==================== block 1
## src/rtl/sub_share_ctrl_pkg.sv

```systemverilog
// Shared types and constants for the shared subtractor controller.
// Holds FSM encoding, datapath width and requester ids.
package sub_share_ctrl_pkg;

  localparam int DATA_W = 64;

  localparam logic REQ0_ID = 1'b0;
  localparam logic REQ1_ID = 1'b1;

  typedef enum logic [1:0] {
    IDLE = 2'd0,
    CALC = 2'd1,
    HOLD = 2'd2
  } state_t;

  typedef struct packed {
    logic signed [DATA_W-1:0] a;
    logic signed [DATA_W-1:0] b;
    logic                     id;
  } op_t;

  // High when requester 1 wins; ptr names the favoured requester.
  function automatic logic pick_req1(
    input logic v0,
    input logic v1,
    input logic ptr,
    input logic rr
  );
    return v1 && (!v0 || (rr && ptr));
  endfunction

endpackage

```

## src/rtl/bit64_sub.sv

```systemverilog
// 64-bit two's complement subtractor with signed overflow flag.
// Wraps on overflow; flag marks an out-of-range result.
module bit64_sub
  import sub_share_ctrl_pkg::*;
(
  output logic signed [DATA_W-1:0] diff,
  output logic                     overflow,
  input  logic signed [DATA_W-1:0] a,
  input  logic signed [DATA_W-1:0] b
);

  // Difference and overflow from the operand signs
  always_comb begin
    diff     = a - b;
    overflow = (a[DATA_W-1] != b[DATA_W-1])
            && (diff[DATA_W-1] != a[DATA_W-1]);
  end

endmodule

```

## src/rtl/sub_share_ctrl.sv

```systemverilog
// Two requesters sharing one 64-bit subtractor.
// Arbitrate in IDLE, compute in CALC, present result in HOLD.
module sub_share_ctrl
  import sub_share_ctrl_pkg::*;
#(
  parameter int RR_EN     = 1,
  parameter int OVF_CNT_W = 8
) (
  input  logic                     clk,
  input  logic                     rst,
  input  logic                     req0_valid,
  output logic                     req0_ready,
  input  logic signed [DATA_W-1:0] req0_a,
  input  logic signed [DATA_W-1:0] req0_b,
  input  logic                     req1_valid,
  output logic                     req1_ready,
  input  logic signed [DATA_W-1:0] req1_a,
  input  logic signed [DATA_W-1:0] req1_b,
  output logic                     rsp_valid,
  input  logic                     rsp_ready,
  output logic                     rsp_id,
  output logic signed [DATA_W-1:0] rsp_diff,
  output logic                     rsp_overflow,
  output logic                     busy,
  output logic [OVF_CNT_W-1:0]     ovf_count
);

  localparam logic [OVF_CNT_W-1:0] CNT_MAX = '1;
  localparam logic [OVF_CNT_W-1:0] CNT_ONE = OVF_CNT_W'(1);

  state_t                   state;
  logic                     ptr;
  op_t                      op;
  logic signed [DATA_W-1:0] sub_diff;
  logic                     sub_ovf;
  logic                     gnt1;
  logic                     take;

  // Grant decision and combinational readies, only while IDLE
  always_comb begin
    gnt1 = pick_req1(req0_valid, req1_valid, ptr, RR_EN != 0);
    req0_ready = !rst && (state == IDLE)
              && req0_valid && !gnt1;
    req1_ready = !rst && (state == IDLE) && gnt1;
    take = req0_ready || req1_ready;
    busy = (state != IDLE);
  end

  bit64_sub u_sub (
    .diff     (sub_diff),
    .overflow (sub_ovf),
    .a        (op.a),
    .b        (op.b)
  );

  // Controller FSM with registered response and overflow count
  always_ff @(posedge clk) begin
    if (rst) begin
      state        <= IDLE;
      ptr          <= REQ0_ID;
      op           <= '0;
      rsp_valid    <= 1'b0;
      rsp_id       <= REQ0_ID;
      rsp_diff     <= '0;
      rsp_overflow <= 1'b0;
      ovf_count    <= '0;
    end else begin
      unique case (state)
        IDLE: begin
          if (take) begin
            op.a  <= gnt1 ? req1_a : req0_a;
            op.b  <= gnt1 ? req1_b : req0_b;
            op.id <= gnt1 ? REQ1_ID : REQ0_ID;
            state <= CALC;
            if (RR_EN != 0) begin
              ptr <= gnt1 ? REQ0_ID : REQ1_ID;
            end
          end
        end
        CALC: begin
          rsp_diff     <= sub_diff;
          rsp_overflow <= sub_ovf;
          rsp_id       <= op.id;
          rsp_valid    <= 1'b1;
          state        <= HOLD;
        end
        HOLD: begin
          if (rsp_ready) begin
            rsp_valid <= 1'b0;
            state     <= IDLE;
            if (rsp_overflow && ovf_count != CNT_MAX) begin
              ovf_count <= ovf_count + CNT_ONE;
            end
          end
        end
        default: state <= IDLE;
      endcase
    end
  end

endmodule

```

## config.mk

```make
export PLATFORM = sky130hd
export DESIGN_NAME = sub_share_ctrl
export DESIGN_NICKNAME = d
export VERILOG_FILES = /design/src/rtl/sub_share_ctrl_pkg.sv /design/src/rtl/bit64_sub.sv /design/src/rtl/sub_share_ctrl.sv
export SDC_FILE = /design/constraint.sdc
export NUM_CORES = 1
export LEC_CHECK = 0
export CAP_MARGIN = 20
export CORE_MARGIN = 4
export CORE_UTILIZATION = 23
export CTS_CLUSTER_DIAMETER = 200
export DETAILED_ROUTE_END_ITERATION = 7
export GPL_ROUTABILITY_DRIVEN = 0
export HOLD_SLACK_MARGIN = 0.05
export PLACE_DENSITY = 0.49
export SLEW_MARGIN = 5
export SYNTH_ARGS = -nofsm -noshare
export SYNTH_HDL_FRONTEND = slang
export SYNTH_SLANG_ARGS = --single-unit
```

## constraint.sdc

```tcl
create_clock -name clk -period 3.5 [get_ports clk]
set_input_delay 0.525 -clock clk [delete_from_list [all_inputs] [get_ports clk]]
set_output_delay 0.525 -clock clk [all_outputs]
set_load 0.02 [all_outputs]
```

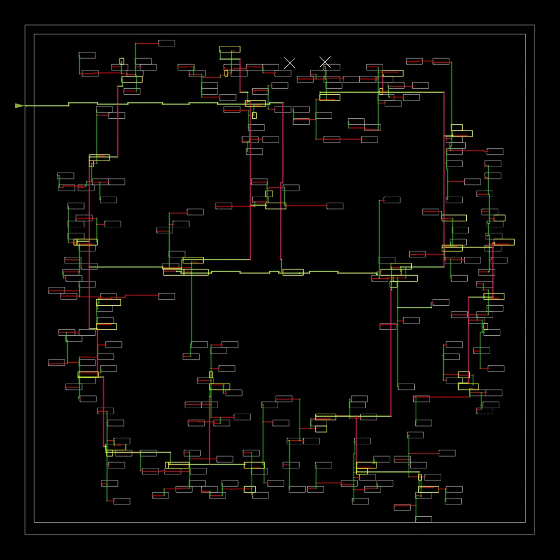
**Above:** block 1 (the clock network).
Late-Pin Clk Latency: 550 ps
Flops: 207
clock buffer count: 39

==> results.json <==
{
  "wl_per_cell_microns": 17.9,
  "largestClassByArea": "multi-input combinational cells",
  "use_met2_pct": 26.1,
  "wl_met1_mm": 18.5,
  "grt_pass1_wl_mm": 66.2,
  "post-route-min-period_ps": 3350,
  "syn_inst": 1393,
  "p_total_mw": 8.82,
  "drive_gt1_share_pct": 6.55,
  "root_buffer": "clkbuf_16",
  "post-route-util_pct": 33.8,
  "power_density_nw_per_um2": 534,
  "postSynthAreaPerCell_sq_um": 8.13,
  "drc_errors": 4,
  "failed_checks": "design-rule violations",
  "setup_ws_ps": 152,
  "viasPerCell": 4.87,
  "status": "finished, violations left",
  "setup_violations": 0,
  "pg_comb_mw": 3.16,
  "place_ws_ps": -75.5,
  "cp-startpoint": "op[2]"
}

==================== block 2
**Block 2: the clock network**

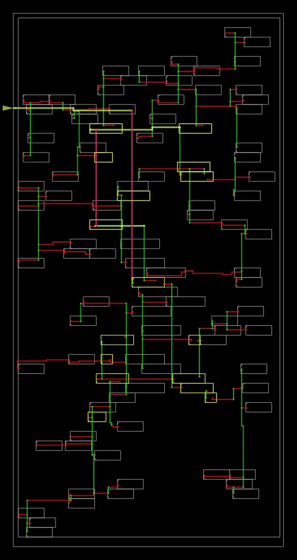
**Block 2: wires at chosen ports, followed through buffers**

Scale bar: 20 microns.
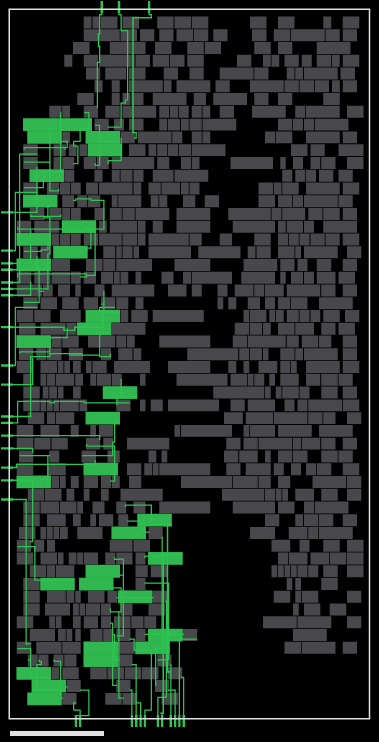
**Block 2: register map, names as in the netlist**

Scale bar: 20 microns.
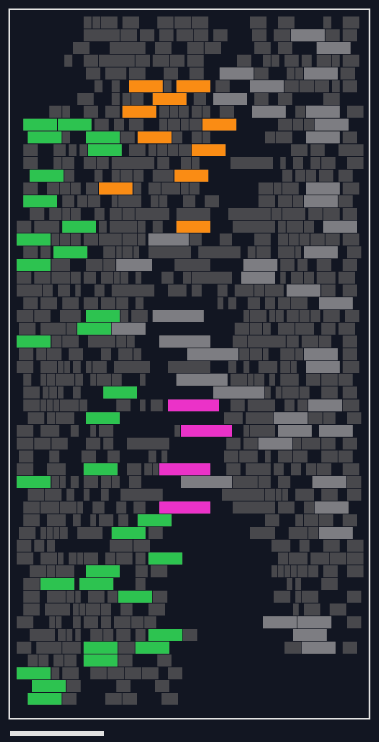
## config.mk

```make
export PLATFORM = sky130hd
export DESIGN_NAME = data_bram_lsu
export DESIGN_NICKNAME = d
export VERILOG_FILES = /design/src/rtl/data_bram_lsu.sv
export SDC_FILE = /design/constraint.sdc
export NUM_CORES = 1
export LEC_CHECK = 0
export CORE_ASPECT_RATIO = 2
export CORE_MARGIN = 1
export CORE_UTILIZATION = 39
export CTS_CLUSTER_SIZE = 16
export DETAILED_ROUTE_END_ITERATION = 8
export GPL_TIMING_DRIVEN = 0
export PLACE_DENSITY = 0.83
export SLEW_MARGIN = 20
export SYNTH_ARGS = -nofsm -noshare
export SYNTH_HDL_FRONTEND = slang
export SYNTH_SLANG_ARGS = --single-unit
```

## constraint.sdc

```tcl
create_clock -name i_clk -period 1.71 [get_ports i_clk]
set_input_delay 0.342 -clock i_clk [delete_from_list [all_inputs] [get_ports i_clk]]
set_output_delay 0.342 -clock i_clk [all_outputs]
set_load 0.05 [all_outputs]
```

## src/rtl/data_bram_lsu.sv

```systemverilog
// data_bram_lsu: single-outstanding load/store initiator for a data BRAM port.
// Accepts one request at a time, aligns store data to byte lanes, extracts and
// extends load data, and rejects misaligned / illegal / out-of-range accesses
// without touching memory.
module data_bram_lsu #(
  parameter int AW = 10,
  parameter int DW = 32
) (
  input  logic            i_clk,
  input  logic            i_rst,
  input  logic            i_req_valid,
  output logic            o_req_ready,
  input  logic            i_req_we,
  input  logic [1:0]      i_req_size,
  input  logic            i_req_unsigned,
  input  logic [31:0]     i_req_addr,
  input  logic [DW-1:0]   i_req_wdata,
  output logic            o_rsp_valid,
  input  logic            i_rsp_ready,
  output logic [DW-1:0]   o_rsp_rdata,
  output logic            o_rsp_err,
  output logic [AW-1:0]   o_mem_addr,
  output logic            o_mem_rden,
  output logic            o_mem_wren,
  output logic [DW/8-1:0] o_mem_strb,
  output logic [DW-1:0]   o_mem_wdata,
  input  logic [DW-1:0]   i_mem_rdata
);

  localparam int SW = DW / 8;

  localparam logic [1:0] S_IDLE   = 2'd0;
  localparam logic [1:0] S_ACCESS = 2'd1;
  localparam logic [1:0] S_RESP   = 2'd2;

  if (DW != 32) begin : g_bad_dw
    $error("data_bram_lsu: only DW=32 is supported");
  end

  // Byte-enable pattern for the access size, shifted to its lane offset.
  function automatic logic [SW-1:0] f_strb(input logic [1:0] size, input logic [1:0] off);
    logic [SW-1:0] m;
    case (size)
      2'd0:    m = SW'(4'b0001);
      2'd1:    m = SW'(4'b0011);
      default: m = SW'(4'b1111);
    endcase
    return m << off;
  endfunction

  // Replicate the right-justified store operand across all lanes so the
  // strobes alone select which bytes land in memory.
  function automatic logic [DW-1:0] f_wdata(input logic [1:0] size, input logic [DW-1:0] w);
    logic [DW-1:0] r;
    case (size)
      2'd0:    r = DW'({4{w[7:0]}});
      2'd1:    r = DW'({2{w[15:0]}});
      default: r = w;
    endcase
    return r;
  endfunction

  // Pick the addressed lane out of a memory word and sign/zero-extend it.
  function automatic logic [DW-1:0] f_extract(input logic [DW-1:0] rd, input logic [1:0] size,
                                              input logic [1:0] off, input logic uns);
    logic [7:0]    b;
    logic [15:0]   h;
    logic [DW-1:0] r;
    b = rd[8*off +: 8];
    h = off[1] ? rd[31:16] : rd[15:0];
    case (size)
      2'd0:    r = DW'({{24{b[7] & ~uns}}, b});
      2'd1:    r = DW'({{16{h[15] & ~uns}}, h});
      default: r = rd;
    endcase
    return r;
  endfunction

  logic [1:0]    r_state;
  logic          r_we;
  logic [1:0]    r_size;
  logic          r_uns;
  logic [1:0]    r_off;
  logic [AW-1:0] r_mem_addr;
  logic [DW-1:0] r_mem_wdata;
  logic [SW-1:0] r_mem_strb;
  logic [DW-1:0] r_rsp_rdata;
  logic          r_rsp_err;

  logic w_req_err;
  logic w_access;

  // Request legality: illegal size, misalignment, or address beyond the BRAM.
  assign w_req_err = (i_req_size == 2'd3)
                   || ((i_req_size == 2'd1) && i_req_addr[0])
                   || ((i_req_size == 2'd2) && (i_req_addr[1:0] != 2'b00))
                   || (|i_req_addr[31:AW+2]);

  // Memory strobes only exist during ACCESS and are killed by reset immediately.
  assign w_access    = (r_state == S_ACCESS) && !i_rst;
  assign o_req_ready = (r_state == S_IDLE) && !i_rst;
  assign o_rsp_valid = (r_state == S_RESP);
  assign o_rsp_rdata = r_rsp_rdata;
  assign o_rsp_err   = r_rsp_err;
  assign o_mem_addr  = r_mem_addr;
  assign o_mem_wdata = r_mem_wdata;
  assign o_mem_rden  = w_access && !r_we;
  assign o_mem_wren  = w_access && r_we;
  assign o_mem_strb  = (w_access && r_we) ? r_mem_strb : '0;

  // Request fields: latched on acceptance only, held otherwise.
  always_ff @(posedge i_clk) begin
    if (!i_rst && (r_state == S_IDLE) && i_req_valid) begin
      r_we       <= i_req_we;
      r_size     <= i_req_size;
      r_uns      <= i_req_unsigned;
      r_off      <= i_req_addr[1:0];
      r_mem_strb <= f_strb(i_req_size, i_req_addr[1:0]);
    end
  end

  // Control FSM plus the reset-cleared response and memory address/data registers.
  always_ff @(posedge i_clk) begin
    if (i_rst) begin
      r_state     <= S_IDLE;
      r_rsp_err   <= 1'b0;
      r_rsp_rdata <= '0;
      r_mem_addr  <= '0;
      r_mem_wdata <= '0;
    end else begin
      case (r_state)
        S_IDLE: begin
          if (i_req_valid) begin
            r_rsp_rdata <= '0;
            if (w_req_err) begin
              r_rsp_err <= 1'b1;
              r_state   <= S_RESP;
            end else begin
              r_rsp_err   <= 1'b0;
              r_mem_addr  <= i_req_addr[AW+1:2];
              r_mem_wdata <= f_wdata(i_req_size, i_req_wdata);
              r_state     <= S_ACCESS;
            end
          end
        end
        S_ACCESS: begin
          if (!r_we) begin
            r_rsp_rdata <= f_extract(i_mem_rdata, r_size, r_off, r_uns);
          end
          r_state <= S_RESP;
        end
        S_RESP: begin
          if (i_rsp_ready) begin
            r_state <= S_IDLE;
          end
        end
        default: r_state <= S_IDLE;
      endcase
    end
  end

endmodule

```

==> results.json <==
{
  "ys_seq_share_pct": 42.6,
  "setup_tns_ps": -424,
  "max_stage_delay_ps": 370,
  "num_rows": 54,
  "p_seq_mw": 2.09,
  "cts.sinks": 87,
  "failed_checks": "negative setup slack",
  "root_buffer": "clkbuf_16",
  "postSynthAreaPerCell_sq_um": 9.42,
  "setup_violations": 11,
  "status": "finished, violations left",
  "max_freq_ghz": 0.564,
  "setup_ws_ps": -64.2,
  "hpwl_mm": 12.0,
  "top_logic_kind": "AND-OR/OR-AND gates",
  "syn2layout_area_growth_pct": 61.0,
  "fp_util_pct": 39.8,
  "seq_share_pct": 26.5,
  "ys_warn_count": 0,
  "place_ws_ps": -1520,
  "instances_no_fill": 819
}
About 'the clock network' of block 2:
Clk. pwr: 2.10 mW
Flops: 87
Late-Pin Clk Latency: 330 ps
skew final: 9.87 ps

About 'wires at chosen ports, followed through buffers' of block 2:
- green: o_mem_wdata (bits 32; direction output; edge 17 left, 12 bottom, 3 top; end cells 32; buffers 32; wire 1140 microns)

About 'register map, names as in the netlist' of block 2:
- green: o_mem_wdata (sequential cells 32)
- orange: o_mem_addr (sequential cells 10; where top center)
- magenta: r_mem_strb (sequential cells 4)
- not colored: 41


==================== block 3
**Block 3: the clock network**

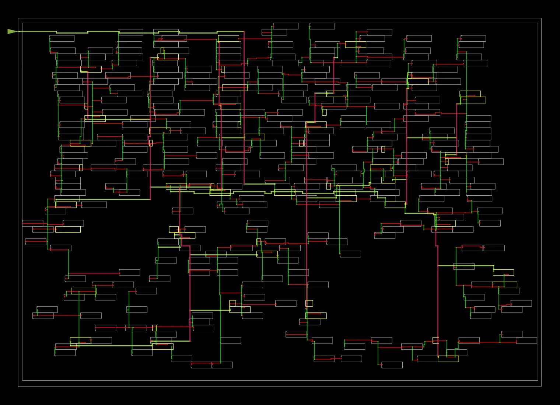
**Block 3: wires at chosen ports, followed through buffers**

Scale bar: 50 microns.
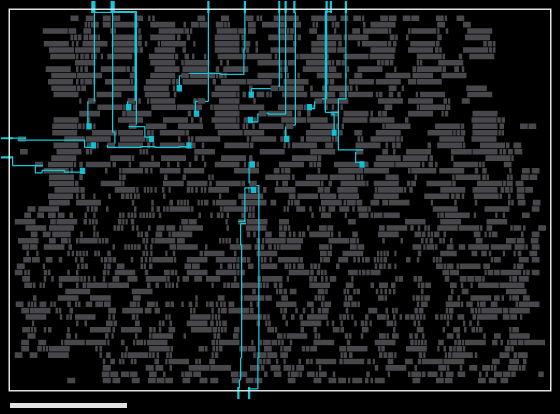
**Block 3: a small window of the routed layout**

Region (38, 102) to (78, 142) microns. Cells in gray, sequential cells in the stronger gray; small squares are vias.
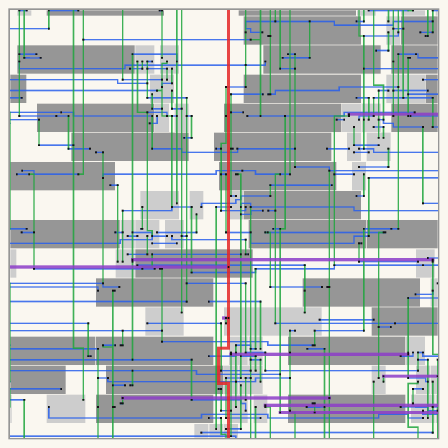
[config.mk]
export PLATFORM = sky130hd
export DESIGN_NAME = csr_stream_fetch_flat
export DESIGN_NICKNAME = d
export VERILOG_FILES = /design/src/rtl/spmv_pkg.sv /design/src/rtl/csr_stream_fetch_if.sv /design/src/rtl/sync_fifo.sv /design/src/rtl/csr_stream_fetch.sv /design/src/flat_wrapper.sv
export SDC_FILE = /design/constraint.sdc
export NUM_CORES = 1
export LEC_CHECK = 0
export ABC_AREA = 1
export CELL_PAD_IN_SITES_DETAIL_PLACEMENT = 0
export CELL_PAD_IN_SITES_GLOBAL_PLACEMENT = 1
export CORE_ASPECT_RATIO = 0.7
export CORE_MARGIN = 1.5
export CORE_UTILIZATION = 40
export DETAILED_ROUTE_END_ITERATION = 10
export PLACE_DENSITY_LB_ADDON = 0.15
export SETUP_SLACK_MARGIN = 0.15
export SLEW_MARGIN = 20
export SYNTH_ARGS = -nofsm -noshare
export SYNTH_HDL_FRONTEND = slang
export SYNTH_SLANG_ARGS = --single-unit
[constraint.sdc]
create_clock -name clk -period 4.5 [get_ports clk]
set_input_delay 0.9 -clock clk [delete_from_list [all_inputs] [get_ports clk]]
set_output_delay 0.9 -clock clk [all_outputs]
set_load 0.03 [all_outputs]
[src/rtl/spmv_pkg.sv]
// spmv_pkg: shared definitions for the SpMV front end.
//   - default field widths and output FIFO depth
//   - fetch FSM state encoding
//   - stream beat layout {val, col, row, eor}
package spmv_pkg;

    localparam int DEF_WIDTH_VALUE = 16;
    localparam int DEF_WIDTH_COL   = 16;
    localparam int DEF_WIDTH_ROW   = 16;
    localparam int DEF_WIDTH_PTR   = 20;
    localparam int DEF_FIFO_DEPTH  = 4;

    typedef enum logic [2:0] {
        IDLE,
        PTR0_REQ,
        PTR0_WAIT,
        PTR_REQ,
        PTR_WAIT,
        STREAM,
        DRAIN
    } state_t;

    typedef struct packed {
        logic [DEF_WIDTH_VALUE-1:0] val;
        logic [DEF_WIDTH_COL-1:0]   col;
        logic [DEF_WIDTH_ROW-1:0]   row;
        logic                       eor;
    } beat_t;

endpackage

[src/rtl/csr_stream_fetch_if.sv]
// csr_stream_fetch_if: all non-clock signals of the CSR fetcher.
//   control : start, n_rows -> busy, done, ptr_err
//   rp mem  : rp_en, rp_addr -> rp_data (1-cycle read latency)
//   nz mem  : nz_en, nz_addr -> nz_val, nz_col (1-cycle read latency)
//   stream  : out_valid, out_val, out_col, out_row, out_eor <- out_ready
// master = the fetcher, slave = its environment (memories, controller, sink).
interface csr_stream_fetch_if
    import spmv_pkg::*;
#(
    parameter int WIDTH_VALUE = DEF_WIDTH_VALUE,
    parameter int WIDTH_COL   = DEF_WIDTH_COL,
    parameter int WIDTH_ROW   = DEF_WIDTH_ROW,
    parameter int WIDTH_PTR   = DEF_WIDTH_PTR
) ();

    logic                   start;
    logic [WIDTH_ROW-1:0]   n_rows;
    logic                   busy;
    logic                   done;
    logic                   ptr_err;

    logic                   rp_en;
    logic [WIDTH_ROW-1:0]   rp_addr;
    logic [WIDTH_PTR-1:0]   rp_data;

    logic                   nz_en;
    logic [WIDTH_PTR-1:0]   nz_addr;
    logic [WIDTH_VALUE-1:0] nz_val;
    logic [WIDTH_COL-1:0]   nz_col;

    logic                   out_valid;
    logic                   out_ready;
    logic [WIDTH_VALUE-1:0] out_val;
    logic [WIDTH_COL-1:0]   out_col;
    logic [WIDTH_ROW-1:0]   out_row;
    logic                   out_eor;

    modport master (
        input  start, n_rows, rp_data, nz_val, nz_col, out_ready,
        output busy, done, ptr_err, rp_en, rp_addr, nz_en, nz_addr,
               out_valid, out_val, out_col, out_row, out_eor
    );

    modport slave (
        output start, n_rows, rp_data, nz_val, nz_col, out_ready,
        input  busy, done, ptr_err, rp_en, rp_addr, nz_en, nz_addr,
               out_valid, out_val, out_col, out_row, out_eor
    );

endinterface

[src/rtl/sync_fifo.sv]
// sync_fifo: single-clock FIFO, DEPTH a power of two (>= 2).
//   push/wdata  : write side; a push while full is taken only with a pop
//   pop/rdata   : read side; rdata is the head entry (show-ahead)
//   count/full/empty : occupancy
module sync_fifo #(
    parameter int WIDTH = 8,
    parameter int DEPTH = 4
) (
    input  logic                     clk,
    input  logic                     rst_n,
    input  logic                     push,
    input  logic [WIDTH-1:0]         wdata,
    input  logic                     pop,
    output logic [WIDTH-1:0]         rdata,
    output logic [$clog2(DEPTH):0]   count,
    output logic                     full,
    output logic                     empty
);

    localparam int AW = $clog2(DEPTH);

    logic [WIDTH-1:0] mem [DEPTH];
    logic [AW-1:0]    wptr, rptr;
    logic             do_push, do_pop;

    assign full    = (count == (AW+1)'(DEPTH));
    assign empty   = (count == '0);
    assign do_pop  = pop & ~empty;
    assign do_push = push & (~full | do_pop);
    assign rdata   = mem[rptr];

    always_ff @(posedge clk) begin
        if (do_push) mem[wptr] <= wdata;
    end

    always_ff @(posedge clk or negedge rst_n) begin
        if (!rst_n) begin
            wptr  <= '0;
            rptr  <= '0;
            count <= '0;
        end else begin
            if (do_push) wptr <= wptr + 1'b1;
            if (do_pop)  rptr <= rptr + 1'b1;
            case ({do_push, do_pop})
                2'b10:   count <= count + 1'b1;
                2'b01:   count <= count - 1'b1;
                default: count <= count;
            endcase
        end
    end

endmodule

[src/rtl/csr_stream_fetch.sv]
// csr_stream_fetch: walks a CSR matrix (row pointers + value/column arrays
// in synchronous-read memories) and emits one stream beat per nonzero,
// tagged with its row and an end-of-row flag. Empty rows, and rows whose
// pointer goes backwards (flagged on ptr_err), emit one synthetic beat
// {val=0, col=r, row=r, eor=1} so every row closes with an eor beat.
//   clk, rst_n : clock, async active-low reset
//   bus        : csr_stream_fetch_if.master (control, rp/nz memories, stream)
module csr_stream_fetch
    import spmv_pkg::*;
#(
    parameter int WIDTH_VALUE = DEF_WIDTH_VALUE,
    parameter int WIDTH_COL   = DEF_WIDTH_COL,
    parameter int WIDTH_ROW   = DEF_WIDTH_ROW,
    parameter int WIDTH_PTR   = DEF_WIDTH_PTR,
    parameter int FIFO_DEPTH  = DEF_FIFO_DEPTH
) (
    input logic               clk,
    input logic               rst_n,
    csr_stream_fetch_if.master bus
);

    typedef struct packed {
        logic [WIDTH_VALUE-1:0] val;
        logic [WIDTH_COL-1:0]   col;
        logic [WIDTH_ROW-1:0]   row;
        logic                   eor;
    } fifo_beat_t;

    localparam int                   CNT_W   = $clog2(FIFO_DEPTH) + 1;
    localparam logic [CNT_W:0]       DEPTH_C = (CNT_W+1)'(FIFO_DEPTH);
    localparam logic [WIDTH_ROW-1:0] ROW_ONE = 1;
    localparam logic [WIDTH_PTR-1:0] PTR_ONE = 1;

    state_t               state, state_d;
    logic [WIDTH_ROW-1:0] n_rows_q, r, tag_row;
    logic [WIDTH_PTR-1:0] k, row_end;
    logic                 inflight, tag_eor;
    logic                 busy_q, done_q, ptr_err_q;

    logic                 credit, issue_rd, push_syn, row_done, last_row, drained;
    logic                 rp_en, nz_en;
    logic [WIDTH_ROW-1:0] rp_addr;
    logic [WIDTH_PTR-1:0] nz_addr;

    fifo_beat_t           fifo_wdata, fifo_rdata;
    logic [CNT_W-1:0]     fifo_count;
    logic                 fifo_push, fifo_pop, fifo_full, fifo_empty;

    // Reserve a slot for the read in flight so a returning beat always fits.
    assign credit   = ~fifo_full &
                      (({1'b0, fifo_count} + {{CNT_W{1'b0}}, inflight}) < DEPTH_C);
    assign last_row = ((r + ROW_ONE) == n_rows_q);
    assign drained  = fifo_empty & ~inflight;

    always_ff @(posedge clk or negedge rst_n) begin
        if (!rst_n) state <= IDLE;
        else        state <= state_d;
    end

    always_comb begin
        state_d  = state;
        rp_en    = 1'b0;
        rp_addr  = '0;
        nz_en    = 1'b0;
        nz_addr  = '0;
        issue_rd = 1'b0;
        push_syn = 1'b0;
        row_done = 1'b0;
        case (state)
            IDLE:      if (bus.start && bus.n_rows != '0) state_d = PTR0_REQ;
            PTR0_REQ:  begin rp_en = 1'b1; state_d = PTR0_WAIT; end
            PTR0_WAIT: state_d = PTR_REQ;
            PTR_REQ:   begin rp_en = 1'b1; rp_addr = r + ROW_ONE; state_d = PTR_WAIT; end
            PTR_WAIT:  state_d = STREAM;
            STREAM: begin
                if (credit) begin
                    // A row is left right after its eor beat, so k==row_end
                    // here only happens for a row that is empty on entry.
                    if (k != row_end) begin
                        nz_en    = 1'b1;
                        nz_addr  = k;
                        issue_rd = 1'b1;
                        row_done = ((k + PTR_ONE) == row_end);
                    end else begin
                        push_syn = 1'b1;
                        row_done = 1'b1;
                    end
                    if (row_done) state_d = last_row ? DRAIN : PTR_REQ;
                end
            end
            DRAIN:     if (drained) state_d = IDLE;
            default:   state_d = IDLE;
        endcase
    end

    always_ff @(posedge clk or negedge rst_n) begin
        if (!rst_n) begin
            n_rows_q  <= '0;
            r         <= '0;
            k         <= '0;
            row_end   <= '0;
            inflight  <= 1'b0;
            tag_row   <= '0;
            tag_eor   <= 1'b0;
            busy_q    <= 1'b0;
            done_q    <= 1'b0;
            ptr_err_q <= 1'b0;
        end else begin
            done_q   <= 1'b0;
            inflight <= issue_rd;
            if (state == IDLE && bus.start) begin
                if (bus.n_rows == '0) begin
                    done_q <= 1'b1;
                end else begin
                    n_rows_q  <= bus.n_rows;
                    r         <= '0;
                    ptr_err_q <= 1'b0;
                    busy_q    <= 1'b1;
                end
            end
            if (state == PTR0_WAIT) k <= bus.rp_data;
            // k already holds the row start (previous row's end), so rp[r]
            // is never re-read; a backwards pointer collapses to an empty row.
            if (state == PTR_WAIT) begin
                if (bus.rp_data < k) begin
                    ptr_err_q <= 1'b1;
                    row_end   <= k;
                end else begin
                    row_end   <= bus.rp_data;
                end
            end
            if (issue_rd) begin
                k       <= k + PTR_ONE;
                tag_row <= r;
                tag_eor <= row_done;
            end
            if (row_done) r <= r + ROW_ONE;
            if (state == DRAIN && drained) begin
                done_q <= 1'b1;
                busy_q <= 1'b0;
            end
        end
    end

    // Returning read and synthetic beat never coincide: two pointer cycles
    // separate the last read of one row from the next row's STREAM entry.
    always_comb begin
        fifo_wdata = '0;
        if (inflight) begin
            fifo_wdata.val = bus.nz_val;
            fifo_wdata.col = bus.nz_col;
            fifo_wdata.row = tag_row;
            fifo_wdata.eor = tag_eor;
        end else begin
            fifo_wdata.col = WIDTH_COL'(r);
            fifo_wdata.row = r;
            fifo_wdata.eor = 1'b1;
        end
    end

    assign fifo_push = inflight | push_syn;
    assign fifo_pop  = ~fifo_empty & bus.out_ready;

    sync_fifo #(
        .WIDTH ($bits(fifo_beat_t)),
        .DEPTH (FIFO_DEPTH)
    ) u_fifo (
        .clk   (clk),
        .rst_n (rst_n),
        .push  (fifo_push),
        .wdata (fifo_wdata),
        .pop   (fifo_pop),
        .rdata (fifo_rdata),
        .count (fifo_count),
        .full  (fifo_full),
        .empty (fifo_empty)
    );

    assign bus.busy      = busy_q;
    assign bus.done      = done_q;
    assign bus.ptr_err   = ptr_err_q;
    assign bus.rp_en     = rp_en;
    assign bus.rp_addr   = rp_addr;
    assign bus.nz_en     = nz_en;
    assign bus.nz_addr   = nz_addr;
    assign bus.out_valid = ~fifo_empty;
    assign bus.out_val   = fifo_rdata.val;
    assign bus.out_col   = fifo_rdata.col;
    assign bus.out_row   = fifo_rdata.row;
    assign bus.out_eor   = fifo_rdata.eor;

endmodule

[src/flat_wrapper.sv]
// flat-port wrapper written by rule: the top's interface ports become plain ports
module csr_stream_fetch_flat import spmv_pkg::*;
#(
    parameter int WIDTH_VALUE = DEF_WIDTH_VALUE,
    parameter int WIDTH_COL   = DEF_WIDTH_COL,
    parameter int WIDTH_ROW   = DEF_WIDTH_ROW,
    parameter int WIDTH_PTR   = DEF_WIDTH_PTR,
    parameter int FIFO_DEPTH  = DEF_FIFO_DEPTH
)
  (clk, rst_n, bus_start, bus_n_rows, bus_rp_data, bus_nz_val, bus_nz_col, bus_out_ready, bus_busy, bus_done, bus_ptr_err, bus_rp_en, bus_rp_addr, bus_nz_en, bus_nz_addr, bus_out_valid, bus_out_val, bus_out_col, bus_out_row, bus_out_eor);
  csr_stream_fetch_if #(.WIDTH_VALUE(WIDTH_VALUE), .WIDTH_COL(WIDTH_COL), .WIDTH_ROW(WIDTH_ROW), .WIDTH_PTR(WIDTH_PTR)) bus_i ();
  input logic clk;
  input logic rst_n;
  input wire logic [$bits(bus_i.start)-1:0] bus_start;
  input wire logic [$bits(bus_i.n_rows)-1:0] bus_n_rows;
  input wire logic [$bits(bus_i.rp_data)-1:0] bus_rp_data;
  input wire logic [$bits(bus_i.nz_val)-1:0] bus_nz_val;
  input wire logic [$bits(bus_i.nz_col)-1:0] bus_nz_col;
  input wire logic [$bits(bus_i.out_ready)-1:0] bus_out_ready;
  output wire logic [$bits(bus_i.busy)-1:0] bus_busy;
  output wire logic [$bits(bus_i.done)-1:0] bus_done;
  output wire logic [$bits(bus_i.ptr_err)-1:0] bus_ptr_err;
  output wire logic [$bits(bus_i.rp_en)-1:0] bus_rp_en;
  output wire logic [$bits(bus_i.rp_addr)-1:0] bus_rp_addr;
  output wire logic [$bits(bus_i.nz_en)-1:0] bus_nz_en;
  output wire logic [$bits(bus_i.nz_addr)-1:0] bus_nz_addr;
  output wire logic [$bits(bus_i.out_valid)-1:0] bus_out_valid;
  output wire logic [$bits(bus_i.out_val)-1:0] bus_out_val;
  output wire logic [$bits(bus_i.out_col)-1:0] bus_out_col;
  output wire logic [$bits(bus_i.out_row)-1:0] bus_out_row;
  output wire logic [$bits(bus_i.out_eor)-1:0] bus_out_eor;
  assign bus_i.start = bus_start;
  assign bus_i.n_rows = bus_n_rows;
  assign bus_i.rp_data = bus_rp_data;
  assign bus_i.nz_val = bus_nz_val;
  assign bus_i.nz_col = bus_nz_col;
  assign bus_i.out_ready = bus_out_ready;
  assign bus_busy = bus_i.busy;
  assign bus_done = bus_i.done;
  assign bus_ptr_err = bus_i.ptr_err;
  assign bus_rp_en = bus_i.rp_en;
  assign bus_rp_addr = bus_i.rp_addr;
  assign bus_nz_en = bus_i.nz_en;
  assign bus_nz_addr = bus_i.nz_addr;
  assign bus_out_valid = bus_i.out_valid;
  assign bus_out_val = bus_i.out_val;
  assign bus_out_col = bus_i.out_col;
  assign bus_out_row = bus_i.out_row;
  assign bus_out_eor = bus_i.out_eor;
  csr_stream_fetch #(.WIDTH_VALUE(WIDTH_VALUE), .WIDTH_COL(WIDTH_COL), .WIDTH_ROW(WIDTH_ROW), .WIDTH_PTR(WIDTH_PTR), .FIFO_DEPTH(FIFO_DEPTH)) u_core (.clk(clk), .rst_n(rst_n), .bus(bus_i));
endmodule
==> results.json <==
{
  "status": "finished clean",
  "gp_congestion": 0.881,
  "pwr-share-clk_pct": 23.7,
  "grt_use_total_pct": 21.5,
  "lay_top_cells": "355 x nand2_1, 196 x edfxtp_1, 186 x nor2_1",
  "reg_top3": "u_core.u_fifo.mem: 196 flops, u_core.k: 20 flops, u_core.row_end: 20 flops",
  "simple_gate_share_pct": 19.0,
  "grt-ovfl-total": 0,
  "hpwl_mm": 27.0,
  "timing.final.crit_share_pct": 90.3,
  "drive_gt1_share_pct": 7.72,
  "instances_no_fill": 2179,
  "io_buffers": 162,
  "common_cells": "356 x nand2_1, 196 x edfxtp_1, 190 x nor2_1, 175 x o21ai_0, 120 x inv_1",
  "area_leaders": "edfxtp_1 40%, dfrtp_1 18%, nand2_1 9.2%, o21ai_0 6.0%, nor2_1 4.9%",
  "n_all_inverters": 126,
  "drv_slew": 0,
  "n_fill_cell": 3400,
  "cp-startpoint": "u_core.k[0]",
  "synth_area_sq_um": 14600,
  "grt_pass1_wl_mm": 62.5,
  "use_met3_pct": 3.13,
  "synth.most_common_cell": "nand2_1",
  "synthesis.nets": 1623,
  "buffers": 185,
  "cts_made_buffers": 30
}
Notes on 'the clock network' of block 3 above:
skew final: 21.4 ps
CTS sink cnt: 299
clock buffer count: 35

Notes on 'wires at chosen ports, followed through buffers' of block 3 above:
- cyan: bus_out_row (bits 16; direction output; edge 12 top, 2 bottom, 2 left; end cells 16; buffers 16; wire 1010 microns)

Notes on 'a small window of the routed layout' of block 3 above:
- green: met2
- purple: met3
- red: met4
- blue: met1
- most frequent: edfxtp_1 (24), nor2_1 (11), o21ai_0 (10)
- sequential cells in the window: 24
- netlist names of flops here include: u_core.u_fifo.mem (24)
- cells with their middle in the window: 62


==================== block 4
**Block 4: metal layers overlaid**

Two of the layers only.
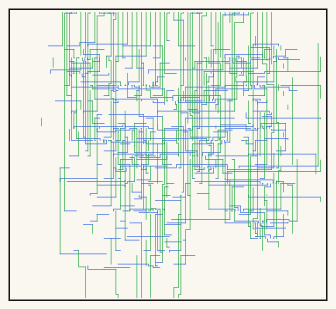
**Block 4: the clock network**

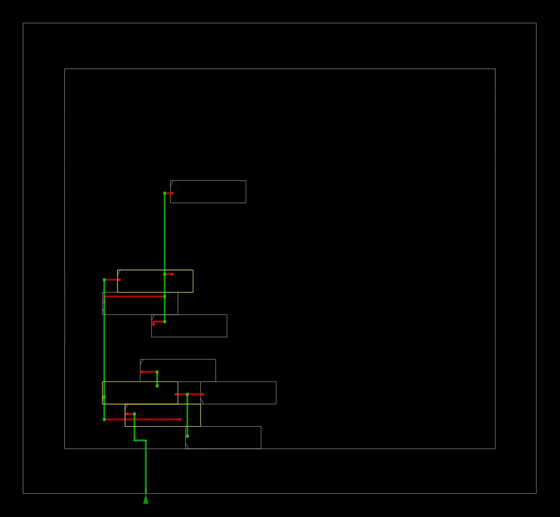
### src/rtl/arc4_ctrl.sv
// arc4_ctrl: top-level sequencer and s_mem arbiter for the ARC4 pipeline.
//
// One start handshake runs the three stages in order (init -> ksa -> prga).
// Each stage receives a one-cycle start pulse only once it reports ready,
// and the controller then waits for that stage to report completion.
// The shared 256x8 s_mem write/read port is granted to the active stage
// alone, and only while that stage is launched (GO) or running (BUSY).
//
// Optional feature: define ARC4_CTRL_WATCHDOG_EN to add a per-state cycle
// watchdog. It aborts to the ERR state when the controller spends TIMEOUT
// consecutive cycles in one WAIT or BUSY state. Without the macro, `err`
// stays 0, ERR is unreachable and TIMEOUT has no effect.
module arc4_ctrl #(
  parameter int AW      = 8,
  parameter int DW      = 8,
  parameter int TIMEOUT = 4096
) (
  input  logic          clk,
  input  logic          rst_n,

  // start handshake and status
  input  logic          en,
  output logic          rdy,
  output logic          done,
  output logic          err,
  output logic [1:0]    stage,

  // stage start pulses
  output logic          init_en,
  output logic          ksa_en,
  output logic          prga_en,

  // stage ready / complete
  input  logic          init_rdy,
  input  logic          ksa_rdy,
  input  logic          prga_rdy,

  // stage memory requests
  input  logic [AW-1:0] init_addr,
  input  logic [AW-1:0] ksa_addr,
  input  logic [AW-1:0] prga_addr,
  input  logic [DW-1:0] init_wrdata,
  input  logic [DW-1:0] ksa_wrdata,
  input  logic [DW-1:0] prga_wrdata,
  input  logic          init_wren,
  input  logic          ksa_wren,
  input  logic          prga_wren,

  // shared s_mem port
  output logic [AW-1:0] mem_addr,
  output logic [DW-1:0] mem_wrdata,
  output logic          mem_wren
);

  // A watchdog that expires after zero cycles has no meaning.
  if (TIMEOUT < 1) begin : g_timeout_check
    $error("arc4_ctrl: TIMEOUT must be at least 1");
  end

  typedef enum logic [2:0] {
    S_IDLE,
    S_WAIT,
    S_GO,
    S_BUSY,
    S_DONE,
    S_ERR
  } state_t;

  localparam logic [1:0] STAGE_INIT = 2'd0;
  localparam logic [1:0] STAGE_KSA  = 2'd1;
  localparam logic [1:0] STAGE_PRGA = 2'd2;

  state_t     state;
  logic [1:0] stage_q;
  logic       done_q;
  logic       err_q;
  logic       sel_rdy;
  logic       grant;
  logic       wd_expired;

  // Ready/complete flag of the currently selected stage.
  // NOTE: every always_comb output gets a default first, so no path can
  // leave it unassigned and infer a latch.
  always_comb begin
    sel_rdy = 1'b0;
    case (stage_q)
      STAGE_INIT: sel_rdy = init_rdy;
      STAGE_KSA:  sel_rdy = ksa_rdy;
      STAGE_PRGA: sel_rdy = prga_rdy;
      default:    sel_rdy = 1'b0;
    endcase
  end

`ifdef ARC4_CTRL_WATCHDOG_EN
  // Counter just wide enough to hold TIMEOUT; it never passes TIMEOUT-1
  // because reaching that value forces the state to change.
  localparam int            CW      = (TIMEOUT < 1) ? 1 : $clog2(TIMEOUT + 1);
  localparam logic [CW-1:0] WD_LAST = CW'(TIMEOUT - 1);

  logic [CW-1:0] wd_cnt;
  logic          in_watch;
  logic          leaving;

  assign in_watch   = (state == S_WAIT) || (state == S_BUSY);
  assign wd_expired = in_watch && (wd_cnt == WD_LAST);

  // Flags the edge at which the current state is left, so the counter
  // starts from zero in whichever state is entered next.
  always_comb begin
    leaving = 1'b0;
    case (state)
      S_IDLE, S_DONE, S_ERR: leaving = en;
      S_WAIT, S_BUSY:        leaving = sel_rdy | wd_expired;
      S_GO:                  leaving = 1'b1;
      default:               leaving = 1'b1;
    endcase
  end

  // Consecutive-cycle counter for the current WAIT or BUSY state.
  always_ff @(posedge clk or negedge rst_n) begin
    if (!rst_n) begin
      wd_cnt <= '0;
    end else if (leaving) begin
      wd_cnt <= '0;
    end else if (in_watch) begin
      wd_cnt <= wd_cnt + 1'b1;
    end
  end
`else
  assign wd_expired = 1'b0;
`endif

  // Sequencer: walks the stages in order and records completion or abort.
  // NOTE: sequential state uses non-blocking assignments so every register
  // updates from the values present before the edge.
  always_ff @(posedge clk or negedge rst_n) begin
    if (!rst_n) begin
      state   <= S_IDLE;
      stage_q <= STAGE_INIT;
      done_q  <= 1'b0;
      err_q   <= 1'b0;
    end else begin
      case (state)
        S_IDLE: begin
          if (en) begin
            state   <= S_WAIT;
            stage_q <= STAGE_INIT;
          end
        end

        S_WAIT: begin
          if (sel_rdy) begin
            state <= S_GO;
          end else if (wd_expired) begin
            state <= S_ERR;
            err_q <= 1'b1;
          end
        end

        S_GO: begin
          state <= S_BUSY;
        end

        S_BUSY: begin
          if (sel_rdy) begin
            if (stage_q == STAGE_PRGA) begin
              state  <= S_DONE;
              done_q <= 1'b1;
            end else begin
              state   <= S_WAIT;
              stage_q <= stage_q + 2'd1;
            end
          end else if (wd_expired) begin
            state <= S_ERR;
            err_q <= 1'b1;
          end
        end

        S_DONE, S_ERR: begin
          // stage keeps its last value here until the next start
          if (en) begin
            state   <= S_WAIT;
            stage_q <= STAGE_INIT;
            done_q  <= 1'b0;
            err_q   <= 1'b0;
          end
        end

        default: begin
          state <= S_IDLE;
        end
      endcase
    end
  end

  // Status and start pulses decoded straight from the state register.
  assign rdy     = (state == S_IDLE) || (state == S_DONE) || (state == S_ERR);
  assign done    = done_q;
  assign err     = err_q;
  assign stage   = stage_q;
  assign init_en = (state == S_GO) && (stage_q == STAGE_INIT);
  assign ksa_en  = (state == S_GO) && (stage_q == STAGE_KSA);
  assign prga_en = (state == S_GO) && (stage_q == STAGE_PRGA);

  // The port belongs to the selected stage only while it is launched or
  // running; a reset drops the grant at once because it clears the state.
  assign grant = (state == S_GO) || (state == S_BUSY);

  // Zero-latency arbiter: selected stage's request, or an idle port.
  always_comb begin
    mem_addr   = '0;
    mem_wrdata = '0;
    mem_wren   = 1'b0;
    if (grant) begin
      case (stage_q)
        STAGE_INIT: begin
          mem_addr   = init_addr;
          mem_wrdata = init_wrdata;
          mem_wren   = init_wren;
        end
        STAGE_KSA: begin
          mem_addr   = ksa_addr;
          mem_wrdata = ksa_wrdata;
          mem_wren   = ksa_wren;
        end
        STAGE_PRGA: begin
          mem_addr   = prga_addr;
          mem_wrdata = prga_wrdata;
          mem_wren   = prga_wren;
        end
        default: begin
          mem_addr   = '0;
          mem_wrdata = '0;
          mem_wren   = 1'b0;
        end
      endcase
    end
  end

endmodule

### config.mk
export PLATFORM = sky130hd
export DESIGN_NAME = arc4_ctrl
export DESIGN_NICKNAME = d
export VERILOG_FILES = /design/src/rtl/arc4_ctrl.sv
export SDC_FILE = /design/constraint.sdc
export NUM_CORES = 1
export LEC_CHECK = 0
export CAP_MARGIN = 10
export CORE_ASPECT_RATIO = 0.9
export CORE_MARGIN = 5
export CORE_UTILIZATION = 29
export CTS_BUF_LIST = sky130_fd_sc_hd__clkbuf_16
export CTS_CLUSTER_DIAMETER = 200
export CTS_CLUSTER_SIZE = 28
export DETAILED_ROUTE_END_ITERATION = 8
export PLACE_DENSITY = 0.94
export SLEW_MARGIN = 20
export SYNTH_ARGS = -nofsm -noshare
export SYNTH_HDL_FRONTEND = slang
export SYNTH_SLANG_ARGS = --single-unit
### constraint.sdc
create_clock -name clk -period 3.02 [get_ports clk]
set_input_delay 0.604 -clock clk [delete_from_list [all_inputs] [get_ports clk]]
set_output_delay 0.604 -clock clk [all_outputs]
set_load 0.02 [all_outputs]
==> results.json <==
{
  "pg_comb_mw": 1.07,
  "lay_top_cells": "80 x clkdlybuf4s50_1, 19 x nor2_1, 18 x a222oi_1",
  "ys_ff": 6,
  "status": "finished clean",
  "antenna_found_initial": 0,
  "setup_violations": 0,
  "post-route-util_pct": 65.9,
  "syn_inst": 89,
  "postSynthAreaPerCell_sq_um": 8.08,
  "layout_top_cell": "clkdlybuf4s50_1",
  "intPower_mw": 0.786,
  "drive_gt1_share_pct": 5.49,
  "worstHoldPathType": "reg2reg",
  "use_met2_pct": 36.7,
  "instances_no_fill": 192,
  "combGateArea_sq_um": 503,
  "arrival_ps": 2210,
  "drv_slew": 0,
  "top_logic_kind": "AND-OR/OR-AND gates",
  "path_clk_slew_ps": 30,
  "n_all_inverters": 5,
  "r2r-start": "stage[0]",
  "power_density_nw_per_um2": 895,
  "setup_tns_ps": 0,
  "diodes": 0,
  "critPathTopFamily": "simple AND/OR/NAND/NOR gates"
}
## Picture notes: 'metal layers overlaid' of block 4
- green: met2 (wire length 1960 microns)
- blue: met1 (wire length 1170 microns)

## Picture notes: 'the clock network' of block 4
Flops: 6
CTS buffer count: 3


==================== block 5
**src/rtl/pkt_bufid_prefetch.sv**
```systemverilog
// pkt_bufid_prefetch: per-port prefetch cache of free packet-buffer IDs.
// Fetches bufids one at a time from the free-buffer manager into a small
// register-array FIFO. It presents the head bufid to the port so an ID is ready
// as soon as a frame starts.
// Optional build macro: PKT_BUFID_PREFETCH_STAT_EN enables the 16-bit
// accepted-grant counter on ov_fetch_cnt. Otherwise that output is tied to 0.
module pkt_bufid_prefetch #(
  parameter int DEPTH = 4,
  parameter int PTR_W = 2
) (
  input  logic             i_clk,
  input  logic             i_rst_n,
  input  logic             i_prefetch_enable,
  output logic             o_bufid_req,
  input  logic             i_bufid_grant,
  input  logic [8:0]       iv_bufid,
  input  logic             i_free_empty,
  output logic             o_pkt_bufid_wr,
  output logic [8:0]       ov_pkt_bufid,
  input  logic             i_pkt_bufid_ack,
  output logic [PTR_W:0]   ov_cache_cnt,
  output logic             o_starve_pulse,
  output logic             o_protocol_err_pulse,
  output logic [15:0]      ov_fetch_cnt
);

  typedef enum logic {IDLE, REQ} state_t;

  localparam logic [PTR_W:0]   CNT_FULL = (PTR_W+1)'(DEPTH);
  localparam logic [PTR_W:0]   CNT_ONE  = (PTR_W+1)'(1);
  localparam logic [PTR_W-1:0] PTR_ONE  = PTR_W'(1);

  state_t           state_reg, state_next;
  logic [PTR_W:0]   cnt_reg, cnt_next;
  logic [PTR_W-1:0] rd_ptr_reg, wr_ptr_reg, rd_ptr_inc;
  logic [8:0]       mem [DEPTH];
  logic [8:0]       bufid_reg, bufid_next;
  logic             bufid_wr_reg;
  logic             starve_cond, starve_prev_reg, starve_pulse_reg;
  logic             err_pulse_reg;
  logic             push, pop;

  // A grant is only accepted while a request is outstanding; ack only pops a
  // valid head, so the FIFO can neither overflow nor underflow.
  assign push        = (state_reg == REQ) && i_bufid_grant;
  assign pop         = i_pkt_bufid_ack && bufid_wr_reg;
  assign rd_ptr_inc  = rd_ptr_reg + PTR_ONE;
  assign starve_cond = (cnt_reg == '0) && i_prefetch_enable && i_free_empty;

  // Fetch FSM next state: request only when there is room and the manager has stock
  always_comb begin
    state_next = state_reg;
    case (state_reg)
      IDLE: if (i_prefetch_enable && (cnt_reg < CNT_FULL) && !i_free_empty)
              state_next = REQ;
      REQ:  if (i_bufid_grant || i_free_empty)
              state_next = IDLE;
      default: state_next = IDLE;
    endcase
  end

  // Occupancy and next head value; a push into an empty (or just-emptied) cache
  // forwards the incoming bufid straight to the head register
  always_comb begin
    cnt_next   = cnt_reg;
    bufid_next = bufid_reg;
    if (push && !pop)
      cnt_next = cnt_reg + CNT_ONE;
    else if (pop && !push)
      cnt_next = cnt_reg - CNT_ONE;
    if (pop) begin
      if (cnt_reg > CNT_ONE)
        bufid_next = mem[rd_ptr_inc];
      else if (push)
        bufid_next = iv_bufid;
    end else if (push && (cnt_reg == '0)) begin
      bufid_next = iv_bufid;
    end
  end

  // Control state, pointers, registered outputs and event pulses
  always_ff @(posedge i_clk or negedge i_rst_n) begin
    if (!i_rst_n) begin
      state_reg        <= IDLE;
      cnt_reg          <= '0;
      rd_ptr_reg       <= '0;
      wr_ptr_reg       <= '0;
      bufid_reg        <= '0;
      bufid_wr_reg     <= 1'b0;
      starve_prev_reg  <= 1'b0;
      starve_pulse_reg <= 1'b0;
      err_pulse_reg    <= 1'b0;
    end else begin
      state_reg        <= state_next;
      cnt_reg          <= cnt_next;
      bufid_reg        <= bufid_next;
      bufid_wr_reg     <= (cnt_next != '0);
      if (push)
        wr_ptr_reg <= wr_ptr_reg + PTR_ONE;
      if (pop)
        rd_ptr_reg <= rd_ptr_inc;
      starve_prev_reg  <= starve_cond;
      starve_pulse_reg <= starve_cond && !starve_prev_reg;
      err_pulse_reg    <= (state_reg == IDLE) && i_bufid_grant;
    end
  end

  // Storage entries carry no reset: stale contents are unreachable once the
  // pointers and count are cleared
  generate
    for (genvar gi = 0; gi < DEPTH; gi++) begin : g_entry
      always_ff @(posedge i_clk) begin
        if (push && (wr_ptr_reg == PTR_W'(gi)))
          mem[gi] <= iv_bufid;
      end
    end
  endgenerate

`ifdef PKT_BUFID_PREFETCH_STAT_EN
  logic [15:0] fetch_cnt_reg;

  // Accepted-grant counter, wraps naturally at 16 bits
  always_ff @(posedge i_clk or negedge i_rst_n) begin
    if (!i_rst_n)
      fetch_cnt_reg <= '0;
    else if (push)
      fetch_cnt_reg <= fetch_cnt_reg + 16'd1;
  end

  assign ov_fetch_cnt = fetch_cnt_reg;
`else
  assign ov_fetch_cnt = 16'd0;
`endif

  assign o_bufid_req          = (state_reg == REQ);
  assign o_pkt_bufid_wr       = bufid_wr_reg;
  assign ov_pkt_bufid         = bufid_reg;
  assign ov_cache_cnt         = cnt_reg;
  assign o_starve_pulse       = starve_pulse_reg;
  assign o_protocol_err_pulse = err_pulse_reg;

endmodule
```
**config.mk**
```make
export PLATFORM = sky130hd
export DESIGN_NAME = pkt_bufid_prefetch
export DESIGN_NICKNAME = d
export VERILOG_FILES = /design/src/rtl/pkt_bufid_prefetch.sv
export SDC_FILE = /design/constraint.sdc
export NUM_CORES = 1
export LEC_CHECK = 0
export ABC_AREA = 0
export CAP_MARGIN = 30
export CORE_ASPECT_RATIO = 1.5
export CORE_MARGIN = 2
export CORE_UTILIZATION = 48
export CTS_BUF_LIST = sky130_fd_sc_hd__clkbuf_2 sky130_fd_sc_hd__clkbuf_4 sky130_fd_sc_hd__clkbuf_8
export CTS_CLUSTER_DIAMETER = 100
export DETAILED_ROUTE_END_ITERATION = 8
export GPL_TIMING_DRIVEN = 0
export PLACE_DENSITY_LB_ADDON = 0.08
export SYNTH_ARGS = -nofsm -noshare
export SYNTH_HDL_FRONTEND = slang
export SYNTH_SLANG_ARGS = --single-unit
```
**constraint.sdc**
```tcl
create_clock -name i_clk -period 1.79 [get_ports i_clk]
set_input_delay 0.179 -clock i_clk [delete_from_list [all_inputs] [get_ports i_clk]]
set_output_delay 0.179 -clock i_clk [all_outputs]
set_load 0.1 [all_outputs]
```
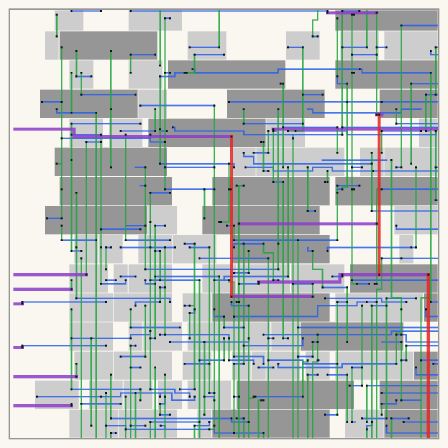
**Above:** block 5 (a small window of the routed layout).
Region (0, 49) to (40, 89) microns. Cells in gray, sequential cells in the stronger gray; small squares are vias.
- purple: met3
- green: met2
- blue: met1
- red: met4
- sequential cells in the window: 21
- netlist names of flops here include: mem (11), ov_pkt_bufid (3), ov_cache_cnt (2)
- most frequent: edfxtp_1 (11), buf_4 (7), dfrtp_1 (6)
- cells with their middle in the window: 77

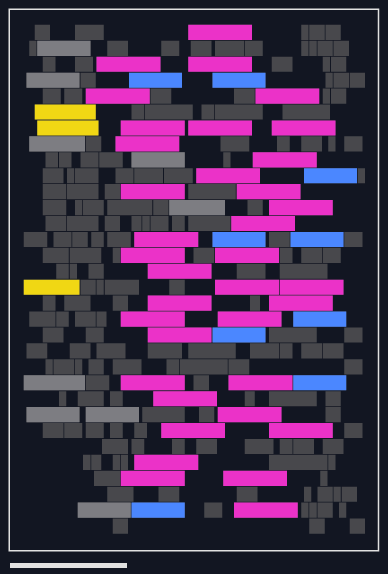
**Above:** block 5 (register map, names as in the netlist).
Scale bar: 20 microns.
- yellow: ov_cache_cnt (sequential cells 3)
- blue: ov_pkt_bufid (sequential cells 9)
- magenta: mem (sequential cells 36)
- not colored: 9

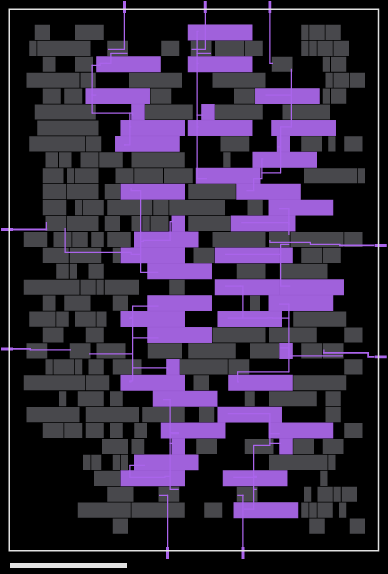
**Above:** block 5 (wires at chosen ports, followed through buffers).
Scale bar: 20 microns.
- purple: iv_bufid (bits 9; direction input; edge 3 top, 2 left, 2 right, 2 bottom; end cells 45; buffers 9; wire 430 microns)

==> results.json <==
{
  "status": "finished clean",
  "ys_sh_xor_pct": 2.11,
  "finalClockSkew_ps": 9.07,
  "common_cells": "36 x edfxtp_1, 21 x dfrtp_1, 16 x and3_1, 16 x buf_4",
  "cts_made_buffers": 9,
  "n_fill_cell": 401,
  "ys_warn_count": 0,
  "diodes": 0,
  "drive_gt1_share_pct": 33.6,
  "crit_buf_inv": 1,
  "timing.final.crit_share_pct": 98.6,
  "ys_cells": 156,
  "seq_share_pct": 49.2,
  "finalWirelength_mm": 5.01,
  "lay_top_cells": "36 x edfxtp_1, 28 x buf_4, 16 x conb_1",
  "grt-ovfl-total": 0,
  "firstDrtPassIters": 4,
  "path_depth": 5,
  "synth-edff-count": 36,
  "ys_seq_share_pct": 64.5,
  "num_rows": 32,
  "buffers": 63,
  "simple_gate_share_pct": 6.78,
  "top_register": "mem",
  "final-nonclk-buf-share_pct": 17.7,
  "num_io_pins": 47,
  "worstPathRequired_ps": 2050
}

==================== block 6
**src/rtl/adder_result_fifo_if.sv**
```systemverilog
// Valid/ready result channel carried between the adder stage, the result FIFO and the consumer.
// master drives data/valid, slave returns ready.
interface adder_result_fifo_if #(
    parameter int WIDTH = 16
) ();
    logic [WIDTH-1:0] data;
    logic             valid;
    logic             ready;

    modport master (output data, output valid, input ready);
    modport slave  (input data, input valid, output ready);
endinterface

```
**src/rtl/adder_result_fifo.sv**
```systemverilog
// DEPTH-entry result FIFO between the adder stage and its consumer, with fill level output.
// Optional push statistics (stat_count/stat_sum) are built when ADDER_RESULT_FIFO_STATS_EN is defined.
module adder_result_fifo #(
    parameter int  WIDTH = 16,
    parameter int  DEPTH = 4,
    localparam int LVL_W = $clog2(DEPTH + 1)
) (
    input  logic                clk,
    input  logic                rst,
    adder_result_fifo_if.slave  in_if,
    adder_result_fifo_if.master out_if,
    output logic [LVL_W-1:0]    level
`ifdef ADDER_RESULT_FIFO_STATS_EN
    ,
    output logic [15:0]         stat_count,
    output logic [WIDTH+15:0]   stat_sum
`endif
);

    localparam int PTR_W = (DEPTH > 1) ? $clog2(DEPTH) : 1;

    logic [WIDTH-1:0] r_mem [DEPTH];
    logic [PTR_W-1:0] r_wr_ptr;
    logic [PTR_W-1:0] r_rd_ptr;
    logic [LVL_W-1:0] r_level;
    logic             w_full;
    logic             w_empty;
    logic             w_push;
    logic             w_pop;

    // DEPTH need not be a power of two, so pointers wrap explicitly at DEPTH-1.
    function automatic logic [PTR_W-1:0] ptr_next(input logic [PTR_W-1:0] p);
        if (p == PTR_W'(DEPTH - 1)) begin
            return {PTR_W{1'b0}};
        end else begin
            return p + PTR_W'(1);
        end
    endfunction

    // Handshake qualification decoded from the registered level only.
    always_comb begin
        w_full  = (r_level == LVL_W'(DEPTH));
        w_empty = (r_level == {LVL_W{1'b0}});
        w_push  = in_if.valid && !w_full;
        w_pop   = out_if.ready && !w_empty;
    end

    assign in_if.ready  = !w_full;
    assign out_if.valid = !w_empty;
    assign level        = r_level;

    // Head-of-queue presentation; forced to zero when nothing is stored.
    always_comb begin
        if (w_empty) begin
            out_if.data = {WIDTH{1'b0}};
        end else begin
            out_if.data = r_mem[r_rd_ptr];
        end
    end

    // Storage write; contents survive reset, only the pointers are cleared.
    always_ff @(posedge clk) begin
        if (rst && w_push) begin
            r_mem[r_wr_ptr] <= in_if.data;
        end
    end

    // Pointer and level bookkeeping.
    always_ff @(posedge clk) begin
        if (!rst) begin
            r_wr_ptr <= {PTR_W{1'b0}};
            r_rd_ptr <= {PTR_W{1'b0}};
            r_level  <= {LVL_W{1'b0}};
        end else begin
            if (w_push) begin
                r_wr_ptr <= ptr_next(r_wr_ptr);
            end
            if (w_pop) begin
                r_rd_ptr <= ptr_next(r_rd_ptr);
            end
            case ({w_push, w_pop})
                2'b10:   r_level <= r_level + LVL_W'(1);
                2'b01:   r_level <= r_level - LVL_W'(1);
                default: r_level <= r_level;
            endcase
        end
    end

`ifdef ADDER_RESULT_FIFO_STATS_EN
    logic [15:0]       r_stat_count;
    logic [WIDTH+15:0] r_stat_sum;

    // Push statistics: saturating count, wrapping sum of zero-extended results.
    always_ff @(posedge clk) begin
        if (!rst) begin
            r_stat_count <= 16'h0000;
            r_stat_sum   <= {(WIDTH + 16){1'b0}};
        end else if (w_push) begin
            if (r_stat_count != 16'hFFFF) begin
                r_stat_count <= r_stat_count + 16'd1;
            end
            r_stat_sum <= r_stat_sum + {16'h0000, in_if.data};
        end
    end

    assign stat_count = r_stat_count;
    assign stat_sum   = r_stat_sum;
`endif

endmodule

```
**src/flat_wrapper.sv**
```systemverilog
// flat-port wrapper written by rule: the top's interface ports become plain ports
module adder_result_fifo_flat 
#(
    parameter int  WIDTH = 16,
    parameter int  DEPTH = 4,
    localparam int LVL_W = $clog2(DEPTH + 1)
)
  (clk, rst, level, in_if_data, in_if_valid, in_if_ready, out_if_data, out_if_valid, out_if_ready);
  adder_result_fifo_if #(.WIDTH(WIDTH)) in_if_i ();
  adder_result_fifo_if #(.WIDTH(WIDTH)) out_if_i ();
  input  logic clk;
  input  logic rst;
  output logic [LVL_W-1:0] level;
  input wire logic [$bits(in_if_i.data)-1:0] in_if_data;
  input wire logic [$bits(in_if_i.valid)-1:0] in_if_valid;
  output wire logic [$bits(in_if_i.ready)-1:0] in_if_ready;
  output wire logic [$bits(out_if_i.data)-1:0] out_if_data;
  output wire logic [$bits(out_if_i.valid)-1:0] out_if_valid;
  input wire logic [$bits(out_if_i.ready)-1:0] out_if_ready;
  assign in_if_i.data = in_if_data;
  assign in_if_i.valid = in_if_valid;
  assign in_if_ready = in_if_i.ready;
  assign out_if_data = out_if_i.data;
  assign out_if_valid = out_if_i.valid;
  assign out_if_i.ready = out_if_ready;
  adder_result_fifo #(.WIDTH(WIDTH), .DEPTH(DEPTH)) u_core (.clk(clk), .rst(rst), .in_if(in_if_i), .out_if(out_if_i), .level(level));
endmodule
```
**config.mk**
```make
export PLATFORM = sky130hd
export DESIGN_NAME = adder_result_fifo_flat
export DESIGN_NICKNAME = d
export VERILOG_FILES = /design/src/rtl/adder_result_fifo_if.sv /design/src/rtl/adder_result_fifo.sv /design/src/flat_wrapper.sv
export SDC_FILE = /design/constraint.sdc
export NUM_CORES = 1
export LEC_CHECK = 0
export ABC_AREA = 1
export CAP_MARGIN = 30
export CORE_MARGIN = 2
export CORE_UTILIZATION = 40
export DETAILED_ROUTE_END_ITERATION = 16
export DONT_BUFFER_PORTS = 1
export HOLD_SLACK_MARGIN = 0.08
export PLACE_DENSITY = 0.53
export SLEW_MARGIN = 20
export SYNTH_ARGS = -nofsm -noshare
export SYNTH_HDL_FRONTEND = slang
export SYNTH_SLANG_ARGS = --single-unit
```
**constraint.sdc**
```tcl
create_clock -name clk -period 4.35 [get_ports clk]
set_clock_uncertainty 0.2 [all_clocks]
set_input_delay 0.435 -clock clk [delete_from_list [all_inputs] [get_ports clk]]
set_output_delay 0.435 -clock clk [all_outputs]
set_load 0.02 [all_outputs]
```
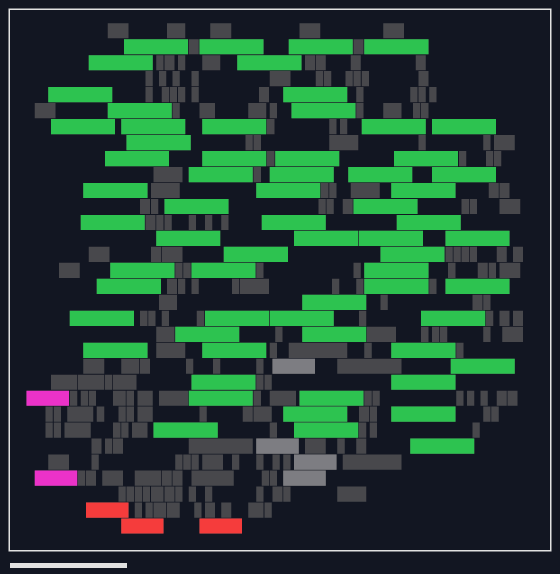
**Above:** block 6 (register map, names as in the netlist).
Scale bar: 20 microns.
- red: u_core.level (sequential cells 3)
- magenta: u_core.r_wr_ptr (sequential cells 2)
- green: u_core.r_mem (sequential cells 64)

==> results.json <==
{
  "max_freq_ghz": 0.393,
  "num_rows": 32,
  "ir_worst_vdd_uv": 229,
  "reg2reg_depth": 11,
  "critPathTopFamily": "flip-flops",
  "instances_no_fill": 408,
  "clkCellAreaFrac_pct": 5.84,
  "cap_viol_max_count": 0,
  "pg_comb_mw": 0.689,
  "reg2reg_to": "u_core.level[2]",
  "nClkBuffers": 10,
  "top_logic_kind": "simple AND/OR/NAND/NOR gates",
  "synthAoiAreaFrac_pct": 6.88,
  "worstHoldPathCells": 3,
  "viasPerCell": 4.67,
  "intPower_mw": 1.33,
  "status": "finished clean",
  "ys_ff": 73,
  "end_kind": "output pin",
  "max_stage_delay_ps": 480,
  "wl_met2_mm": 2.73,
  "fin_area_sq_um": 3600,
  "nMultiInputCombCells": 174,
  "power_density_nw_per_um2": 590,
  "ys_sh_xor_pct": 0,
  "clk-power_mw": 0.556,
  "die_y_microns": 91.9,
  "lay_top_cells": "78 x nand2_1, 64 x edfxtp_1, 43 x nor2_1",
  "slew_headroom_pct": 63.3
}

==================== block 7
**Block 7: metal layers overlaid**

Two of the layers only.
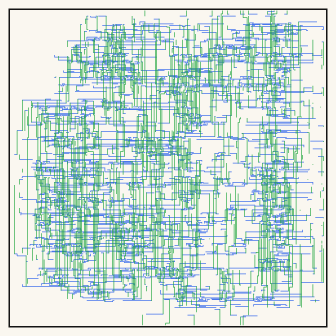
**Block 7: a small window of the routed layout**

Region (8, 64) to (48, 104) microns. Cells in gray, sequential cells in the stronger gray; small squares are vias.
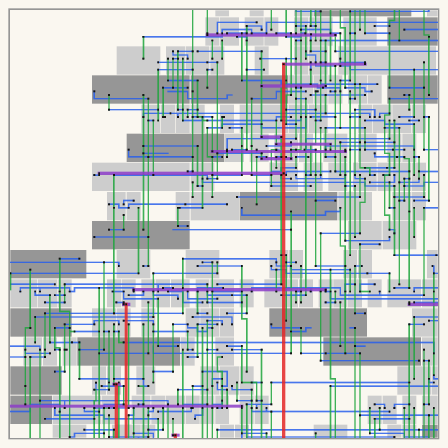
File: src/rtl/mii_rx_deframer.sv
// -----------------------------------------------------------------------------
// mii_rx_deframer
//
// Receive-side MII deframer running in the system clock domain. MII nibbles
// arrive already sampled into this domain, qualified by a one-cycle strobe per
// MII receive clock. The block strips the preamble and SFD, packs nibbles
// low-nibble-first into bytes, and checks the CRC-32 and length of the frame.
// It emits a byte stream with start/end/error flags to the frame buffer.
//
// Each completed byte is held back by one byte time. This lets the final byte
// carry o_eof and the frame verdict, which is only known once RX_DV drops.
//
// Ports
//   i_sys_clk    in   1   system clock, rising edge
//   i_nreset     in   1   asynchronous active-low reset
//   i_rx_stb     in   1   i_rx_dv / i_rx_er / i_rxd valid this cycle
//   i_rx_dv      in   1   MII RX_DV sample
//   i_rx_er      in   1   MII RX_ER sample
//   i_rxd        in   4   MII RXD nibble
//   o_data       out  8   frame byte (dest MAC first, FCS included)
//   o_valid      out  1   one-cycle pulse qualifying o_data/o_sof/o_eof/o_err
//   o_sof        out  1   first byte of frame
//   o_eof        out  1   last byte of frame
//   o_err        out  1   frame bad (meaningful with o_eof)
//   o_frame_cnt  out 16   frames ended with EOF, saturating
//   o_err_cnt    out 16   frames ended with EOF and error, saturating
// -----------------------------------------------------------------------------
module mii_rx_deframer #(
  parameter int MIN_LEN = 64,
  parameter int MAX_LEN = 1518
) (
  input  logic        i_sys_clk,
  input  logic        i_nreset,
  input  logic        i_rx_stb,
  input  logic        i_rx_dv,
  input  logic        i_rx_er,
  input  logic [3:0]  i_rxd,
  output logic [7:0]  o_data,
  output logic        o_valid,
  output logic        o_sof,
  output logic        o_eof,
  output logic        o_err,
  output logic [15:0] o_frame_cnt,
  output logic [15:0] o_err_cnt
);

  localparam int          LW         = $clog2(MAX_LEN + 2);
  localparam logic [31:0] CRC_INIT   = 32'hFFFF_FFFF;
  // Register value after a frame and its own FCS have been shifted through.
  localparam logic [31:0] CRC_RESIDUE = 32'hC704_DD7B;
  localparam logic [3:0]  NIB_PRE    = 4'h5;
  localparam logic [3:0]  NIB_SFD    = 4'hD;

  typedef enum logic [1:0] {
    IDLE,
    PRE,
    DATA,
    DROP
  } state_t;

  // CRC-32, data bits fed LSB first into a shift-left register with the normal
  // polynomial. This register is the bit-reverse of the usual reflected form.
  function automatic logic [31:0] crc32_refl(input logic [31:0] c,
                                             input logic [7:0]  d);
    logic [31:0] r;
    r = c;
    for (int i = 0; i < 8; i++) begin
      r = (r[31] ^ d[i]) ? ((r << 1) ^ 32'h04C1_1DB7) : (r << 1);
    end
    return r;
  endfunction

  // Frame state
  state_t        state,    state_n;
  logic          phase,    phase_n;
  logic [3:0]    low_nib,  low_nib_n;
  logic [7:0]    held,     held_n;
  logic          held_vld, held_vld_n;
  logic          first,    first_n;
  logic [LW-1:0] len,      len_n;
  logic          err,      err_n;
  logic [31:0]   crc,      crc_n;

  // Registered output stage
  logic [7:0]    data_n;
  logic          valid_n, sof_n, eof_n, err_out_n;

  logic [7:0]    new_byte;
  assign new_byte = {i_rxd, low_nib};

  always_comb begin
    // NOTE: every variable gets a default first so no path leaves one
    // unassigned; that is what keeps this block free of inferred latches.
    state_n    = state;
    phase_n    = phase;
    low_nib_n  = low_nib;
    held_n     = held;
    held_vld_n = held_vld;
    first_n    = first;
    len_n      = len;
    err_n      = err;
    crc_n      = crc;
    data_n     = o_data;
    valid_n    = 1'b0;
    sof_n      = 1'b0;
    eof_n      = 1'b0;
    err_out_n  = 1'b0;

    if (i_rx_stb) begin
      unique case (state)
        IDLE: begin
          if (i_rx_dv) state_n = (i_rxd == NIB_PRE) ? PRE : DROP;
        end

        PRE: begin
          if (!i_rx_dv) begin
            state_n = IDLE;
          end else if (i_rxd == NIB_SFD) begin
            state_n    = DATA;
            phase_n    = 1'b0;
            len_n      = '0;
            err_n      = 1'b0;
            crc_n      = CRC_INIT;
            first_n    = 1'b1;
            held_vld_n = 1'b0;
          end else if (i_rxd != NIB_PRE) begin
            state_n = DROP;
          end
        end

        DATA: begin
          if (i_rx_dv) begin
            if (i_rx_er) err_n = 1'b1;
            if (!phase) begin
              low_nib_n = i_rxd;
              phase_n   = 1'b1;
            end else begin
              phase_n = 1'b0;
              if (len == LW'(MAX_LEN)) begin
                // Oversize: close the frame on the held byte and drop the rest.
                valid_n    = 1'b1;
                data_n     = held;
                sof_n      = first;
                eof_n      = 1'b1;
                err_out_n  = 1'b1;
                held_vld_n = 1'b0;
                state_n    = DROP;
              end else begin
                crc_n = crc32_refl(crc, new_byte);
                len_n = len + 1'b1;
                if (held_vld) begin
                  valid_n = 1'b1;
                  data_n  = held;
                  sof_n   = first;
                  first_n = 1'b0;
                end
                held_n     = new_byte;
                held_vld_n = 1'b1;
              end
            end
          end else begin
            // End of carrier: the held byte is the last byte of the frame.
            if (held_vld) begin
              valid_n   = 1'b1;
              data_n    = held;
              sof_n     = first;
              eof_n     = 1'b1;
              err_out_n = err | phase | (crc != CRC_RESIDUE) |
                          (len < LW'(MIN_LEN));
            end
            held_vld_n = 1'b0;
            state_n    = IDLE;
          end
        end

        DROP: begin
          if (!i_rx_dv) state_n = IDLE;
        end

        default: state_n = IDLE;
      endcase
    end
  end

  // NOTE: sequential state uses non-blocking assignments so every register
  // samples the pre-edge values, independent of statement order.
  always_ff @(posedge i_sys_clk or negedge i_nreset) begin
    if (!i_nreset) begin
      state    <= IDLE;
      phase    <= 1'b0;
      low_nib  <= '0;
      held     <= '0;
      held_vld <= 1'b0;
      first    <= 1'b0;
      len      <= '0;
      err      <= 1'b0;
      crc      <= CRC_INIT;
      o_data   <= '0;
      o_valid  <= 1'b0;
      o_sof    <= 1'b0;
      o_eof    <= 1'b0;
      o_err    <= 1'b0;
    end else begin
      state    <= state_n;
      phase    <= phase_n;
      low_nib  <= low_nib_n;
      held     <= held_n;
      held_vld <= held_vld_n;
      first    <= first_n;
      len      <= len_n;
      err      <= err_n;
      crc      <= crc_n;
      o_data   <= data_n;
      o_valid  <= valid_n;
      o_sof    <= sof_n;
      o_eof    <= eof_n;
      o_err    <= err_out_n;
    end
  end

  // Frame statistics, counted off the registered output stream.
  always_ff @(posedge i_sys_clk or negedge i_nreset) begin
    if (!i_nreset) begin
      o_frame_cnt <= '0;
      o_err_cnt   <= '0;
    end else if (o_valid && o_eof) begin
      if (o_frame_cnt != 16'hFFFF) o_frame_cnt <= o_frame_cnt + 16'd1;
      if (o_err && (o_err_cnt != 16'hFFFF)) o_err_cnt <= o_err_cnt + 16'd1;
    end
  end

endmodule

File: config.mk
export PLATFORM = sky130hd
export DESIGN_NAME = mii_rx_deframer
export DESIGN_NICKNAME = d
export VERILOG_FILES = /design/src/rtl/mii_rx_deframer.sv
export SDC_FILE = /design/constraint.sdc
export NUM_CORES = 1
export LEC_CHECK = 0
export ABC_AREA = 1
export CORE_UTILIZATION = 51
export CTS_CLUSTER_SIZE = 20
export DETAILED_ROUTE_END_ITERATION = 12
export GPL_TIMING_DRIVEN = 0
export MAX_ROUTING_LAYER = met4
export PLACE_DENSITY = 0.69
export REMOVE_ABC_BUFFERS = 1
export SYNTH_ARGS = -nofsm -noshare
export SYNTH_HDL_FRONTEND = slang
export SYNTH_SLANG_ARGS = --single-unit
File: constraint.sdc
create_clock -name i_sys_clk -period 2.5 [get_ports i_sys_clk]
set_input_delay 0.375 -clock i_sys_clk [delete_from_list [all_inputs] [get_ports i_sys_clk]]
set_output_delay 0.375 -clock i_sys_clk [all_outputs]
set_load 0.02 [all_outputs]
==> results.json <==
{
  "setup_tns_ps": 0,
  "p_seq_mw": 2.79,
  "n_all_inverters": 108,
  "top_area_share_pct": 29.3,
  "synthAoiAreaFrac_pct": 8.82,
  "ir_worst_vdd_uv": 660,
  "status": "finished clean",
  "pwr-share-clk_pct": 18.2,
  "fp_util_pct": 52.1,
  "startpoint_type": "input pin",
  "crit_path_max_fanout": 29,
  "routed.top_layer": "met4",
  "diodes": 0,
  "layout_top_cell": "nand2_1",
  "fp.dieW_microns": 113,
  "log.warning_count": 26,
  "place_ws_ps": -721,
  "clockBufferDepth": 2,
  "lay_top_cells": "255 x nand2_1, 104 x inv_1, 73 x dfrtp_1",
  "max_stage_delay_ps": 720,
  "nClkBuffers": 10,
  "ys_sh_mux_pct": 0,
  "fin_area_sq_um": 7240,
  "p_leak_nw": 3.40,
  "largest_reg_flops": 32,
  "cpMostUsedCell": "nand2_1",
  "cp-startpoint": "i_rxd[3]",
  "synth-edff-count": 0
}
Notes on 'metal layers overlaid' of block 7 above:
- blue: met1 (wire length 6540 microns)
- green: met2 (wire length 7310 microns)

Notes on 'a small window of the routed layout' of block 7 above:
- green: met2
- red: met4
- purple: met3
- blue: met1
- most frequent: nand2_1 (37), inv_1 (15), nand3_1 (13)
- netlist names of flops here include: len (8), crc (4)
- sequential cells in the window: 13
- cells with their middle in the window: 131


==================== block 8
**Block 8: wires at chosen ports, followed through buffers**

Scale bar: 200 microns.
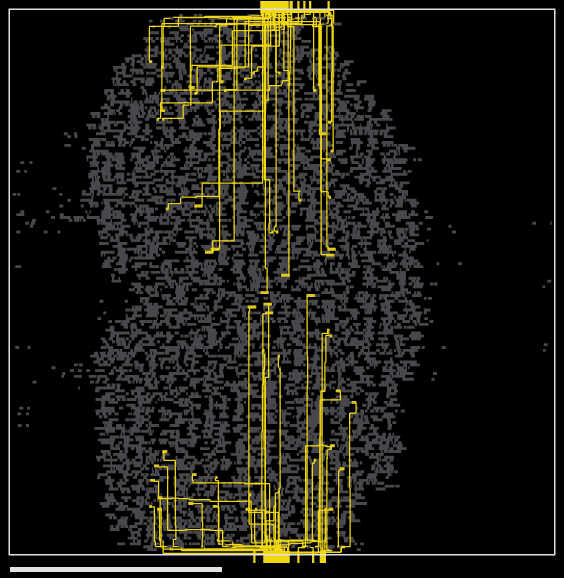
**Block 8: metal layers overlaid**

Two of the layers only.
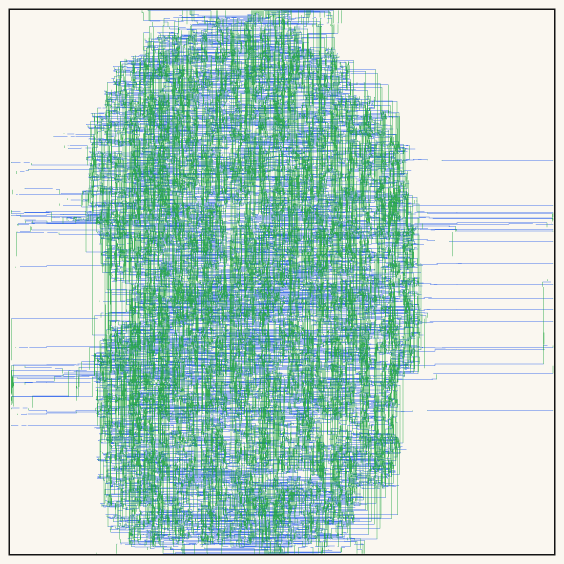
File: config.mk
export PLATFORM = sky130hd
export DESIGN_NAME = rf_mp_sb
export DESIGN_NICKNAME = d
export VERILOG_FILES = /design/src/rtl/rf_pkg.sv /design/src/rtl/rf_scoreboard.sv /design/src/rtl/rf_mp_sb.sv
export SDC_FILE = /design/constraint.sdc
export NUM_CORES = 2
export LEC_CHECK = 0
export CAP_MARGIN = 20
export CORE_MARGIN = 2
export CORE_UTILIZATION = 25
export DETAILED_ROUTE_END_ITERATION = 10
export PLACE_DENSITY_LB_ADDON = 0.3
export SLEW_MARGIN = 40
export SYNTH_ARGS = -nofsm -noshare
export SYNTH_HDL_FRONTEND = slang
export SYNTH_SLANG_ARGS = --single-unit
File: constraint.sdc
create_clock -name clk -period 47.1 [get_ports clk]
set_clock_uncertainty 0.15 [all_clocks]
set_input_delay 9.42 -clock clk [delete_from_list [all_inputs] [get_ports clk]]
set_output_delay 9.42 -clock clk [all_outputs]
set_load 0.02 [all_outputs]
File: src/rtl/rf_pkg.sv
// Shared constants and packed-port helpers for the multi-port register file
// and its busy-bit scoreboard.
package rf_pkg;

  localparam int   RF_WIDTH_DEF      = 32;
  localparam int   RF_ADDR_W_DEF     = 5;
  localparam int   RF_ADDR_ZERO      = 0;
  localparam logic RF_WRITE_ENABLED  = 1'b1;
  localparam logic RF_WRITE_DISABLED = 1'b0;

  // Lowest bit of port `port` inside a packed bus of `w`-bit fields.
  function automatic int port_lsb(input int port, input int w);
    return port * w;
  endfunction

  // Total width of a packed bus holding `nr` fields of `w` bits.
  function automatic int bus_width(input int nr, input int w);
    return nr * w;
  endfunction

endpackage

File: src/rtl/rf_scoreboard.sv
// Busy-bit scoreboard: one bit per register, set on issue, cleared on
// writeback; an issue in the same cycle as a writeback wins.
module rf_scoreboard
  import rf_pkg::*;
#(
  parameter int DEPTH  = 32,
  parameter int NR_WR  = 2,
  parameter int ADDR_W = RF_ADDR_W_DEF
) (
  input  logic                    clk,
  input  logic                    rst,
  input  logic [NR_WR-1:0]        wr_en,
  input  logic [NR_WR*ADDR_W-1:0] wr_addr,
  input  logic                    iss_en,
  input  logic [ADDR_W-1:0]       iss_addr,
  output logic [DEPTH-1:0]        busy_vec
);

  logic [DEPTH-1:0] busy_q;
  logic [DEPTH-1:0] set_vec;
  logic [DEPTH-1:0] clr_vec;
  logic [DEPTH-1:0] busy_d;

  always_comb begin
    set_vec = '0;
    clr_vec = '0;
    if (iss_en) set_vec[iss_addr] = 1'b1;
    for (int j = 0; j < NR_WR; j++) begin
      if (wr_en[j] == RF_WRITE_ENABLED)
        clr_vec[wr_addr[port_lsb(j, ADDR_W) +: ADDR_W]] = 1'b1;
    end
    // A fresh issue means a newer producer is in flight, so set beats clear.
    busy_d = (busy_q & ~clr_vec) | set_vec;
    busy_d[RF_ADDR_ZERO] = 1'b0;
  end

  always_ff @(posedge clk or posedge rst) begin
    if (rst) busy_q <= '0;
    else     busy_q <= busy_d;
  end

  assign busy_vec = busy_q;

endmodule

File: src/rtl/rf_mp_sb.sv
// Multi-port register file (NR_RD comb reads, NR_WR prioritised writes, r0 = 0)
// with busy scoreboard. Define RF_BYPASS_EN for same-cycle write-to-read bypass.
module rf_mp_sb
  import rf_pkg::*;
#(
  parameter int WIDTH  = RF_WIDTH_DEF,
  parameter int ADDR_W = RF_ADDR_W_DEF,
  parameter int NR_RD  = 2,
  parameter int NR_WR  = 2
) (
  input  logic                    clk,
  input  logic                    rst,
  input  logic [NR_RD*ADDR_W-1:0] rd_addr,
  output logic [NR_RD*WIDTH-1:0]  rd_data,
  output logic [NR_RD-1:0]        rd_busy,
  input  logic [NR_WR-1:0]        wr_en,
  input  logic [NR_WR*ADDR_W-1:0] wr_addr,
  input  logic [NR_WR*WIDTH-1:0]  wr_data,
  input  logic                    iss_en,
  input  logic [ADDR_W-1:0]       iss_addr,
  output logic [2**ADDR_W-1:0]    busy_vec
);

  localparam int DEPTH = 2**ADDR_W;

  logic [WIDTH-1:0]  regs   [DEPTH];
  logic [DEPTH-1:0]  wr_hit;
  logic [WIDTH-1:0]  wr_val [DEPTH];
  logic [ADDR_W-1:0] wa;
  logic [ADDR_W-1:0] ra;

  // Per-address write select; walking ports high-to-low lets port 0 win.
  always_comb begin
    wa     = '0;
    wr_hit = '0;
    for (int a = 0; a < DEPTH; a++) wr_val[a] = '0;
    for (int j = NR_WR - 1; j >= 0; j--) begin
      wa = wr_addr[port_lsb(j, ADDR_W) +: ADDR_W];
      if (wr_en[j] == RF_WRITE_ENABLED && wa != ADDR_W'(RF_ADDR_ZERO)) begin
        wr_hit[wa] = 1'b1;
        wr_val[wa] = wr_data[port_lsb(j, WIDTH) +: WIDTH];
      end
    end
  end

  // Entry 0 is reset and never written, so it folds to a constant.
  always_ff @(posedge clk or posedge rst) begin
    if (rst) begin
      for (int a = 0; a < DEPTH; a++) regs[a] <= '0;
    end else begin
      for (int a = 1; a < DEPTH; a++) begin
        if (wr_hit[a]) regs[a] <= wr_val[a];
      end
    end
  end

  always_comb begin
    ra      = '0;
    rd_data = '0;
    rd_busy = '0;
    for (int i = 0; i < NR_RD; i++) begin
      ra = rd_addr[port_lsb(i, ADDR_W) +: ADDR_W];
      if (ra != ADDR_W'(RF_ADDR_ZERO)) begin
        rd_data[port_lsb(i, WIDTH) +: WIDTH] = regs[ra];
        rd_busy[i] = busy_vec[ra];
`ifdef RF_BYPASS_EN
        if (wr_hit[ra] && !rst) begin
          rd_data[port_lsb(i, WIDTH) +: WIDTH] = wr_val[ra];
          rd_busy[i] = iss_en && (iss_addr == ra);
        end
`endif
      end
    end
  end

  rf_scoreboard #(
    .DEPTH  (DEPTH),
    .NR_WR  (NR_WR),
    .ADDR_W (ADDR_W)
  ) u_sb (
    .clk      (clk),
    .rst      (rst),
    .wr_en    (wr_en),
    .wr_addr  (wr_addr),
    .iss_en   (iss_en),
    .iss_addr (iss_addr),
    .busy_vec (busy_vec)
  );

endmodule

==> results.json <==
{
  "viasPerCell": 5.70,
  "r2r-start": "u_sb.busy_vec[20]",
  "wl_per_cell_microns": 31.7,
  "setup_tns_ps": 0,
  "crit_buf_inv": 6,
  "timing.final.crit_share_pct": 49.8,
  "status": "finished clean",
  "seqPwrFrac_pct": 43.0,
  "cp-startpoint": "rd_addr[7]",
  "ys_sh_mux_pct": 29.2,
  "top_area_share_pct": 39.6,
  "power_density_nw_per_um2": 41.6,
  "use_met3_pct": 5.89,
  "instances_no_fill": 9751,
  "holdWs_ps": 357,
  "place_ws_ps": 23660,
  "drt_iter0_drc": 7367,
  "num_io_pins": 192,
  "pg_comb_mw": 0.797,
  "path_clk_slew_ps": 60,
  "simple_gate_share_pct": 9.11,
  "synth_area_sq_um": 64600
}
## Picture notes: 'wires at chosen ports, followed through buffers' of block 8
- yellow: rd_data (bits 64; direction output; edge 32 top, 32 bottom; end cells 64; buffers 76; wire 10900 microns)

## Picture notes: 'metal layers overlaid' of block 8
- blue: met1 (wire length 127 mm)
- green: met2 (wire length 133 mm)


==================== block 9
===== src/rtl/vedic_mac_acc.sv =====
// Accumulates unsigned 16-bit Vedic multiplier products into a wide sum, closing a block after LEN products or on p_last.
// Latency: accept-to-acc_out 1 cycle; acc_valid rises on the edge that adds the closing product.
// Backpressure: p_ready drops while a finished sum waits in HOLD; one bubble cycle follows each output handshake.
//
// Ports:
//   clk, rst              rising-edge clock, synchronous active-high reset
//   p_in/p_valid/p_last   product input; p_last is sampled only on accept
//   p_ready               combinational from state: !rst && state != HOLD
//   acc_out/acc_valid     registered result; acc_ready completes the output handshake
//   count, ovf, busy      products taken in this block, sticky overflow, state == ACCUM
//
// Optional build macro: VEDIC_MAC_SAT_EN
//   defined   -> acc_out clamps to all-ones on overflow
//   undefined -> acc_out wraps modulo 2^ACC_W
module vedic_mac_acc #(
  parameter int ACC_W = 24,
  parameter int LEN   = 8,
  parameter int CNT_W = 4
) (
  input  logic             clk,
  input  logic             rst,
  input  logic [15:0]      p_in,
  input  logic             p_valid,
  input  logic             p_last,
  output logic             p_ready,
  output logic [ACC_W-1:0] acc_out,
  output logic             acc_valid,
  input  logic             acc_ready,
  output logic [CNT_W-1:0] count,
  output logic             ovf,
  output logic             busy
);

  localparam logic [1:0] IDLE  = 2'd0;
  localparam logic [1:0] ACCUM = 2'd1;
  localparam logic [1:0] HOLD  = 2'd2;

  localparam logic [CNT_W-1:0] LEN_C = CNT_W'(LEN);

  logic [1:0]       state;
  logic             accept;
  logic [ACC_W:0]   sum;
  logic [ACC_W-1:0] acc_nxt;
  logic [CNT_W-1:0] cnt_nxt;
  logic             close;

  assign p_ready = !rst && (state != HOLD);
  assign busy    = (state == ACCUM);
  assign accept  = p_valid && p_ready;

  // One extra bit so the carry out of the accumulator is visible as overflow.
  assign sum     = {1'b0, acc_out} + {{(ACC_W-15){1'b0}}, p_in};
  assign cnt_nxt = count + 1'b1;
  // Reaching LEN and an early p_last on the same product form a single close.
  assign close   = (cnt_nxt == LEN_C) || p_last;

`ifdef VEDIC_MAC_SAT_EN
  // Once clamped, any further nonzero product overflows again, so the sum
  // stays pinned at all-ones for the rest of the block.
  assign acc_nxt = sum[ACC_W] ? {ACC_W{1'b1}} : sum[ACC_W-1:0];
`else
  assign acc_nxt = sum[ACC_W-1:0];
`endif

  always_ff @(posedge clk) begin
    if (rst) begin
      state     <= IDLE;
      acc_out   <= '0;
      count     <= '0;
      acc_valid <= 1'b0;
      ovf       <= 1'b0;
    end else begin
      case (state)
        IDLE, ACCUM: begin
          if (accept) begin
            acc_out <= acc_nxt;
            count   <= cnt_nxt;
            if (sum[ACC_W]) begin
              ovf <= 1'b1;
            end
            if (close) begin
              state     <= HOLD;
              acc_valid <= 1'b1;
            end else begin
              state <= ACCUM;
            end
          end
        end
        HOLD: begin
          // Result frozen until downstream takes it; the restart waits one
          // cycle because p_ready is decoded from the registered state.
          if (acc_valid && acc_ready) begin
            acc_out   <= '0;
            count     <= '0;
            ovf       <= 1'b0;
            acc_valid <= 1'b0;
            state     <= IDLE;
          end
        end
        default: state <= IDLE;
      endcase
    end
  end

endmodule


===== config.mk =====
export PLATFORM = sky130hd
export DESIGN_NAME = vedic_mac_acc
export DESIGN_NICKNAME = d
export VERILOG_FILES = /design/src/rtl/vedic_mac_acc.sv
export SDC_FILE = /design/constraint.sdc
export NUM_CORES = 1
export LEC_CHECK = 0
export CAP_MARGIN = 5
export CORE_UTILIZATION = 52
export CTS_CLUSTER_SIZE = 8
export DETAILED_ROUTE_END_ITERATION = 10
export PLACE_DENSITY = 0.88
export SLEW_MARGIN = 10
export SYNTH_ARGS = -nofsm -noshare
export SYNTH_HDL_FRONTEND = slang
export SYNTH_SLANG_ARGS = --single-unit

===== constraint.sdc =====
create_clock -name clk -period 5.9 [get_ports clk]
set_input_delay 1.18 -clock clk [delete_from_list [all_inputs] [get_ports clk]]
set_output_delay 1.18 -clock clk [all_outputs]
set_load 0.005 [all_outputs]

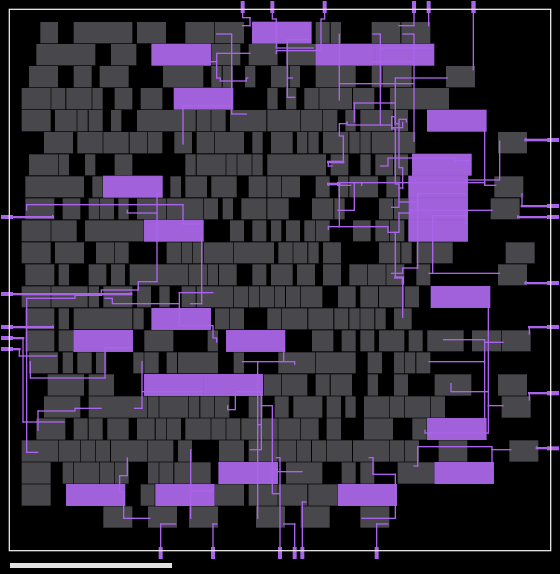
**Above:** block 9 (wires at chosen ports, followed through buffers).
Scale bar: 20 microns.
- purple: acc_out (bits 24; direction output; edge 7 right, 6 bottom, 6 top, 5 left; end cells 24; buffers 24; wire 774 microns)

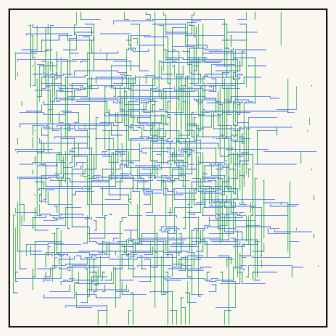
**Above:** block 9 (metal layers overlaid).
Two of the layers only.
- blue: met1 (wire length 2390 microns)
- green: met2 (wire length 2360 microns)

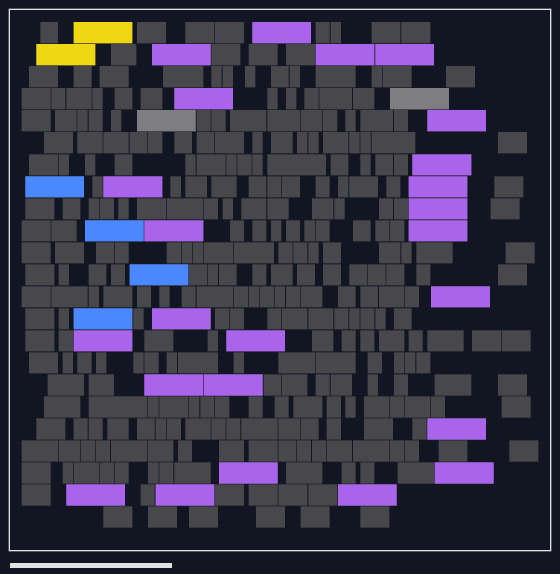
**Above:** block 9 (register map, names as in the netlist).
Scale bar: 20 microns.
- blue: count (sequential cells 4; where middle left)
- purple: acc_out (sequential cells 24)
- yellow: state (sequential cells 2)
- not colored: 2

==> results.json <==
{
  "rsz0062_at_grt": "no",
  "p_leak_nw": 1.06,
  "path_depth": 3,
  "yosysTopAreaCell": "dfxtp_1",
  "slowest_stage": "clkdlybuf4s50_1",
  "ys_ff": 32,
  "grt-busiest-layer": "met2",
  "area_leaders": "dfxtp_1 29%, ha_1 9.8%, o21ai_0 6.9%, a21oi_1 6.0%, nand2_1 5.0%",
  "comb-cell-share_pct": 52.1,
  "cts_resized": 0,
  "finalClockSkew_ps": 4.25,
  "setup_ws_ps": 2110,
  "cp-startpoint": "rst",
  "ys_chip_area_sq_um": 2180,
  "root_buffer": "clkbuf_8",
  "status": "finished clean",
  "finalHoldViolations": 0,
  "globalRouteMet1Util_pct": 30.0,
  "pwr-share-clk_pct": 20.8,
  "top_register": "acc_out",
  "vias": 2188,
  "diodes": 0,
  "r2r-start": "state[1]",
  "wl_per_cell_microns": 13.6,
  "drive_gt1_share_pct": 4.27,
  "intPower_mw": 0.486,
  "grt_max_degree": 34,
  "routed.top_layer": "met4",
  "arrival_ps": 2610,
  "timing.final.crit_share_pct": 64.2
}

==================== block 10
==> src/rtl/pcie_rx_tag_arb.sv <==
// Round-robin read-request scheduler and per-channel tag allocator for the cpld0/1/2 completion channels.
// Optional per-channel outstanding-tag watchdog is built when PCIE_TAG_TIMEOUT_EN is defined.
module pcie_rx_tag_arb #(
    parameter int C_TAGS_PER_CH = 8,
    parameter int C_ADDR_WIDTH  = 64,
    parameter int C_LEN_WIDTH   = 10,
    parameter int C_TIMEOUT_CYC = 65535
) (
    input  logic                    pcie_user_clk,
    input  logic                    pcie_user_rst,
    input  logic                    req0_valid,
    output logic                    req0_ready,
    input  logic [C_ADDR_WIDTH-1:0] req0_addr,
    input  logic [C_LEN_WIDTH-1:0]  req0_len,
    input  logic                    req1_valid,
    output logic                    req1_ready,
    input  logic [C_ADDR_WIDTH-1:0] req1_addr,
    input  logic [C_LEN_WIDTH-1:0]  req1_len,
    input  logic                    req2_valid,
    output logic                    req2_ready,
    input  logic [C_ADDR_WIDTH-1:0] req2_addr,
    input  logic [C_LEN_WIDTH-1:0]  req2_len,
    output logic                    tx_rd_valid,
    input  logic                    tx_rd_ready,
    output logic [C_ADDR_WIDTH-1:0] tx_rd_addr,
    output logic [C_LEN_WIDTH-1:0]  tx_rd_len,
    output logic [7:0]              tx_rd_tag,
    input  logic                    cpld_fifo_wr_en,
    input  logic [7:0]              cpld_fifo_tag,
    input  logic                    cpld_fifo_tag_last,
    output logic [4:0]              ch0_outstanding,
    output logic [4:0]              ch1_outstanding,
    output logic [4:0]              ch2_outstanding,
    output logic                    all_idle,
    output logic                    tag_err,
    output logic                    tag_timeout_err
);

    localparam logic [15:0] SLOT_MASK = 16'((32'd1 << C_TAGS_PER_CH) - 32'd1);

    typedef enum logic [0:0] {ST_IDLE = 1'b0, ST_ISSUE = 1'b1} state_e;

    function automatic logic [4:0] popcount16(input logic [15:0] v);
        logic [4:0] n;
        n = 5'd0;
        for (int i = 0; i < 16; i++) n = n + {4'd0, v[i]};
        return n;
    endfunction

    function automatic logic [3:0] lowest_free(input logic [15:0] used);
        logic [3:0] s;
        s = 4'd0;
        for (int i = 15; i >= 0; i--) s = (!used[i] && SLOT_MASK[i]) ? 4'(i) : s;
        return s;
    endfunction

    function automatic logic [1:0] rr_idx(input logic [1:0] p, input int k);
        logic [2:0] s;
        s = {1'b0, p} + 3'(k);
        return (s >= 3'd3) ? 2'(s - 3'd3) : s[1:0];
    endfunction

    state_e                          state_r, state_nxt_s;
    logic [2:0][15:0]                bitmap_r, bitmap_nxt_s, alloc_mask_s, free_mask_s;
    logic [2:0]                      req_valid_s, elig_s, ready_s, free_ok_s;
    logic [2:0][C_ADDR_WIDTH-1:0]    req_addr_s;
    logic [2:0][C_LEN_WIDTH-1:0]     req_len_s;
    logic [1:0]                      ptr_r, win_s, gnt_ch_r;
    logic                            win_any_s, hs_s, free_legal_s, free_err_s;
    logic [C_ADDR_WIDTH-1:0]         addr_r;
    logic [C_LEN_WIDTH-1:0]          len_r;
    logic [7:0]                      tag_r;
    logic [2:0][4:0]                 cnt_r;
    logic                            all_idle_r, tag_err_r;

    assign req_valid_s = {req2_valid, req1_valid, req0_valid};
    assign req_addr_s  = {req2_addr, req1_addr, req0_addr};
    assign req_len_s   = {req2_len, req1_len, req0_len};
    assign hs_s        = (state_r == ST_ISSUE) && tx_rd_ready;
    assign free_err_s  = cpld_fifo_wr_en && cpld_fifo_tag_last && !free_legal_s;

    // Eligibility per channel and round-robin winner starting at the pointer
    always_comb begin
        elig_s    = 3'd0;
        win_s     = ptr_r;
        win_any_s = 1'b0;
        for (int n = 0; n < 3; n++) elig_s[n] = req_valid_s[n] && ((bitmap_r[n] | ~SLOT_MASK) != 16'hFFFF);
        // Walk from farthest to nearest so the channel at the pointer wins last-write
        for (int k = 2; k >= 0; k--) begin
            win_s     = elig_s[rr_idx(ptr_r, k)] ? rr_idx(ptr_r, k) : win_s;
            win_any_s = win_any_s | elig_s[rr_idx(ptr_r, k)];
        end
    end

    // Legality of a last-beat completion against the current bitmaps
    always_comb begin
        free_legal_s = 1'b0;
        if (cpld_fifo_wr_en && cpld_fifo_tag_last && (cpld_fifo_tag[7:4] <= 4'd2)) begin
            free_legal_s = SLOT_MASK[cpld_fifo_tag[3:0]] && bitmap_r[cpld_fifo_tag[5:4]][cpld_fifo_tag[3:0]];
        end else begin
            free_legal_s = 1'b0;
        end
    end

    // Next bitmaps: allocation on handshake and legal free may land in the same cycle
    always_comb begin
        alloc_mask_s = '0;
        free_mask_s  = '0;
        free_ok_s    = 3'd0;
        bitmap_nxt_s = bitmap_r;
        for (int n = 0; n < 3; n++) begin
            alloc_mask_s[n] = (hs_s && (gnt_ch_r == 2'(n))) ? (16'd1 << tag_r[3:0]) : 16'd0;
            free_ok_s[n]    = free_legal_s && (cpld_fifo_tag[5:4] == 2'(n));
            free_mask_s[n]  = free_ok_s[n] ? (16'd1 << cpld_fifo_tag[3:0]) : 16'd0;
            bitmap_nxt_s[n] = (bitmap_r[n] & ~free_mask_s[n]) | alloc_mask_s[n];
        end
    end

    // FSM next-state
    always_comb begin
        state_nxt_s = state_r;
        case (state_r)
            ST_IDLE:  state_nxt_s = win_any_s ? ST_ISSUE : ST_IDLE;
            ST_ISSUE: state_nxt_s = hs_s ? ST_IDLE : ST_ISSUE;
            default:  state_nxt_s = ST_IDLE;
        endcase
    end

    // FSM outputs; a handshake coinciding with reset is not acknowledged
    always_comb begin
        tx_rd_valid = 1'b0;
        ready_s     = 3'd0;
        case (state_r)
            ST_ISSUE: begin
                tx_rd_valid = 1'b1;
                ready_s     = (tx_rd_ready && !pcie_user_rst) ? (3'd1 << gnt_ch_r) : 3'd0;
            end
            ST_IDLE: begin
                tx_rd_valid = 1'b0;
                ready_s     = 3'd0;
            end
            default: begin
                tx_rd_valid = 1'b0;
                ready_s     = 3'd0;
            end
        endcase
    end

    // State register, grant capture, bitmaps, pointer and status registers
    always_ff @(posedge pcie_user_clk) begin
        if (pcie_user_rst) begin
            state_r    <= ST_IDLE;
            bitmap_r   <= '0;
            ptr_r      <= 2'd0;
            gnt_ch_r   <= 2'd0;
            addr_r     <= '0;
            len_r      <= '0;
            tag_r      <= 8'd0;
            cnt_r      <= '0;
            all_idle_r <= 1'b1;
            tag_err_r  <= 1'b0;
        end else begin
            state_r  <= state_nxt_s;
            bitmap_r <= bitmap_nxt_s;
            if ((state_r == ST_IDLE) && win_any_s) begin
                gnt_ch_r <= win_s;
                addr_r   <= req_addr_s[win_s];
                len_r    <= req_len_s[win_s];
                tag_r    <= {2'b00, win_s, lowest_free(bitmap_r[win_s])};
            end
            if (hs_s) begin
                ptr_r <= (gnt_ch_r == 2'd2) ? 2'd0 : gnt_ch_r + 2'd1;
            end
            for (int n = 0; n < 3; n++) cnt_r[n] <= popcount16(bitmap_r[n]);
            all_idle_r <= (bitmap_nxt_s == '0) && (state_nxt_s == ST_IDLE);
            tag_err_r  <= tag_err_r | free_err_s;
        end
    end

    assign req0_ready      = ready_s[0];
    assign req1_ready      = ready_s[1];
    assign req2_ready      = ready_s[2];
    assign tx_rd_addr      = addr_r;
    assign tx_rd_len       = len_r;
    assign tx_rd_tag       = tag_r;
    assign ch0_outstanding = cnt_r[0];
    assign ch1_outstanding = cnt_r[1];
    assign ch2_outstanding = cnt_r[2];
    assign all_idle        = all_idle_r;
    assign tag_err         = tag_err_r;

`ifdef PCIE_TAG_TIMEOUT_EN
    localparam logic [15:0] TO_LIMIT = 16'(C_TIMEOUT_CYC);

    logic [2:0][15:0] wd_cnt_r;
    logic             wd_err_r;

    // Per-channel watchdog: runs while tags are outstanding, restarts on any legal free
    always_ff @(posedge pcie_user_clk) begin
        if (pcie_user_rst) begin
            wd_cnt_r <= '0;
            wd_err_r <= 1'b0;
        end else begin
            for (int n = 0; n < 3; n++) begin
                if ((bitmap_r[n] == 16'd0) || free_ok_s[n]) begin
                    wd_cnt_r[n] <= 16'd0;
                end else if (wd_cnt_r[n] != TO_LIMIT) begin
                    wd_cnt_r[n] <= wd_cnt_r[n] + 16'd1;
                end
                if (wd_cnt_r[n] == TO_LIMIT) wd_err_r <= 1'b1;
            end
        end
    end

    assign tag_timeout_err = wd_err_r;
`else
    assign tag_timeout_err = 1'b0;
`endif

endmodule
==> config.mk <==
export PLATFORM = sky130hd
export DESIGN_NAME = pcie_rx_tag_arb
export DESIGN_NICKNAME = d
export VERILOG_FILES = /design/src/rtl/pcie_rx_tag_arb.sv
export SDC_FILE = /design/constraint.sdc
export NUM_CORES = 1
export LEC_CHECK = 0
export ABC_AREA = 1
export CORE_ASPECT_RATIO = 2
export CORE_UTILIZATION = 40
export CTS_BUF_LIST = sky130_fd_sc_hd__clkbuf_8
export DETAILED_ROUTE_END_ITERATION = 6
export PLACE_DENSITY = 0.76
export SLEW_MARGIN = 20
export SYNTH_ARGS = -nofsm -noshare
export SYNTH_HDL_FRONTEND = slang
export SYNTH_SLANG_ARGS = --single-unit
==> constraint.sdc <==
create_clock -name pcie_user_clk -period 10.3 [get_ports pcie_user_clk]
set_clock_uncertainty 0.2 [all_clocks]
set_input_delay 2.06 -clock pcie_user_clk [delete_from_list [all_inputs] [get_ports pcie_user_clk]]
set_output_delay 2.06 -clock pcie_user_clk [all_outputs]
set_load 0.02 [all_outputs]
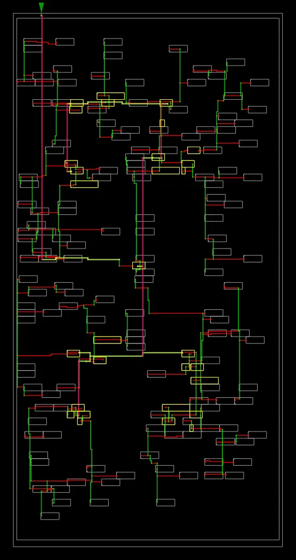
**Above:** block 10 (the clock network).
CTS sink cnt: 147
Flops: 147
Late-Pin Clk Latency: 460 ps

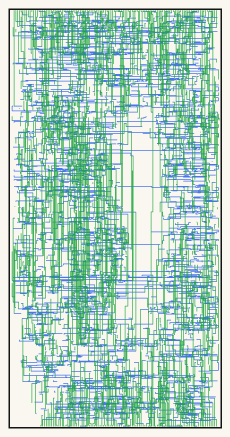
**Above:** block 10 (metal layers overlaid).
Two of the layers only.
- green: met2 (wire length 17400 microns)
- blue: met1 (wire length 12400 microns)

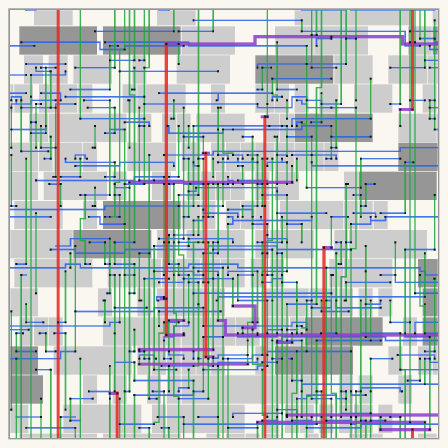
**Above:** block 10 (a small window of the routed layout).
Region (7, 141) to (47, 181) microns. Cells in gray, sequential cells in the stronger gray; small squares are vias.
- blue: met1
- purple: met3
- red: met4
- green: met2
- sequential cells in the window: 10
- cells with their middle in the window: 150
- most frequent: nand2_1 (31), inv_1 (28), nor2_1 (16)
- netlist names of flops here include: bitmap_r (5), ch0_outstanding (2), ptr_r (2)

==> results.json <==
{
  "use_met3_pct": 4.38,
  "cts_setup_buffers": 0,
  "n_fill_cell": 2140,
  "num_io_pins": 342,
  "drv_slew": 0,
  "syn_inst": 1364,
  "hold_buffers": 0,
  "setup_tns_ps": 0,
  "largest_reg_flops": 64,
  "ys_warn_count": 0,
  "intPower_mw": 1.22,
  "status": "finished clean",
  "wl_met2_mm": 17.4,
  "startpoint_type": "input pin",
  "grt_pass1_wl_mm": 50.9,
  "power_density_nw_per_um2": 145
}

==================== block 11
[src/rtl/alu_seq.sv]
// Sequential ALU: single-cycle logic/arithmetic/shift ops, WIDTH-cycle shift-add multiply.
// Results and flags are registered and held between done pulses.
module alu_seq #(
  parameter int WIDTH = 4
) (
  input  logic             clk,
  input  logic             reset_n,
  input  logic             start,
  input  logic [WIDTH-1:0] inA,
  input  logic [WIDTH-1:0] inB,
  input  logic [2:0]       op,
  output logic             ready,
  output logic             done,
  output logic [WIDTH-1:0] ans,
  output logic             zero,
  output logic             carry,
  output logic             ovf
);

  localparam int SHW = $clog2(WIDTH);

  typedef enum logic [2:0] {
    OP_AND = 3'b000,
    OP_OR  = 3'b001,
    OP_XOR = 3'b010,
    OP_ADD = 3'b011,
    OP_SUB = 3'b100,
    OP_SLL = 3'b101,
    OP_SRL = 3'b110,
    OP_MUL = 3'b111
  } opType;

  typedef enum logic [1:0] {
    IDLE = 2'd0,
    MUL  = 2'd1,
    DONE = 2'd2
  } stateType;

  stateType         state, stateNext;
  logic [WIDTH-1:0] opA, opB, prodHi;
  logic [2:0]       opCode;
  logic [SHW-1:0]   cnt;

  logic [WIDTH-1:0] aluAns;
  logic             aluCarry, aluOvf;
  logic [WIDTH:0]   wide;
  logic [SHW-1:0]   shamt;

  logic [WIDTH:0]   mulSum;
  logic [WIDTH-1:0] mulHi, mulLo;
  logic             mulLast;

  assign ready   = (state == IDLE);
  assign done    = (state == DONE);
  assign shamt   = inB[SHW-1:0];
  assign mulLast = (cnt == SHW'(WIDTH - 1));

  // Single-cycle ops are evaluated straight from the ports so ans loads on the accept edge.
  // NOTE: every output of a combinational block gets a default first, so no path can infer a latch.
  always_comb begin
    aluAns   = '0;
    aluCarry = 1'b0;
    aluOvf   = 1'b0;
    wide     = '0;
    case (op)
      OP_AND: aluAns = inA & inB;
      OP_OR:  aluAns = inA | inB;
      OP_XOR: aluAns = inA ^ inB;
      OP_ADD: begin
        wide     = {1'b0, inA} + {1'b0, inB};
        aluAns   = wide[WIDTH-1:0];
        aluCarry = wide[WIDTH];
        aluOvf   = (inA[WIDTH-1] == inB[WIDTH-1]) && (aluAns[WIDTH-1] != inA[WIDTH-1]);
      end
      OP_SUB: begin
        wide     = {1'b0, inA} - {1'b0, inB};
        aluAns   = wide[WIDTH-1:0];
        aluCarry = wide[WIDTH];
        aluOvf   = (inA[WIDTH-1] != inB[WIDTH-1]) && (aluAns[WIDTH-1] != inA[WIDTH-1]);
      end
      OP_SLL: aluAns = inA << shamt;
      OP_SRL: aluAns = inA >> shamt;
      default: ;
    endcase
  end

  // One shift-add step: {prodHi, opB} shifts right, opB doubles as the multiplier / product low half.
  always_comb begin
    mulSum = {1'b0, prodHi} + ((opB[0] && (opCode == OP_MUL)) ? {1'b0, opA} : '0);
    mulHi  = mulSum[WIDTH:1];
    mulLo  = {mulSum[0], opB[WIDTH-1:1]};
  end

  always_comb begin
    stateNext = state;
    case (state)
      IDLE:    if (start) stateNext = (op == OP_MUL) ? MUL : DONE;
      MUL:     if (mulLast) stateNext = DONE;
      DONE:    stateNext = IDLE;
      default: stateNext = IDLE;
    endcase
  end

  // NOTE: sequential state uses non-blocking assignments so all registers update from pre-edge values.
  always_ff @(posedge clk or negedge reset_n) begin
    if (!reset_n) state <= IDLE;
    else          state <= stateNext;
  end

  always_ff @(posedge clk or negedge reset_n) begin
    if (!reset_n) begin
      opA    <= '0;
      opB    <= '0;
      opCode <= '0;
      prodHi <= '0;
      cnt    <= '0;
      ans    <= '0;
      zero   <= 1'b0;
      carry  <= 1'b0;
      ovf    <= 1'b0;
    end else begin
      case (state)
        IDLE: if (start) begin
          opA    <= inA;
          opB    <= inB;
          opCode <= op;
          prodHi <= '0;
          cnt    <= '0;
          if (op != OP_MUL) begin
            ans   <= aluAns;
            zero  <= (aluAns == '0);
            carry <= aluCarry;
            ovf   <= aluOvf;
          end
        end
        MUL: begin
          prodHi <= mulHi;
          opB    <= mulLo;
          cnt    <= cnt + 1'b1;
          if (mulLast) begin
            ans   <= mulLo;
            zero  <= (mulLo == '0);
            carry <= |mulHi;
            ovf   <= 1'b0;
          end
        end
        default: ;
      endcase
    end
  end

endmodule

[config.mk]
export PLATFORM = sky130hd
export DESIGN_NAME = alu_seq
export DESIGN_NICKNAME = d
export VERILOG_FILES = /design/src/rtl/alu_seq.sv
export SDC_FILE = /design/constraint.sdc
export NUM_CORES = 1
export LEC_CHECK = 0
export ABC_AREA = 1
export CORE_MARGIN = 2
export CORE_UTILIZATION = 51
export CTS_CLUSTER_SIZE = 25
export DETAILED_ROUTE_END_ITERATION = 16
export GPL_TIMING_DRIVEN = 1
export PLACE_DENSITY = 0.76
export SLEW_MARGIN = 30
export SYNTH_ARGS = -nofsm -noshare
export SYNTH_HDL_FRONTEND = slang
export SYNTH_SLANG_ARGS = --single-unit
[constraint.sdc]
create_clock -name clk -period 1.6 [get_ports clk]
set_input_delay 0.32 -clock clk [delete_from_list [all_inputs] [get_ports clk]]
set_output_delay 0.32 -clock clk [all_outputs]
set_load 0.005 [all_outputs]
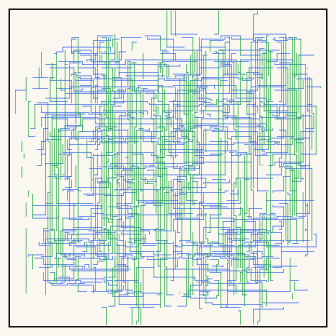
**Above:** block 11 (metal layers overlaid).
Two of the layers only.
- green: met2 (wire length 3450 microns)
- blue: met1 (wire length 2600 microns)

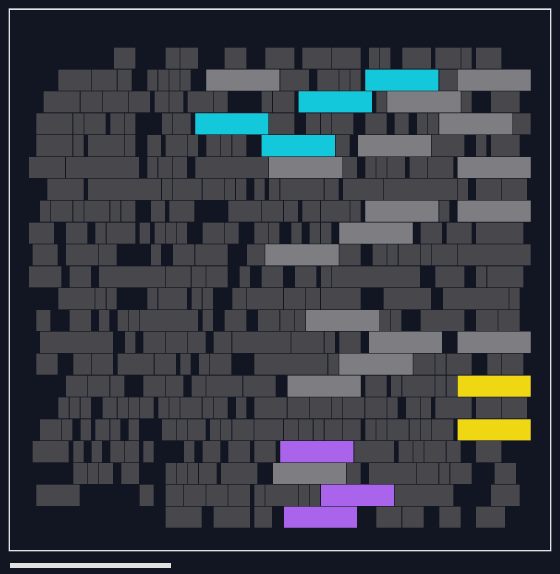
**Above:** block 11 (register map, names as in the netlist).
Scale bar: 20 microns.
- cyan: ans (sequential cells 4; where top center)
- purple: opCode (sequential cells 3)
- yellow: cnt (sequential cells 2)
- not colored: 17

==> results.json <==
{
  "lay_top_cells": "65 x nand2_1, 53 x buf_4, 26 x dfrtp_1",
  "log.warning_count": 39,
  "ys_sh_mux_pct": 0,
  "largestClassByArea": "multi-input combinational cells",
  "failed_checks": "negative setup slack",
  "setup_violations": 6,
  "max_stage_delay_ps": 430,
  "setup_ws_ps": -367,
  "diodes": 0,
  "ys_seq_share_pct": 31.9,
  "startpoint_type": "flop",
  "status": "finished, violations left",
  "grt_use_total_pct": 27.1,
  "power_density_nw_per_um2": 1110,
  "rsz0062_at_grt": "yes",
  "layout_top_cell": "nand2_1",
  "post-route-min-period_ps": 1970,
  "combGateArea_sq_um": 1440
}

==================== block 12
**Block 12: routed metal per tile**

The die is cut into 21 by 26 equal tiles; dark blue is low, red is high, scaled to the fullest tile. Values are wire area over tile area, all layers added.
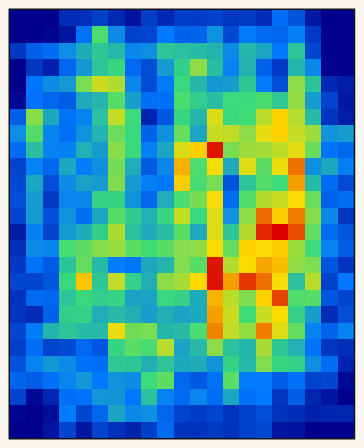
**Block 12: a small window of the routed layout**

Region (6, 77) to (46, 117) microns. Cells in gray, sequential cells in the stronger gray; small squares are vias.
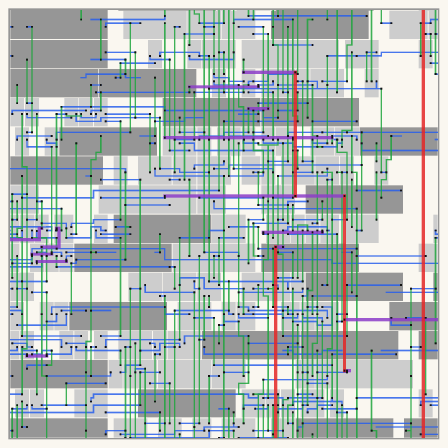
--- config.mk ---
export PLATFORM = sky130hd
export DESIGN_NAME = agc_iq_source
export DESIGN_NICKNAME = d
export VERILOG_FILES = /design/src/rtl/agc_pkg.sv /design/src/rtl/quad_phase_gen.sv /design/src/rtl/agc_iq_source.sv
export SDC_FILE = /design/constraint.sdc
export NUM_CORES = 1
export LEC_CHECK = 0
export CORE_ASPECT_RATIO = 1.25
export CORE_UTILIZATION = 60
export CTS_CLUSTER_DIAMETER = 50
export CTS_CLUSTER_SIZE = 8
export DETAILED_ROUTE_END_ITERATION = 7
export PLACE_DENSITY = 0.86
export SKIP_LAST_GASP = 1
export SYNTH_ARGS = -nofsm -noshare
export SYNTH_HDL_FRONTEND = slang
export SYNTH_SLANG_ARGS = --single-unit
export TNS_END_PERCENT = 30
--- constraint.sdc ---
create_clock -name clk -period 6.9 [get_ports clk]
set_clock_uncertainty 0.15 [all_clocks]
set_input_delay 1.035 -clock clk [delete_from_list [all_inputs] [get_ports clk]]
set_output_delay 1.035 -clock clk [all_outputs]
set_load 0.1 [all_outputs]
--- src/rtl/agc_pkg.sv ---
// Shared types and default widths for the AGC I/Q test source.
package agc_pkg;
  localparam int W_IN     = 16;
  localparam int CNTWIDTH = 16;
  localparam int DIVWIDTH = 8;
  localparam int NCWIDTH  = 8;

  localparam logic signed [W_IN-1:0] SMAX = {1'b0, {(W_IN-1){1'b1}}};
  localparam logic signed [W_IN-1:0] SMIN = {1'b1, {(W_IN-1){1'b0}}};

  typedef enum logic [1:0] {IDLE, SEG_A, SEG_B, DONE} state_e;
endpackage

--- src/rtl/quad_phase_gen.sv ---
// Registered quadrature sample: (X,0),(0,X),(-X,0),(0,-X) by phase, negation saturating.
module quad_phase_gen #(
  parameter int W = agc_pkg::W_IN
) (
  input  logic                clk,
  input  logic                rst_n,
  input  logic                clr,
  input  logic                load,
  input  logic [1:0]          phase,
  input  logic signed [W-1:0] amp,
  output logic signed [W-1:0] data_i,
  output logic signed [W-1:0] data_q
);
  localparam logic signed [W-1:0] NMAX = {1'b0, {(W-1){1'b1}}};
  localparam logic signed [W-1:0] NMIN = {1'b1, {(W-1){1'b0}}};

  logic signed [W-1:0] neg;
  assign neg = (amp == NMIN) ? NMAX : -amp;

  always_ff @(posedge clk or negedge rst_n) begin
    if (!rst_n) begin
      data_i <= '0;
      data_q <= '0;
    end else if (clr) begin
      data_i <= '0;
      data_q <= '0;
    end else if (load) begin
      case (phase)
        2'd0: begin data_i <= amp; data_q <= '0;  end
        2'd1: begin data_i <= '0;  data_q <= amp; end
        2'd2: begin data_i <= neg; data_q <= '0;  end
        default: begin data_i <= '0; data_q <= neg; end
      endcase
    end
  end
endmodule

--- src/rtl/agc_iq_source.sv ---
// Paced I/Q step-amplitude source: alternates A/B segments of constant-envelope quadrature samples.
module agc_iq_source #(
  parameter int W_IN     = agc_pkg::W_IN,
  parameter int CNTWIDTH = agc_pkg::CNTWIDTH,
  parameter int DIVWIDTH = agc_pkg::DIVWIDTH,
  parameter int NCWIDTH  = agc_pkg::NCWIDTH
) (
  input  logic                   clk,
  input  logic                   rst_n,
  input  logic                   start,
  input  logic                   stop,
  input  logic signed [W_IN-1:0] amp_a,
  input  logic signed [W_IN-1:0] amp_b,
  input  logic [CNTWIDTH-1:0]    seg_len,
  input  logic [DIVWIDTH-1:0]    rate_div,
  input  logic [NCWIDTH-1:0]     n_cycles,
  output logic signed [W_IN-1:0] m_chans_dataI,
  output logic signed [W_IN-1:0] m_chans_dataQ,
  output logic                   m_chans_valid,
  output logic                   busy,
  output logic                   done
);
  import agc_pkg::*;

  state_e                state;
  logic signed [W_IN-1:0] amp_a_r, amp_b_r, amp_sel;
  logic [CNTWIDTH-1:0]   seg_len_r, cnt;
  logic [DIVWIDTH-1:0]   rate_div_r, div_cnt;
  logic [NCWIDTH-1:0]    n_cycles_r, pairs;
  logic [1:0]            phase, phase_sel;
  logic start_ok, active, pace, seg_end, last_pair, to_done, emit, clr, use_b;

  // Segment boundaries are resolved on the edge after a segment's last sample, so the
  // next sample (if paced on that edge) already belongs to the following segment.
  always_comb begin
    start_ok  = (state == IDLE) && start && !stop;
    active    = (state == SEG_A) || (state == SEG_B);
    pace      = (div_cnt == rate_div_r);
    seg_end   = (cnt == seg_len_r);
    last_pair = (n_cycles_r != '0) && (pairs + NCWIDTH'(1) == n_cycles_r);
    to_done   = active && seg_end && (state == SEG_B) && last_pair;
    emit      = start_ok || (active && !stop && pace && !to_done);
    use_b     = (state == SEG_B) ^ seg_end;
    amp_sel   = start_ok ? amp_a : (use_b ? amp_b_r : amp_a_r);
    phase_sel = start_ok ? 2'd0 : phase;
    clr       = (state == DONE) || (active && stop);
  end

  always_ff @(posedge clk or negedge rst_n) begin
    if (!rst_n) begin
      state <= IDLE;
      amp_a_r <= '0; amp_b_r <= '0;
      seg_len_r <= '0; rate_div_r <= '0; n_cycles_r <= '0;
      cnt <= '0; div_cnt <= '0; pairs <= '0; phase <= '0;
      m_chans_valid <= 1'b0; busy <= 1'b0; done <= 1'b0;
    end else begin
      case (state)
        IDLE: begin
          m_chans_valid <= 1'b0;
          busy <= 1'b0;
          done <= 1'b0;
          if (start_ok) begin
            amp_a_r    <= amp_a;
            amp_b_r    <= amp_b;
            seg_len_r  <= (seg_len == '0) ? CNTWIDTH'(1) : seg_len;
            rate_div_r <= rate_div;
            n_cycles_r <= n_cycles;
            cnt        <= CNTWIDTH'(1);
            div_cnt    <= '0;
            pairs      <= '0;
            phase      <= 2'd1;
            state      <= SEG_A;
            busy       <= 1'b1;
            m_chans_valid <= 1'b1;
          end
        end
        SEG_A, SEG_B: begin
          if (stop) begin
            state <= IDLE;
            busy <= 1'b0;
            m_chans_valid <= 1'b0;
          end else begin
            m_chans_valid <= emit;
            div_cnt <= pace ? '0 : div_cnt + DIVWIDTH'(1);
            if (emit) phase <= phase + 2'd1;
            if (seg_end) begin
              cnt <= emit ? CNTWIDTH'(1) : '0;
              if (state == SEG_A) state <= SEG_B;
              else begin
                pairs <= pairs + NCWIDTH'(1);
                state <= last_pair ? DONE : SEG_A;
              end
            end else begin
              cnt <= cnt + CNTWIDTH'(emit);
            end
            if (to_done) begin
              busy <= 1'b0;
              done <= 1'b1;
            end
          end
        end
        default: begin
          state <= IDLE;
          done <= 1'b0;
          busy <= 1'b0;
          m_chans_valid <= 1'b0;
        end
      endcase
    end
  end

  quad_phase_gen #(.W(W_IN)) u_qgen (
    .clk(clk), .rst_n(rst_n), .clr(clr), .load(emit),
    .phase(phase_sel), .amp(amp_sel),
    .data_i(m_chans_dataI), .data_q(m_chans_dataQ)
  );
endmodule

==> results.json <==
{
  "flops": 135,
  "ys_chip_area_sq_um": 7830,
  "status": "finished clean",
  "drc_errors": 0,
  "viasPerCell": 6.08,
  "instances_no_fill": 1172,
  "fin_nets": 1069,
  "cts.sinks": 135,
  "crit_buf_inv": 2,
  "drv_slew": 0,
  "synth.most_common_cell": "nand2_1",
  "use_met2_pct": 57.3,
  "synth-edff-count": 0,
  "dp.cells": 1140,
  "ant_nets": 0,
  "combGateArea_sq_um": 4210,
  "n_tap_cell": 168,
  "top_logic_kind": "simple AND/OR/NAND/NOR gates",
  "grt_pass1_vias": 6996,
  "lay_top_cells": "257 x nand2_1, 135 x dfrtp_1, 101 x clkdlybuf4s50_1",
  "top_area_share_pct": 43.1,
  "globalRouteMet1Util_pct": 35.9,
  "layout_top_cell": "nand2_1",
  "fp_util_pct": 61.6,
  "n_fill_cell": 965,
  "wl_met2_mm": 10.7,
  "cts_made_buffers": 17,
  "place_ws_ps": 2250
}
## Picture notes: 'routed metal per tile' of block 12
- emptiest ninth of the die: lower left
- fullest tile: 0.70
- nearly empty tiles: 4.9%

## Picture notes: 'a small window of the routed layout' of block 12
- purple: met3
- blue: met1
- green: met2
- red: met4
- most frequent: nand2_1 (37), dfrtp_1 (22), xnor2_1 (15)
- cells with their middle in the window: 127
- netlist names of flops here include: cnt (11), seg_len_r (11)
- sequential cells in the window: 22


==================== block 13
<file path="src/rtl/adc_capture_sequencer_pkg.sv">
// Shared definitions for the ADC capture sequencer: state encoding, counter width
// and the saturating-increment helper used by the statistics counters.
package adc_capture_sequencer_pkg;

  localparam int unsigned CNT_W = 16;

  typedef enum logic [1:0] {
    ST_IDLE    = 2'd0,
    ST_WARMUP  = 2'd1,
    ST_CAPTURE = 2'd2,
    ST_FAULT   = 2'd3
  } seq_state_e;

  function automatic logic [CNT_W-1:0] sat_inc(input logic [CNT_W-1:0] v);
    return (v == '1) ? v : v + 1'b1;
  endfunction

endpackage

</file>
<file path="src/rtl/adc_capture_sequencer_if.sv">
// Valid/ready word stream from the capture sequencer to the entropy FIFO.
interface adc_capture_sequencer_if #(
  parameter int unsigned WORD_W = 32
) ();

  logic [WORD_W-1:0] m_data;
  logic              m_valid;
  logic              m_ready;

  modport master (output m_data, output m_valid, input m_ready);
  modport slave  (input m_data, input m_valid, output m_ready);

endinterface

</file>
<file path="src/rtl/adc_capture_sequencer_bit_packer.sv">
// Shift accumulator packing P_BITS-wide fragments MSB-first into P_WORD_W words;
// the completed word is presented combinationally in the cycle its last fragment arrives.
module adc_bit_packer #(
  parameter int unsigned P_BITS   = 2,
  parameter int unsigned P_WORD_W = 32
) (
  input  logic                clk,
  input  logic                reset_n,
  input  logic [P_BITS-1:0]   bits,
  input  logic                bits_vld,
  input  logic                flush,
  output logic [P_WORD_W-1:0] word,
  output logic                word_vld
);

  localparam int unsigned N  = P_WORD_W / P_BITS;
  localparam int unsigned CW = $clog2(N + 1);

  logic [P_WORD_W-1:0] acc_q, acc_d;
  logic [CW-1:0]       cnt_q, cnt_d;
  logic                last;

  assign last = (cnt_q == CW'(N - 1));

  always_comb begin
    acc_d    = acc_q;
    cnt_d    = cnt_q;
    word     = (acc_q << P_BITS) | P_WORD_W'(bits);
    word_vld = bits_vld && !flush && last;
    if (flush) begin
      acc_d = '0;
      cnt_d = '0;
    end else if (bits_vld) begin
      if (last) begin
        acc_d = '0;
        cnt_d = '0;
      end else begin
        acc_d = word;
        cnt_d = cnt_q + 1'b1;
      end
    end
  end

  always_ff @(posedge clk) begin
    if (!reset_n) begin
      acc_q <= '0;
      cnt_q <= '0;
    end else begin
      acc_q <= acc_d;
      cnt_q <= cnt_d;
    end
  end

endmodule

</file>
<file path="src/rtl/adc_capture_sequencer.sv">
// ADC acquisition sequencer: warm-up discard, over-range supervision, LSB packing onto a
// valid/ready stream. Define ADC_XOR_WHITEN_EN to XOR the next-higher bit group into the LSBs.
module adc_capture_sequencer
  import adc_capture_sequencer_pkg::*;
#(
  parameter int unsigned P_BITS_PER_SAMPLE = 2,
  parameter int unsigned P_WORD_W          = 32,
  parameter int unsigned P_WARMUP          = 64,
  parameter int unsigned P_OR_LIMIT        = 8
) (
  input  logic                    AD_CLK_P_SYS,
  input  logic                    reset_n,
  input  logic                    start,
  input  logic                    stop,
  input  logic [13:0]             adc_data,
  input  logic                    adc_or,
  output logic                    adc_oe_n,
  adc_capture_sequencer_if.master m,
  output logic                    busy,
  output logic                    fault,
  output logic [CNT_W-1:0]        or_count,
  output logic [CNT_W-1:0]        drop_count
);

  localparam int unsigned B  = P_BITS_PER_SAMPLE;
  localparam int unsigned WW = $clog2(P_WARMUP + 1);
  localparam int unsigned OW = $clog2(P_OR_LIMIT + 1);

  seq_state_e          state_q, state_d;
  logic [13:0]         adc_q;
  logic                or_q;
  logic [WW-1:0]       warm_cnt_q;
  logic [OW-1:0]       consec_q;
  logic [CNT_W-1:0]    or_count_q, drop_count_q;
  logic [P_WORD_W-1:0] m_data_q;
  logic                m_valid_q;

  logic [B-1:0]        bits;
  logic                bits_vld, flush, start_clr;
  logic [P_WORD_W-1:0] word;
  logic                word_vld;
  logic                unused_adc_hi;

  assign unused_adc_hi = ^adc_q;

`ifdef ADC_XOR_WHITEN_EN
  assign bits = adc_q[B-1:0] ^ adc_q[2*B-1:B];
`else
  assign bits = adc_q[B-1:0];
`endif

  always_ff @(posedge AD_CLK_P_SYS) begin
    if (!reset_n) state_q <= ST_IDLE;
    else          state_q <= state_d;
  end

  // stop outranks start everywhere except FAULT, where only start is honoured
  always_comb begin
    state_d = state_q;
    unique case (state_q)
      ST_IDLE:    if (start && !stop) state_d = ST_WARMUP;
      ST_WARMUP:  if (stop) state_d = ST_IDLE;
                  else if (warm_cnt_q == WW'(P_WARMUP - 1)) state_d = ST_CAPTURE;
      ST_CAPTURE: if (stop) state_d = ST_IDLE;
                  else if (or_q && consec_q == OW'(P_OR_LIMIT - 1)) state_d = ST_FAULT;
      ST_FAULT:   if (start) state_d = ST_WARMUP;
      default:    state_d = ST_IDLE;
    endcase
  end

  always_comb begin
    busy      = (state_q == ST_WARMUP) || (state_q == ST_CAPTURE);
    fault     = (state_q == ST_FAULT);
    adc_oe_n  = !busy;
    bits_vld  = (state_q == ST_CAPTURE) && !stop && !or_q;
    flush     = (state_q != ST_CAPTURE) || stop;
    start_clr = (state_d == ST_WARMUP) && !busy;
  end

  adc_bit_packer #(
    .P_BITS   (B),
    .P_WORD_W (P_WORD_W)
  ) u_packer (
    .clk      (AD_CLK_P_SYS),
    .reset_n  (reset_n),
    .bits     (bits),
    .bits_vld (bits_vld),
    .flush    (flush),
    .word     (word),
    .word_vld (word_vld)
  );

  always_ff @(posedge AD_CLK_P_SYS) begin
    if (!reset_n) begin
      adc_q        <= '0;
      or_q         <= 1'b0;
      warm_cnt_q   <= '0;
      consec_q     <= '0;
      or_count_q   <= '0;
      drop_count_q <= '0;
      m_data_q     <= '0;
      m_valid_q    <= 1'b0;
    end else begin
      adc_q      <= adc_data;
      or_q       <= adc_or;
      warm_cnt_q <= (state_q == ST_WARMUP) ? warm_cnt_q + 1'b1 : '0;

      if (state_q != ST_CAPTURE) consec_q <= '0;
      else if (or_q)             consec_q <= consec_q + 1'b1;
      else                       consec_q <= '0;

      if (start_clr)                              or_count_q <= '0;
      else if (state_q == ST_CAPTURE && or_q && !stop) or_count_q <= sat_inc(or_count_q);

      // a completed word may only replace the held one in the cycle it is accepted
      if (word_vld && (!m_valid_q || m.m_ready)) begin
        m_data_q  <= word;
        m_valid_q <= 1'b1;
      end else if (m_valid_q && m.m_ready) begin
        m_valid_q <= 1'b0;
      end

      if (start_clr)                                    drop_count_q <= '0;
      else if (word_vld && m_valid_q && !m.m_ready) drop_count_q <= sat_inc(drop_count_q);
    end
  end

  assign m.m_data   = m_data_q;
  assign m.m_valid  = m_valid_q;
  assign or_count   = or_count_q;
  assign drop_count = drop_count_q;

endmodule

</file>
<file path="src/flat_wrapper.sv">
// flat-port wrapper written by rule: the top's interface ports become plain ports
module adc_capture_sequencer_flat import adc_capture_sequencer_pkg::*;
#(
  parameter int unsigned P_BITS_PER_SAMPLE = 2,
  parameter int unsigned P_WORD_W          = 32,
  parameter int unsigned P_WARMUP          = 64,
  parameter int unsigned P_OR_LIMIT        = 8
)
  (AD_CLK_P_SYS, reset_n, start, stop, adc_data, adc_or, adc_oe_n, busy, fault, or_count, drop_count, m_m_data, m_m_valid, m_m_ready);
  adc_capture_sequencer_if #(.WORD_W(8)) m_i ();
  input  logic AD_CLK_P_SYS;
  input  logic reset_n;
  input  logic start;
  input  logic stop;
  input  logic [13:0] adc_data;
  input  logic adc_or;
  output logic adc_oe_n;
  output logic busy;
  output logic fault;
  output logic [CNT_W-1:0] or_count;
  output logic [CNT_W-1:0] drop_count;
  output wire logic [$bits(m_i.m_data)-1:0] m_m_data;
  output wire logic [$bits(m_i.m_valid)-1:0] m_m_valid;
  input wire logic [$bits(m_i.m_ready)-1:0] m_m_ready;
  assign m_m_data = m_i.m_data;
  assign m_m_valid = m_i.m_valid;
  assign m_i.m_ready = m_m_ready;
  adc_capture_sequencer #(.P_BITS_PER_SAMPLE(P_BITS_PER_SAMPLE), .P_WORD_W(P_WORD_W), .P_WARMUP(P_WARMUP), .P_OR_LIMIT(P_OR_LIMIT)) u_core (.AD_CLK_P_SYS(AD_CLK_P_SYS), .reset_n(reset_n), .start(start), .stop(stop), .adc_data(adc_data), .adc_or(adc_or), .adc_oe_n(adc_oe_n), .m(m_i), .busy(busy), .fault(fault), .or_count(or_count), .drop_count(drop_count));
endmodule
</file>
<file path="config.mk">
export PLATFORM = sky130hd
export DESIGN_NAME = adc_capture_sequencer_flat
export DESIGN_NICKNAME = d
export VERILOG_FILES = /design/src/rtl/adc_capture_sequencer_pkg.sv /design/src/rtl/adc_capture_sequencer_if.sv /design/src/rtl/adc_capture_sequencer_bit_packer.sv /design/src/rtl/adc_capture_sequencer.sv /design/src/flat_wrapper.sv
export SDC_FILE = /design/constraint.sdc
export NUM_CORES = 1
export LEC_CHECK = 0
export CAP_MARGIN = 0
export CELL_PAD_IN_SITES_DETAIL_PLACEMENT = 1
export CELL_PAD_IN_SITES_GLOBAL_PLACEMENT = 1
export CORE_MARGIN = 2
export CORE_UTILIZATION = 40
export CTS_CLUSTER_SIZE = 20
export DETAILED_ROUTE_END_ITERATION = 12
export GPL_TIMING_DRIVEN = 0
export PLACE_DENSITY_LB_ADDON = 0.1
export SLEW_MARGIN = 20
export SYNTH_ARGS = -nofsm -noshare
export SYNTH_HDL_FRONTEND = slang
export SYNTH_HIERARCHICAL = 1
export SYNTH_SLANG_ARGS = --single-unit
</file>
<file path="constraint.sdc">
create_clock -name AD_CLK_P_SYS -period 4.9 [get_ports AD_CLK_P_SYS]
set_clock_uncertainty 0.05 [all_clocks]
set_input_delay 1.47 -clock AD_CLK_P_SYS [delete_from_list [all_inputs] [get_ports AD_CLK_P_SYS]]
set_output_delay 1.47 -clock AD_CLK_P_SYS [all_outputs]
set_load 0.02 [all_outputs]
</file>
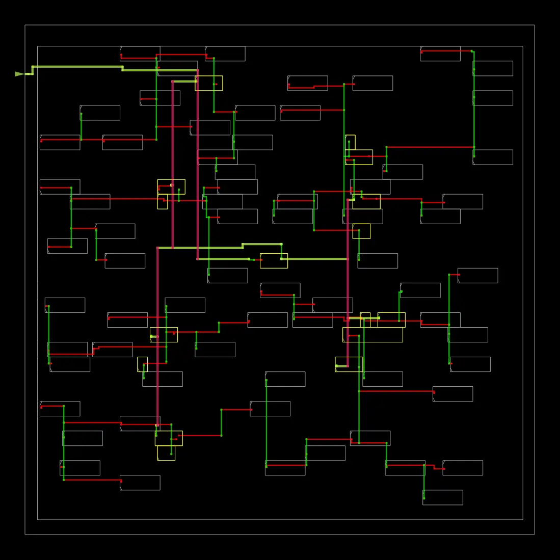
**Above:** block 13 (the clock network).
Late-Pin Clk Latency: 350 ps
CTS sink cnt: 68
CTS buffer count: 9

==> results.json <==
{
  "n_fill_cell": 921,
  "path_cells": "clkdlybuf4s50_1 > nor2b_1 > inv_1 > nor2_1 > buf_4 > buf_6 > nand3_1 > nor4_2 > nand3b_1 > nor2_1 > o21ai_0 > or4_1 > a21oi_1",
  "layout_top_cell": "dfxtp_1",
  "final-nonclk-buf-share_pct": 16.0,
  "arrival_ps": 4690,
  "max_freq_ghz": 0.224,
  "worstPathRequired_ps": 5130,
  "worst_pin_slew_ps": 701,
  "finalWirelength_mm": 7.64,
  "wl_per_cell_microns": 14.6,
  "diodes": 0,
  "fp.dieW_microns": 93.7,
  "clockBufferDepth": 2,
  "post-route-min-period_ps": 4460,
  "cpMostUsedCell": "nor2_1",
  "viasPerCell": 5.24,
  "critPathTopFamily": "simple AND/OR/NAND/NOR gates",
  "dp.cells": 507,
  "clkCellAreaFrac_pct": 4.72,
  "intPower_mw": 0.820,
  "setup_ws_ps": 443,
  "max_stage_delay_ps": 520,
  "gp_congestion": 0.784,
  "status": "finished clean"
}

==================== block 14
## config.mk

```make
export PLATFORM = sky130hd
export DESIGN_NAME = line_steer_ctrl
export DESIGN_NICKNAME = d
export VERILOG_FILES = /design/src/rtl/line_steer_ctrl.sv
export SDC_FILE = /design/constraint.sdc
export NUM_CORES = 1
export LEC_CHECK = 0
export CAP_MARGIN = 10
export CORE_UTILIZATION = 50
export CTS_CLUSTER_SIZE = 28
export DETAILED_ROUTE_END_ITERATION = 6
export PLACE_DENSITY = 0.74
export SLEW_MARGIN = 30
export SYNTH_ARGS = -nofsm -noshare
export SYNTH_HDL_FRONTEND = slang
export SYNTH_SLANG_ARGS = --single-unit
```

## constraint.sdc

```tcl
create_clock -name clk -period 4 [get_ports clk]
set_clock_uncertainty 0.2 [all_clocks]
set_input_delay 0.8 -clock clk [delete_from_list [all_inputs] [get_ports clk]]
set_output_delay 0.8 -clock clk [all_outputs]
set_load 0.1 [all_outputs]
```

## src/rtl/line_steer_ctrl.sv

```systemverilog
// -----------------------------------------------------------------------------
// line_steer_ctrl
//
// Steering controller for the line follower. Once per control period it samples
// the synchronised sensor triple, decodes a steering command, tracks how long
// the line has been lost, and runs a search / halt recovery. It also owns the
// period counter shared with the two motor-PWM blocks and announces each period
// boundary with a one-cycle count_reset pulse.
//
// Handshake / timing contract: there is no valid/ready pair. Sensors are sampled
// only on the boundary cycle (cnt == PERIOD-1 with enable=1). Every output is
// registered, so the decision taken at a boundary appears on the following
// cycle, together with count_reset=1.
//
// Ports:
//   clk          in   system clock, rising edge
//   reset_n      in   synchronous active-low reset
//   enable       in   run request; 0 forces IDLE on the next cycle
//   sensor_l/m/r in   synchronised sensors, 0 = black (line), 1 = white
//   motor_l_cmd  out  2b left motor: 00 stop, 01 forward, 10 reverse
//   motor_r_cmd  out  2b right motor, same encoding
//   count_reset  out  one-cycle pulse after each period boundary
//   state        out  3b FSM state: IDLE 0, TRACK 1, LOST 2, SEARCH 3, HALT 4
// -----------------------------------------------------------------------------
module line_steer_ctrl #(
    parameter int PERIOD         = 2000000,
    parameter int LOST_PERIODS   = 5,
    parameter int SEARCH_PERIODS = 50
) (
    input  logic       clk,
    input  logic       reset_n,
    input  logic       enable,
    input  logic       sensor_l,
    input  logic       sensor_m,
    input  logic       sensor_r,
    output logic [1:0] motor_l_cmd,
    output logic [1:0] motor_r_cmd,
    output logic       count_reset,
    output logic [2:0] state
);

    localparam int CW = (PERIOD > 1) ? $clog2(PERIOD) : 1;
    localparam int LW = $clog2(LOST_PERIODS + 1);
    localparam int SW = $clog2(SEARCH_PERIODS + 1);

    localparam logic [CW-1:0] CNT_LAST    = CW'(PERIOD - 1);
    localparam logic [LW-1:0] LOST_LAST   = LW'(LOST_PERIODS);
    localparam logic [SW-1:0] SEARCH_LAST = SW'(SEARCH_PERIODS);

    localparam logic [1:0] M_STOP = 2'b00;
    localparam logic [1:0] M_FWD  = 2'b01;
    localparam logic [1:0] M_REV  = 2'b10;

    // last_turn encoding
    localparam logic TURN_LEFT  = 1'b0;
    localparam logic TURN_RIGHT = 1'b1;

    typedef enum logic [2:0] {
        S_IDLE   = 3'd0,
        S_TRACK  = 3'd1,
        S_LOST   = 3'd2,
        S_SEARCH = 3'd3,
        S_HALT   = 3'd4
    } state_t;

    state_t         cur;
    logic [CW-1:0]  cnt;
    logic [LW-1:0]  lost_cnt;
    logic [SW-1:0]  search_cnt;
    logic           last_turn;

    logic [2:0]     sensors;
    logic           boundary;
    logic           line_found;
    logic [1:0]     dec_l;
    logic [1:0]     dec_r;
    logic           dec_turns;
    logic           dec_turn;
    logic [LW-1:0]  lost_next;
    logic [SW-1:0]  search_next;

    assign state       = cur;
    assign sensors     = {sensor_l, sensor_m, sensor_r};
    assign boundary    = enable && (cnt == CNT_LAST);
    assign line_found  = (sensors != 3'b111);
    assign lost_next   = lost_cnt + LW'(1);
    assign search_next = search_cnt + SW'(1);

    // Steering decode. Patterns with the line centred or ambiguous (000, 010,
    // 101) drive straight; the one-sided patterns steer and remember direction.
    always_comb begin
        dec_l     = M_FWD;
        dec_r     = M_FWD;
        dec_turns = 1'b0;
        dec_turn  = TURN_LEFT;
        case (sensors)
            3'b001: begin dec_l = M_STOP; dec_r = M_FWD;  dec_turns = 1'b1; dec_turn = TURN_LEFT;  end
            3'b011: begin dec_l = M_REV;  dec_r = M_FWD;  dec_turns = 1'b1; dec_turn = TURN_LEFT;  end
            3'b100: begin dec_l = M_FWD;  dec_r = M_STOP; dec_turns = 1'b1; dec_turn = TURN_RIGHT; end
            3'b110: begin dec_l = M_FWD;  dec_r = M_REV;  dec_turns = 1'b1; dec_turn = TURN_RIGHT; end
            default: begin dec_l = M_FWD; dec_r = M_FWD;  dec_turns = 1'b0; dec_turn = TURN_LEFT;  end
        endcase
    end

    always_ff @(posedge clk) begin
        if (!reset_n) begin
            cur         <= S_IDLE;
            cnt         <= '0;
            lost_cnt    <= '0;
            search_cnt  <= '0;
            motor_l_cmd <= M_STOP;
            motor_r_cmd <= M_STOP;
            count_reset <= 1'b0;
            last_turn   <= TURN_LEFT;
        end else if (!enable) begin
            // last_turn deliberately survives a disable.
            cur         <= S_IDLE;
            cnt         <= '0;
            lost_cnt    <= '0;
            search_cnt  <= '0;
            motor_l_cmd <= M_STOP;
            motor_r_cmd <= M_STOP;
            count_reset <= 1'b0;
        end else begin
            cnt         <= boundary ? '0 : cnt + CW'(1);
            count_reset <= boundary;

            if (boundary) begin
                if (cur == S_HALT) begin
                    // Only disable or reset leaves HALT.
                    motor_l_cmd <= M_STOP;
                    motor_r_cmd <= M_STOP;
                end else if (line_found) begin
                    // Any non-halted state that sees the line resumes tracking.
                    cur         <= S_TRACK;
                    motor_l_cmd <= dec_l;
                    motor_r_cmd <= dec_r;
                    lost_cnt    <= '0;
                    search_cnt  <= '0;
                    if (dec_turns) begin
                        last_turn <= dec_turn;
                    end
                end else begin
                    case (cur)
                        S_IDLE, S_TRACK: begin
                            if (LOST_PERIODS == 1) begin
                                cur         <= S_SEARCH;
                                search_cnt  <= '0;
                                lost_cnt    <= LW'(1);
                                motor_l_cmd <= (last_turn == TURN_RIGHT) ? M_FWD : M_REV;
                                motor_r_cmd <= (last_turn == TURN_RIGHT) ? M_REV : M_FWD;
                            end else begin
                                // Motors keep their last command while lost.
                                cur      <= S_LOST;
                                lost_cnt <= LW'(1);
                            end
                        end
                        S_LOST: begin
                            lost_cnt <= lost_next;
                            if (lost_next == LOST_LAST) begin
                                cur         <= S_SEARCH;
                                search_cnt  <= '0;
                                motor_l_cmd <= (last_turn == TURN_RIGHT) ? M_FWD : M_REV;
                                motor_r_cmd <= (last_turn == TURN_RIGHT) ? M_REV : M_FWD;
                            end
                        end
                        S_SEARCH: begin
                            search_cnt <= search_next;
                            if (search_next == SEARCH_LAST) begin
                                cur         <= S_HALT;
                                motor_l_cmd <= M_STOP;
                                motor_r_cmd <= M_STOP;
                            end else begin
                                motor_l_cmd <= (last_turn == TURN_RIGHT) ? M_FWD : M_REV;
                                motor_r_cmd <= (last_turn == TURN_RIGHT) ? M_REV : M_FWD;
                            end
                        end
                        default: begin
                            cur <= cur;
                        end
                    endcase
                end
            end
        end
    end

endmodule

```

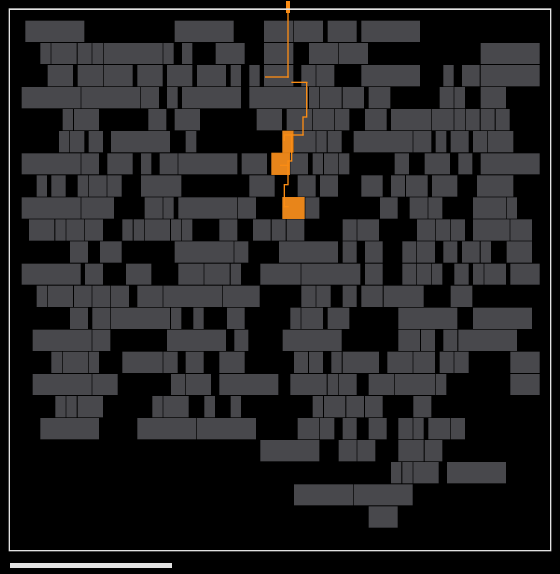
**Above:** block 14 (wires at chosen ports, followed through buffers).
Scale bar: 20 microns.
- orange: reset_n (bits 1; direction input; edge top; end cells 3; buffers 1; wire 33.6 microns)

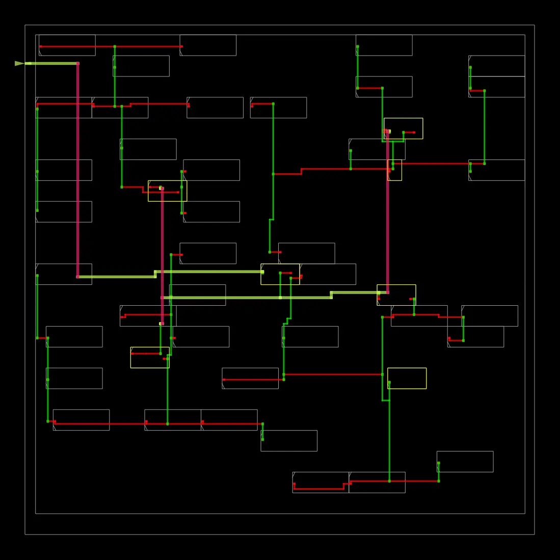
**Above:** block 14 (the clock network).
CTS sink cnt: 39
CTS buffer count: 5

==> results.json <==
{
  "status": "finished clean",
  "ys_chip_area_sq_um": 2080,
  "p_leak_nw": 0.762,
  "fin_nets": 276,
  "grt-busiest-layer": "met2",
  "dieArea_sq_um": 4430,
  "top_logic_kind": "simple AND/OR/NAND/NOR gates",
  "area_leaders": "dfxtp_1 37%, xor2_1 6.7%, nor2_1 5.4%, nand4_1 4.8%, nand3_1 3.8%",
  "top_area_share_pct": 37.5,
  "hpwl_mm": 3.22,
  "critical_path_class": "reg2out",
  "slew_headroom_pct": 35.0,
  "common_cells": "39 x dfxtp_1, 30 x nor2_1, 16 x nand3_1, 16 x nand4_1, 16 x xor2_1",
  "power.share.switching_pct": 22.1,
  "nMultiInputCombCells": 197,
  "intPower_mw": 0.532,
  "final-nonclk-buf-share_pct": 5.60,
  "layout_top_cell": "dfxtp_1",
  "cap_viol_max_count": 0
}

==================== block 15
**Block 15: metal layers overlaid**

Two of the layers only.
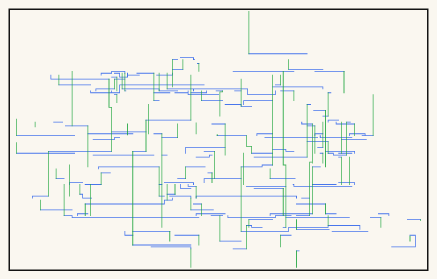
`src/rtl/pong_pkg.sv`:
```
// pong_pkg: shared paddle bit indices, default debounce length and raw-control bundle type.
package pong_pkg;
    localparam int BTN_DOWN = 0;
    localparam int BTN_UP = 1;
    localparam int DEBOUNCE_FRAMES_DEF = 3;
    typedef struct packed {
        logic [1:0] btn;
        logic       start;
    } ctrl_in_t;
endpackage

```
`src/rtl/pong_input_cond_if.sv`:
```
// pong_input_cond_if: raw board inputs in, conditioned per-frame controls out.
interface pong_input_cond_if;
    logic [1:0] btn_raw_i;
    logic       start_raw_i;
    logic [1:0] btn_o;
    logic       start_o;
    logic       conflict_o;
    modport master (output btn_raw_i, start_raw_i, input btn_o, start_o, conflict_o);
    modport slave (input btn_raw_i, start_raw_i, output btn_o, start_o, conflict_o);
endinterface

```
`src/rtl/btn_debounce.sv`:
```
// btn_debounce: 2-flop synchronizer plus consecutive-frame debounce of one raw input.
module btn_debounce
    import pong_pkg::*;
#(
    parameter int DEBOUNCE_FRAMES = DEBOUNCE_FRAMES_DEF
) (
    input  logic clk,
    input  logic rst,
    input  logic raw,
    output logic d
);
    localparam int CW = $clog2(DEBOUNCE_FRAMES + 1);
    logic [1:0] sync;
    logic [CW-1:0] cnt;
    always_ff @(posedge clk or posedge rst) begin
        if (rst) begin
            sync <= '0;
            d <= 1'b0;
            cnt <= '0;
        end else begin
            sync <= {sync[0], raw};
            if (sync[1] == d) cnt <= '0;
            else if (cnt == CW'(DEBOUNCE_FRAMES - 1)) begin
                d <= sync[1];
                cnt <= '0;
            end else cnt <= cnt + 1'b1;
        end
    end
endmodule

```
`src/rtl/pong_input_cond.sv`:
```
// pong_input_cond: debounced paddle levels with conflict masking and a one-frame start pulse.
// Optional START_HOLDOFF_EN ignores new start presses for HOLDOFF_FRAMES after each pulse.
module pong_input_cond
    import pong_pkg::*;
#(
    parameter int DEBOUNCE_FRAMES = DEBOUNCE_FRAMES_DEF
`ifdef START_HOLDOFF_EN
    , parameter int HOLDOFF_FRAMES = 120
`endif
) (
    input  logic clk_frame_i,
    input  logic rst_i,
    pong_input_cond_if.slave io
);
    ctrl_in_t raw, d;
    logic start_q, conflict, rise, fire;
    assign raw = '{btn: io.btn_raw_i, start: io.start_raw_i};
    for (genvar i = 0; i < 3; i++) begin : g_db
        btn_debounce #(.DEBOUNCE_FRAMES(DEBOUNCE_FRAMES)) u_db (
            .clk(clk_frame_i), .rst(rst_i), .raw(raw[i]), .d(d[i])
        );
    end
    assign conflict = d.btn[BTN_UP] & d.btn[BTN_DOWN];
    assign rise = d.start & ~start_q;
`ifdef START_HOLDOFF_EN
    localparam int HW = $clog2(HOLDOFF_FRAMES + 1);
    logic [HW-1:0] hold_cnt;
    assign fire = rise && hold_cnt == '0;
    always_ff @(posedge clk_frame_i or posedge rst_i) begin
        if (rst_i) hold_cnt <= '0;
        else if (fire) hold_cnt <= HW'(HOLDOFF_FRAMES);
        else if (hold_cnt != '0) hold_cnt <= hold_cnt - 1'b1;
    end
`else
    assign fire = rise;
`endif
    always_ff @(posedge clk_frame_i or posedge rst_i) begin
        if (rst_i) begin
            io.btn_o <= '0;
            io.conflict_o <= 1'b0;
            io.start_o <= 1'b0;
            start_q <= 1'b0;
        end else begin
            io.btn_o <= conflict ? 2'b00 : d.btn;
            io.conflict_o <= conflict;
            io.start_o <= fire;
            start_q <= d.start;
        end
    end
endmodule

```
`src/flat_wrapper.sv`:
```
// flat-port wrapper written by rule: the top's interface ports become plain ports
module pong_input_cond_flat import pong_pkg::*;
#(
    parameter int DEBOUNCE_FRAMES = DEBOUNCE_FRAMES_DEF

)
  (clk_frame_i, rst_i, io_btn_raw_i, io_start_raw_i, io_btn_o, io_start_o, io_conflict_o);
  pong_input_cond_if io_i ();
  input  logic clk_frame_i;
  input  logic rst_i;
  input wire logic [$bits(io_i.btn_raw_i)-1:0] io_btn_raw_i;
  input wire logic [$bits(io_i.start_raw_i)-1:0] io_start_raw_i;
  output wire logic [$bits(io_i.btn_o)-1:0] io_btn_o;
  output wire logic [$bits(io_i.start_o)-1:0] io_start_o;
  output wire logic [$bits(io_i.conflict_o)-1:0] io_conflict_o;
  assign io_i.btn_raw_i = io_btn_raw_i;
  assign io_i.start_raw_i = io_start_raw_i;
  assign io_btn_o = io_i.btn_o;
  assign io_start_o = io_i.start_o;
  assign io_conflict_o = io_i.conflict_o;
  pong_input_cond #(.DEBOUNCE_FRAMES(DEBOUNCE_FRAMES)) u_core (.clk_frame_i(clk_frame_i), .rst_i(rst_i), .io(io_i));
endmodule
```
`config.mk`:
```
export PLATFORM = sky130hd
export DESIGN_NAME = pong_input_cond_flat
export DESIGN_NICKNAME = d
export VERILOG_FILES = /design/src/rtl/pong_pkg.sv /design/src/rtl/pong_input_cond_if.sv /design/src/rtl/btn_debounce.sv /design/src/rtl/pong_input_cond.sv /design/src/flat_wrapper.sv
export SDC_FILE = /design/constraint.sdc
export NUM_CORES = 1
export LEC_CHECK = 0
export ABC_AREA = 1
export CAP_MARGIN = 20
export CELL_PAD_IN_SITES_DETAIL_PLACEMENT = 1
export CELL_PAD_IN_SITES_GLOBAL_PLACEMENT = 2
export CORE_ASPECT_RATIO = 0.6
export CORE_MARGIN = 2
export CORE_UTILIZATION = 25
export CTS_CLUSTER_SIZE = 12
export DETAILED_ROUTE_END_ITERATION = 8
export GPL_TIMING_DRIVEN = 0
export PLACE_DENSITY_LB_ADDON = 0.1
export SYNTH_ARGS = -nofsm -noshare
export SYNTH_HDL_FRONTEND = slang
export SYNTH_SLANG_ARGS = --single-unit
```
`constraint.sdc`:
```
create_clock -name clk_frame_i -period 2 [get_ports clk_frame_i]
set_clock_uncertainty 0.15 [all_clocks]
set_input_delay 0.3 -clock clk_frame_i [delete_from_list [all_inputs] [get_ports clk_frame_i]]
set_output_delay 0.3 -clock clk_frame_i [all_outputs]
set_load 0.05 [all_outputs]
```
==> results.json <==
{
  "status": "finished clean",
  "clockBufferDepth": 2,
  "dieArea_sq_um": 3280,
  "reg_top3": "u_core.g_db.u_db.cnt: 6 flops, u_core.g_db.u_db.sync: 6 flops, u_core.g_db.u_db.d: 3 flops",
  "reg2reg_to": "u_core.g_db[0].u_db.cnt[0]",
  "ys_warn_count": 0,
  "grt-ovfl-total": 0,
  "seq_share_pct": 57.6,
  "timing.final.crit_share_pct": 91.6,
  "drive_gt1_share_pct": 5.88,
  "final-nonclk-buf-share_pct": 9.22,
  "combGateArea_sq_um": 143,
  "crit_end": "io_start_o",
  "routed.top_layer": "met4",
  "p_leak_nw": 0.462,
  "dr_wl_met3_microns": 56,
  "largestClassByArea": "flip-flops and latches",
  "reg2reg_depth": 4,
  "setup_violations": 0,
  "cts_setup_buffers": 0,
  "clock_latency_ps": 250,
  "postSynthAreaPerCell_sq_um": 9.55,
  "finalWirelength_mm": 1.13,
  "worstHoldPathType": "reg2reg"
}
About 'metal layers overlaid' of block 15:
- green: met2 (wire length 405 microns)
- blue: met1 (wire length 662 microns)


==================== block 16
$ cat config.mk
export PLATFORM = sky130hd
export DESIGN_NAME = rr_arbiter4
export DESIGN_NICKNAME = d
export VERILOG_FILES = /design/src/rtl/rr_arbiter4.sv
export SDC_FILE = /design/constraint.sdc
export NUM_CORES = 1
export LEC_CHECK = 0
export CAP_MARGIN = 20
export CORE_MARGIN = 2
export CORE_UTILIZATION = 35
export DETAILED_ROUTE_END_ITERATION = 10
export PLACE_DENSITY = 0.65
export SETUP_SLACK_MARGIN = 0.15
export SKIP_LAST_GASP = 1
export SYNTH_ARGS = -nofsm -noshare
export SYNTH_HDL_FRONTEND = slang
export SYNTH_SLANG_ARGS = --single-unit
$ cat constraint.sdc
create_clock -name clk -period 1.7 [get_ports clk]
set_input_delay 0.255 -clock clk [delete_from_list [all_inputs] [get_ports clk]]
set_output_delay 0.255 -clock clk [all_outputs]
set_load 0.1 [all_outputs]
$ cat src/rtl/rr_arbiter4.sv
// Four-requester round-robin arbiter with a one-hot grant decoded from a
// registered index, tenure capped at MAX_HOLD cycles with a timeout pulse.
module rr_arbiter4 #(
  parameter int unsigned MAX_HOLD = 8
) (
  input  logic       clk,
  input  logic       rst,
  input  logic [3:0] req,
  output logic [3:0] gnt,
  output logic [1:0] gnt_idx,
  output logic       gnt_valid,
  output logic       timeout
);

  typedef enum logic {S_IDLE, S_GRANT} state_t;

  state_t     r_state, w_state_nxt;
  logic [1:0] r_ptr, w_ptr_nxt;
  logic [1:0] r_idx, w_idx_nxt;
  logic [7:0] r_hold, w_hold_nxt;
  logic       r_valid, w_valid_nxt;
  logic       r_to, w_to_nxt;

  logic       w_found;
  logic [1:0] w_winner;
  logic [1:0] w_cand;

  // Scan from the farthest offset down so the nearest requester to ptr wins.
  always_comb begin
    w_found  = 1'b0;
    w_winner = r_ptr;
    w_cand   = r_ptr;
    for (int k = 3; k >= 0; k--) begin
      w_cand = r_ptr + 2'(k);
      if (req[w_cand]) begin
        w_found  = 1'b1;
        w_winner = w_cand;
      end
    end
  end

  always_comb begin
    w_state_nxt = r_state;
    w_ptr_nxt   = r_ptr;
    w_idx_nxt   = r_idx;
    w_hold_nxt  = r_hold;
    w_valid_nxt = r_valid;
    w_to_nxt    = 1'b0;
    case (r_state)
      S_IDLE: begin
        if (w_found) begin
          w_state_nxt = S_GRANT;
          w_idx_nxt   = w_winner;
          w_valid_nxt = 1'b1;
          w_hold_nxt  = 8'd1;
          w_ptr_nxt   = w_winner + 2'd1;
        end
      end
      S_GRANT: begin
        // A dropped request wins over the hold limit: no timeout in that case.
        if (!req[r_idx]) begin
          w_state_nxt = S_IDLE;
          w_valid_nxt = 1'b0;
        end else if (r_hold == 8'(MAX_HOLD)) begin
          w_state_nxt = S_IDLE;
          w_valid_nxt = 1'b0;
          w_to_nxt    = 1'b1;
        end else begin
          w_hold_nxt = r_hold + 8'd1;
        end
      end
      default: w_state_nxt = S_IDLE;
    endcase
  end

  always_ff @(posedge clk) begin
    if (rst) begin
      r_state <= S_IDLE;
      r_ptr   <= 2'd0;
      r_idx   <= 2'd0;
      r_hold  <= 8'd0;
      r_valid <= 1'b0;
      r_to    <= 1'b0;
    end else begin
      r_state <= w_state_nxt;
      r_ptr   <= w_ptr_nxt;
      r_idx   <= w_idx_nxt;
      r_hold  <= w_hold_nxt;
      r_valid <= w_valid_nxt;
      r_to    <= w_to_nxt;
    end
  end

  always_comb begin
    gnt = 4'b0000;
    if (r_valid) gnt[r_idx] = 1'b1;
  end

  assign gnt_idx   = r_idx;
  assign gnt_valid = r_valid;
  assign timeout   = r_to;

endmodule
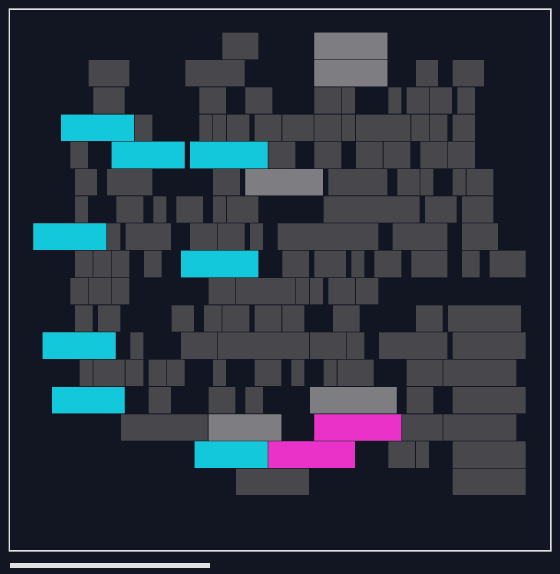
**Above:** block 16 (register map, names as in the netlist).
Scale bar: 20 microns.
- magenta: gnt_idx (sequential cells 2)
- cyan: r_hold (sequential cells 8)

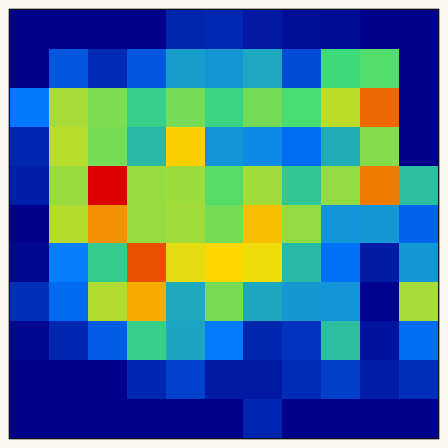
**Above:** block 16 (routed metal per tile).
The die is cut into 11 by 11 equal tiles; dark blue is low, red is high, scaled to the fullest tile. Values are wire area over tile area, all layers added.
- densest ninth of the die: center
- nearly empty tiles: 22%
- tiles over half the peak: 29%
- emptiest ninth of the die: lower left
- mean over tiles: 0.11
- fullest tile: 0.35

==> results.json <==
{
  "status": "finished clean",
  "hold_buffers": 0,
  "log.warning_count": 29,
  "pwr-share-clk_pct": 18.3,
  "fp.dieW_microns": 53.9,
  "place_ws_ps": -219,
  "firstDrtPassIters": 2,
  "holdWs_ps": 487,
  "ys_sh_xor_pct": 2.01,
  "gp_congestion": 0.778,
  "end_kind": "flop",
  "p_leak_nw": 0.529,
  "syn_inst": 103,
  "worstHoldPathCells": 2,
  "globalRouteMet1Util_pct": 17.3,
  "reg2reg_depth": 6,
  "ys_cells": 103,
  "synthAoiAreaFrac_pct": 21.5
}

==================== block 17
<file path="src/rtl/array_sequencer.sv">
// Instruction sequencer for the systolic array: pops one 64-bit instruction, decodes it and
// emits the cycle-by-cycle memory/array command stream. Every output is a registered flop.
module array_sequencer #(
  parameter int ARRAY_N    = 4,
  parameter int ROW_WIDTH  = 2,
  parameter int ADDR_WIDTH = 16,
  parameter int LEN_WIDTH  = 12
) (
  input  logic                  clk,
  input  logic                  rst,
  input  logic                  instr_valid,
  input  logic [63:0]           instr_data,
  output logic                  instr_ready,
  output logic [ADDR_WIDTH-1:0] mem_addr,
  output logic                  mem_rd_en,
  output logic                  mem_wr_en,
  output logic                  w_load_en,
  output logic [ROW_WIDTH-1:0]  w_row,
  output logic                  x_valid,
  output logic                  compute_en,
  output logic                  acc_clear,
  output logic                  out_shift_en,
  output logic                  op_done,
  output logic                  busy,
  output logic                  halted,
  output logic                  illegal_op
);

  typedef enum logic [2:0] {
    S_IDLE, S_DECODE, S_LOAD_W, S_STREAM, S_DRAIN, S_STORE, S_HALT
  } state_t;

  localparam logic [3:0] OP_NOP     = 4'h0;
  localparam logic [3:0] OP_LOAD_W  = 4'h1;
  localparam logic [3:0] OP_COMPUTE = 4'h3;
  localparam logic [3:0] OP_STORE   = 4'h4;
  localparam logic [3:0] OP_HALT    = 4'hF;

  localparam logic [LEN_WIDTH-1:0] ROW_LAST   = LEN_WIDTH'(ARRAY_N - 1);
  localparam logic [LEN_WIDTH-1:0] DRAIN_LAST = LEN_WIDTH'(2 * ARRAY_N - 3);

  state_t                state_q, state_d;
  logic [LEN_WIDTH-1:0]  cnt_q, cnt_d;
  logic [LEN_WIDTH-1:0]  len_q, len_d;
  logic [3:0]            opcode_q, opcode_d;
  logic [ADDR_WIDTH-1:0] base_q, base_d;
  logic                  clear_q, clear_d;

  logic                  instr_ready_q, instr_ready_d;
  logic [ADDR_WIDTH-1:0] mem_addr_q, mem_addr_d;
  logic                  mem_rd_en_q, mem_rd_en_d;
  logic                  mem_wr_en_q, mem_wr_en_d;
  logic                  w_load_en_q, w_load_en_d;
  logic [ROW_WIDTH-1:0]  w_row_q, w_row_d;
  logic                  x_valid_q, x_valid_d;
  logic                  compute_en_q, compute_en_d;
  logic                  acc_clear_q, acc_clear_d;
  logic                  out_shift_en_q, out_shift_en_d;
  logic                  op_done_q, op_done_d;
  logic                  busy_q, busy_d;
  logic                  halted_q, halted_d;
  logic                  illegal_op_q, illegal_op_d;

  logic [ADDR_WIDTH-1:0] beat_addr;
  logic                  unused_reserved;

  assign unused_reserved = ^instr_data[30:0];

  always_comb begin
    state_d        = state_q;
    cnt_d          = cnt_q;
    len_d          = len_q;
    opcode_d       = opcode_q;
    base_d         = base_q;
    clear_d        = clear_q;
    instr_ready_d  = 1'b0;
    mem_addr_d     = '0;
    mem_rd_en_d    = 1'b0;
    mem_wr_en_d    = 1'b0;
    w_load_en_d    = 1'b0;
    w_row_d        = '0;
    x_valid_d      = 1'b0;
    compute_en_d   = 1'b0;
    acc_clear_d    = 1'b0;
    out_shift_en_d = 1'b0;
    op_done_d      = 1'b0;
    halted_d       = halted_q;
    illegal_op_d   = illegal_op_q;

    case (state_q)
      S_IDLE: begin
        if (instr_valid && instr_ready_q) begin
          state_d  = S_DECODE;
          opcode_d = instr_data[63:60];
          base_d   = ADDR_WIDTH'(instr_data[59:44]);
          len_d    = LEN_WIDTH'(instr_data[43:32]);
          clear_d  = instr_data[31];
        end
      end
      S_DECODE: begin
        cnt_d = '0;
        case (opcode_q)
          OP_NOP: begin
            state_d   = S_IDLE;
            op_done_d = 1'b1;
          end
          OP_LOAD_W:  state_d = S_LOAD_W;
          OP_COMPUTE: state_d = (len_q == '0) ? S_DRAIN : S_STREAM;
          OP_STORE:   state_d = S_STORE;
          OP_HALT: begin
            state_d   = S_HALT;
            op_done_d = 1'b1;
          end
          default: begin
            state_d      = S_IDLE;
            illegal_op_d = 1'b1;
          end
        endcase
      end
      S_LOAD_W, S_STORE: begin
        if (cnt_q == ROW_LAST) begin
          state_d = S_IDLE;
          cnt_d   = '0;
        end else begin
          cnt_d = cnt_q + 1'b1;
        end
      end
      S_STREAM: begin
        if (cnt_q == len_q - LEN_WIDTH'(1)) begin
          state_d = S_DRAIN;
          cnt_d   = '0;
        end else begin
          cnt_d = cnt_q + 1'b1;
        end
      end
      S_DRAIN: begin
        if (cnt_q == DRAIN_LAST) begin
          state_d = S_IDLE;
          cnt_d   = '0;
        end else begin
          cnt_d = cnt_q + 1'b1;
        end
      end
      S_HALT:  state_d = S_HALT;
      default: state_d = S_IDLE;
    endcase

    // Outputs describe the beat that the next state/counter pair represents.
    beat_addr = base_q + ADDR_WIDTH'(cnt_d);
    case (state_d)
      S_IDLE: instr_ready_d = (state_q != S_DECODE);
      S_LOAD_W: begin
        mem_rd_en_d = 1'b1;
        w_load_en_d = 1'b1;
        w_row_d     = cnt_d[ROW_WIDTH-1:0];
        mem_addr_d  = beat_addr;
        op_done_d   = (cnt_d == ROW_LAST);
      end
      S_STREAM: begin
        x_valid_d    = 1'b1;
        compute_en_d = 1'b1;
        mem_rd_en_d  = 1'b1;
        mem_addr_d   = beat_addr;
        acc_clear_d  = clear_q && (cnt_d == '0);
      end
      S_DRAIN: begin
        compute_en_d = 1'b1;
        op_done_d    = (cnt_d == DRAIN_LAST);
      end
      S_STORE: begin
        out_shift_en_d = 1'b1;
        mem_wr_en_d    = 1'b1;
        mem_addr_d     = beat_addr;
        op_done_d      = (cnt_d == ROW_LAST);
      end
      S_HALT:  halted_d = 1'b1;
      default: ;
    endcase
    busy_d = (state_d != S_IDLE);
  end

  always_ff @(posedge clk or posedge rst) begin
    if (rst) begin
      state_q        <= S_IDLE;
      cnt_q          <= '0;
      len_q          <= '0;
      opcode_q       <= '0;
      base_q         <= '0;
      clear_q        <= 1'b0;
      instr_ready_q  <= 1'b0;
      mem_addr_q     <= '0;
      mem_rd_en_q    <= 1'b0;
      mem_wr_en_q    <= 1'b0;
      w_load_en_q    <= 1'b0;
      w_row_q        <= '0;
      x_valid_q      <= 1'b0;
      compute_en_q   <= 1'b0;
      acc_clear_q    <= 1'b0;
      out_shift_en_q <= 1'b0;
      op_done_q      <= 1'b0;
      busy_q         <= 1'b0;
      halted_q       <= 1'b0;
      illegal_op_q   <= 1'b0;
    end else begin
      state_q        <= state_d;
      cnt_q          <= cnt_d;
      len_q          <= len_d;
      opcode_q       <= opcode_d;
      base_q         <= base_d;
      clear_q        <= clear_d;
      instr_ready_q  <= instr_ready_d;
      mem_addr_q     <= mem_addr_d;
      mem_rd_en_q    <= mem_rd_en_d;
      mem_wr_en_q    <= mem_wr_en_d;
      w_load_en_q    <= w_load_en_d;
      w_row_q        <= w_row_d;
      x_valid_q      <= x_valid_d;
      compute_en_q   <= compute_en_d;
      acc_clear_q    <= acc_clear_d;
      out_shift_en_q <= out_shift_en_d;
      op_done_q      <= op_done_d;
      busy_q         <= busy_d;
      halted_q       <= halted_d;
      illegal_op_q   <= illegal_op_d;
    end
  end

  assign instr_ready  = instr_ready_q;
  assign mem_addr     = mem_addr_q;
  assign mem_rd_en    = mem_rd_en_q;
  assign mem_wr_en    = mem_wr_en_q;
  assign w_load_en    = w_load_en_q;
  assign w_row        = w_row_q;
  assign x_valid      = x_valid_q;
  assign compute_en   = compute_en_q;
  assign acc_clear    = acc_clear_q;
  assign out_shift_en = out_shift_en_q;
  assign op_done      = op_done_q;
  assign busy         = busy_q;
  assign halted       = halted_q;
  assign illegal_op   = illegal_op_q;

endmodule

</file>
<file path="config.mk">
export PLATFORM = sky130hd
export DESIGN_NAME = array_sequencer
export DESIGN_NICKNAME = d
export VERILOG_FILES = /design/src/rtl/array_sequencer.sv
export SDC_FILE = /design/constraint.sdc
export NUM_CORES = 1
export LEC_CHECK = 0
export ABC_AREA = 1
export CORE_ASPECT_RATIO = 1.4
export CORE_MARGIN = 4
export CORE_UTILIZATION = 44
export CTS_CLUSTER_DIAMETER = 80
export DETAILED_ROUTE_END_ITERATION = 10
export HOLD_SLACK_MARGIN = 0.02
export PLACE_DENSITY = 0.73
export SYNTH_ARGS = -nofsm -noshare
export SYNTH_HDL_FRONTEND = slang
export SYNTH_SLANG_ARGS = --single-unit
</file>
<file path="constraint.sdc">
create_clock -name clk -period 3.1 [get_ports clk]
set_input_delay 0.465 -clock clk [delete_from_list [all_inputs] [get_ports clk]]
set_output_delay 0.465 -clock clk [all_outputs]
set_load 0.03 [all_outputs]
</file>
==> results.json <==
{
  "status": "finished, violations left",
  "failed_checks": "negative setup slack",
  "root_buffer": "clkbuf_16",
  "path_clk_slew_ps": 60,
  "post-route-util_pct": 68.1,
  "max_stage_delay_ps": 370,
  "top_area_share_pct": 42.7,
  "worstHoldPathType": "reg2reg",
  "setup_ws_ps": -424,
  "setup_violations": 10,
  "finalWirelength_mm": 12.5,
  "grt_pass1_wl_mm": 20.2,
  "die_y_microns": 128,
  "syn_inst": 598,
  "ir_worst_vdd_uv": 802
}
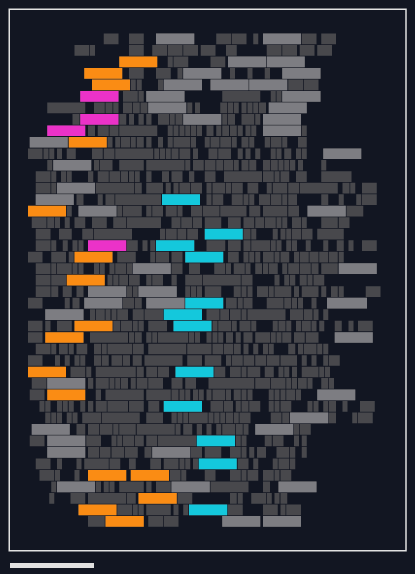
**Above:** block 17 (register map, names as in the netlist).
Scale bar: 20 microns.
- magenta: opcode_q (sequential cells 4; where upper left)
- cyan: cnt_q (sequential cells 12)
- orange: mem_addr (sequential cells 16)
- not colored: 45

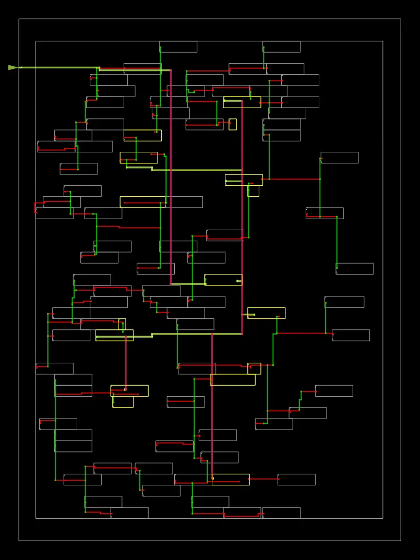
**Above:** block 17 (the clock network).
skew final: 4.24 ps
Late-Pin Clk Latency: 340 ps
Clk. pwr: 1.15 mW

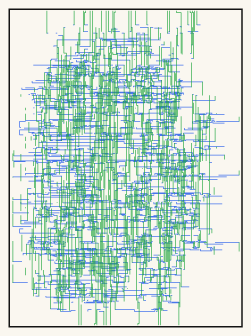
**Above:** block 17 (metal layers overlaid).
Two of the layers only.
- blue: met1 (wire length 4980 microns)
- green: met2 (wire length 6870 microns)


==================== block 18
**Block 18: routed metal per tile**

The die is cut into 12 by 23 equal tiles; dark blue is low, red is high, scaled to the fullest tile. Values are wire area over tile area, all layers added.
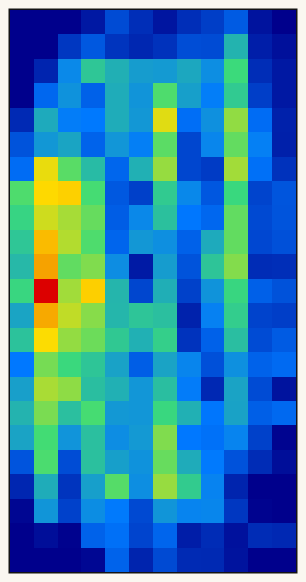
**Block 18: register map, names as in the netlist**

Scale bar: 20 microns.
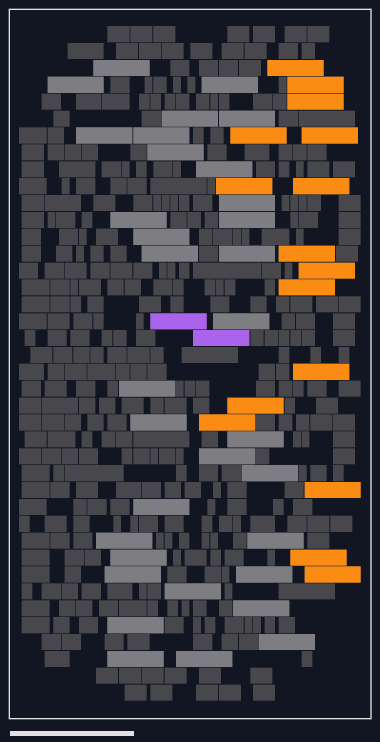
[config.mk]
export PLATFORM = sky130hd
export DESIGN_NAME = branch_resolve_ctrl
export DESIGN_NICKNAME = d
export VERILOG_FILES = /design/src/rtl/branch_resolve_ctrl.sv
export SDC_FILE = /design/constraint.sdc
export NUM_CORES = 1
export LEC_CHECK = 0
export CAP_MARGIN = 40
export CORE_ASPECT_RATIO = 2
export CORE_UTILIZATION = 45
export DETAILED_ROUTE_END_ITERATION = 7
export PLACE_DENSITY = 0.78
export SLEW_MARGIN = 20
export SYNTH_ARGS = -nofsm -noshare
export SYNTH_HDL_FRONTEND = slang
export SYNTH_SLANG_ARGS = --single-unit
export TNS_END_PERCENT = 30
[constraint.sdc]
create_clock -name Clk -period 3.9 [get_ports Clk]
set_clock_uncertainty 0.15 [all_clocks]
set_input_delay 0.975 -clock Clk [delete_from_list [all_inputs] [get_ports Clk]]
set_output_delay 0.975 -clock Clk [all_outputs]
set_load 0.02 [all_outputs]
[src/rtl/branch_resolve_ctrl.sv]
// ID-stage branch resolution control: comparator forwarding selects, load/ALU
// hazard stalls, PC-source/flush decision and saturating debug counters.
module branch_resolve_ctrl #(
    parameter int REG_W = 5,
    parameter int CNT_W = 16
) (
    input  logic             Clk,
    input  logic             Rst_n,
    input  logic             Branch_ID,
    input  logic             Taken_ID,
    input  logic             Uses_rt_ID,
    input  logic [REG_W-1:0] Rs_ID,
    input  logic [REG_W-1:0] Rt_ID,
    input  logic             ID_EX_RegWrite,
    input  logic             ID_EX_MemRead,
    input  logic [REG_W-1:0] ID_EX_Rd,
    input  logic             EX_MEM_RegWrite,
    input  logic             EX_MEM_MemRead,
    input  logic [REG_W-1:0] EX_MEM_Rd,
    input  logic             MEM_WB_RegWrite,
    input  logic [REG_W-1:0] MEM_WB_Rd,
    output logic             Stall,
    output logic             Bubble_ID_EX,
    output logic             PCSrc,
    output logic             Flush_IF_ID,
    output logic [1:0]       FwdA,
    output logic [1:0]       FwdB,
    output logic [CNT_W-1:0] Branch_cnt,
    output logic [CNT_W-1:0] Taken_cnt,
    output logic [CNT_W-1:0] Stall_cnt
);

    typedef enum logic {
        IDLE,
        STALL
    } state_t;

    localparam logic [1:0]       FWD_RF    = 2'b00;
    localparam logic [1:0]       FWD_EXMEM = 2'b01;
    localparam logic [1:0]       FWD_MEMWB = 2'b10;
    localparam logic [CNT_W-1:0] CNT_ONE   = {{(CNT_W-1){1'b0}}, 1'b1};
    localparam logic [CNT_W-1:0] CNT_MAX   = {CNT_W{1'b1}};

    state_t     state, state_next;
    logic [1:0] stall_left, stall_left_next;

    logic stall_c, bubble_c, pcsrc_c, flush_c;
    logic resolve, taken_inc, stall_inc;
    logic id_ex_hit, ex_mem_hit;
    logic hazard_load, hazard_alu;
    logic [1:0] fwd_a_c, fwd_b_c;

    // Register $0 is hard-wired, so a producer writing it never matches.
    function automatic logic reg_match(input logic we, input logic [REG_W-1:0] rd,
                                       input logic [REG_W-1:0] src);
        return we && (rd != '0) && (rd == src);
    endfunction

    function automatic logic [1:0] fwd_sel(input logic [REG_W-1:0] src);
        if (reg_match(EX_MEM_RegWrite, EX_MEM_Rd, src) && !EX_MEM_MemRead)
            return FWD_EXMEM;
        else if (reg_match(MEM_WB_RegWrite, MEM_WB_Rd, src))
            return FWD_MEMWB;
        else
            return FWD_RF;
    endfunction

    always_comb begin
        id_ex_hit   = reg_match(ID_EX_RegWrite, ID_EX_Rd, Rs_ID) ||
                      (Uses_rt_ID && reg_match(ID_EX_RegWrite, ID_EX_Rd, Rt_ID));
        ex_mem_hit  = reg_match(EX_MEM_RegWrite, EX_MEM_Rd, Rs_ID) ||
                      (Uses_rt_ID && reg_match(EX_MEM_RegWrite, EX_MEM_Rd, Rt_ID));
        hazard_load = id_ex_hit && ID_EX_MemRead;
        hazard_alu  = (id_ex_hit && !ID_EX_MemRead) || (ex_mem_hit && EX_MEM_MemRead);
        fwd_a_c     = Branch_ID ? fwd_sel(Rs_ID) : FWD_RF;
        fwd_b_c     = (Branch_ID && Uses_rt_ID) ? fwd_sel(Rt_ID) : FWD_RF;
    end

    always_ff @(posedge Clk or negedge Rst_n) begin
        if (!Rst_n) begin
            state      <= IDLE;
            stall_left <= 2'd0;
        end else begin
            state      <= state_next;
            stall_left <= stall_left_next;
        end
    end

    // The detect cycle is itself the first stall cycle, so stall_left holds the
    // stall cycles still owed after the current one has been spent.
    always_comb begin
        state_next      = state;
        stall_left_next = stall_left;
        stall_c         = 1'b0;
        bubble_c        = 1'b0;
        pcsrc_c         = 1'b0;
        flush_c         = 1'b0;
        resolve         = 1'b0;
        case (state)
            IDLE: begin
                if (Branch_ID) begin
                    if (hazard_load) begin
                        stall_c         = 1'b1;
                        bubble_c        = 1'b1;
                        stall_left_next = 2'd2 - 2'd1;
                        state_next      = STALL;
                    end else if (hazard_alu) begin
                        stall_c         = 1'b1;
                        bubble_c        = 1'b1;
                        stall_left_next = 2'd1 - 2'd1;
                    end else begin
                        resolve = 1'b1;
                        pcsrc_c = Taken_ID;
                        flush_c = Taken_ID;
                    end
                end
            end
            STALL: begin
                stall_c         = 1'b1;
                bubble_c        = 1'b1;
                stall_left_next = stall_left - 2'd1;
                if (stall_left <= 2'd1) begin
                    stall_left_next = 2'd0;
                    state_next      = IDLE;
                end
            end
            default: begin
                state_next      = IDLE;
                stall_left_next = 2'd0;
            end
        endcase
    end

    assign taken_inc = resolve && Taken_ID;
    assign stall_inc = stall_c;

    // Outputs are forced low while reset is held, even with a branch in ID.
    assign Stall        = stall_c  && Rst_n;
    assign Bubble_ID_EX = bubble_c && Rst_n;
    assign PCSrc        = pcsrc_c  && Rst_n;
    assign Flush_IF_ID  = flush_c  && Rst_n;
    assign FwdA         = Rst_n ? fwd_a_c : FWD_RF;
    assign FwdB         = Rst_n ? fwd_b_c : FWD_RF;

    always_ff @(posedge Clk or negedge Rst_n) begin
        if (!Rst_n) begin
            Branch_cnt <= '0;
            Taken_cnt  <= '0;
            Stall_cnt  <= '0;
        end else begin
            if (resolve && (Branch_cnt != CNT_MAX))
                Branch_cnt <= Branch_cnt + CNT_ONE;
            if (taken_inc && (Taken_cnt != CNT_MAX))
                Taken_cnt <= Taken_cnt + CNT_ONE;
            if (stall_inc && (Stall_cnt != CNT_MAX))
                Stall_cnt <= Stall_cnt + CNT_ONE;
        end
    end

endmodule

==> results.json <==
{
  "flops": 51,
  "area_leaders": "dfrtp_1 45%, xor2_1 13%, xnor2_1 9.9%, nand3_1 3.9%, nor2_1 2.9%",
  "ys_cells": 286,
  "power_density_nw_per_um2": 448,
  "seq_share_pct": 29.9,
  "status": "finished, violations left",
  "synthesis.nets": 324,
  "nClkBuffers": 5,
  "vias": 2591,
  "slowest_stage": "dlygate4sd2_1",
  "share_comb_of_total_power_pct": 33.6,
  "fin_area_sq_um": 4260,
  "cts_made_buffers": 5,
  "setup_ws_ps": 39.7,
  "path_clk_slew_ps": 60,
  "async_flop_share_pct": 100,
  "gp_congestion": 0.897,
  "final-nonclk-buf-share_pct": 26.9,
  "setup_violations": 0,
  "synth_area_sq_um": 2830,
  "die_y_microns": 114,
  "drc_errors": 4,
  "failed_checks": "design-rule violations",
  "dominantRegCellSynth": "dfrtp_1",
  "synth.most_common_cell": "dfrtp_1",
  "p_leak_nw": 1.99,
  "simple_gate_share_pct": 23.0
}
## Picture notes: 'routed metal per tile' of block 18
- nearly empty tiles: 8.0%
- densest ninth of the die: middle left
- emptiest ninth of the die: lower right
- mean over tiles: 0.19

## Picture notes: 'register map, names as in the netlist' of block 18
- orange: Taken_cnt (sequential cells 16)
- purple: stall_left (sequential cells 2)


==================== block 19
**Block 19: register map, names as in the netlist**

Scale bar: 100 microns.
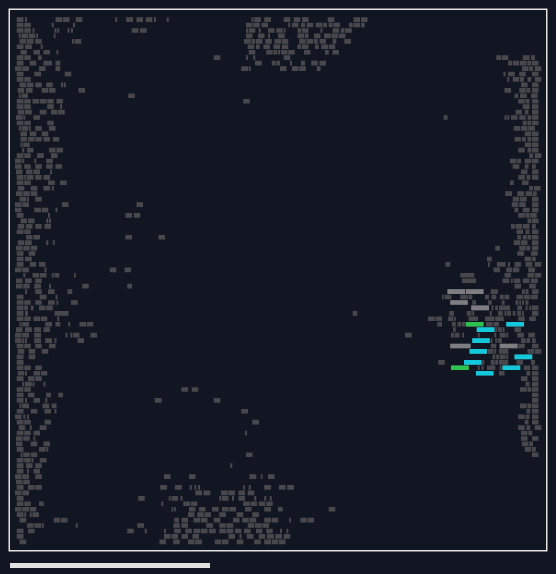
**Block 19: the clock network**

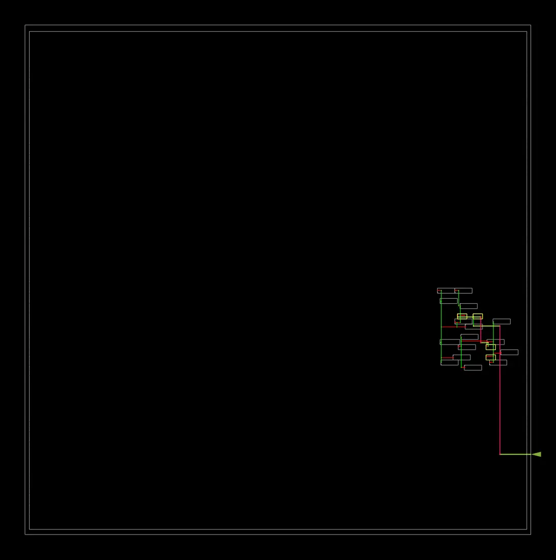
--- src/rtl/wb_arb_rr.sv ---
// wb_arb_rr: round-robin Wishbone B3 shared-bus arbiter with base/mask slave decode.
// One master owns the bus per cyc. The slave is chosen once per cyc and held.
// Unmapped addresses and stalled slaves are answered with err.
module wb_arb_rr #(
  parameter int                  NUM_M   = 2,
  parameter int                  NUM_S   = 4,
  parameter int                  DW      = 64,
  parameter int                  AW      = 32,
  parameter logic [NUM_S*AW-1:0] S_BASE  = {NUM_S{32'h0}},
  parameter logic [NUM_S*AW-1:0] S_MASK  = {NUM_S{32'hFFFFF000}},
  parameter int                  TIMEOUT = 255
) (
  input  logic                    clk,
  input  logic                    rstn,
  input  logic [NUM_M-1:0]        m_cyc_i,
  input  logic [NUM_M-1:0]        m_stb_i,
  input  logic [NUM_M-1:0]        m_we_i,
  input  logic [NUM_M*AW-1:0]     m_adr_i,
  input  logic [NUM_M*DW-1:0]     m_dat_i,
  input  logic [NUM_M*(DW/8)-1:0] m_sel_i,
  input  logic [NUM_M*3-1:0]      m_cti_i,
  output logic [DW-1:0]           m_dat_o,
  output logic [NUM_M-1:0]        m_ack_o,
  output logic [NUM_M-1:0]        m_err_o,
  output logic [NUM_M-1:0]        m_rty_o,
  output logic [AW-1:0]           s_adr_o,
  output logic [DW-1:0]           s_dat_o,
  output logic [DW/8-1:0]         s_sel_o,
  output logic                    s_we_o,
  output logic [2:0]              s_cti_o,
  output logic [NUM_S-1:0]        s_cyc_o,
  output logic [NUM_S-1:0]        s_stb_o,
  input  logic [NUM_S*DW-1:0]     s_dat_i,
  input  logic [NUM_S-1:0]        s_ack_i,
  input  logic [NUM_S-1:0]        s_err_i,
  input  logic [NUM_S-1:0]        s_rty_i,
  output logic [NUM_M-1:0]        gnt_o,
  output logic                    timeout_o
);

  localparam int MIW = (NUM_M > 1) ? $clog2(NUM_M) : 1;
  localparam int SIW = (NUM_S > 1) ? $clog2(NUM_S) : 1;
  localparam int CW  = (TIMEOUT > 0) ? $clog2(TIMEOUT + 1) : 1;

  typedef enum logic [1:0] {IDLE, DECODE, ACTIVE} state_t;

  state_t           state_q, state_d;
  logic [MIW-1:0]   ptr_q, ptr_d;
  logic [MIW-1:0]   gidx_q, gidx_d;
  logic [NUM_M-1:0] gnt_q, gnt_d;
  logic [SIW-1:0]   ssel_q, ssel_d;
  logic             nomatch_q, nomatch_d;
  logic             nm_err_q, nm_err_d;
  logic [CW-1:0]    cnt_q, cnt_d;

  logic [AW-1:0]    m_adr [NUM_M];
  logic [DW-1:0]    m_dat [NUM_M];
  logic [DW/8-1:0]  m_sel [NUM_M];
  logic [2:0]       m_cti [NUM_M];
  logic [DW-1:0]    s_dat [NUM_S];
  logic [AW-1:0]    s_base [NUM_S];
  logic [AW-1:0]    s_mask [NUM_S];

  for (genvar i = 0; i < NUM_M; i++) begin : g_unpack_m
    assign m_adr[i] = m_adr_i[i*AW +: AW];
    assign m_dat[i] = m_dat_i[i*DW +: DW];
    assign m_sel[i] = m_sel_i[i*(DW/8) +: DW/8];
    assign m_cti[i] = m_cti_i[i*3 +: 3];
  end

  for (genvar i = 0; i < NUM_S; i++) begin : g_unpack_s
    assign s_dat[i]  = s_dat_i[i*DW +: DW];
    assign s_base[i] = S_BASE[i*AW +: AW];
    assign s_mask[i] = S_MASK[i*AW +: AW];
  end

  logic           gcyc, gstb, active, resp, wd_en, to_hit;
  logic           req_found, dec_hit;
  logic [MIW-1:0] req_idx, cand;
  logic [SIW-1:0] dec_idx;

  assign gcyc   = m_cyc_i[gidx_q];
  assign gstb   = m_stb_i[gidx_q];
  assign active = (state_q == ACTIVE);
  assign resp   = s_ack_i[ssel_q] | s_err_i[ssel_q] | s_rty_i[ssel_q];
  assign wd_en  = (TIMEOUT > 0) && active && !nomatch_q && gcyc && gstb;
  assign to_hit = wd_en && (cnt_q == CW'(TIMEOUT));
  assign gnt_o  = gnt_q;

  // Round-robin search: first requester at or after the pointer, wrapping.
  always_comb begin
    req_found = 1'b0;
    req_idx   = '0;
    cand      = '0;
    for (int i = 0; i < NUM_M; i++) begin
      cand = MIW'((int'(ptr_q) + i) % NUM_M);
      if (!req_found && m_cyc_i[cand]) begin
        req_found = 1'b1;
        req_idx   = cand;
      end
    end
  end

  // Address decode of the granted master; the lowest matching slave wins.
  always_comb begin
    dec_hit = 1'b0;
    dec_idx = '0;
    for (int i = NUM_S - 1; i >= 0; i--) begin
      if ((m_adr[gidx_q] & s_mask[i]) == (s_base[i] & s_mask[i])) begin
        dec_hit = 1'b1;
        dec_idx = SIW'(i);
      end
    end
  end

  // Next state: grant in IDLE, latch slave in DECODE, run and watch in ACTIVE.
  always_comb begin
    state_d   = state_q;
    ptr_d     = ptr_q;
    gidx_d    = gidx_q;
    gnt_d     = gnt_q;
    ssel_d    = ssel_q;
    nomatch_d = nomatch_q;
    nm_err_d  = 1'b0;
    cnt_d     = '0;
    case (state_q)
      IDLE: begin
        if (req_found) begin
          gidx_d  = req_idx;
          gnt_d   = NUM_M'(1) << req_idx;
          state_d = DECODE;
        end
      end
      DECODE: begin
        ssel_d    = dec_idx;
        nomatch_d = !dec_hit;
        state_d   = ACTIVE;
      end
      ACTIVE: begin
        if (!gcyc) begin
          state_d = IDLE;
          gnt_d   = '0;
          ptr_d   = (gidx_q == MIW'(NUM_M - 1)) ? '0 : gidx_q + MIW'(1);
        end else begin
          nm_err_d = nomatch_q && gstb && !nm_err_q;
          if (wd_en && !resp && !to_hit) begin
            cnt_d = cnt_q + CW'(1);
          end
        end
      end
      default: state_d = IDLE;
    endcase
  end

  // State registers with asynchronous active-low reset.
  always_ff @(posedge clk or negedge rstn) begin
    if (!rstn) begin
      state_q   <= IDLE;
      ptr_q     <= '0;
      gidx_q    <= '0;
      gnt_q     <= '0;
      ssel_q    <= '0;
      nomatch_q <= 1'b0;
      nm_err_q  <= 1'b0;
      cnt_q     <= '0;
    end else begin
      state_q   <= state_d;
      ptr_q     <= ptr_d;
      gidx_q    <= gidx_d;
      gnt_q     <= gnt_d;
      ssel_q    <= ssel_d;
      nomatch_q <= nomatch_d;
      nm_err_q  <= nm_err_d;
      cnt_q     <= cnt_d;
    end
  end

  // Bus routing: broadcast the owner's request, steer one slave's reply back.
  always_comb begin
    s_adr_o   = '0;
    s_dat_o   = '0;
    s_sel_o   = '0;
    s_we_o    = 1'b0;
    s_cti_o   = '0;
    s_cyc_o   = '0;
    s_stb_o   = '0;
    m_dat_o   = '0;
    m_ack_o   = '0;
    m_err_o   = '0;
    m_rty_o   = '0;
    timeout_o = 1'b0;
    if (state_q != IDLE) begin
      s_adr_o = m_adr[gidx_q];
      s_dat_o = m_dat[gidx_q];
      s_sel_o = m_sel[gidx_q];
      s_we_o  = m_we_i[gidx_q];
      s_cti_o = m_cti[gidx_q];
    end
    if (active) begin
      if (nomatch_q) begin
        m_err_o[gidx_q] = nm_err_q;
      end else begin
        s_cyc_o[ssel_q] = gcyc;
        s_stb_o[ssel_q] = gstb & ~to_hit;
        m_dat_o         = s_dat[ssel_q];
        m_ack_o[gidx_q] = s_ack_i[ssel_q] & ~to_hit;
        m_err_o[gidx_q] = s_err_i[ssel_q] | to_hit;
        m_rty_o[gidx_q] = s_rty_i[ssel_q] & ~to_hit;
        timeout_o       = to_hit;
      end
    end
  end

endmodule
--- config.mk ---
export PLATFORM = sky130hd
export DESIGN_NAME = wb_arb_rr
export DESIGN_NICKNAME = d
export VERILOG_FILES = /design/src/rtl/wb_arb_rr.sv
export SDC_FILE = /design/constraint.sdc
export NUM_CORES = 1
export LEC_CHECK = 0
export CORE_AREA = 2 2 266 268
export CTS_BUF_LIST = sky130_fd_sc_hd__clkbuf_8
export DETAILED_ROUTE_END_ITERATION = 12
export DIE_AREA = 0 0 268 270
export SLEW_MARGIN = 25
export SYNTH_ARGS = -nofsm -noshare
export SYNTH_HDL_FRONTEND = slang
export SYNTH_SLANG_ARGS = --single-unit
--- constraint.sdc ---
create_clock -name clk -period 3.8 [get_ports clk]
set_clock_uncertainty 0.15 [all_clocks]
set_input_delay 0.76 -clock clk [delete_from_list [all_inputs] [get_ports clk]]
set_output_delay 0.76 -clock clk [all_outputs]
set_load 0.005 [all_outputs]
==> results.json <==
{
  "dieArea_sq_um": 72400,
  "status": "finished clean",
  "clkCellAreaFrac_pct": 0.615,
  "place_ws_ps": 168,
  "die_y_microns": 270,
  "ys_types": 34,
  "path_cells": "clkdlybuf4s50_1 > mux2i_1 > nor4_2 > and2_1 > o31ai_1 > nor3_1 > clkdlybuf4s50_1",
  "use_met2_pct": 13.1,
  "coreArea_sq_um": 69500,
  "dr_wl_met3_mm": 6.06,
  "seq_area_sq_um": 404,
  "ys_ff": 16,
  "hold-path-endpoint": "cnt_q[0]",
  "antenna_found_initial": 5,
  "cap_viol_max_count": 0,
  "comb-cell-share_pct": 27.1,
  "crit_path_max_fanout": 4,
  "nMultiInputCombCells": 370,
  "syn2layout_area_growth_pct": 199
}
About 'register map, names as in the netlist' of block 19:
- cyan: cnt_q (sequential cells 8)
- green: gnt_o (sequential cells 2)
- not colored: 6

About 'the clock network' of block 19:
Flops: 16
Clk. pwr: 0.152 mW
Late-Pin Clk Latency: 250 ps
CTS buffer count: 3


==================== block 20
==> config.mk <==
export PLATFORM = sky130hd
export DESIGN_NAME = iter_shifter_flat
export DESIGN_NICKNAME = d
export VERILOG_FILES = /design/src/rtl/iter_shifter_pkg.sv /design/src/rtl/iter_shifter_if.sv /design/src/rtl/iter_shifter_stage.sv /design/src/rtl/iter_shifter.sv /design/src/flat_wrapper.sv
export SDC_FILE = /design/constraint.sdc
export NUM_CORES = 1
export LEC_CHECK = 0
export ABC_AREA = 1
export CAP_MARGIN = 10
export CORE_UTILIZATION = 28
export CTS_BUF_LIST = sky130_fd_sc_hd__clkbuf_4 sky130_fd_sc_hd__clkbuf_8
export DETAILED_ROUTE_END_ITERATION = 6
export SLEW_MARGIN = 20
export SYNTH_ARGS = -nofsm -noshare
export SYNTH_HDL_FRONTEND = slang
export SYNTH_SLANG_ARGS = --single-unit
==> constraint.sdc <==
create_clock -name clk -period 2.85 [get_ports clk]
set_input_delay 0.4275 -clock clk [delete_from_list [all_inputs] [get_ports clk]]
set_output_delay 0.4275 -clock clk [all_outputs]
set_load 0.05 [all_outputs]
==> src/rtl/iter_shifter_pkg.sv <==
// Shared types for the iterative shifter: shift-mode and FSM-state enums.
package shifter_pkg;

    localparam int MODE_W = 2;

    typedef enum logic [MODE_W-1:0] {
        SH_SLL = 2'b00,
        SH_SRL = 2'b01,
        SH_SRA = 2'b10,
        SH_ROL = 2'b11
    } sh_mode_e;

    typedef enum logic [1:0] {
        ST_IDLE  = 2'b00,
        ST_SHIFT = 2'b01,
        ST_DONE  = 2'b10
    } state_e;

endpackage

==> src/rtl/iter_shifter_if.sv <==
// Request/result handshake bundle of iter_shifter; the requester uses master, the shifter slave.
interface iter_shifter_if
    import shifter_pkg::*;
#(
    parameter int WIDTH   = 32,
    parameter int SHAMT_W = $clog2(WIDTH)
);
    logic               in_valid;
    logic               in_ready;
    logic [WIDTH-1:0]   in_data;
    logic [SHAMT_W-1:0] in_shamt;
    logic [MODE_W-1:0]  in_mode;
    logic               out_valid;
    logic               out_ready;
    logic [WIDTH-1:0]   out_data;

    modport master (
        output in_valid, in_data, in_shamt, in_mode, out_ready,
        input  in_ready, out_valid, out_data
    );

    modport slave (
        input  in_valid, in_data, in_shamt, in_mode, out_ready,
        output in_ready, out_valid, out_data
    );
endinterface

==> src/rtl/iter_shifter_stage.sv <==
// One combinational shift step of k bits (k <= STEP) in the selected mode.
// The rotate wrap path exists only when ITER_SHIFTER_ROTATE_EN is defined; otherwise ROL decodes as SLL.
module shift_stage
    import shifter_pkg::*;
#(
    parameter int WIDTH = 32,
    parameter int STEP  = 1,
    localparam int K_W  = $clog2(STEP) + 1
) (
    input  logic [WIDTH-1:0] data,
    input  logic [K_W-1:0]   k,
    input  sh_mode_e         mode,
    input  logic             sign,
    output logic [WIDTH-1:0] result
);

    logic [WIDTH-1:0] fill_s;
`ifdef ITER_SHIFTER_ROTATE_EN
    logic [31:0]      wrap_s;
`endif

    // Select the k-bit step; SRA ORs the latched sign into the vacated MSBs.
    always_comb begin
        fill_s = ~({WIDTH{1'b1}} >> k);
`ifdef ITER_SHIFTER_ROTATE_EN
        wrap_s = 32'(WIDTH) - 32'(k);
`endif
        case (mode)
            SH_SLL:  result = data << k;
            SH_SRL:  result = data >> k;
            SH_SRA:  result = (data >> k) | (sign ? fill_s : {WIDTH{1'b0}});
`ifdef ITER_SHIFTER_ROTATE_EN
            SH_ROL:  result = (data << k) | (data >> wrap_s);
`else
            SH_ROL:  result = data << k;
`endif
            default: result = data << k;
        endcase
    end

endmodule

==> src/rtl/iter_shifter.sv <==
// Multi-cycle shifter: up to STEP bits per clock, result held on a valid/ready output.
// Optional rotate (mode 11) is enabled by defining ITER_SHIFTER_ROTATE_EN.
module iter_shifter
    import shifter_pkg::*;
#(
    parameter int WIDTH = 32,
    parameter int STEP  = 1
) (
    input  logic          clk,
    input  logic          rst_n,
    iter_shifter_if.slave bus
);

    localparam int SHAMT_W = $clog2(WIDTH);
    localparam int K_W     = $clog2(STEP) + 1;
    localparam logic [SHAMT_W:0] STEP_C = (SHAMT_W + 1)'(STEP);

    state_e             state_r;
    logic [WIDTH-1:0]   work_r;
    logic [WIDTH-1:0]   out_data_r;
    logic [SHAMT_W-1:0] remaining_r;
    sh_mode_e           mode_r;
    logic               sign_r;
    logic               out_valid_r;

    logic [SHAMT_W-1:0] amt_s;
    logic [SHAMT_W-1:0] rem_next_s;
    logic [K_W-1:0]     k_s;
    logic [WIDTH-1:0]   stage_in_s;
    logic [WIDTH-1:0]   stage_out_s;
    sh_mode_e           stage_mode_s;
    logic               stage_sign_s;

    // The first step overlaps the accept edge, giving max(1, ceil(shamt/STEP)) cycles of latency.
    always_comb begin
        if (state_r == ST_IDLE) begin
            amt_s        = bus.in_shamt;
            stage_in_s   = bus.in_data;
            stage_mode_s = sh_mode_e'(bus.in_mode);
            stage_sign_s = bus.in_data[WIDTH-1];
        end else begin
            amt_s        = remaining_r;
            stage_in_s   = work_r;
            stage_mode_s = mode_r;
            stage_sign_s = sign_r;
        end
        if ({1'b0, amt_s} >= STEP_C) begin
            k_s = K_W'(STEP);
        end else begin
            k_s = K_W'(amt_s);
        end
        rem_next_s = amt_s - SHAMT_W'(k_s);
    end

    shift_stage #(
        .WIDTH (WIDTH),
        .STEP  (STEP)
    ) u_stage (
        .data   (stage_in_s),
        .k      (k_s),
        .mode   (stage_mode_s),
        .sign   (stage_sign_s),
        .result (stage_out_s)
    );

    // Control FSM, work register, remaining counter and registered result.
    always_ff @(posedge clk or negedge rst_n) begin
        if (!rst_n) begin
            state_r     <= ST_IDLE;
            work_r      <= {WIDTH{1'b0}};
            out_data_r  <= {WIDTH{1'b0}};
            remaining_r <= {SHAMT_W{1'b0}};
            mode_r      <= SH_SLL;
            sign_r      <= 1'b0;
            out_valid_r <= 1'b0;
        end else begin
            case (state_r)
                ST_IDLE: begin
                    if (bus.in_valid) begin
                        work_r      <= stage_out_s;
                        mode_r      <= sh_mode_e'(bus.in_mode);
                        sign_r      <= bus.in_data[WIDTH-1];
                        remaining_r <= rem_next_s;
                        if (rem_next_s == {SHAMT_W{1'b0}}) begin
                            state_r     <= ST_DONE;
                            out_valid_r <= 1'b1;
                            out_data_r  <= stage_out_s;
                        end else begin
                            state_r <= ST_SHIFT;
                        end
                    end
                end
                ST_SHIFT: begin
                    work_r      <= stage_out_s;
                    remaining_r <= rem_next_s;
                    if (rem_next_s == {SHAMT_W{1'b0}}) begin
                        state_r     <= ST_DONE;
                        out_valid_r <= 1'b1;
                        out_data_r  <= stage_out_s;
                    end
                end
                ST_DONE: begin
                    if (bus.out_ready) begin
                        state_r     <= ST_IDLE;
                        out_valid_r <= 1'b0;
                    end
                end
                default: begin
                    state_r     <= ST_IDLE;
                    out_valid_r <= 1'b0;
                end
            endcase
        end
    end

    assign bus.in_ready  = (state_r == ST_IDLE);
    assign bus.out_valid = out_valid_r;
    assign bus.out_data  = out_data_r;

endmodule

==> src/flat_wrapper.sv <==
// flat-port wrapper written by rule: the top's interface ports become plain ports
module iter_shifter_flat import shifter_pkg::*;
#(
    parameter int WIDTH = 32,
    parameter int STEP  = 1
)
  (clk, rst_n, bus_in_valid, bus_in_data, bus_in_shamt, bus_in_mode, bus_out_ready, bus_in_ready, bus_out_valid, bus_out_data);
  iter_shifter_if #(.WIDTH(WIDTH)) bus_i ();
  input  logic clk;
  input  logic rst_n;
  input wire logic [$bits(bus_i.in_valid)-1:0] bus_in_valid;
  input wire logic [$bits(bus_i.in_data)-1:0] bus_in_data;
  input wire logic [$bits(bus_i.in_shamt)-1:0] bus_in_shamt;
  input wire logic [$bits(bus_i.in_mode)-1:0] bus_in_mode;
  input wire logic [$bits(bus_i.out_ready)-1:0] bus_out_ready;
  output wire logic [$bits(bus_i.in_ready)-1:0] bus_in_ready;
  output wire logic [$bits(bus_i.out_valid)-1:0] bus_out_valid;
  output wire logic [$bits(bus_i.out_data)-1:0] bus_out_data;
  assign bus_i.in_valid = bus_in_valid;
  assign bus_i.in_data = bus_in_data;
  assign bus_i.in_shamt = bus_in_shamt;
  assign bus_i.in_mode = bus_in_mode;
  assign bus_i.out_ready = bus_out_ready;
  assign bus_in_ready = bus_i.in_ready;
  assign bus_out_valid = bus_i.out_valid;
  assign bus_out_data = bus_i.out_data;
  iter_shifter #(.WIDTH(WIDTH), .STEP(STEP)) u_core (.clk(clk), .rst_n(rst_n), .bus(bus_i));
endmodule
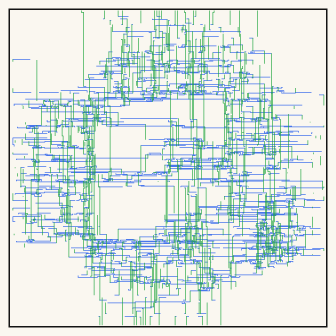
**Above:** block 20 (metal layers overlaid).
Two of the layers only.
- blue: met1 (wire length 5550 microns)
- green: met2 (wire length 4700 microns)

==> results.json <==
{
  "status": "finished clean",
  "buffers": 91,
  "syn_inst": 657,
  "ys_types": 23,
  "cts.sinks": 75,
  "clk-power_mw": 0.795,
  "crit_buf_inv": 3,
  "ant_nets": 0,
  "power_density_nw_per_um2": 1370,
  "power_leader": "combinational logic",
  "share_comb_of_total_power_pct": 66.4,
  "flops": 75,
  "seq_share_pct": 33.8,
  "synthAoiAreaFrac_pct": 11.1,
  "clkCellAreaFrac_pct": 3.32,
  "syn2layout_area_growth_pct": 26.5,
  "async_flop_share_pct": 100,
  "hold_buffers": 0,
  "ys_chip_area_sq_um": 4380,
  "path_clk_slew_ps": 80,
  "top_logic_kind": "simple AND/OR/NAND/NOR gates",
  "use_met3_pct": 3.02,
  "io_buffers": 76,
  "cts_setup_buffers": 0,
  "ff2ff_setup_slack_ps": 320,
  "common_cells": "382 x nand2_1, 75 x dfrtp_1, 51 x inv_1, 32 x o21ai_0, 28 x o21ai_1",
  "drive_gt1_share_pct": 8.36
}

==================== block 21
## src/rtl/stability_monitor.sv

```systemverilog
// Stability monitor: watches a data word while a qualifier flag is high and
// queues KEEP/LOSE events for a downstream consumer through a small FIFO.
module stability_monitor #(
    parameter int unsigned WIDTH     = 8,
    parameter int unsigned CNT_WIDTH = 16,
    parameter int unsigned DEPTH     = 4
) (
    input  logic                 clk,
    input  logic                 rst,
    input  logic                 flag,
    input  logic [WIDTH-1:0]     data,
    output logic                 evt_valid,
    input  logic                 evt_ready,
    output logic                 evt_kind,
    output logic [WIDTH-1:0]     evt_old,
    output logic [WIDTH-1:0]     evt_new,
    output logic [CNT_WIDTH-1:0] evt_cycles,
    output logic                 overflow,
    output logic [CNT_WIDTH-1:0] err_count
);

    localparam int unsigned AW = $clog2(DEPTH);
    localparam logic [CNT_WIDTH-1:0] CNT_MAX = '1;
    localparam logic KIND_KEEP = 1'b0;
    localparam logic KIND_LOSE = 1'b1;

    typedef enum logic {
        IDLE  = 1'b0,
        TRACK = 1'b1
    } state_t;

    typedef struct packed {
        logic                 kind;
        logic [WIDTH-1:0]     old_v;
        logic [WIDTH-1:0]     new_v;
        logic [CNT_WIDTH-1:0] cycles;
    } evt_t;

    state_t               r_state;
    state_t               w_state_nxt;
    logic [WIDTH-1:0]     r_last_data;
    logic [WIDTH-1:0]     w_data_nxt;
    logic [CNT_WIDTH-1:0] r_count;
    logic [CNT_WIDTH-1:0] w_count_nxt;
    logic [CNT_WIDTH-1:0] w_count_inc;
    logic                 r_stable;
    logic                 w_stable_nxt;
    logic                 w_push;
    logic                 w_lose;
    evt_t                 w_push_evt;

    evt_t                 r_mem [DEPTH];
    logic [AW:0]          r_wptr;
    logic [AW:0]          r_rptr;
    logic                 w_empty;
    logic                 w_full;
    logic                 w_pop;
    logic                 w_wr;
    logic                 w_drop;
    evt_t                 w_head;
    logic                 r_overflow;
    logic [CNT_WIDTH-1:0] r_err_count;

    assign w_count_inc = (r_count == CNT_MAX) ? r_count : r_count + CNT_WIDTH'(1);

    always_ff @(posedge clk or posedge rst) begin
        if (rst) begin
            r_state     <= IDLE;
            r_last_data <= '0;
            r_count     <= '0;
            r_stable    <= 1'b0;
        end else begin
            r_state     <= w_state_nxt;
            r_last_data <= w_data_nxt;
            r_count     <= w_count_nxt;
            r_stable    <= w_stable_nxt;
        end
    end

    always_comb begin
        w_state_nxt  = r_state;
        w_data_nxt   = r_last_data;
        w_count_nxt  = r_count;
        w_stable_nxt = r_stable;
        w_push       = 1'b0;
        w_lose       = 1'b0;
        w_push_evt   = '0;
        case (r_state)
            IDLE: begin
                if (flag) begin
                    w_state_nxt  = TRACK;
                    w_data_nxt   = data;
                    w_count_nxt  = CNT_WIDTH'(1);
                    w_stable_nxt = 1'b1;
                end
            end
            TRACK: begin
                if (flag) begin
                    w_count_nxt = w_count_inc;
                    // Each change is reported against the previous cycle's word.
                    if (data != r_last_data) begin
                        w_push       = 1'b1;
                        w_lose       = 1'b1;
                        w_push_evt   = '{kind: KIND_LOSE, old_v: r_last_data,
                                         new_v: data, cycles: r_count};
                        w_stable_nxt = 1'b0;
                        w_data_nxt   = data;
                    end
                end else begin
                    w_state_nxt = IDLE;
                    if (r_stable) begin
                        w_push     = 1'b1;
                        w_push_evt = '{kind: KIND_KEEP, old_v: r_last_data,
                                       new_v: r_last_data, cycles: r_count};
                    end
                end
            end
            default: w_state_nxt = IDLE;
        endcase
    end

    assign w_empty = (r_wptr == r_rptr);
    assign w_full  = (r_wptr[AW] != r_rptr[AW]) && (r_wptr[AW-1:0] == r_rptr[AW-1:0]);
    assign w_pop   = !w_empty && evt_ready;
    // A full queue still accepts a push when the head leaves on the same edge.
    assign w_wr    = w_push && (!w_full || w_pop);
    assign w_drop  = w_push && w_full && !w_pop;

    always_ff @(posedge clk) begin
        if (w_wr) begin
            r_mem[r_wptr[AW-1:0]] <= w_push_evt;
        end
    end

    always_ff @(posedge clk or posedge rst) begin
        if (rst) begin
            r_wptr      <= '0;
            r_rptr      <= '0;
            r_overflow  <= 1'b0;
            r_err_count <= '0;
        end else begin
            if (w_wr) begin
                r_wptr <= r_wptr + 1'b1;
            end
            if (w_pop) begin
                r_rptr <= r_rptr + 1'b1;
            end
            if (w_drop) begin
                r_overflow <= 1'b1;
            end
            if (w_lose && (r_err_count != CNT_MAX)) begin
                r_err_count <= r_err_count + CNT_WIDTH'(1);
            end
        end
    end

    // Head fields are gated so an empty queue presents all zeros.
    assign w_head     = r_mem[r_rptr[AW-1:0]];
    assign evt_valid  = !w_empty;
    assign evt_kind   = evt_valid ? w_head.kind   : 1'b0;
    assign evt_old    = evt_valid ? w_head.old_v  : '0;
    assign evt_new    = evt_valid ? w_head.new_v  : '0;
    assign evt_cycles = evt_valid ? w_head.cycles : '0;
    assign overflow   = r_overflow;
    assign err_count  = r_err_count;

endmodule

```

## config.mk

```make
export PLATFORM = sky130hd
export DESIGN_NAME = stability_monitor
export DESIGN_NICKNAME = d
export VERILOG_FILES = /design/src/rtl/stability_monitor.sv
export SDC_FILE = /design/constraint.sdc
export NUM_CORES = 1
export LEC_CHECK = 0
export ABC_CLOCK_PERIOD_IN_PS = 3300
export CAP_MARGIN = 20
export CORE_MARGIN = 5
export CORE_UTILIZATION = 50
export DETAILED_ROUTE_END_ITERATION = 12
export PLACE_DENSITY = 0.7
export REMOVE_ABC_BUFFERS = 1
export SYNTH_ARGS = -nofsm -noshare
export SYNTH_HDL_FRONTEND = slang
export SYNTH_SLANG_ARGS = --single-unit
```

## constraint.sdc

```tcl
create_clock -name clk -period 3.3 [get_ports clk]
set_input_delay 0.99 -clock clk [delete_from_list [all_inputs] [get_ports clk]]
set_output_delay 0.99 -clock clk [all_outputs]
set_load 0.03 [all_outputs]
```

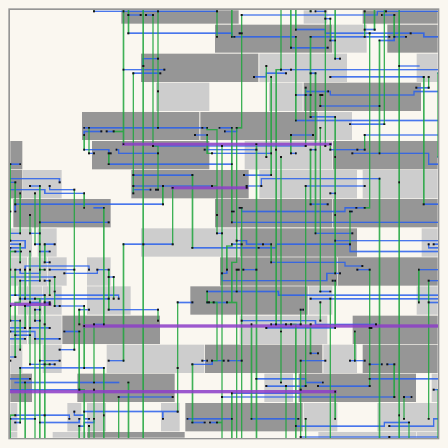
**Above:** block 21 (a small window of the routed layout).
Region (14, 81) to (54, 121) microns. Cells in gray, sequential cells in the stronger gray; small squares are vias.
- green: met2
- purple: met3
- blue: met1
- most frequent: edfxtp_1 (19), and2_1 (4), mux4_2 (4)
- sequential cells in the window: 22
- netlist names of flops here include: r_mem (19), err_count (3)
- cells with their middle in the window: 55

==> results.json <==
{
  "status": "finished clean",
  "power_density_nw_per_um2": 881,
  "ys_warn_count": 0,
  "critPathTopFamily": "flip-flops",
  "wl_met2_mm": 7.66,
  "cts.sinks": 181,
  "wl_per_cell_microns": 18.8,
  "ir_worst_vdd_uv": 605,
  "p_total_mw": 8.24,
  "place_ws_ps": 93.5,
  "fin_area_sq_um": 9350,
  "finalClockSkew_ps": 15.8,
  "drive_gt1_share_pct": 19.4,
  "grt_pass1_wl_mm": 24.7,
  "antenna_found_initial": 0,
  "viasPerCell": 5.55,
  "arrival_ps": 2190,
  "intPower_mw": 5.28,
  "n_all_inverters": 7,
  "slowest_stage": "dfrtp_4",
  "path_depth": 4,
  "ys_cells": 505,
  "ys_ff": 181,
  "startpoint_type": "flop",
  "instances_no_fill": 814,
  "max_stage_delay_ps": 540,
  "r2r-start": "err_count[2]",
  "globalRouteMet1Util_pct": 24.1,
  "slew_headroom_pct": 43.0,
  "log.warning_count": 28
}
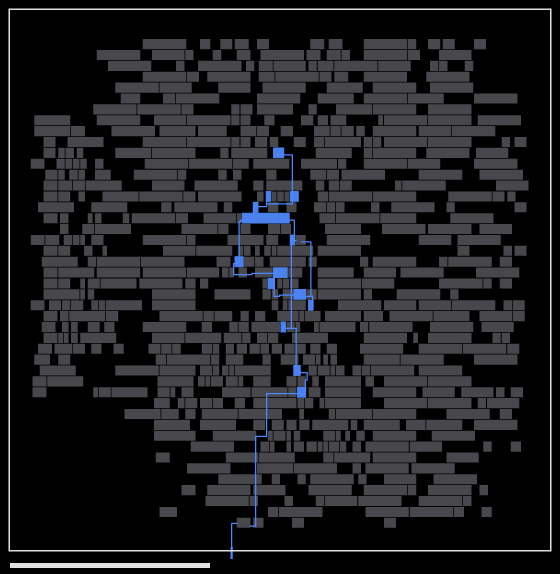
**Above:** block 21 (wires at chosen ports, followed through buffers).
Scale bar: 50 microns.
- blue: flag (bits 1; direction input; edge bottom; end cells 15; buffers 2; wire 209 microns)


==================== block 22
**Block 22: metal layers overlaid**

Two of the layers only.
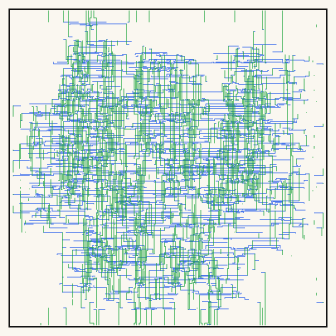
File: src/rtl/imem_loader_pkg.sv
// Shared types and stream-format constants for the instruction memory loader.
//   state_t     : loader FSM encoding (3 bits)
//   is_busy()   : true while a load is consuming stream bytes
package imem_loader_pkg;

    localparam int unsigned BYTE_W     = 8;
    localparam int unsigned WORD_W     = 32;
    localparam int unsigned CNT_W      = 16;
    localparam int unsigned IDX_W      = 2;
    localparam int unsigned LEN_BYTES  = 2;
    localparam int unsigned WORD_BYTES = 4;

    typedef enum logic [2:0] {
        ST_IDLE   = 3'd0,
        ST_LEN_LO = 3'd1,
        ST_LEN_HI = 3'd2,
        ST_DATA   = 3'd3,
        ST_CSUM   = 3'd4,
        ST_DONE   = 3'd5,
        ST_ERR    = 3'd6
    } state_t;

    function automatic logic is_busy(input state_t s);
        return (s == ST_LEN_LO) || (s == ST_LEN_HI) || (s == ST_DATA) || (s == ST_CSUM);
    endfunction

endpackage

File: src/rtl/imem_loader_word_packer.sv
// Assembles little-endian bytes into 32-bit words.
//   clk, rst      : clock, asynchronous active-high reset
//   clear         : drop any partial word and restart at byte 0
//   byte_valid    : byte_data is consumed this cycle
//   byte_data     : stream byte
//   word_valid_c  : combinational, high while the 4th byte of a word is consumed
//   word_c        : combinational, completed word {b3,b2,b1,b0} when word_valid_c
module imem_loader_word_packer
    import imem_loader_pkg::*;
(
    input  logic              clk,
    input  logic              rst,
    input  logic              clear,
    input  logic              byte_valid,
    input  logic [BYTE_W-1:0] byte_data,
    output logic              word_valid_c,
    output logic [WORD_W-1:0] word_c
);

    logic [IDX_W-1:0]  idx;
    logic [WORD_W-1:0] asm_q;

    // New byte enters at the top so the first byte ends up in the LSBs after four shifts.
    assign word_c       = {byte_data, asm_q[WORD_W-1:BYTE_W]};
    assign word_valid_c = byte_valid && (idx == IDX_W'(WORD_BYTES - 1));

    always_ff @(posedge clk or posedge rst) begin
        if (rst) begin
            idx   <= '0;
            asm_q <= '0;
        end else if (clear) begin
            idx   <= '0;
            asm_q <= '0;
        end else if (byte_valid) begin
            idx   <= idx + IDX_W'(1);
            asm_q <= word_c;
        end
    end

endmodule

File: src/rtl/imem_loader.sv
// Boot-time instruction memory loader: consumes a length/data/checksum byte stream,
// writes packed words to the instruction memory and holds the CPU in reset until done.
//   clk, rst  : clock, asynchronous active-high reset
//   start     : pulse to begin a new load (ignored while busy)
//   in_valid / in_data / in_ready : byte stream handshake
//   wr_en / wr_addr / wr_data     : instruction memory write port
//   cpu_hold  : keep CPU in reset (busy or failed load)
//   busy, done, error : load status (done/error sticky until next start)
module imem_loader
    import imem_loader_pkg::*;
#(
    parameter int unsigned DEPTH     = 128,
    parameter int unsigned BASE_ADDR = 0,
    parameter int unsigned ADDR_W    = 32
) (
    input  logic              clk,
    input  logic              rst,
    input  logic              start,
    input  logic              in_valid,
    input  logic [BYTE_W-1:0] in_data,
    output logic              in_ready,
    output logic              wr_en,
    output logic [ADDR_W-1:0] wr_addr,
    output logic [WORD_W-1:0] wr_data,
    output logic              cpu_hold,
    output logic              busy,
    output logic              done,
    output logic              error
);

    state_t            state;
    state_t            state_nxt;
    logic [CNT_W-1:0]  word_cnt;
    logic [CNT_W-1:0]  word_idx;
    logic [BYTE_W-1:0] xor_acc;

    logic              accept_c;
    logic              clear_c;
    logic              pack_valid_c;
    logic              last_word_c;
    logic              word_valid_c;
    logic [WORD_W-1:0] word_c;
    logic [CNT_W-1:0]  len_c;

    assign accept_c     = in_valid && in_ready;
    assign clear_c      = start && !is_busy(state);
    assign pack_valid_c = accept_c && (state == ST_DATA);
    // Full 16-bit count while LEN_HI is on the bus; low byte was captured on LEN_LO.
    assign len_c        = {in_data, word_cnt[BYTE_W-1:0]};
    assign last_word_c  = (word_idx == word_cnt - CNT_W'(1));

    imem_loader_word_packer u_packer (
        .clk          (clk),
        .rst          (rst),
        .clear        (clear_c),
        .byte_valid   (pack_valid_c),
        .byte_data    (in_data),
        .word_valid_c (word_valid_c),
        .word_c       (word_c)
    );

    // Next-state logic.
    always_comb begin
        state_nxt = state;
        case (state)
            ST_IDLE, ST_DONE, ST_ERR: if (start) state_nxt = ST_LEN_LO;
            ST_LEN_LO:                if (accept_c) state_nxt = ST_LEN_HI;
            ST_LEN_HI: begin
                if (accept_c) begin
                    if (32'(len_c) > DEPTH)       state_nxt = ST_ERR;
                    else if (len_c == CNT_W'(0))  state_nxt = ST_CSUM;
                    else                          state_nxt = ST_DATA;
                end
            end
            ST_DATA:                  if (word_valid_c && last_word_c) state_nxt = ST_CSUM;
            ST_CSUM: begin
                if (accept_c) state_nxt = (in_data == xor_acc) ? ST_DONE : ST_ERR;
            end
            default:                  state_nxt = ST_IDLE;
        endcase
    end

    // State, datapath and registered outputs (status decoded from the next state).
    always_ff @(posedge clk or posedge rst) begin
        if (rst) begin
            state    <= ST_IDLE;
            word_cnt <= '0;
            word_idx <= '0;
            xor_acc  <= '0;
            in_ready <= 1'b0;
            busy     <= 1'b0;
            cpu_hold <= 1'b0;
            done     <= 1'b0;
            error    <= 1'b0;
            wr_en    <= 1'b0;
            wr_addr  <= ADDR_W'(BASE_ADDR);
            wr_data  <= '0;
        end else begin
            state    <= state_nxt;
            in_ready <= is_busy(state_nxt);
            busy     <= is_busy(state_nxt);
            cpu_hold <= is_busy(state_nxt) || (state_nxt == ST_ERR);
            done     <= (state_nxt == ST_DONE);
            error    <= (state_nxt == ST_ERR);
            wr_en    <= word_valid_c;

            if (clear_c) begin
                word_cnt <= '0;
                word_idx <= '0;
                xor_acc  <= '0;
            end else begin
                // Checksum covers every byte before CSUM, length bytes included.
                if (accept_c && (state != ST_CSUM)) xor_acc <= xor_acc ^ in_data;
                if (accept_c && (state == ST_LEN_LO)) word_cnt <= CNT_W'(in_data);
                if (accept_c && (state == ST_LEN_HI)) word_cnt <= len_c;
                if (word_valid_c) begin
                    word_idx <= word_idx + CNT_W'(1);
                    wr_addr  <= ADDR_W'(BASE_ADDR) + ADDR_W'({word_idx, 2'b00});
                    wr_data  <= word_c;
                end
            end
        end
    end

endmodule
File: config.mk
export PLATFORM = sky130hd
export DESIGN_NAME = imem_loader
export DESIGN_NICKNAME = d
export VERILOG_FILES = /design/src/rtl/imem_loader_pkg.sv /design/src/rtl/imem_loader_word_packer.sv /design/src/rtl/imem_loader.sv
export SDC_FILE = /design/constraint.sdc
export NUM_CORES = 1
export LEC_CHECK = 0
export ABC_AREA = 1
export CAP_MARGIN = 25
export CORE_MARGIN = 3
export CORE_UTILIZATION = 50
export DETAILED_ROUTE_END_ITERATION = 12
export HOLD_SLACK_MARGIN = 0.08
export PLACE_DENSITY = 0.85
export SLEW_MARGIN = 20
export SYNTH_ARGS = -nofsm -noshare
export SYNTH_HDL_FRONTEND = slang
export SYNTH_SLANG_ARGS = --single-unit
File: constraint.sdc
create_clock -name clk -period 3.96 [get_ports clk]
set_clock_uncertainty 0.1 [all_clocks]
set_input_delay 0.594 -clock clk [delete_from_list [all_inputs] [get_ports clk]]
set_output_delay 0.594 -clock clk [all_outputs]
set_load 0.02 [all_outputs]
==> results.json <==
{
  "status": "finished clean",
  "num_rows": 39,
  "top_logic_kind": "simple AND/OR/NAND/NOR gates",
  "clkCellAreaFrac_pct": 8.23,
  "io_buffers": 65,
  "drive_gt1_share_pct": 7.98,
  "p_sw_mw": 2.13,
  "postSynthAreaPerCell_sq_um": 8.28,
  "finalWirelength_mm": 14.4,
  "grt-busiest-layer": "met2",
  "place_ws_ps": 1000,
  "nClkBuffers": 17,
  "power_density_nw_per_um2": 713,
  "drv_slew": 0,
  "ys_seq_share_pct": 51.0,
  "wl_met1_mm": 6.36,
  "drt_iter0_drc": 467
}
Notes on 'metal layers overlaid' of block 22 above:
- green: met2 (wire length 6610 microns)
- blue: met1 (wire length 6360 microns)


==================== block 23
### src/rtl/muldiv_seq.sv
// Iterative signed MULT/DIV sequencer for the multicycle MIPS core.
// One shared 32-step engine: shift-add for MULT, restoring shift-subtract for DIV.
module muldiv_seq #(
   parameter int WIDTH = 32,
   parameter int CNT_W = 6
) (
   input  logic             clock,
   input  logic             reset,
   input  logic             start,
   input  logic             op,
   input  logic [WIDTH-1:0] a,
   input  logic [WIDTH-1:0] b,
   output logic             busy,
   output logic             done,
   output logic             div_zero,
   output logic [WIDTH-1:0] hi,
   output logic [WIDTH-1:0] lo
);

   localparam logic [1:0] IDLE = 2'd0;
   localparam logic [1:0] PREP = 2'd1;
   localparam logic [1:0] RUN  = 2'd2;
   localparam logic [1:0] FIX  = 2'd3;

   logic [1:0]         state;
   logic [CNT_W-1:0]   count;
   logic               opDiv, negRes, negRem;
   logic [WIDTH-1:0]   opA, opB;
   logic [2*WIDTH-1:0] acc;
   logic [WIDTH:0]     rem;

   logic [WIDTH-1:0]   magA, magB;
   logic [WIDTH:0]     mulSum;
   logic [WIDTH:0]     shifted;
   logic [WIDTH+1:0]   diff;
   logic [2*WIDTH-1:0] prodSigned;
   logic [WIDTH-1:0]   quoSigned, remSigned;

   // acc holds {partial product, multiplier} for MULT and {0, dividend/quotient} for DIV
   always_comb begin
      magA       = opA[WIDTH-1] ? -opA : opA;
      magB       = opB[WIDTH-1] ? -opB : opB;
      mulSum     = {1'b0, acc[2*WIDTH-1:WIDTH]} + {1'b0, {WIDTH{acc[0]}} & opA};
      shifted    = {rem[WIDTH-1:0], acc[WIDTH-1]};
      diff       = {rem, acc[WIDTH-1]} - {2'b00, opB};
      prodSigned = negRes ? -acc : acc;
      quoSigned  = negRes ? -acc[WIDTH-1:0] : acc[WIDTH-1:0];
      remSigned  = negRem ? -rem[WIDTH-1:0] : rem[WIDTH-1:0];
   end

   always_ff @(posedge clock or posedge reset) begin
      if (reset) begin
         state    <= IDLE;
         count    <= '0;
         opDiv    <= 1'b0;
         negRes   <= 1'b0;
         negRem   <= 1'b0;
         opA      <= '0;
         opB      <= '0;
         acc      <= '0;
         rem      <= '0;
         busy     <= 1'b0;
         done     <= 1'b0;
         div_zero <= 1'b0;
         hi       <= '0;
         lo       <= '0;
      end else begin
         done     <= 1'b0;
         div_zero <= 1'b0;
         case (state)
            IDLE: begin
               if (start) begin
                  if (op && (b == '0)) begin
                     done     <= 1'b1;
                     div_zero <= 1'b1;
                  end else begin
                     opDiv  <= op;
                     opA    <= a;
                     opB    <= b;
                     negRes <= a[WIDTH-1] ^ b[WIDTH-1];
                     negRem <= a[WIDTH-1];
                     busy   <= 1'b1;
                     state  <= PREP;
                  end
               end
            end
            PREP: begin
               opA   <= magA;
               opB   <= magB;
               acc   <= {{WIDTH{1'b0}}, (opDiv ? magA : magB)};
               rem   <= '0;
               count <= '0;
               state <= RUN;
            end
            RUN: begin
               if (opDiv) begin
                  // restore when the trial subtraction goes negative
                  rem <= diff[WIDTH+1] ? shifted : diff[WIDTH:0];
                  acc <= {acc[2*WIDTH-1:WIDTH], acc[WIDTH-2:0], ~diff[WIDTH+1]};
               end else begin
                  acc <= {mulSum, acc[WIDTH-1:1]};
               end
               count <= count + 1'b1;
               if (count == CNT_W'(WIDTH - 1))
                  state <= FIX;
            end
            FIX: begin
               if (opDiv) begin
                  hi <= remSigned;
                  lo <= quoSigned;
               end else begin
                  hi <= prodSigned[2*WIDTH-1:WIDTH];
                  lo <= prodSigned[WIDTH-1:0];
               end
               count <= '0;
               busy  <= 1'b0;
               done  <= 1'b1;
               state <= IDLE;
            end
            default: state <= IDLE;
         endcase
      end
   end

endmodule

### config.mk
export PLATFORM = sky130hd
export DESIGN_NAME = muldiv_seq
export DESIGN_NICKNAME = d
export VERILOG_FILES = /design/src/rtl/muldiv_seq.sv
export SDC_FILE = /design/constraint.sdc
export NUM_CORES = 1
export LEC_CHECK = 0
export ABC_AREA = 1
export CAP_MARGIN = 10
export CORE_UTILIZATION = 50
export CTS_CLUSTER_SIZE = 25
export DETAILED_ROUTE_END_ITERATION = 7
export PLACE_DENSITY = 0.72
export SLEW_MARGIN = 15
export SYNTH_ARGS = -nofsm -noshare
export SYNTH_HDL_FRONTEND = slang
export SYNTH_SLANG_ARGS = --single-unit
### constraint.sdc
create_clock -name clock -period 8.6 [get_ports clock]
set_input_delay 2.15 -clock clock [delete_from_list [all_inputs] [get_ports clock]]
set_output_delay 2.15 -clock clock [all_outputs]
set_load 0.02 [all_outputs]
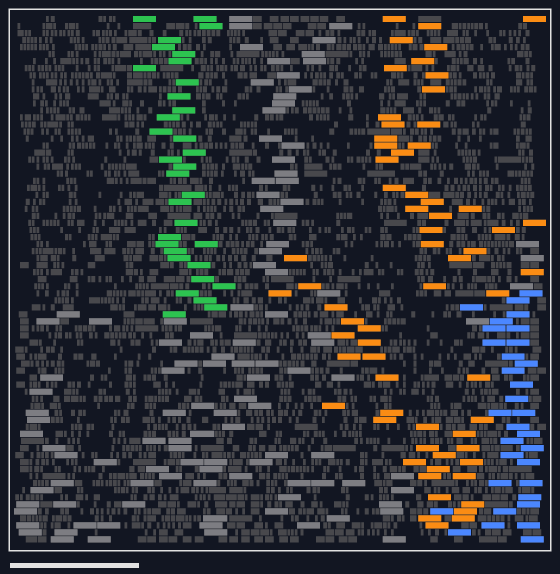
**Above:** block 23 (register map, names as in the netlist).
Scale bar: 50 microns.
- orange: acc (sequential cells 64; where a vertical strip on the right)
- green: rem (sequential cells 33)
- blue: lo (sequential cells 32)
- not colored: 110

==> results.json <==
{
  "finalWirelength_mm": 82.6,
  "cp-startpoint": "op",
  "wl_met2_mm": 36.8,
  "cts.sinks": 239,
  "post-route-util_pct": 57.2,
  "ys_warn_count": 0,
  "intPower_mw": 4.53,
  "n_tap_cell": 539,
  "synth_area_sq_um": 21400,
  "startpoint_type": "input pin",
  "setup_tns_ps": 0,
  "viasPerCell": 5.78,
  "status": "finished clean",
  "seqPwrFrac_pct": 21.3,
  "max_stage_delay_ps": 1000,
  "clk-power_mw": 1.35,
  "n_fill_cell": 4253
}
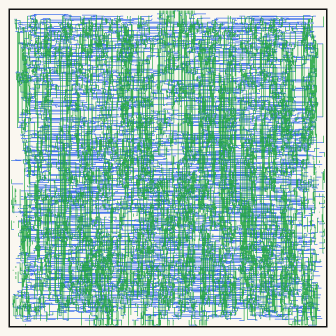
**Above:** block 23 (metal layers overlaid).
Two of the layers only.
- blue: met1 (wire length 34.9 mm)
- green: met2 (wire length 36.8 mm)


==================== block 24
**Block 24: metal layers overlaid**

Two of the layers only.
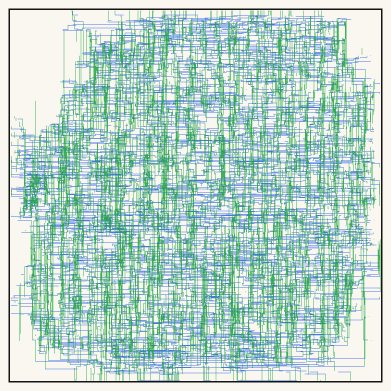
**Block 24: a small window of the routed layout**

Region (69, 246) to (109, 286) microns. Cells in gray, sequential cells in the stronger gray; small squares are vias.
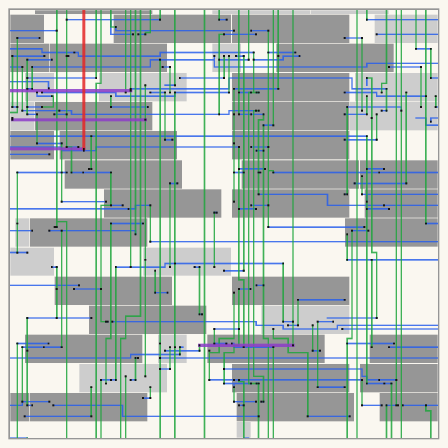
**Block 24: wires at chosen ports, followed through buffers**

Scale bar: 100 microns.
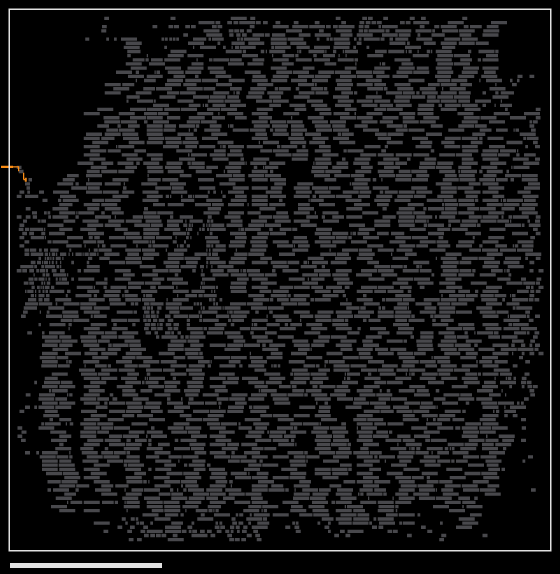
**config.mk**
```make
export PLATFORM = sky130hd
export DESIGN_NAME = riscv_trace_buf_flat
export DESIGN_NICKNAME = d
export VERILOG_FILES = /design/src/rtl/riscv_trace_pkg.sv /design/src/rtl/riscv_trace_buf_if.sv /design/src/rtl/riscv_trace_ram.sv /design/src/rtl/riscv_trace_buf.sv /design/src/flat_wrapper.sv
export SDC_FILE = /design/constraint.sdc
export NUM_CORES = 1
export LEC_CHECK = 0
export CAP_MARGIN = 5
export CORE_MARGIN = 4
export CORE_UTILIZATION = 45
export CTS_CLUSTER_DIAMETER = 100
export DETAILED_ROUTE_END_ITERATION = 16
export PLACE_DENSITY_LB_ADDON = 0.12
export REMOVE_ABC_BUFFERS = 1
export SLEW_MARGIN = 20
export SYNTH_ARGS = -nofsm -noshare
export SYNTH_HDL_FRONTEND = slang
export SYNTH_HIERARCHICAL = 1
export SYNTH_SLANG_ARGS = --single-unit
```
**constraint.sdc**
```tcl
create_clock -name CLK -period 14.8 [get_ports CLK]
set_clock_uncertainty 0.2 [all_clocks]
set_input_delay 2.96 -clock CLK [delete_from_list [all_inputs] [get_ports CLK]]
set_output_delay 2.96 -clock CLK [all_outputs]
set_load 0.02 [all_outputs]
```
**src/rtl/riscv_trace_pkg.sv**
```systemverilog
// Shared definitions for the retirement-trace recorder: FSM state encoding and
// the width of one stored trace entry.
package riscv_trace_pkg;

    typedef enum logic [1:0] {
        ST_IDLE    = 2'd0,
        ST_WAIT    = 2'd1,
        ST_CAPTURE = 2'd2,
        ST_DONE    = 2'd3
    } trace_state_e;

    // One entry packs {timestamp, PC, WE, RD, WD}.
    function automatic int entry_w(input int cw, input int dw, input int aw);
        return cw + 2 * dw + aw + 1;
    endfunction

endpackage

```
**src/rtl/riscv_trace_buf_if.sv**
```systemverilog
// Control, retire-tap and drain signals of the trace recorder. The master is the
// core/debug host side; the slave is the recorder itself.
interface riscv_trace_buf_if #(
    parameter int DWIDTH = 32,
    parameter int AWIDTH = 5,
    parameter int CWIDTH = 16,
    parameter int CNTW   = 5
);
    logic              ARM;
    logic              STOP;
    logic              TRIG_EN;
    logic [DWIDTH-1:0] TRIG_PC;
    logic              TR_VALID;
    logic [DWIDTH-1:0] TR_PC;
    logic              TR_WE;
    logic [AWIDTH-1:0] TR_RD;
    logic [DWIDTH-1:0] TR_WD;
    logic              POP;
    logic              OUT_VALID;
    logic [CWIDTH-1:0] OUT_TS;
    logic [DWIDTH-1:0] OUT_PC;
    logic              OUT_WE;
    logic [AWIDTH-1:0] OUT_RD;
    logic [DWIDTH-1:0] OUT_WD;
    logic [CNTW-1:0]   COUNT;
    logic              OVF;
    logic [1:0]        STATE;

    modport master (
        output ARM, STOP, TRIG_EN, TRIG_PC, TR_VALID, TR_PC, TR_WE, TR_RD, TR_WD, POP,
        input  OUT_VALID, OUT_TS, OUT_PC, OUT_WE, OUT_RD, OUT_WD, COUNT, OVF, STATE
    );

    modport slave (
        input  ARM, STOP, TRIG_EN, TRIG_PC, TR_VALID, TR_PC, TR_WE, TR_RD, TR_WD, POP,
        output OUT_VALID, OUT_TS, OUT_PC, OUT_WE, OUT_RD, OUT_WD, COUNT, OVF, STATE
    );

endinterface

```
**src/rtl/riscv_trace_ram.sv**
```systemverilog
// Trace entry storage: one synchronous write port, one asynchronous read port.
// Contents are deliberately not reset; validity is tracked by the occupancy count.
module riscv_trace_ram #(
    parameter int DEPTH = 16,
    parameter int EW    = 8,
    localparam int PW   = $clog2(DEPTH)
) (
    input  logic          clk,
    input  logic          we_i,
    input  logic [PW-1:0] waddr_i,
    input  logic [EW-1:0] wdata_i,
    input  logic [PW-1:0] raddr_i,
    output logic [EW-1:0] rdata_o
);

    logic [EW-1:0] mem_q [DEPTH];

    always_ff @(posedge clk) begin
        if (we_i) begin
            mem_q[waddr_i] <= wdata_i;
        end
    end

    assign rdata_o = mem_q[raddr_i];

endmodule

```
**src/rtl/riscv_trace_buf.sv**
```systemverilog
// Retirement-trace recorder: after a PC trigger, records timestamped MEM/WB
// writebacks into a ring drained through a first-word-fall-through pop port.
module riscv_trace_buf
    import riscv_trace_pkg::*;
#(
    parameter int DWIDTH = 32,
    parameter int AWIDTH = 5,
    parameter int DEPTH  = 16,
    parameter int CWIDTH = 16,
    parameter int WRAP   = 0
) (
    input  logic             CLK,
    input  logic             RST,
    riscv_trace_buf_if.slave bus
);

    localparam int PW   = $clog2(DEPTH);
    localparam int CNTW = PW + 1;
    localparam int EW   = entry_w(CWIDTH, DWIDTH, AWIDTH);

    trace_state_e      state_q;
    logic [PW-1:0]     wr_ptr_q;
    logic [PW-1:0]     rd_ptr_q;
    logic [CNTW-1:0]   count_q;
    logic [CNTW-1:0]   count_d;
    logic              ovf_q;
    logic [CWIDTH-1:0] ts_q;

    logic full;
    logic trig_hit;
    logic push_req;
    logic push;
    logic pop;
    logic overwrite;

    logic [EW-1:0]     wdata;
    logic [EW-1:0]     rdata;
    logic [CWIDTH-1:0] rd_ts;
    logic [DWIDTH-1:0] rd_pc;
    logic              rd_we;
    logic [AWIDTH-1:0] rd_rd;
    logic [DWIDTH-1:0] rd_wd;

    // ARM outranks STOP, which outranks capture: neither cycle records a retire.
    always_comb begin
        full      = (count_q == CNTW'(DEPTH));
        trig_hit  = bus.TR_VALID && (!bus.TRIG_EN || (bus.TR_PC == bus.TRIG_PC));
        push_req  = !bus.ARM && !bus.STOP &&
                    (((state_q == ST_CAPTURE) && bus.TR_VALID) ||
                     ((state_q == ST_WAIT) && trig_hit));
        pop       = !bus.ARM && bus.POP && (count_q != '0);
        push      = push_req && !((WRAP == 0) && full && !pop);
        overwrite = push && full && !pop;

        count_d = count_q;
        if (push && !pop && !full) begin
            count_d = count_q + CNTW'(1);
        end else if (pop && !push) begin
            count_d = count_q - CNTW'(1);
        end
    end

    always_ff @(posedge CLK or posedge RST) begin
        if (RST) begin
            wr_ptr_q <= '0;
            rd_ptr_q <= '0;
            count_q  <= '0;
            ovf_q    <= 1'b0;
            ts_q     <= '0;
        end else if (bus.ARM) begin
            wr_ptr_q <= '0;
            rd_ptr_q <= '0;
            count_q  <= '0;
            ovf_q    <= 1'b0;
            ts_q     <= '0;
        end else begin
            ts_q    <= ts_q + CWIDTH'(1);
            count_q <= count_d;
            if (push) begin
                wr_ptr_q <= wr_ptr_q + PW'(1);
            end
            if (pop || overwrite) begin
                rd_ptr_q <= rd_ptr_q + PW'(1);
            end
            if (overwrite) begin
                ovf_q <= 1'b1;
            end
        end
    end

    always_ff @(posedge CLK or posedge RST) begin
        if (RST) begin
            state_q <= ST_IDLE;
        end else if (bus.ARM) begin
            state_q <= ST_WAIT;
        end else if (bus.STOP) begin
            state_q <= ST_DONE;
        end else begin
            case (state_q)
                ST_WAIT: begin
                    if (trig_hit) begin
                        state_q <= ST_CAPTURE;
                    end
                end
                ST_CAPTURE: begin
                    if ((WRAP == 0) && push && (count_d == CNTW'(DEPTH))) begin
                        state_q <= ST_DONE;
                    end
                end
                default: state_q <= state_q;
            endcase
        end
    end

    assign wdata = {ts_q, bus.TR_PC, bus.TR_WE, bus.TR_RD, bus.TR_WD};

    riscv_trace_ram #(
        .DEPTH (DEPTH),
        .EW    (EW)
    ) u_ram (
        .clk     (CLK),
        .we_i    (push),
        .waddr_i (wr_ptr_q),
        .wdata_i (wdata),
        .raddr_i (rd_ptr_q),
        .rdata_o (rdata)
    );

    assign {rd_ts, rd_pc, rd_we, rd_rd, rd_wd} = rdata;

    // Storage is unreset, so fields are gated to zero while the ring is empty.
    assign bus.OUT_VALID = (count_q != '0);
    assign bus.OUT_TS    = bus.OUT_VALID ? rd_ts : '0;
    assign bus.OUT_PC    = bus.OUT_VALID ? rd_pc : '0;
    assign bus.OUT_WE    = bus.OUT_VALID ? rd_we : 1'b0;
    assign bus.OUT_RD    = bus.OUT_VALID ? rd_rd : '0;
    assign bus.OUT_WD    = bus.OUT_VALID ? rd_wd : '0;
    assign bus.COUNT     = count_q;
    assign bus.OVF       = ovf_q;
    assign bus.STATE     = state_q;

endmodule

```
**src/flat_wrapper.sv**
```systemverilog
// flat-port wrapper written by rule: the top's interface ports become plain ports
module riscv_trace_buf_flat import riscv_trace_pkg::*;
#(
    parameter int DWIDTH = 32,
    parameter int AWIDTH = 5,
    parameter int DEPTH  = 16,
    parameter int CWIDTH = 16,
    parameter int WRAP   = 0
)
  (CLK, RST, bus_ARM, bus_STOP, bus_TRIG_EN, bus_TRIG_PC, bus_TR_VALID, bus_TR_PC, bus_TR_WE, bus_TR_RD, bus_TR_WD, bus_POP, bus_OUT_VALID, bus_OUT_TS, bus_OUT_PC, bus_OUT_WE, bus_OUT_RD, bus_OUT_WD, bus_COUNT, bus_OVF, bus_STATE);
  riscv_trace_buf_if #(.DWIDTH(DWIDTH), .AWIDTH(AWIDTH), .CWIDTH(CWIDTH), .CNTW((5))) bus_i ();
  input  logic CLK;
  input  logic RST;
  input wire logic [$bits(bus_i.ARM)-1:0] bus_ARM;
  input wire logic [$bits(bus_i.STOP)-1:0] bus_STOP;
  input wire logic [$bits(bus_i.TRIG_EN)-1:0] bus_TRIG_EN;
  input wire logic [$bits(bus_i.TRIG_PC)-1:0] bus_TRIG_PC;
  input wire logic [$bits(bus_i.TR_VALID)-1:0] bus_TR_VALID;
  input wire logic [$bits(bus_i.TR_PC)-1:0] bus_TR_PC;
  input wire logic [$bits(bus_i.TR_WE)-1:0] bus_TR_WE;
  input wire logic [$bits(bus_i.TR_RD)-1:0] bus_TR_RD;
  input wire logic [$bits(bus_i.TR_WD)-1:0] bus_TR_WD;
  input wire logic [$bits(bus_i.POP)-1:0] bus_POP;
  output wire logic [$bits(bus_i.OUT_VALID)-1:0] bus_OUT_VALID;
  output wire logic [$bits(bus_i.OUT_TS)-1:0] bus_OUT_TS;
  output wire logic [$bits(bus_i.OUT_PC)-1:0] bus_OUT_PC;
  output wire logic [$bits(bus_i.OUT_WE)-1:0] bus_OUT_WE;
  output wire logic [$bits(bus_i.OUT_RD)-1:0] bus_OUT_RD;
  output wire logic [$bits(bus_i.OUT_WD)-1:0] bus_OUT_WD;
  output wire logic [$bits(bus_i.COUNT)-1:0] bus_COUNT;
  output wire logic [$bits(bus_i.OVF)-1:0] bus_OVF;
  output wire logic [$bits(bus_i.STATE)-1:0] bus_STATE;
  assign bus_i.ARM = bus_ARM;
  assign bus_i.STOP = bus_STOP;
  assign bus_i.TRIG_EN = bus_TRIG_EN;
  assign bus_i.TRIG_PC = bus_TRIG_PC;
  assign bus_i.TR_VALID = bus_TR_VALID;
  assign bus_i.TR_PC = bus_TR_PC;
  assign bus_i.TR_WE = bus_TR_WE;
  assign bus_i.TR_RD = bus_TR_RD;
  assign bus_i.TR_WD = bus_TR_WD;
  assign bus_i.POP = bus_POP;
  assign bus_OUT_VALID = bus_i.OUT_VALID;
  assign bus_OUT_TS = bus_i.OUT_TS;
  assign bus_OUT_PC = bus_i.OUT_PC;
  assign bus_OUT_WE = bus_i.OUT_WE;
  assign bus_OUT_RD = bus_i.OUT_RD;
  assign bus_OUT_WD = bus_i.OUT_WD;
  assign bus_COUNT = bus_i.COUNT;
  assign bus_OVF = bus_i.OVF;
  assign bus_STATE = bus_i.STATE;
  riscv_trace_buf #(.DWIDTH(DWIDTH), .AWIDTH(AWIDTH), .DEPTH(DEPTH), .CWIDTH(CWIDTH), .WRAP(WRAP)) u_core (.CLK(CLK), .RST(RST), .bus(bus_i));
endmodule
```
==> results.json <==
{
  "max_stage_delay_ps": 960,
  "max_freq_ghz": 0.0979,
  "worst_pin_slew_ps": 1160,
  "power_density_nw_per_um2": 153,
  "intPower_mw": 7.25,
  "status": "finished clean",
  "p_total_mw": 9.62,
  "ys_ff": 1408,
  "drt_iter0_drc": 2395,
  "top_register": "u_core/u_ram/mem_q",
  "critical_path_class": "in2reg",
  "final-nonclk-buf-share_pct": 4.08,
  "drv_slew": 0,
  "p_sw_mw": 2.37,
  "top_logic_kind": "multiplexers",
  "critPathTopFamily": "simple AND/OR/NAND/NOR gates",
  "ys_sh_mux_pct": 14.4,
  "cap_viol_max_count": 0,
  "ys_cells": 2451,
  "n_all_inverters": 9,
  "synth-edff-count": 1376,
  "startpoint_type": "input pin",
  "fp_util_pct": 45.2,
  "hold-path-endpoint": "u_core/bus.OVF",
  "use_met3_pct": 4.15,
  "vias": 25600
}
Notes on 'metal layers overlaid' of block 24 above:
- green: met2 (wire length 64.2 mm)
- blue: met1 (wire length 54.0 mm)

Notes on 'a small window of the routed layout' of block 24 above:
- purple: met3
- green: met2
- blue: met1
- red: met4
- netlist names of flops here include: u_core/u_ram/mem_q (27)
- cells with their middle in the window: 39
- most frequent: edfxtp_1 (27), mux4_2 (6), a22oi_1 (3)
- sequential cells in the window: 27

Notes on 'wires at chosen ports, followed through buffers' of block 24 above:
- orange: RST (bits 1; direction input; edge left; end cells 1; buffers 1; wire 13.7 microns)


==================== block 25
**Block 25: metal layers overlaid**

Two of the layers only.
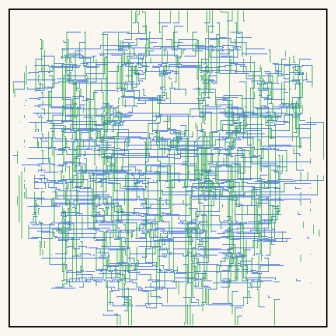
**Block 25: a small window of the routed layout**

Region (6, 58) to (46, 98) microns. Cells in gray, sequential cells in the stronger gray; small squares are vias.
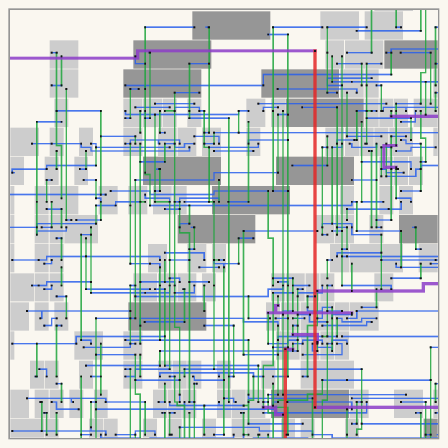
--- src/rtl/lzc_pkg.sv ---
// Shared defaults and FSM state type for the leading-zero-count feeder.
package lzc_pkg;

    localparam int unsigned WIDTH_DEF   = 8;
    localparam int unsigned WORD_DEF    = 4;
    localparam int unsigned OW_DEF      = WIDTH_DEF * WORD_DEF;
    localparam int unsigned ZW_DEF      = $clog2(OW_DEF) + 1;
    localparam int unsigned TIMEOUT_DEF = 64;

    typedef enum logic [1:0] {
        ST_IDLE = 2'd0,
        ST_SEND = 2'd1,
        ST_WAIT = 2'd2,
        ST_RESP = 2'd3
    } state_e;

endpackage

--- src/rtl/lzc_expect.sv ---
// Reference leading-zero count of an operand; all-zero operand yields OW.
module lzc_expect
    import lzc_pkg::*;
#(
    parameter int unsigned OW = OW_DEF
) (
    input  logic [OW-1:0]      i_op,
    output logic [$clog2(OW):0] o_exp_c
);

    localparam int unsigned ZW = $clog2(OW) + 1;

    // Scan upward so the highest set bit makes the final assignment.
    always_comb begin
        o_exp_c = ZW'(OW);
        for (int i = 0; i < int'(OW); i++) begin
            if (i_op[i]) begin
                o_exp_c = ZW'(int'(OW) - 1 - i);
            end
        end
    end

endmodule

--- src/rtl/lzc_feeder.sv ---
// Streams an operand word-by-word to an external leading-zero counter and
// checks the returned count against a locally computed expectation.
module lzc_feeder
    import lzc_pkg::*;
#(
    parameter int unsigned width   = WIDTH_DEF,
    parameter int unsigned word    = WORD_DEF,
    parameter int unsigned TIMEOUT = TIMEOUT_DEF
) (
    input  logic                            clk,
    input  logic                            rst,
    input  logic                            in_valid,
    output logic                            in_ready,
    input  logic [width*word-1:0]           in_data,
    input  logic                            in_mode,
    output logic [width-1:0]                data,
    output logic                            Ivalid,
    output logic                            mode,
    input  logic [$clog2(width*word):0]     zeros,
    input  logic                            Ovalid,
    output logic                            res_valid,
    input  logic                            res_ready,
    output logic [$clog2(width*word):0]     res_zeros,
    output logic                            res_mismatch,
    output logic                            res_timeout
);

    localparam int unsigned OW = width * word;
    localparam int unsigned ZW = $clog2(OW) + 1;
    localparam int unsigned IW = $clog2(word) + 1;
    localparam int unsigned TW = $clog2(TIMEOUT) + 1;

    state_e          r_state, w_state_nxt;
    logic [OW-1:0]   r_sh,    w_sh_nxt;
    logic            r_mode,  w_mode_nxt;
    logic [ZW-1:0]   r_exp,   w_exp_nxt;
    logic [IW-1:0]   r_idx,   w_idx_nxt;
    logic [TW-1:0]   r_tcnt,  w_tcnt_nxt;
    logic [ZW-1:0]   w_exp;
    logic [ZW-1:0]   w_res_zeros_nxt;
    logic            w_res_mis_nxt, w_res_tmo_nxt;
    logic [width-1:0] w_data_nxt;
    logic            w_ivalid_nxt, w_modeo_nxt, w_in_ready_nxt, w_res_valid_nxt;
    logic            w_accept, w_busy, w_tmo, w_last, w_done;

    lzc_expect #(.OW(OW)) u_expect (
        .i_op    (in_data),
        .o_exp_c (w_exp)
    );

    assign w_accept = (r_state == ST_IDLE) && in_valid && in_ready;
    assign w_busy   = (r_state == ST_SEND) || (r_state == ST_WAIT);
    assign w_tmo    = w_busy && (r_tcnt == TW'(TIMEOUT - 1));
    assign w_done   = w_busy && (Ovalid || w_tmo);
    // Turbo ends the stream on the first nonzero word, which is the current top of r_sh.
    assign w_last   = (r_idx == IW'(word - 1)) || (r_mode && (|r_sh[OW-1 -: width]));

    always_ff @(posedge clk) begin
        if (rst) begin
            r_state <= ST_IDLE;
        end else begin
            r_state <= w_state_nxt;
        end
    end

    always_comb begin
        w_state_nxt = r_state;
        case (r_state)
            ST_IDLE: if (w_accept)              w_state_nxt = ST_SEND;
            ST_SEND: if (w_done)                w_state_nxt = ST_RESP;
                     else if (w_last)           w_state_nxt = ST_WAIT;
            ST_WAIT: if (w_done)                w_state_nxt = ST_RESP;
            ST_RESP: if (res_valid && res_ready) w_state_nxt = ST_IDLE;
            default:                            w_state_nxt = ST_IDLE;
        endcase
    end

    // Datapath updates and next values for the registered outputs.
    always_comb begin
        w_sh_nxt        = r_sh;
        w_mode_nxt      = r_mode;
        w_exp_nxt       = r_exp;
        w_idx_nxt       = r_idx;
        w_tcnt_nxt      = r_tcnt;
        w_res_zeros_nxt = res_zeros;
        w_res_mis_nxt   = res_mismatch;
        w_res_tmo_nxt   = res_timeout;

        case (r_state)
            ST_IDLE: begin
                if (w_accept) begin
                    w_sh_nxt   = in_data;
                    w_mode_nxt = in_mode;
                    w_exp_nxt  = w_exp;
                    w_idx_nxt  = '0;
                    w_tcnt_nxt = '0;
                end
            end
            ST_SEND: begin
                w_tcnt_nxt = r_tcnt + 1'b1;
                if (!w_done && !w_last) begin
                    w_sh_nxt  = r_sh << width;
                    w_idx_nxt = r_idx + 1'b1;
                end
            end
            ST_WAIT: begin
                w_tcnt_nxt = r_tcnt + 1'b1;
            end
            default: ;
        endcase

        // A returned count beats a simultaneous timeout.
        if (w_busy && Ovalid) begin
            w_res_zeros_nxt = zeros;
            w_res_mis_nxt   = (zeros != r_exp);
            w_res_tmo_nxt   = 1'b0;
        end else if (w_tmo) begin
            w_res_zeros_nxt = r_exp;
            w_res_mis_nxt   = 1'b0;
            w_res_tmo_nxt   = 1'b1;
        end

        w_ivalid_nxt    = (w_state_nxt == ST_SEND);
        w_data_nxt      = w_ivalid_nxt ? w_sh_nxt[OW-1 -: width] : '0;
        w_modeo_nxt     = ((w_state_nxt == ST_SEND) || (w_state_nxt == ST_WAIT)) ? w_mode_nxt : 1'b0;
        w_in_ready_nxt  = (w_state_nxt == ST_IDLE);
        w_res_valid_nxt = (w_state_nxt == ST_RESP);
    end

    always_ff @(posedge clk) begin
        if (rst) begin
            r_sh         <= '0;
            r_mode       <= 1'b0;
            r_exp        <= '0;
            r_idx        <= '0;
            r_tcnt       <= '0;
            in_ready     <= 1'b1;
            data         <= '0;
            Ivalid       <= 1'b0;
            mode         <= 1'b0;
            res_valid    <= 1'b0;
            res_zeros    <= '0;
            res_mismatch <= 1'b0;
            res_timeout  <= 1'b0;
        end else begin
            r_sh         <= w_sh_nxt;
            r_mode       <= w_mode_nxt;
            r_exp        <= w_exp_nxt;
            r_idx        <= w_idx_nxt;
            r_tcnt       <= w_tcnt_nxt;
            in_ready     <= w_in_ready_nxt;
            data         <= w_data_nxt;
            Ivalid       <= w_ivalid_nxt;
            mode         <= w_modeo_nxt;
            res_valid    <= w_res_valid_nxt;
            res_zeros    <= w_res_zeros_nxt;
            res_mismatch <= w_res_mis_nxt;
            res_timeout  <= w_res_tmo_nxt;
        end
    end

endmodule
--- config.mk ---
export PLATFORM = sky130hd
export DESIGN_NAME = lzc_feeder
export DESIGN_NICKNAME = d
export VERILOG_FILES = /design/src/rtl/lzc_pkg.sv /design/src/rtl/lzc_expect.sv /design/src/rtl/lzc_feeder.sv
export SDC_FILE = /design/constraint.sdc
export NUM_CORES = 1
export LEC_CHECK = 0
export ABC_AREA = 1
export CORE_MARGIN = 2
export CORE_UTILIZATION = 40
export CTS_CLUSTER_DIAMETER = 80
export CTS_CLUSTER_SIZE = 20
export DETAILED_ROUTE_END_ITERATION = 12
export GPL_TIMING_DRIVEN = 0
export SLEW_MARGIN = 0
export SYNTH_ARGS = -nofsm -noshare
export SYNTH_HDL_FRONTEND = slang
export SYNTH_HIERARCHICAL = 1
export SYNTH_SLANG_ARGS = --single-unit
--- constraint.sdc ---
create_clock -name clk -period 2.13 [get_ports clk]
set_input_delay 0.426 -clock clk [delete_from_list [all_inputs] [get_ports clk]]
set_output_delay 0.426 -clock clk [all_outputs]
set_load 0.02 [all_outputs]
==> results.json <==
{
  "ys_sh_adder_pct": 3.15,
  "postSynthAreaPerCell_sq_um": 6.27,
  "p_seq_mw": 1.83,
  "ys_types": 39,
  "critical_path_class": "in2reg",
  "top_area_share_pct": 35.8,
  "largestClassByArea": "multi-input combinational cells",
  "firstDrtPassIters": 4,
  "largest_reg_flops": 32,
  "coreArea_sq_um": 9730,
  "finalClockSkew_ps": 16.0,
  "yosysTopAreaCell": "dfxtp_1",
  "nMultiInputCombCells": 427,
  "grt_pass1_vias": 3752,
  "cts_tree": "yes",
  "finalHoldViolations": 0,
  "synthesis.nets": 688,
  "syn2layout_area_growth_pct": 31.5,
  "root_buffer": "clkbuf_8",
  "status": "finished clean",
  "setup_ws_ps": 44.8,
  "place_ws_ps": -791,
  "fin_nets": 772
}
About 'metal layers overlaid' of block 25:
- green: met2 (wire length 4900 microns)
- blue: met1 (wire length 5010 microns)

About 'a small window of the routed layout' of block 25:
- red: met4
- green: met2
- blue: met1
- purple: met3
- netlist names of flops here include: r_sh (7), r_exp (2), res_zeros (2)
- cells with their middle in the window: 134
- most frequent: nand2_1 (37), inv_1 (19), a21oi_1 (13)
- sequential cells in the window: 12


==================== block 26
### src/rtl/shift_pattern_detector_if.sv
// Serial detector bus: qualified input bit, live pattern/mask/mode controls,
// and the match pulse, counter, sticky flag and history outputs.
interface shift_pattern_detector_if #(
    parameter int WIDTH = 4,
    parameter int CNT_W = 8
);
    logic             din;
    logic             din_valid;
    logic [WIDTH-1:0] pattern;
    logic [WIDTH-1:0] mask;
    logic             overlap_en;
    logic             clr;
    logic             dout;
    logic [CNT_W-1:0] match_cnt;
    logic             match_seen;
    logic [WIDTH-1:0] save_data;

    modport master (
        output din, din_valid, pattern, mask, overlap_en, clr,
        input  dout, match_cnt, match_seen, save_data
    );

    modport slave (
        input  din, din_valid, pattern, mask, overlap_en, clr,
        output dout, match_cnt, match_seen, save_data
    );
endinterface

### src/rtl/shift_pattern_detector.sv
// Parametrised serial pattern detector with per-bit mask, overlap control,
// saturating match counter and sticky match flag.
module shift_pattern_detector #(
    parameter int WIDTH = 4,
    parameter int CNT_W = 8
) (
    input  logic                    clk,
    input  logic                    rst,
    shift_pattern_detector_if.slave bus
);
    localparam int FW = $clog2(WIDTH + 1);

    logic [WIDTH-1:0] save_q, save_d;
    logic [FW-1:0]    fill_q, fill_d;
    logic [CNT_W-1:0] cnt_q, cnt_d;
    logic             seen_q, seen_d;
    logic             dout_q, dout_d;

    logic [WIDTH-1:0] window;
    logic             full;
    logic             hit;

    assign window = {save_q[WIDTH-2:0], bus.din};
    // The window holds only genuine bits once WIDTH-1 are already stored.
    assign full   = (fill_q >= FW'(WIDTH - 1));
    assign hit    = bus.din_valid & full & (((window ^ bus.pattern) & bus.mask) == '0);

    always_comb begin
        save_d = save_q;
        fill_d = fill_q;
        cnt_d  = cnt_q;
        seen_d = seen_q;
        dout_d = 1'b0;
        if (bus.clr) begin
            save_d = '0;
            fill_d = '0;
            cnt_d  = '0;
            seen_d = 1'b0;
        end else if (bus.din_valid) begin
            save_d = window;
            if (fill_q != FW'(WIDTH))
                fill_d = fill_q + FW'(1);
            if (hit) begin
                dout_d = 1'b1;
                seen_d = 1'b1;
                if (cnt_q != '1)
                    cnt_d = cnt_q + CNT_W'(1);
                // Non-overlap: history still shifts but the next match needs fresh bits.
                if (!bus.overlap_en)
                    fill_d = '0;
            end
        end
    end

    always_ff @(posedge clk or posedge rst) begin
        if (rst) begin
            save_q <= '0;
            fill_q <= '0;
            cnt_q  <= '0;
            seen_q <= 1'b0;
            dout_q <= 1'b0;
        end else begin
            save_q <= save_d;
            fill_q <= fill_d;
            cnt_q  <= cnt_d;
            seen_q <= seen_d;
            dout_q <= dout_d;
        end
    end

    assign bus.dout       = dout_q;
    assign bus.match_cnt  = cnt_q;
    assign bus.match_seen = seen_q;
    assign bus.save_data  = save_q;
endmodule

### src/flat_wrapper.sv
// flat-port wrapper written by rule: the top's interface ports become plain ports
module shift_pattern_detector_flat 
#(
    parameter int WIDTH = 4,
    parameter int CNT_W = 8
)
  (clk, rst, bus_din, bus_din_valid, bus_pattern, bus_mask, bus_overlap_en, bus_clr, bus_dout, bus_match_cnt, bus_match_seen, bus_save_data);
  shift_pattern_detector_if #(.WIDTH(WIDTH), .CNT_W(CNT_W)) bus_i ();
  input  logic clk;
  input  logic rst;
  input wire logic [$bits(bus_i.din)-1:0] bus_din;
  input wire logic [$bits(bus_i.din_valid)-1:0] bus_din_valid;
  input wire logic [$bits(bus_i.pattern)-1:0] bus_pattern;
  input wire logic [$bits(bus_i.mask)-1:0] bus_mask;
  input wire logic [$bits(bus_i.overlap_en)-1:0] bus_overlap_en;
  input wire logic [$bits(bus_i.clr)-1:0] bus_clr;
  output wire logic [$bits(bus_i.dout)-1:0] bus_dout;
  output wire logic [$bits(bus_i.match_cnt)-1:0] bus_match_cnt;
  output wire logic [$bits(bus_i.match_seen)-1:0] bus_match_seen;
  output wire logic [$bits(bus_i.save_data)-1:0] bus_save_data;
  assign bus_i.din = bus_din;
  assign bus_i.din_valid = bus_din_valid;
  assign bus_i.pattern = bus_pattern;
  assign bus_i.mask = bus_mask;
  assign bus_i.overlap_en = bus_overlap_en;
  assign bus_i.clr = bus_clr;
  assign bus_dout = bus_i.dout;
  assign bus_match_cnt = bus_i.match_cnt;
  assign bus_match_seen = bus_i.match_seen;
  assign bus_save_data = bus_i.save_data;
  shift_pattern_detector #(.WIDTH(WIDTH), .CNT_W(CNT_W)) u_core (.clk(clk), .rst(rst), .bus(bus_i));
endmodule
### config.mk
export PLATFORM = sky130hd
export DESIGN_NAME = shift_pattern_detector_flat
export DESIGN_NICKNAME = d
export VERILOG_FILES = /design/src/rtl/shift_pattern_detector_if.sv /design/src/rtl/shift_pattern_detector.sv /design/src/flat_wrapper.sv
export SDC_FILE = /design/constraint.sdc
export NUM_CORES = 1
export LEC_CHECK = 0
export CAP_MARGIN = 5
export CORE_MARGIN = 2
export CORE_UTILIZATION = 40
export DETAILED_ROUTE_END_ITERATION = 8
export PLACE_DENSITY = 0.69
export SYNTH_ARGS = -nofsm -noshare
export SYNTH_HDL_FRONTEND = slang
export SYNTH_SLANG_ARGS = --single-unit
### constraint.sdc
create_clock -name clk -period 2.1 [get_ports clk]
set_input_delay 0.315 -clock clk [delete_from_list [all_inputs] [get_ports clk]]
set_output_delay 0.315 -clock clk [all_outputs]
set_load 0.01 [all_outputs]
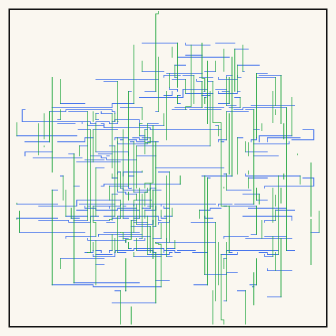
**Above:** block 26 (metal layers overlaid).
Two of the layers only.
- blue: met1 (wire length 891 microns)
- green: met2 (wire length 934 microns)

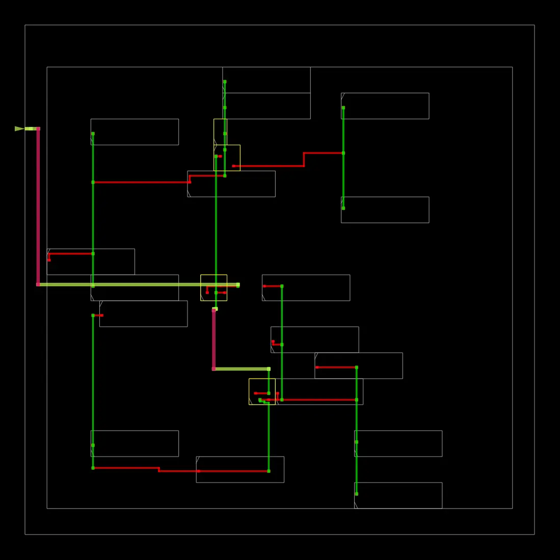
**Above:** block 26 (the clock network).
Clk. pwr: 0.175 mW
clock buffer count: 4
CTS sink cnt: 17

==> results.json <==
{
  "status": "finished clean",
  "p_leak_nw": 0.583,
  "power.share.switching_pct": 26.0,
  "ys_types": 31,
  "cts_setup_buffers": 0,
  "htree_levels": 1,
  "dominantRegCellSynth": "dfrtp_1",
  "setup_tns_ps": 0,
  "synth-edff-count": 0,
  "hpwl_mm": 1.49,
  "drv_slew": 0,
  "layout_top_cell": "clkdlybuf4s50_1",
  "drc_errors": 0,
  "grt_pass1_vias": 742,
  "routed.top_layer": "met4",
  "cts_made_buffers": 3
}


==> gallery <==
The clock network.
(a)
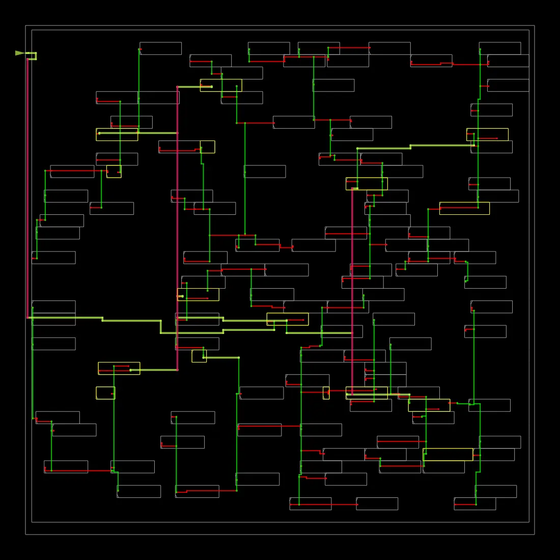
(b)
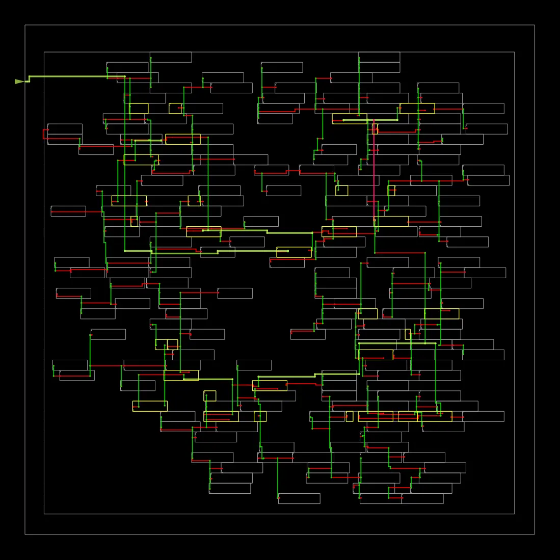
(c)
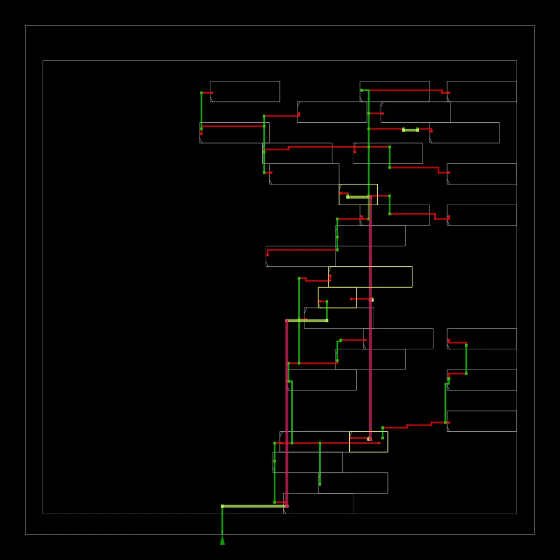
(d)
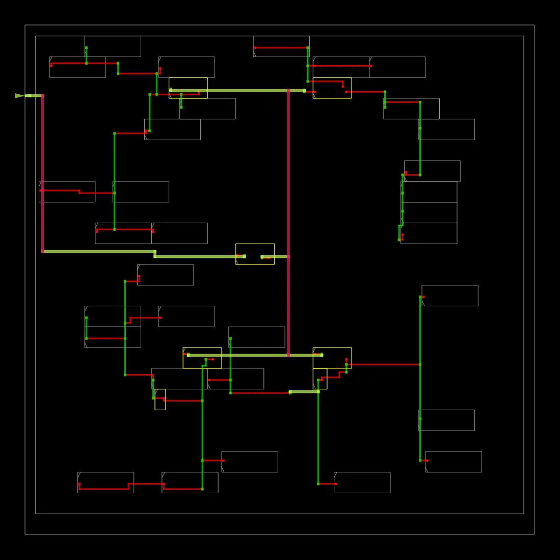
(e)
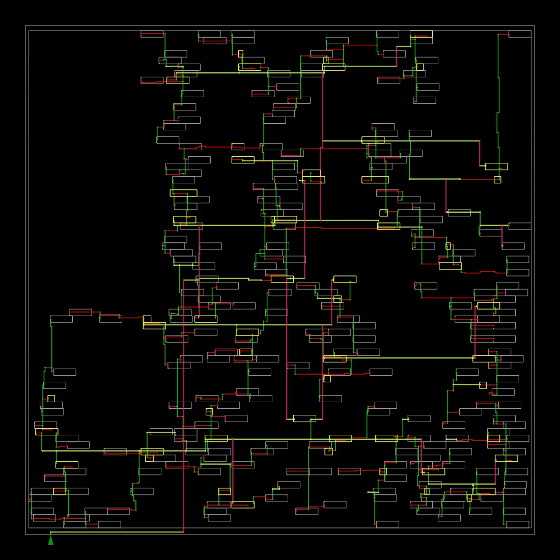
(f)
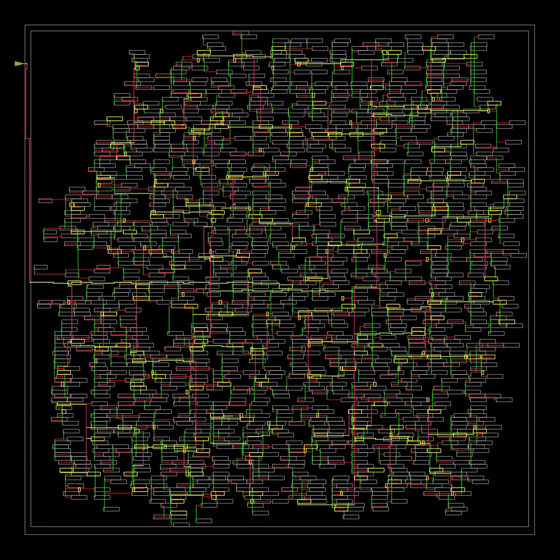
Of these, fewest sequential cells: (c)
- (e) = block 23
- (c) = block 11
- (a) = block 7
- (f) = block 24
- (b) = block 21
- (d) = block 9


==> layout pictures side by side <==
A small window of the routed layout.
picture 1
Region (0, 27) to (40, 67) microns. Cells in gray, sequential cells in the stronger gray; small squares are vias.
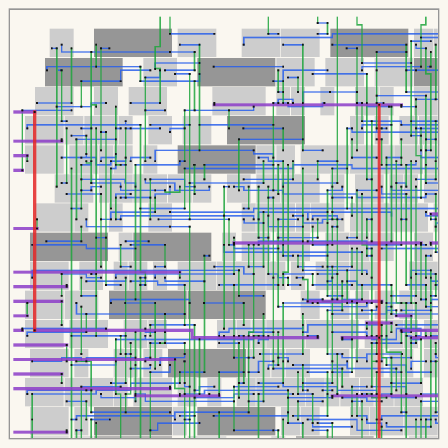
picture 2
Region (3, 76) to (43, 116) microns. Cells in gray, sequential cells in the stronger gray; small squares are vias.
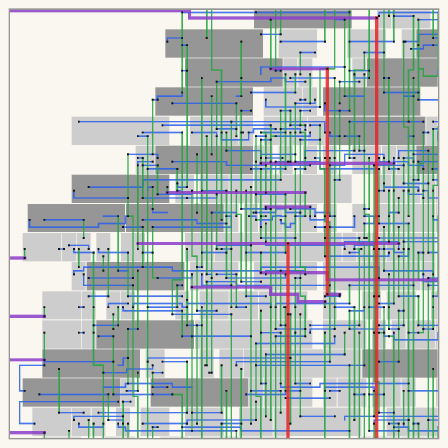
picture 3
Region (37, 152) to (77, 192) microns. Cells in gray, sequential cells in the stronger gray; small squares are vias.
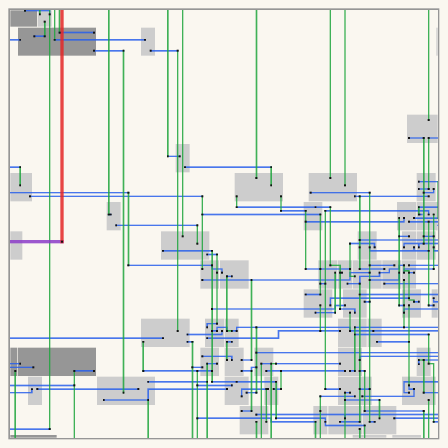
picture 4
Region (0, 27) to (40, 67) microns. Cells in gray, sequential cells in the stronger gray; small squares are vias.
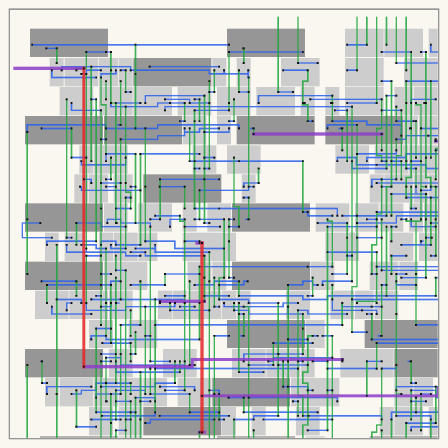
picture 5
Region (32, 137) to (72, 177) microns. Cells in gray, sequential cells in the stronger gray; small squares are vias.
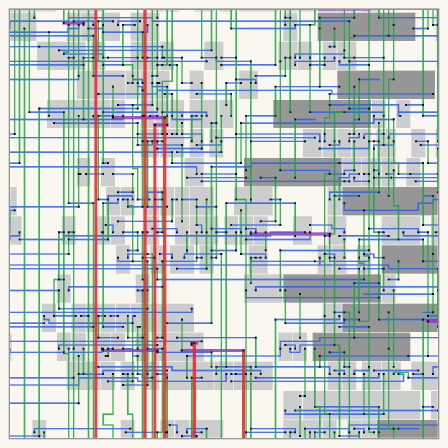
picture 6
Region (3, 49) to (43, 89) microns. Cells in gray, sequential cells in the stronger gray; small squares are vias.
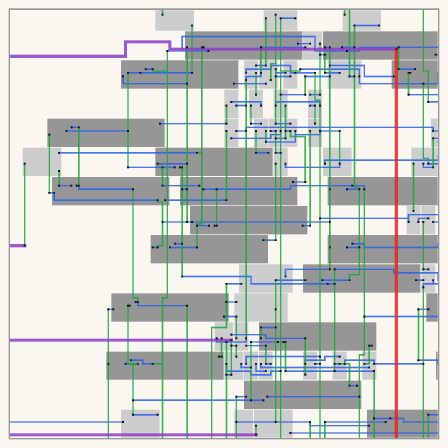
For block 17, see picture 2.
For block 14, see picture 4.
For block 1, see picture 3.
For block 23, see picture 5.
For block 9, see picture 1.
For block 6, see picture 6.

Key to picture 1:
- purple: met3
- blue: met1
- red: met4
- green: met2
- cells with their middle in the window: 147
- netlist names of flops here include: acc_out (6), count (4), state (2)
- sequential cells in the window: 13
- most frequent: clkdlybuf4s50_1 (20), nor2_1 (18), nand2_1 (14)

Power and IR drop assume default switching activity.
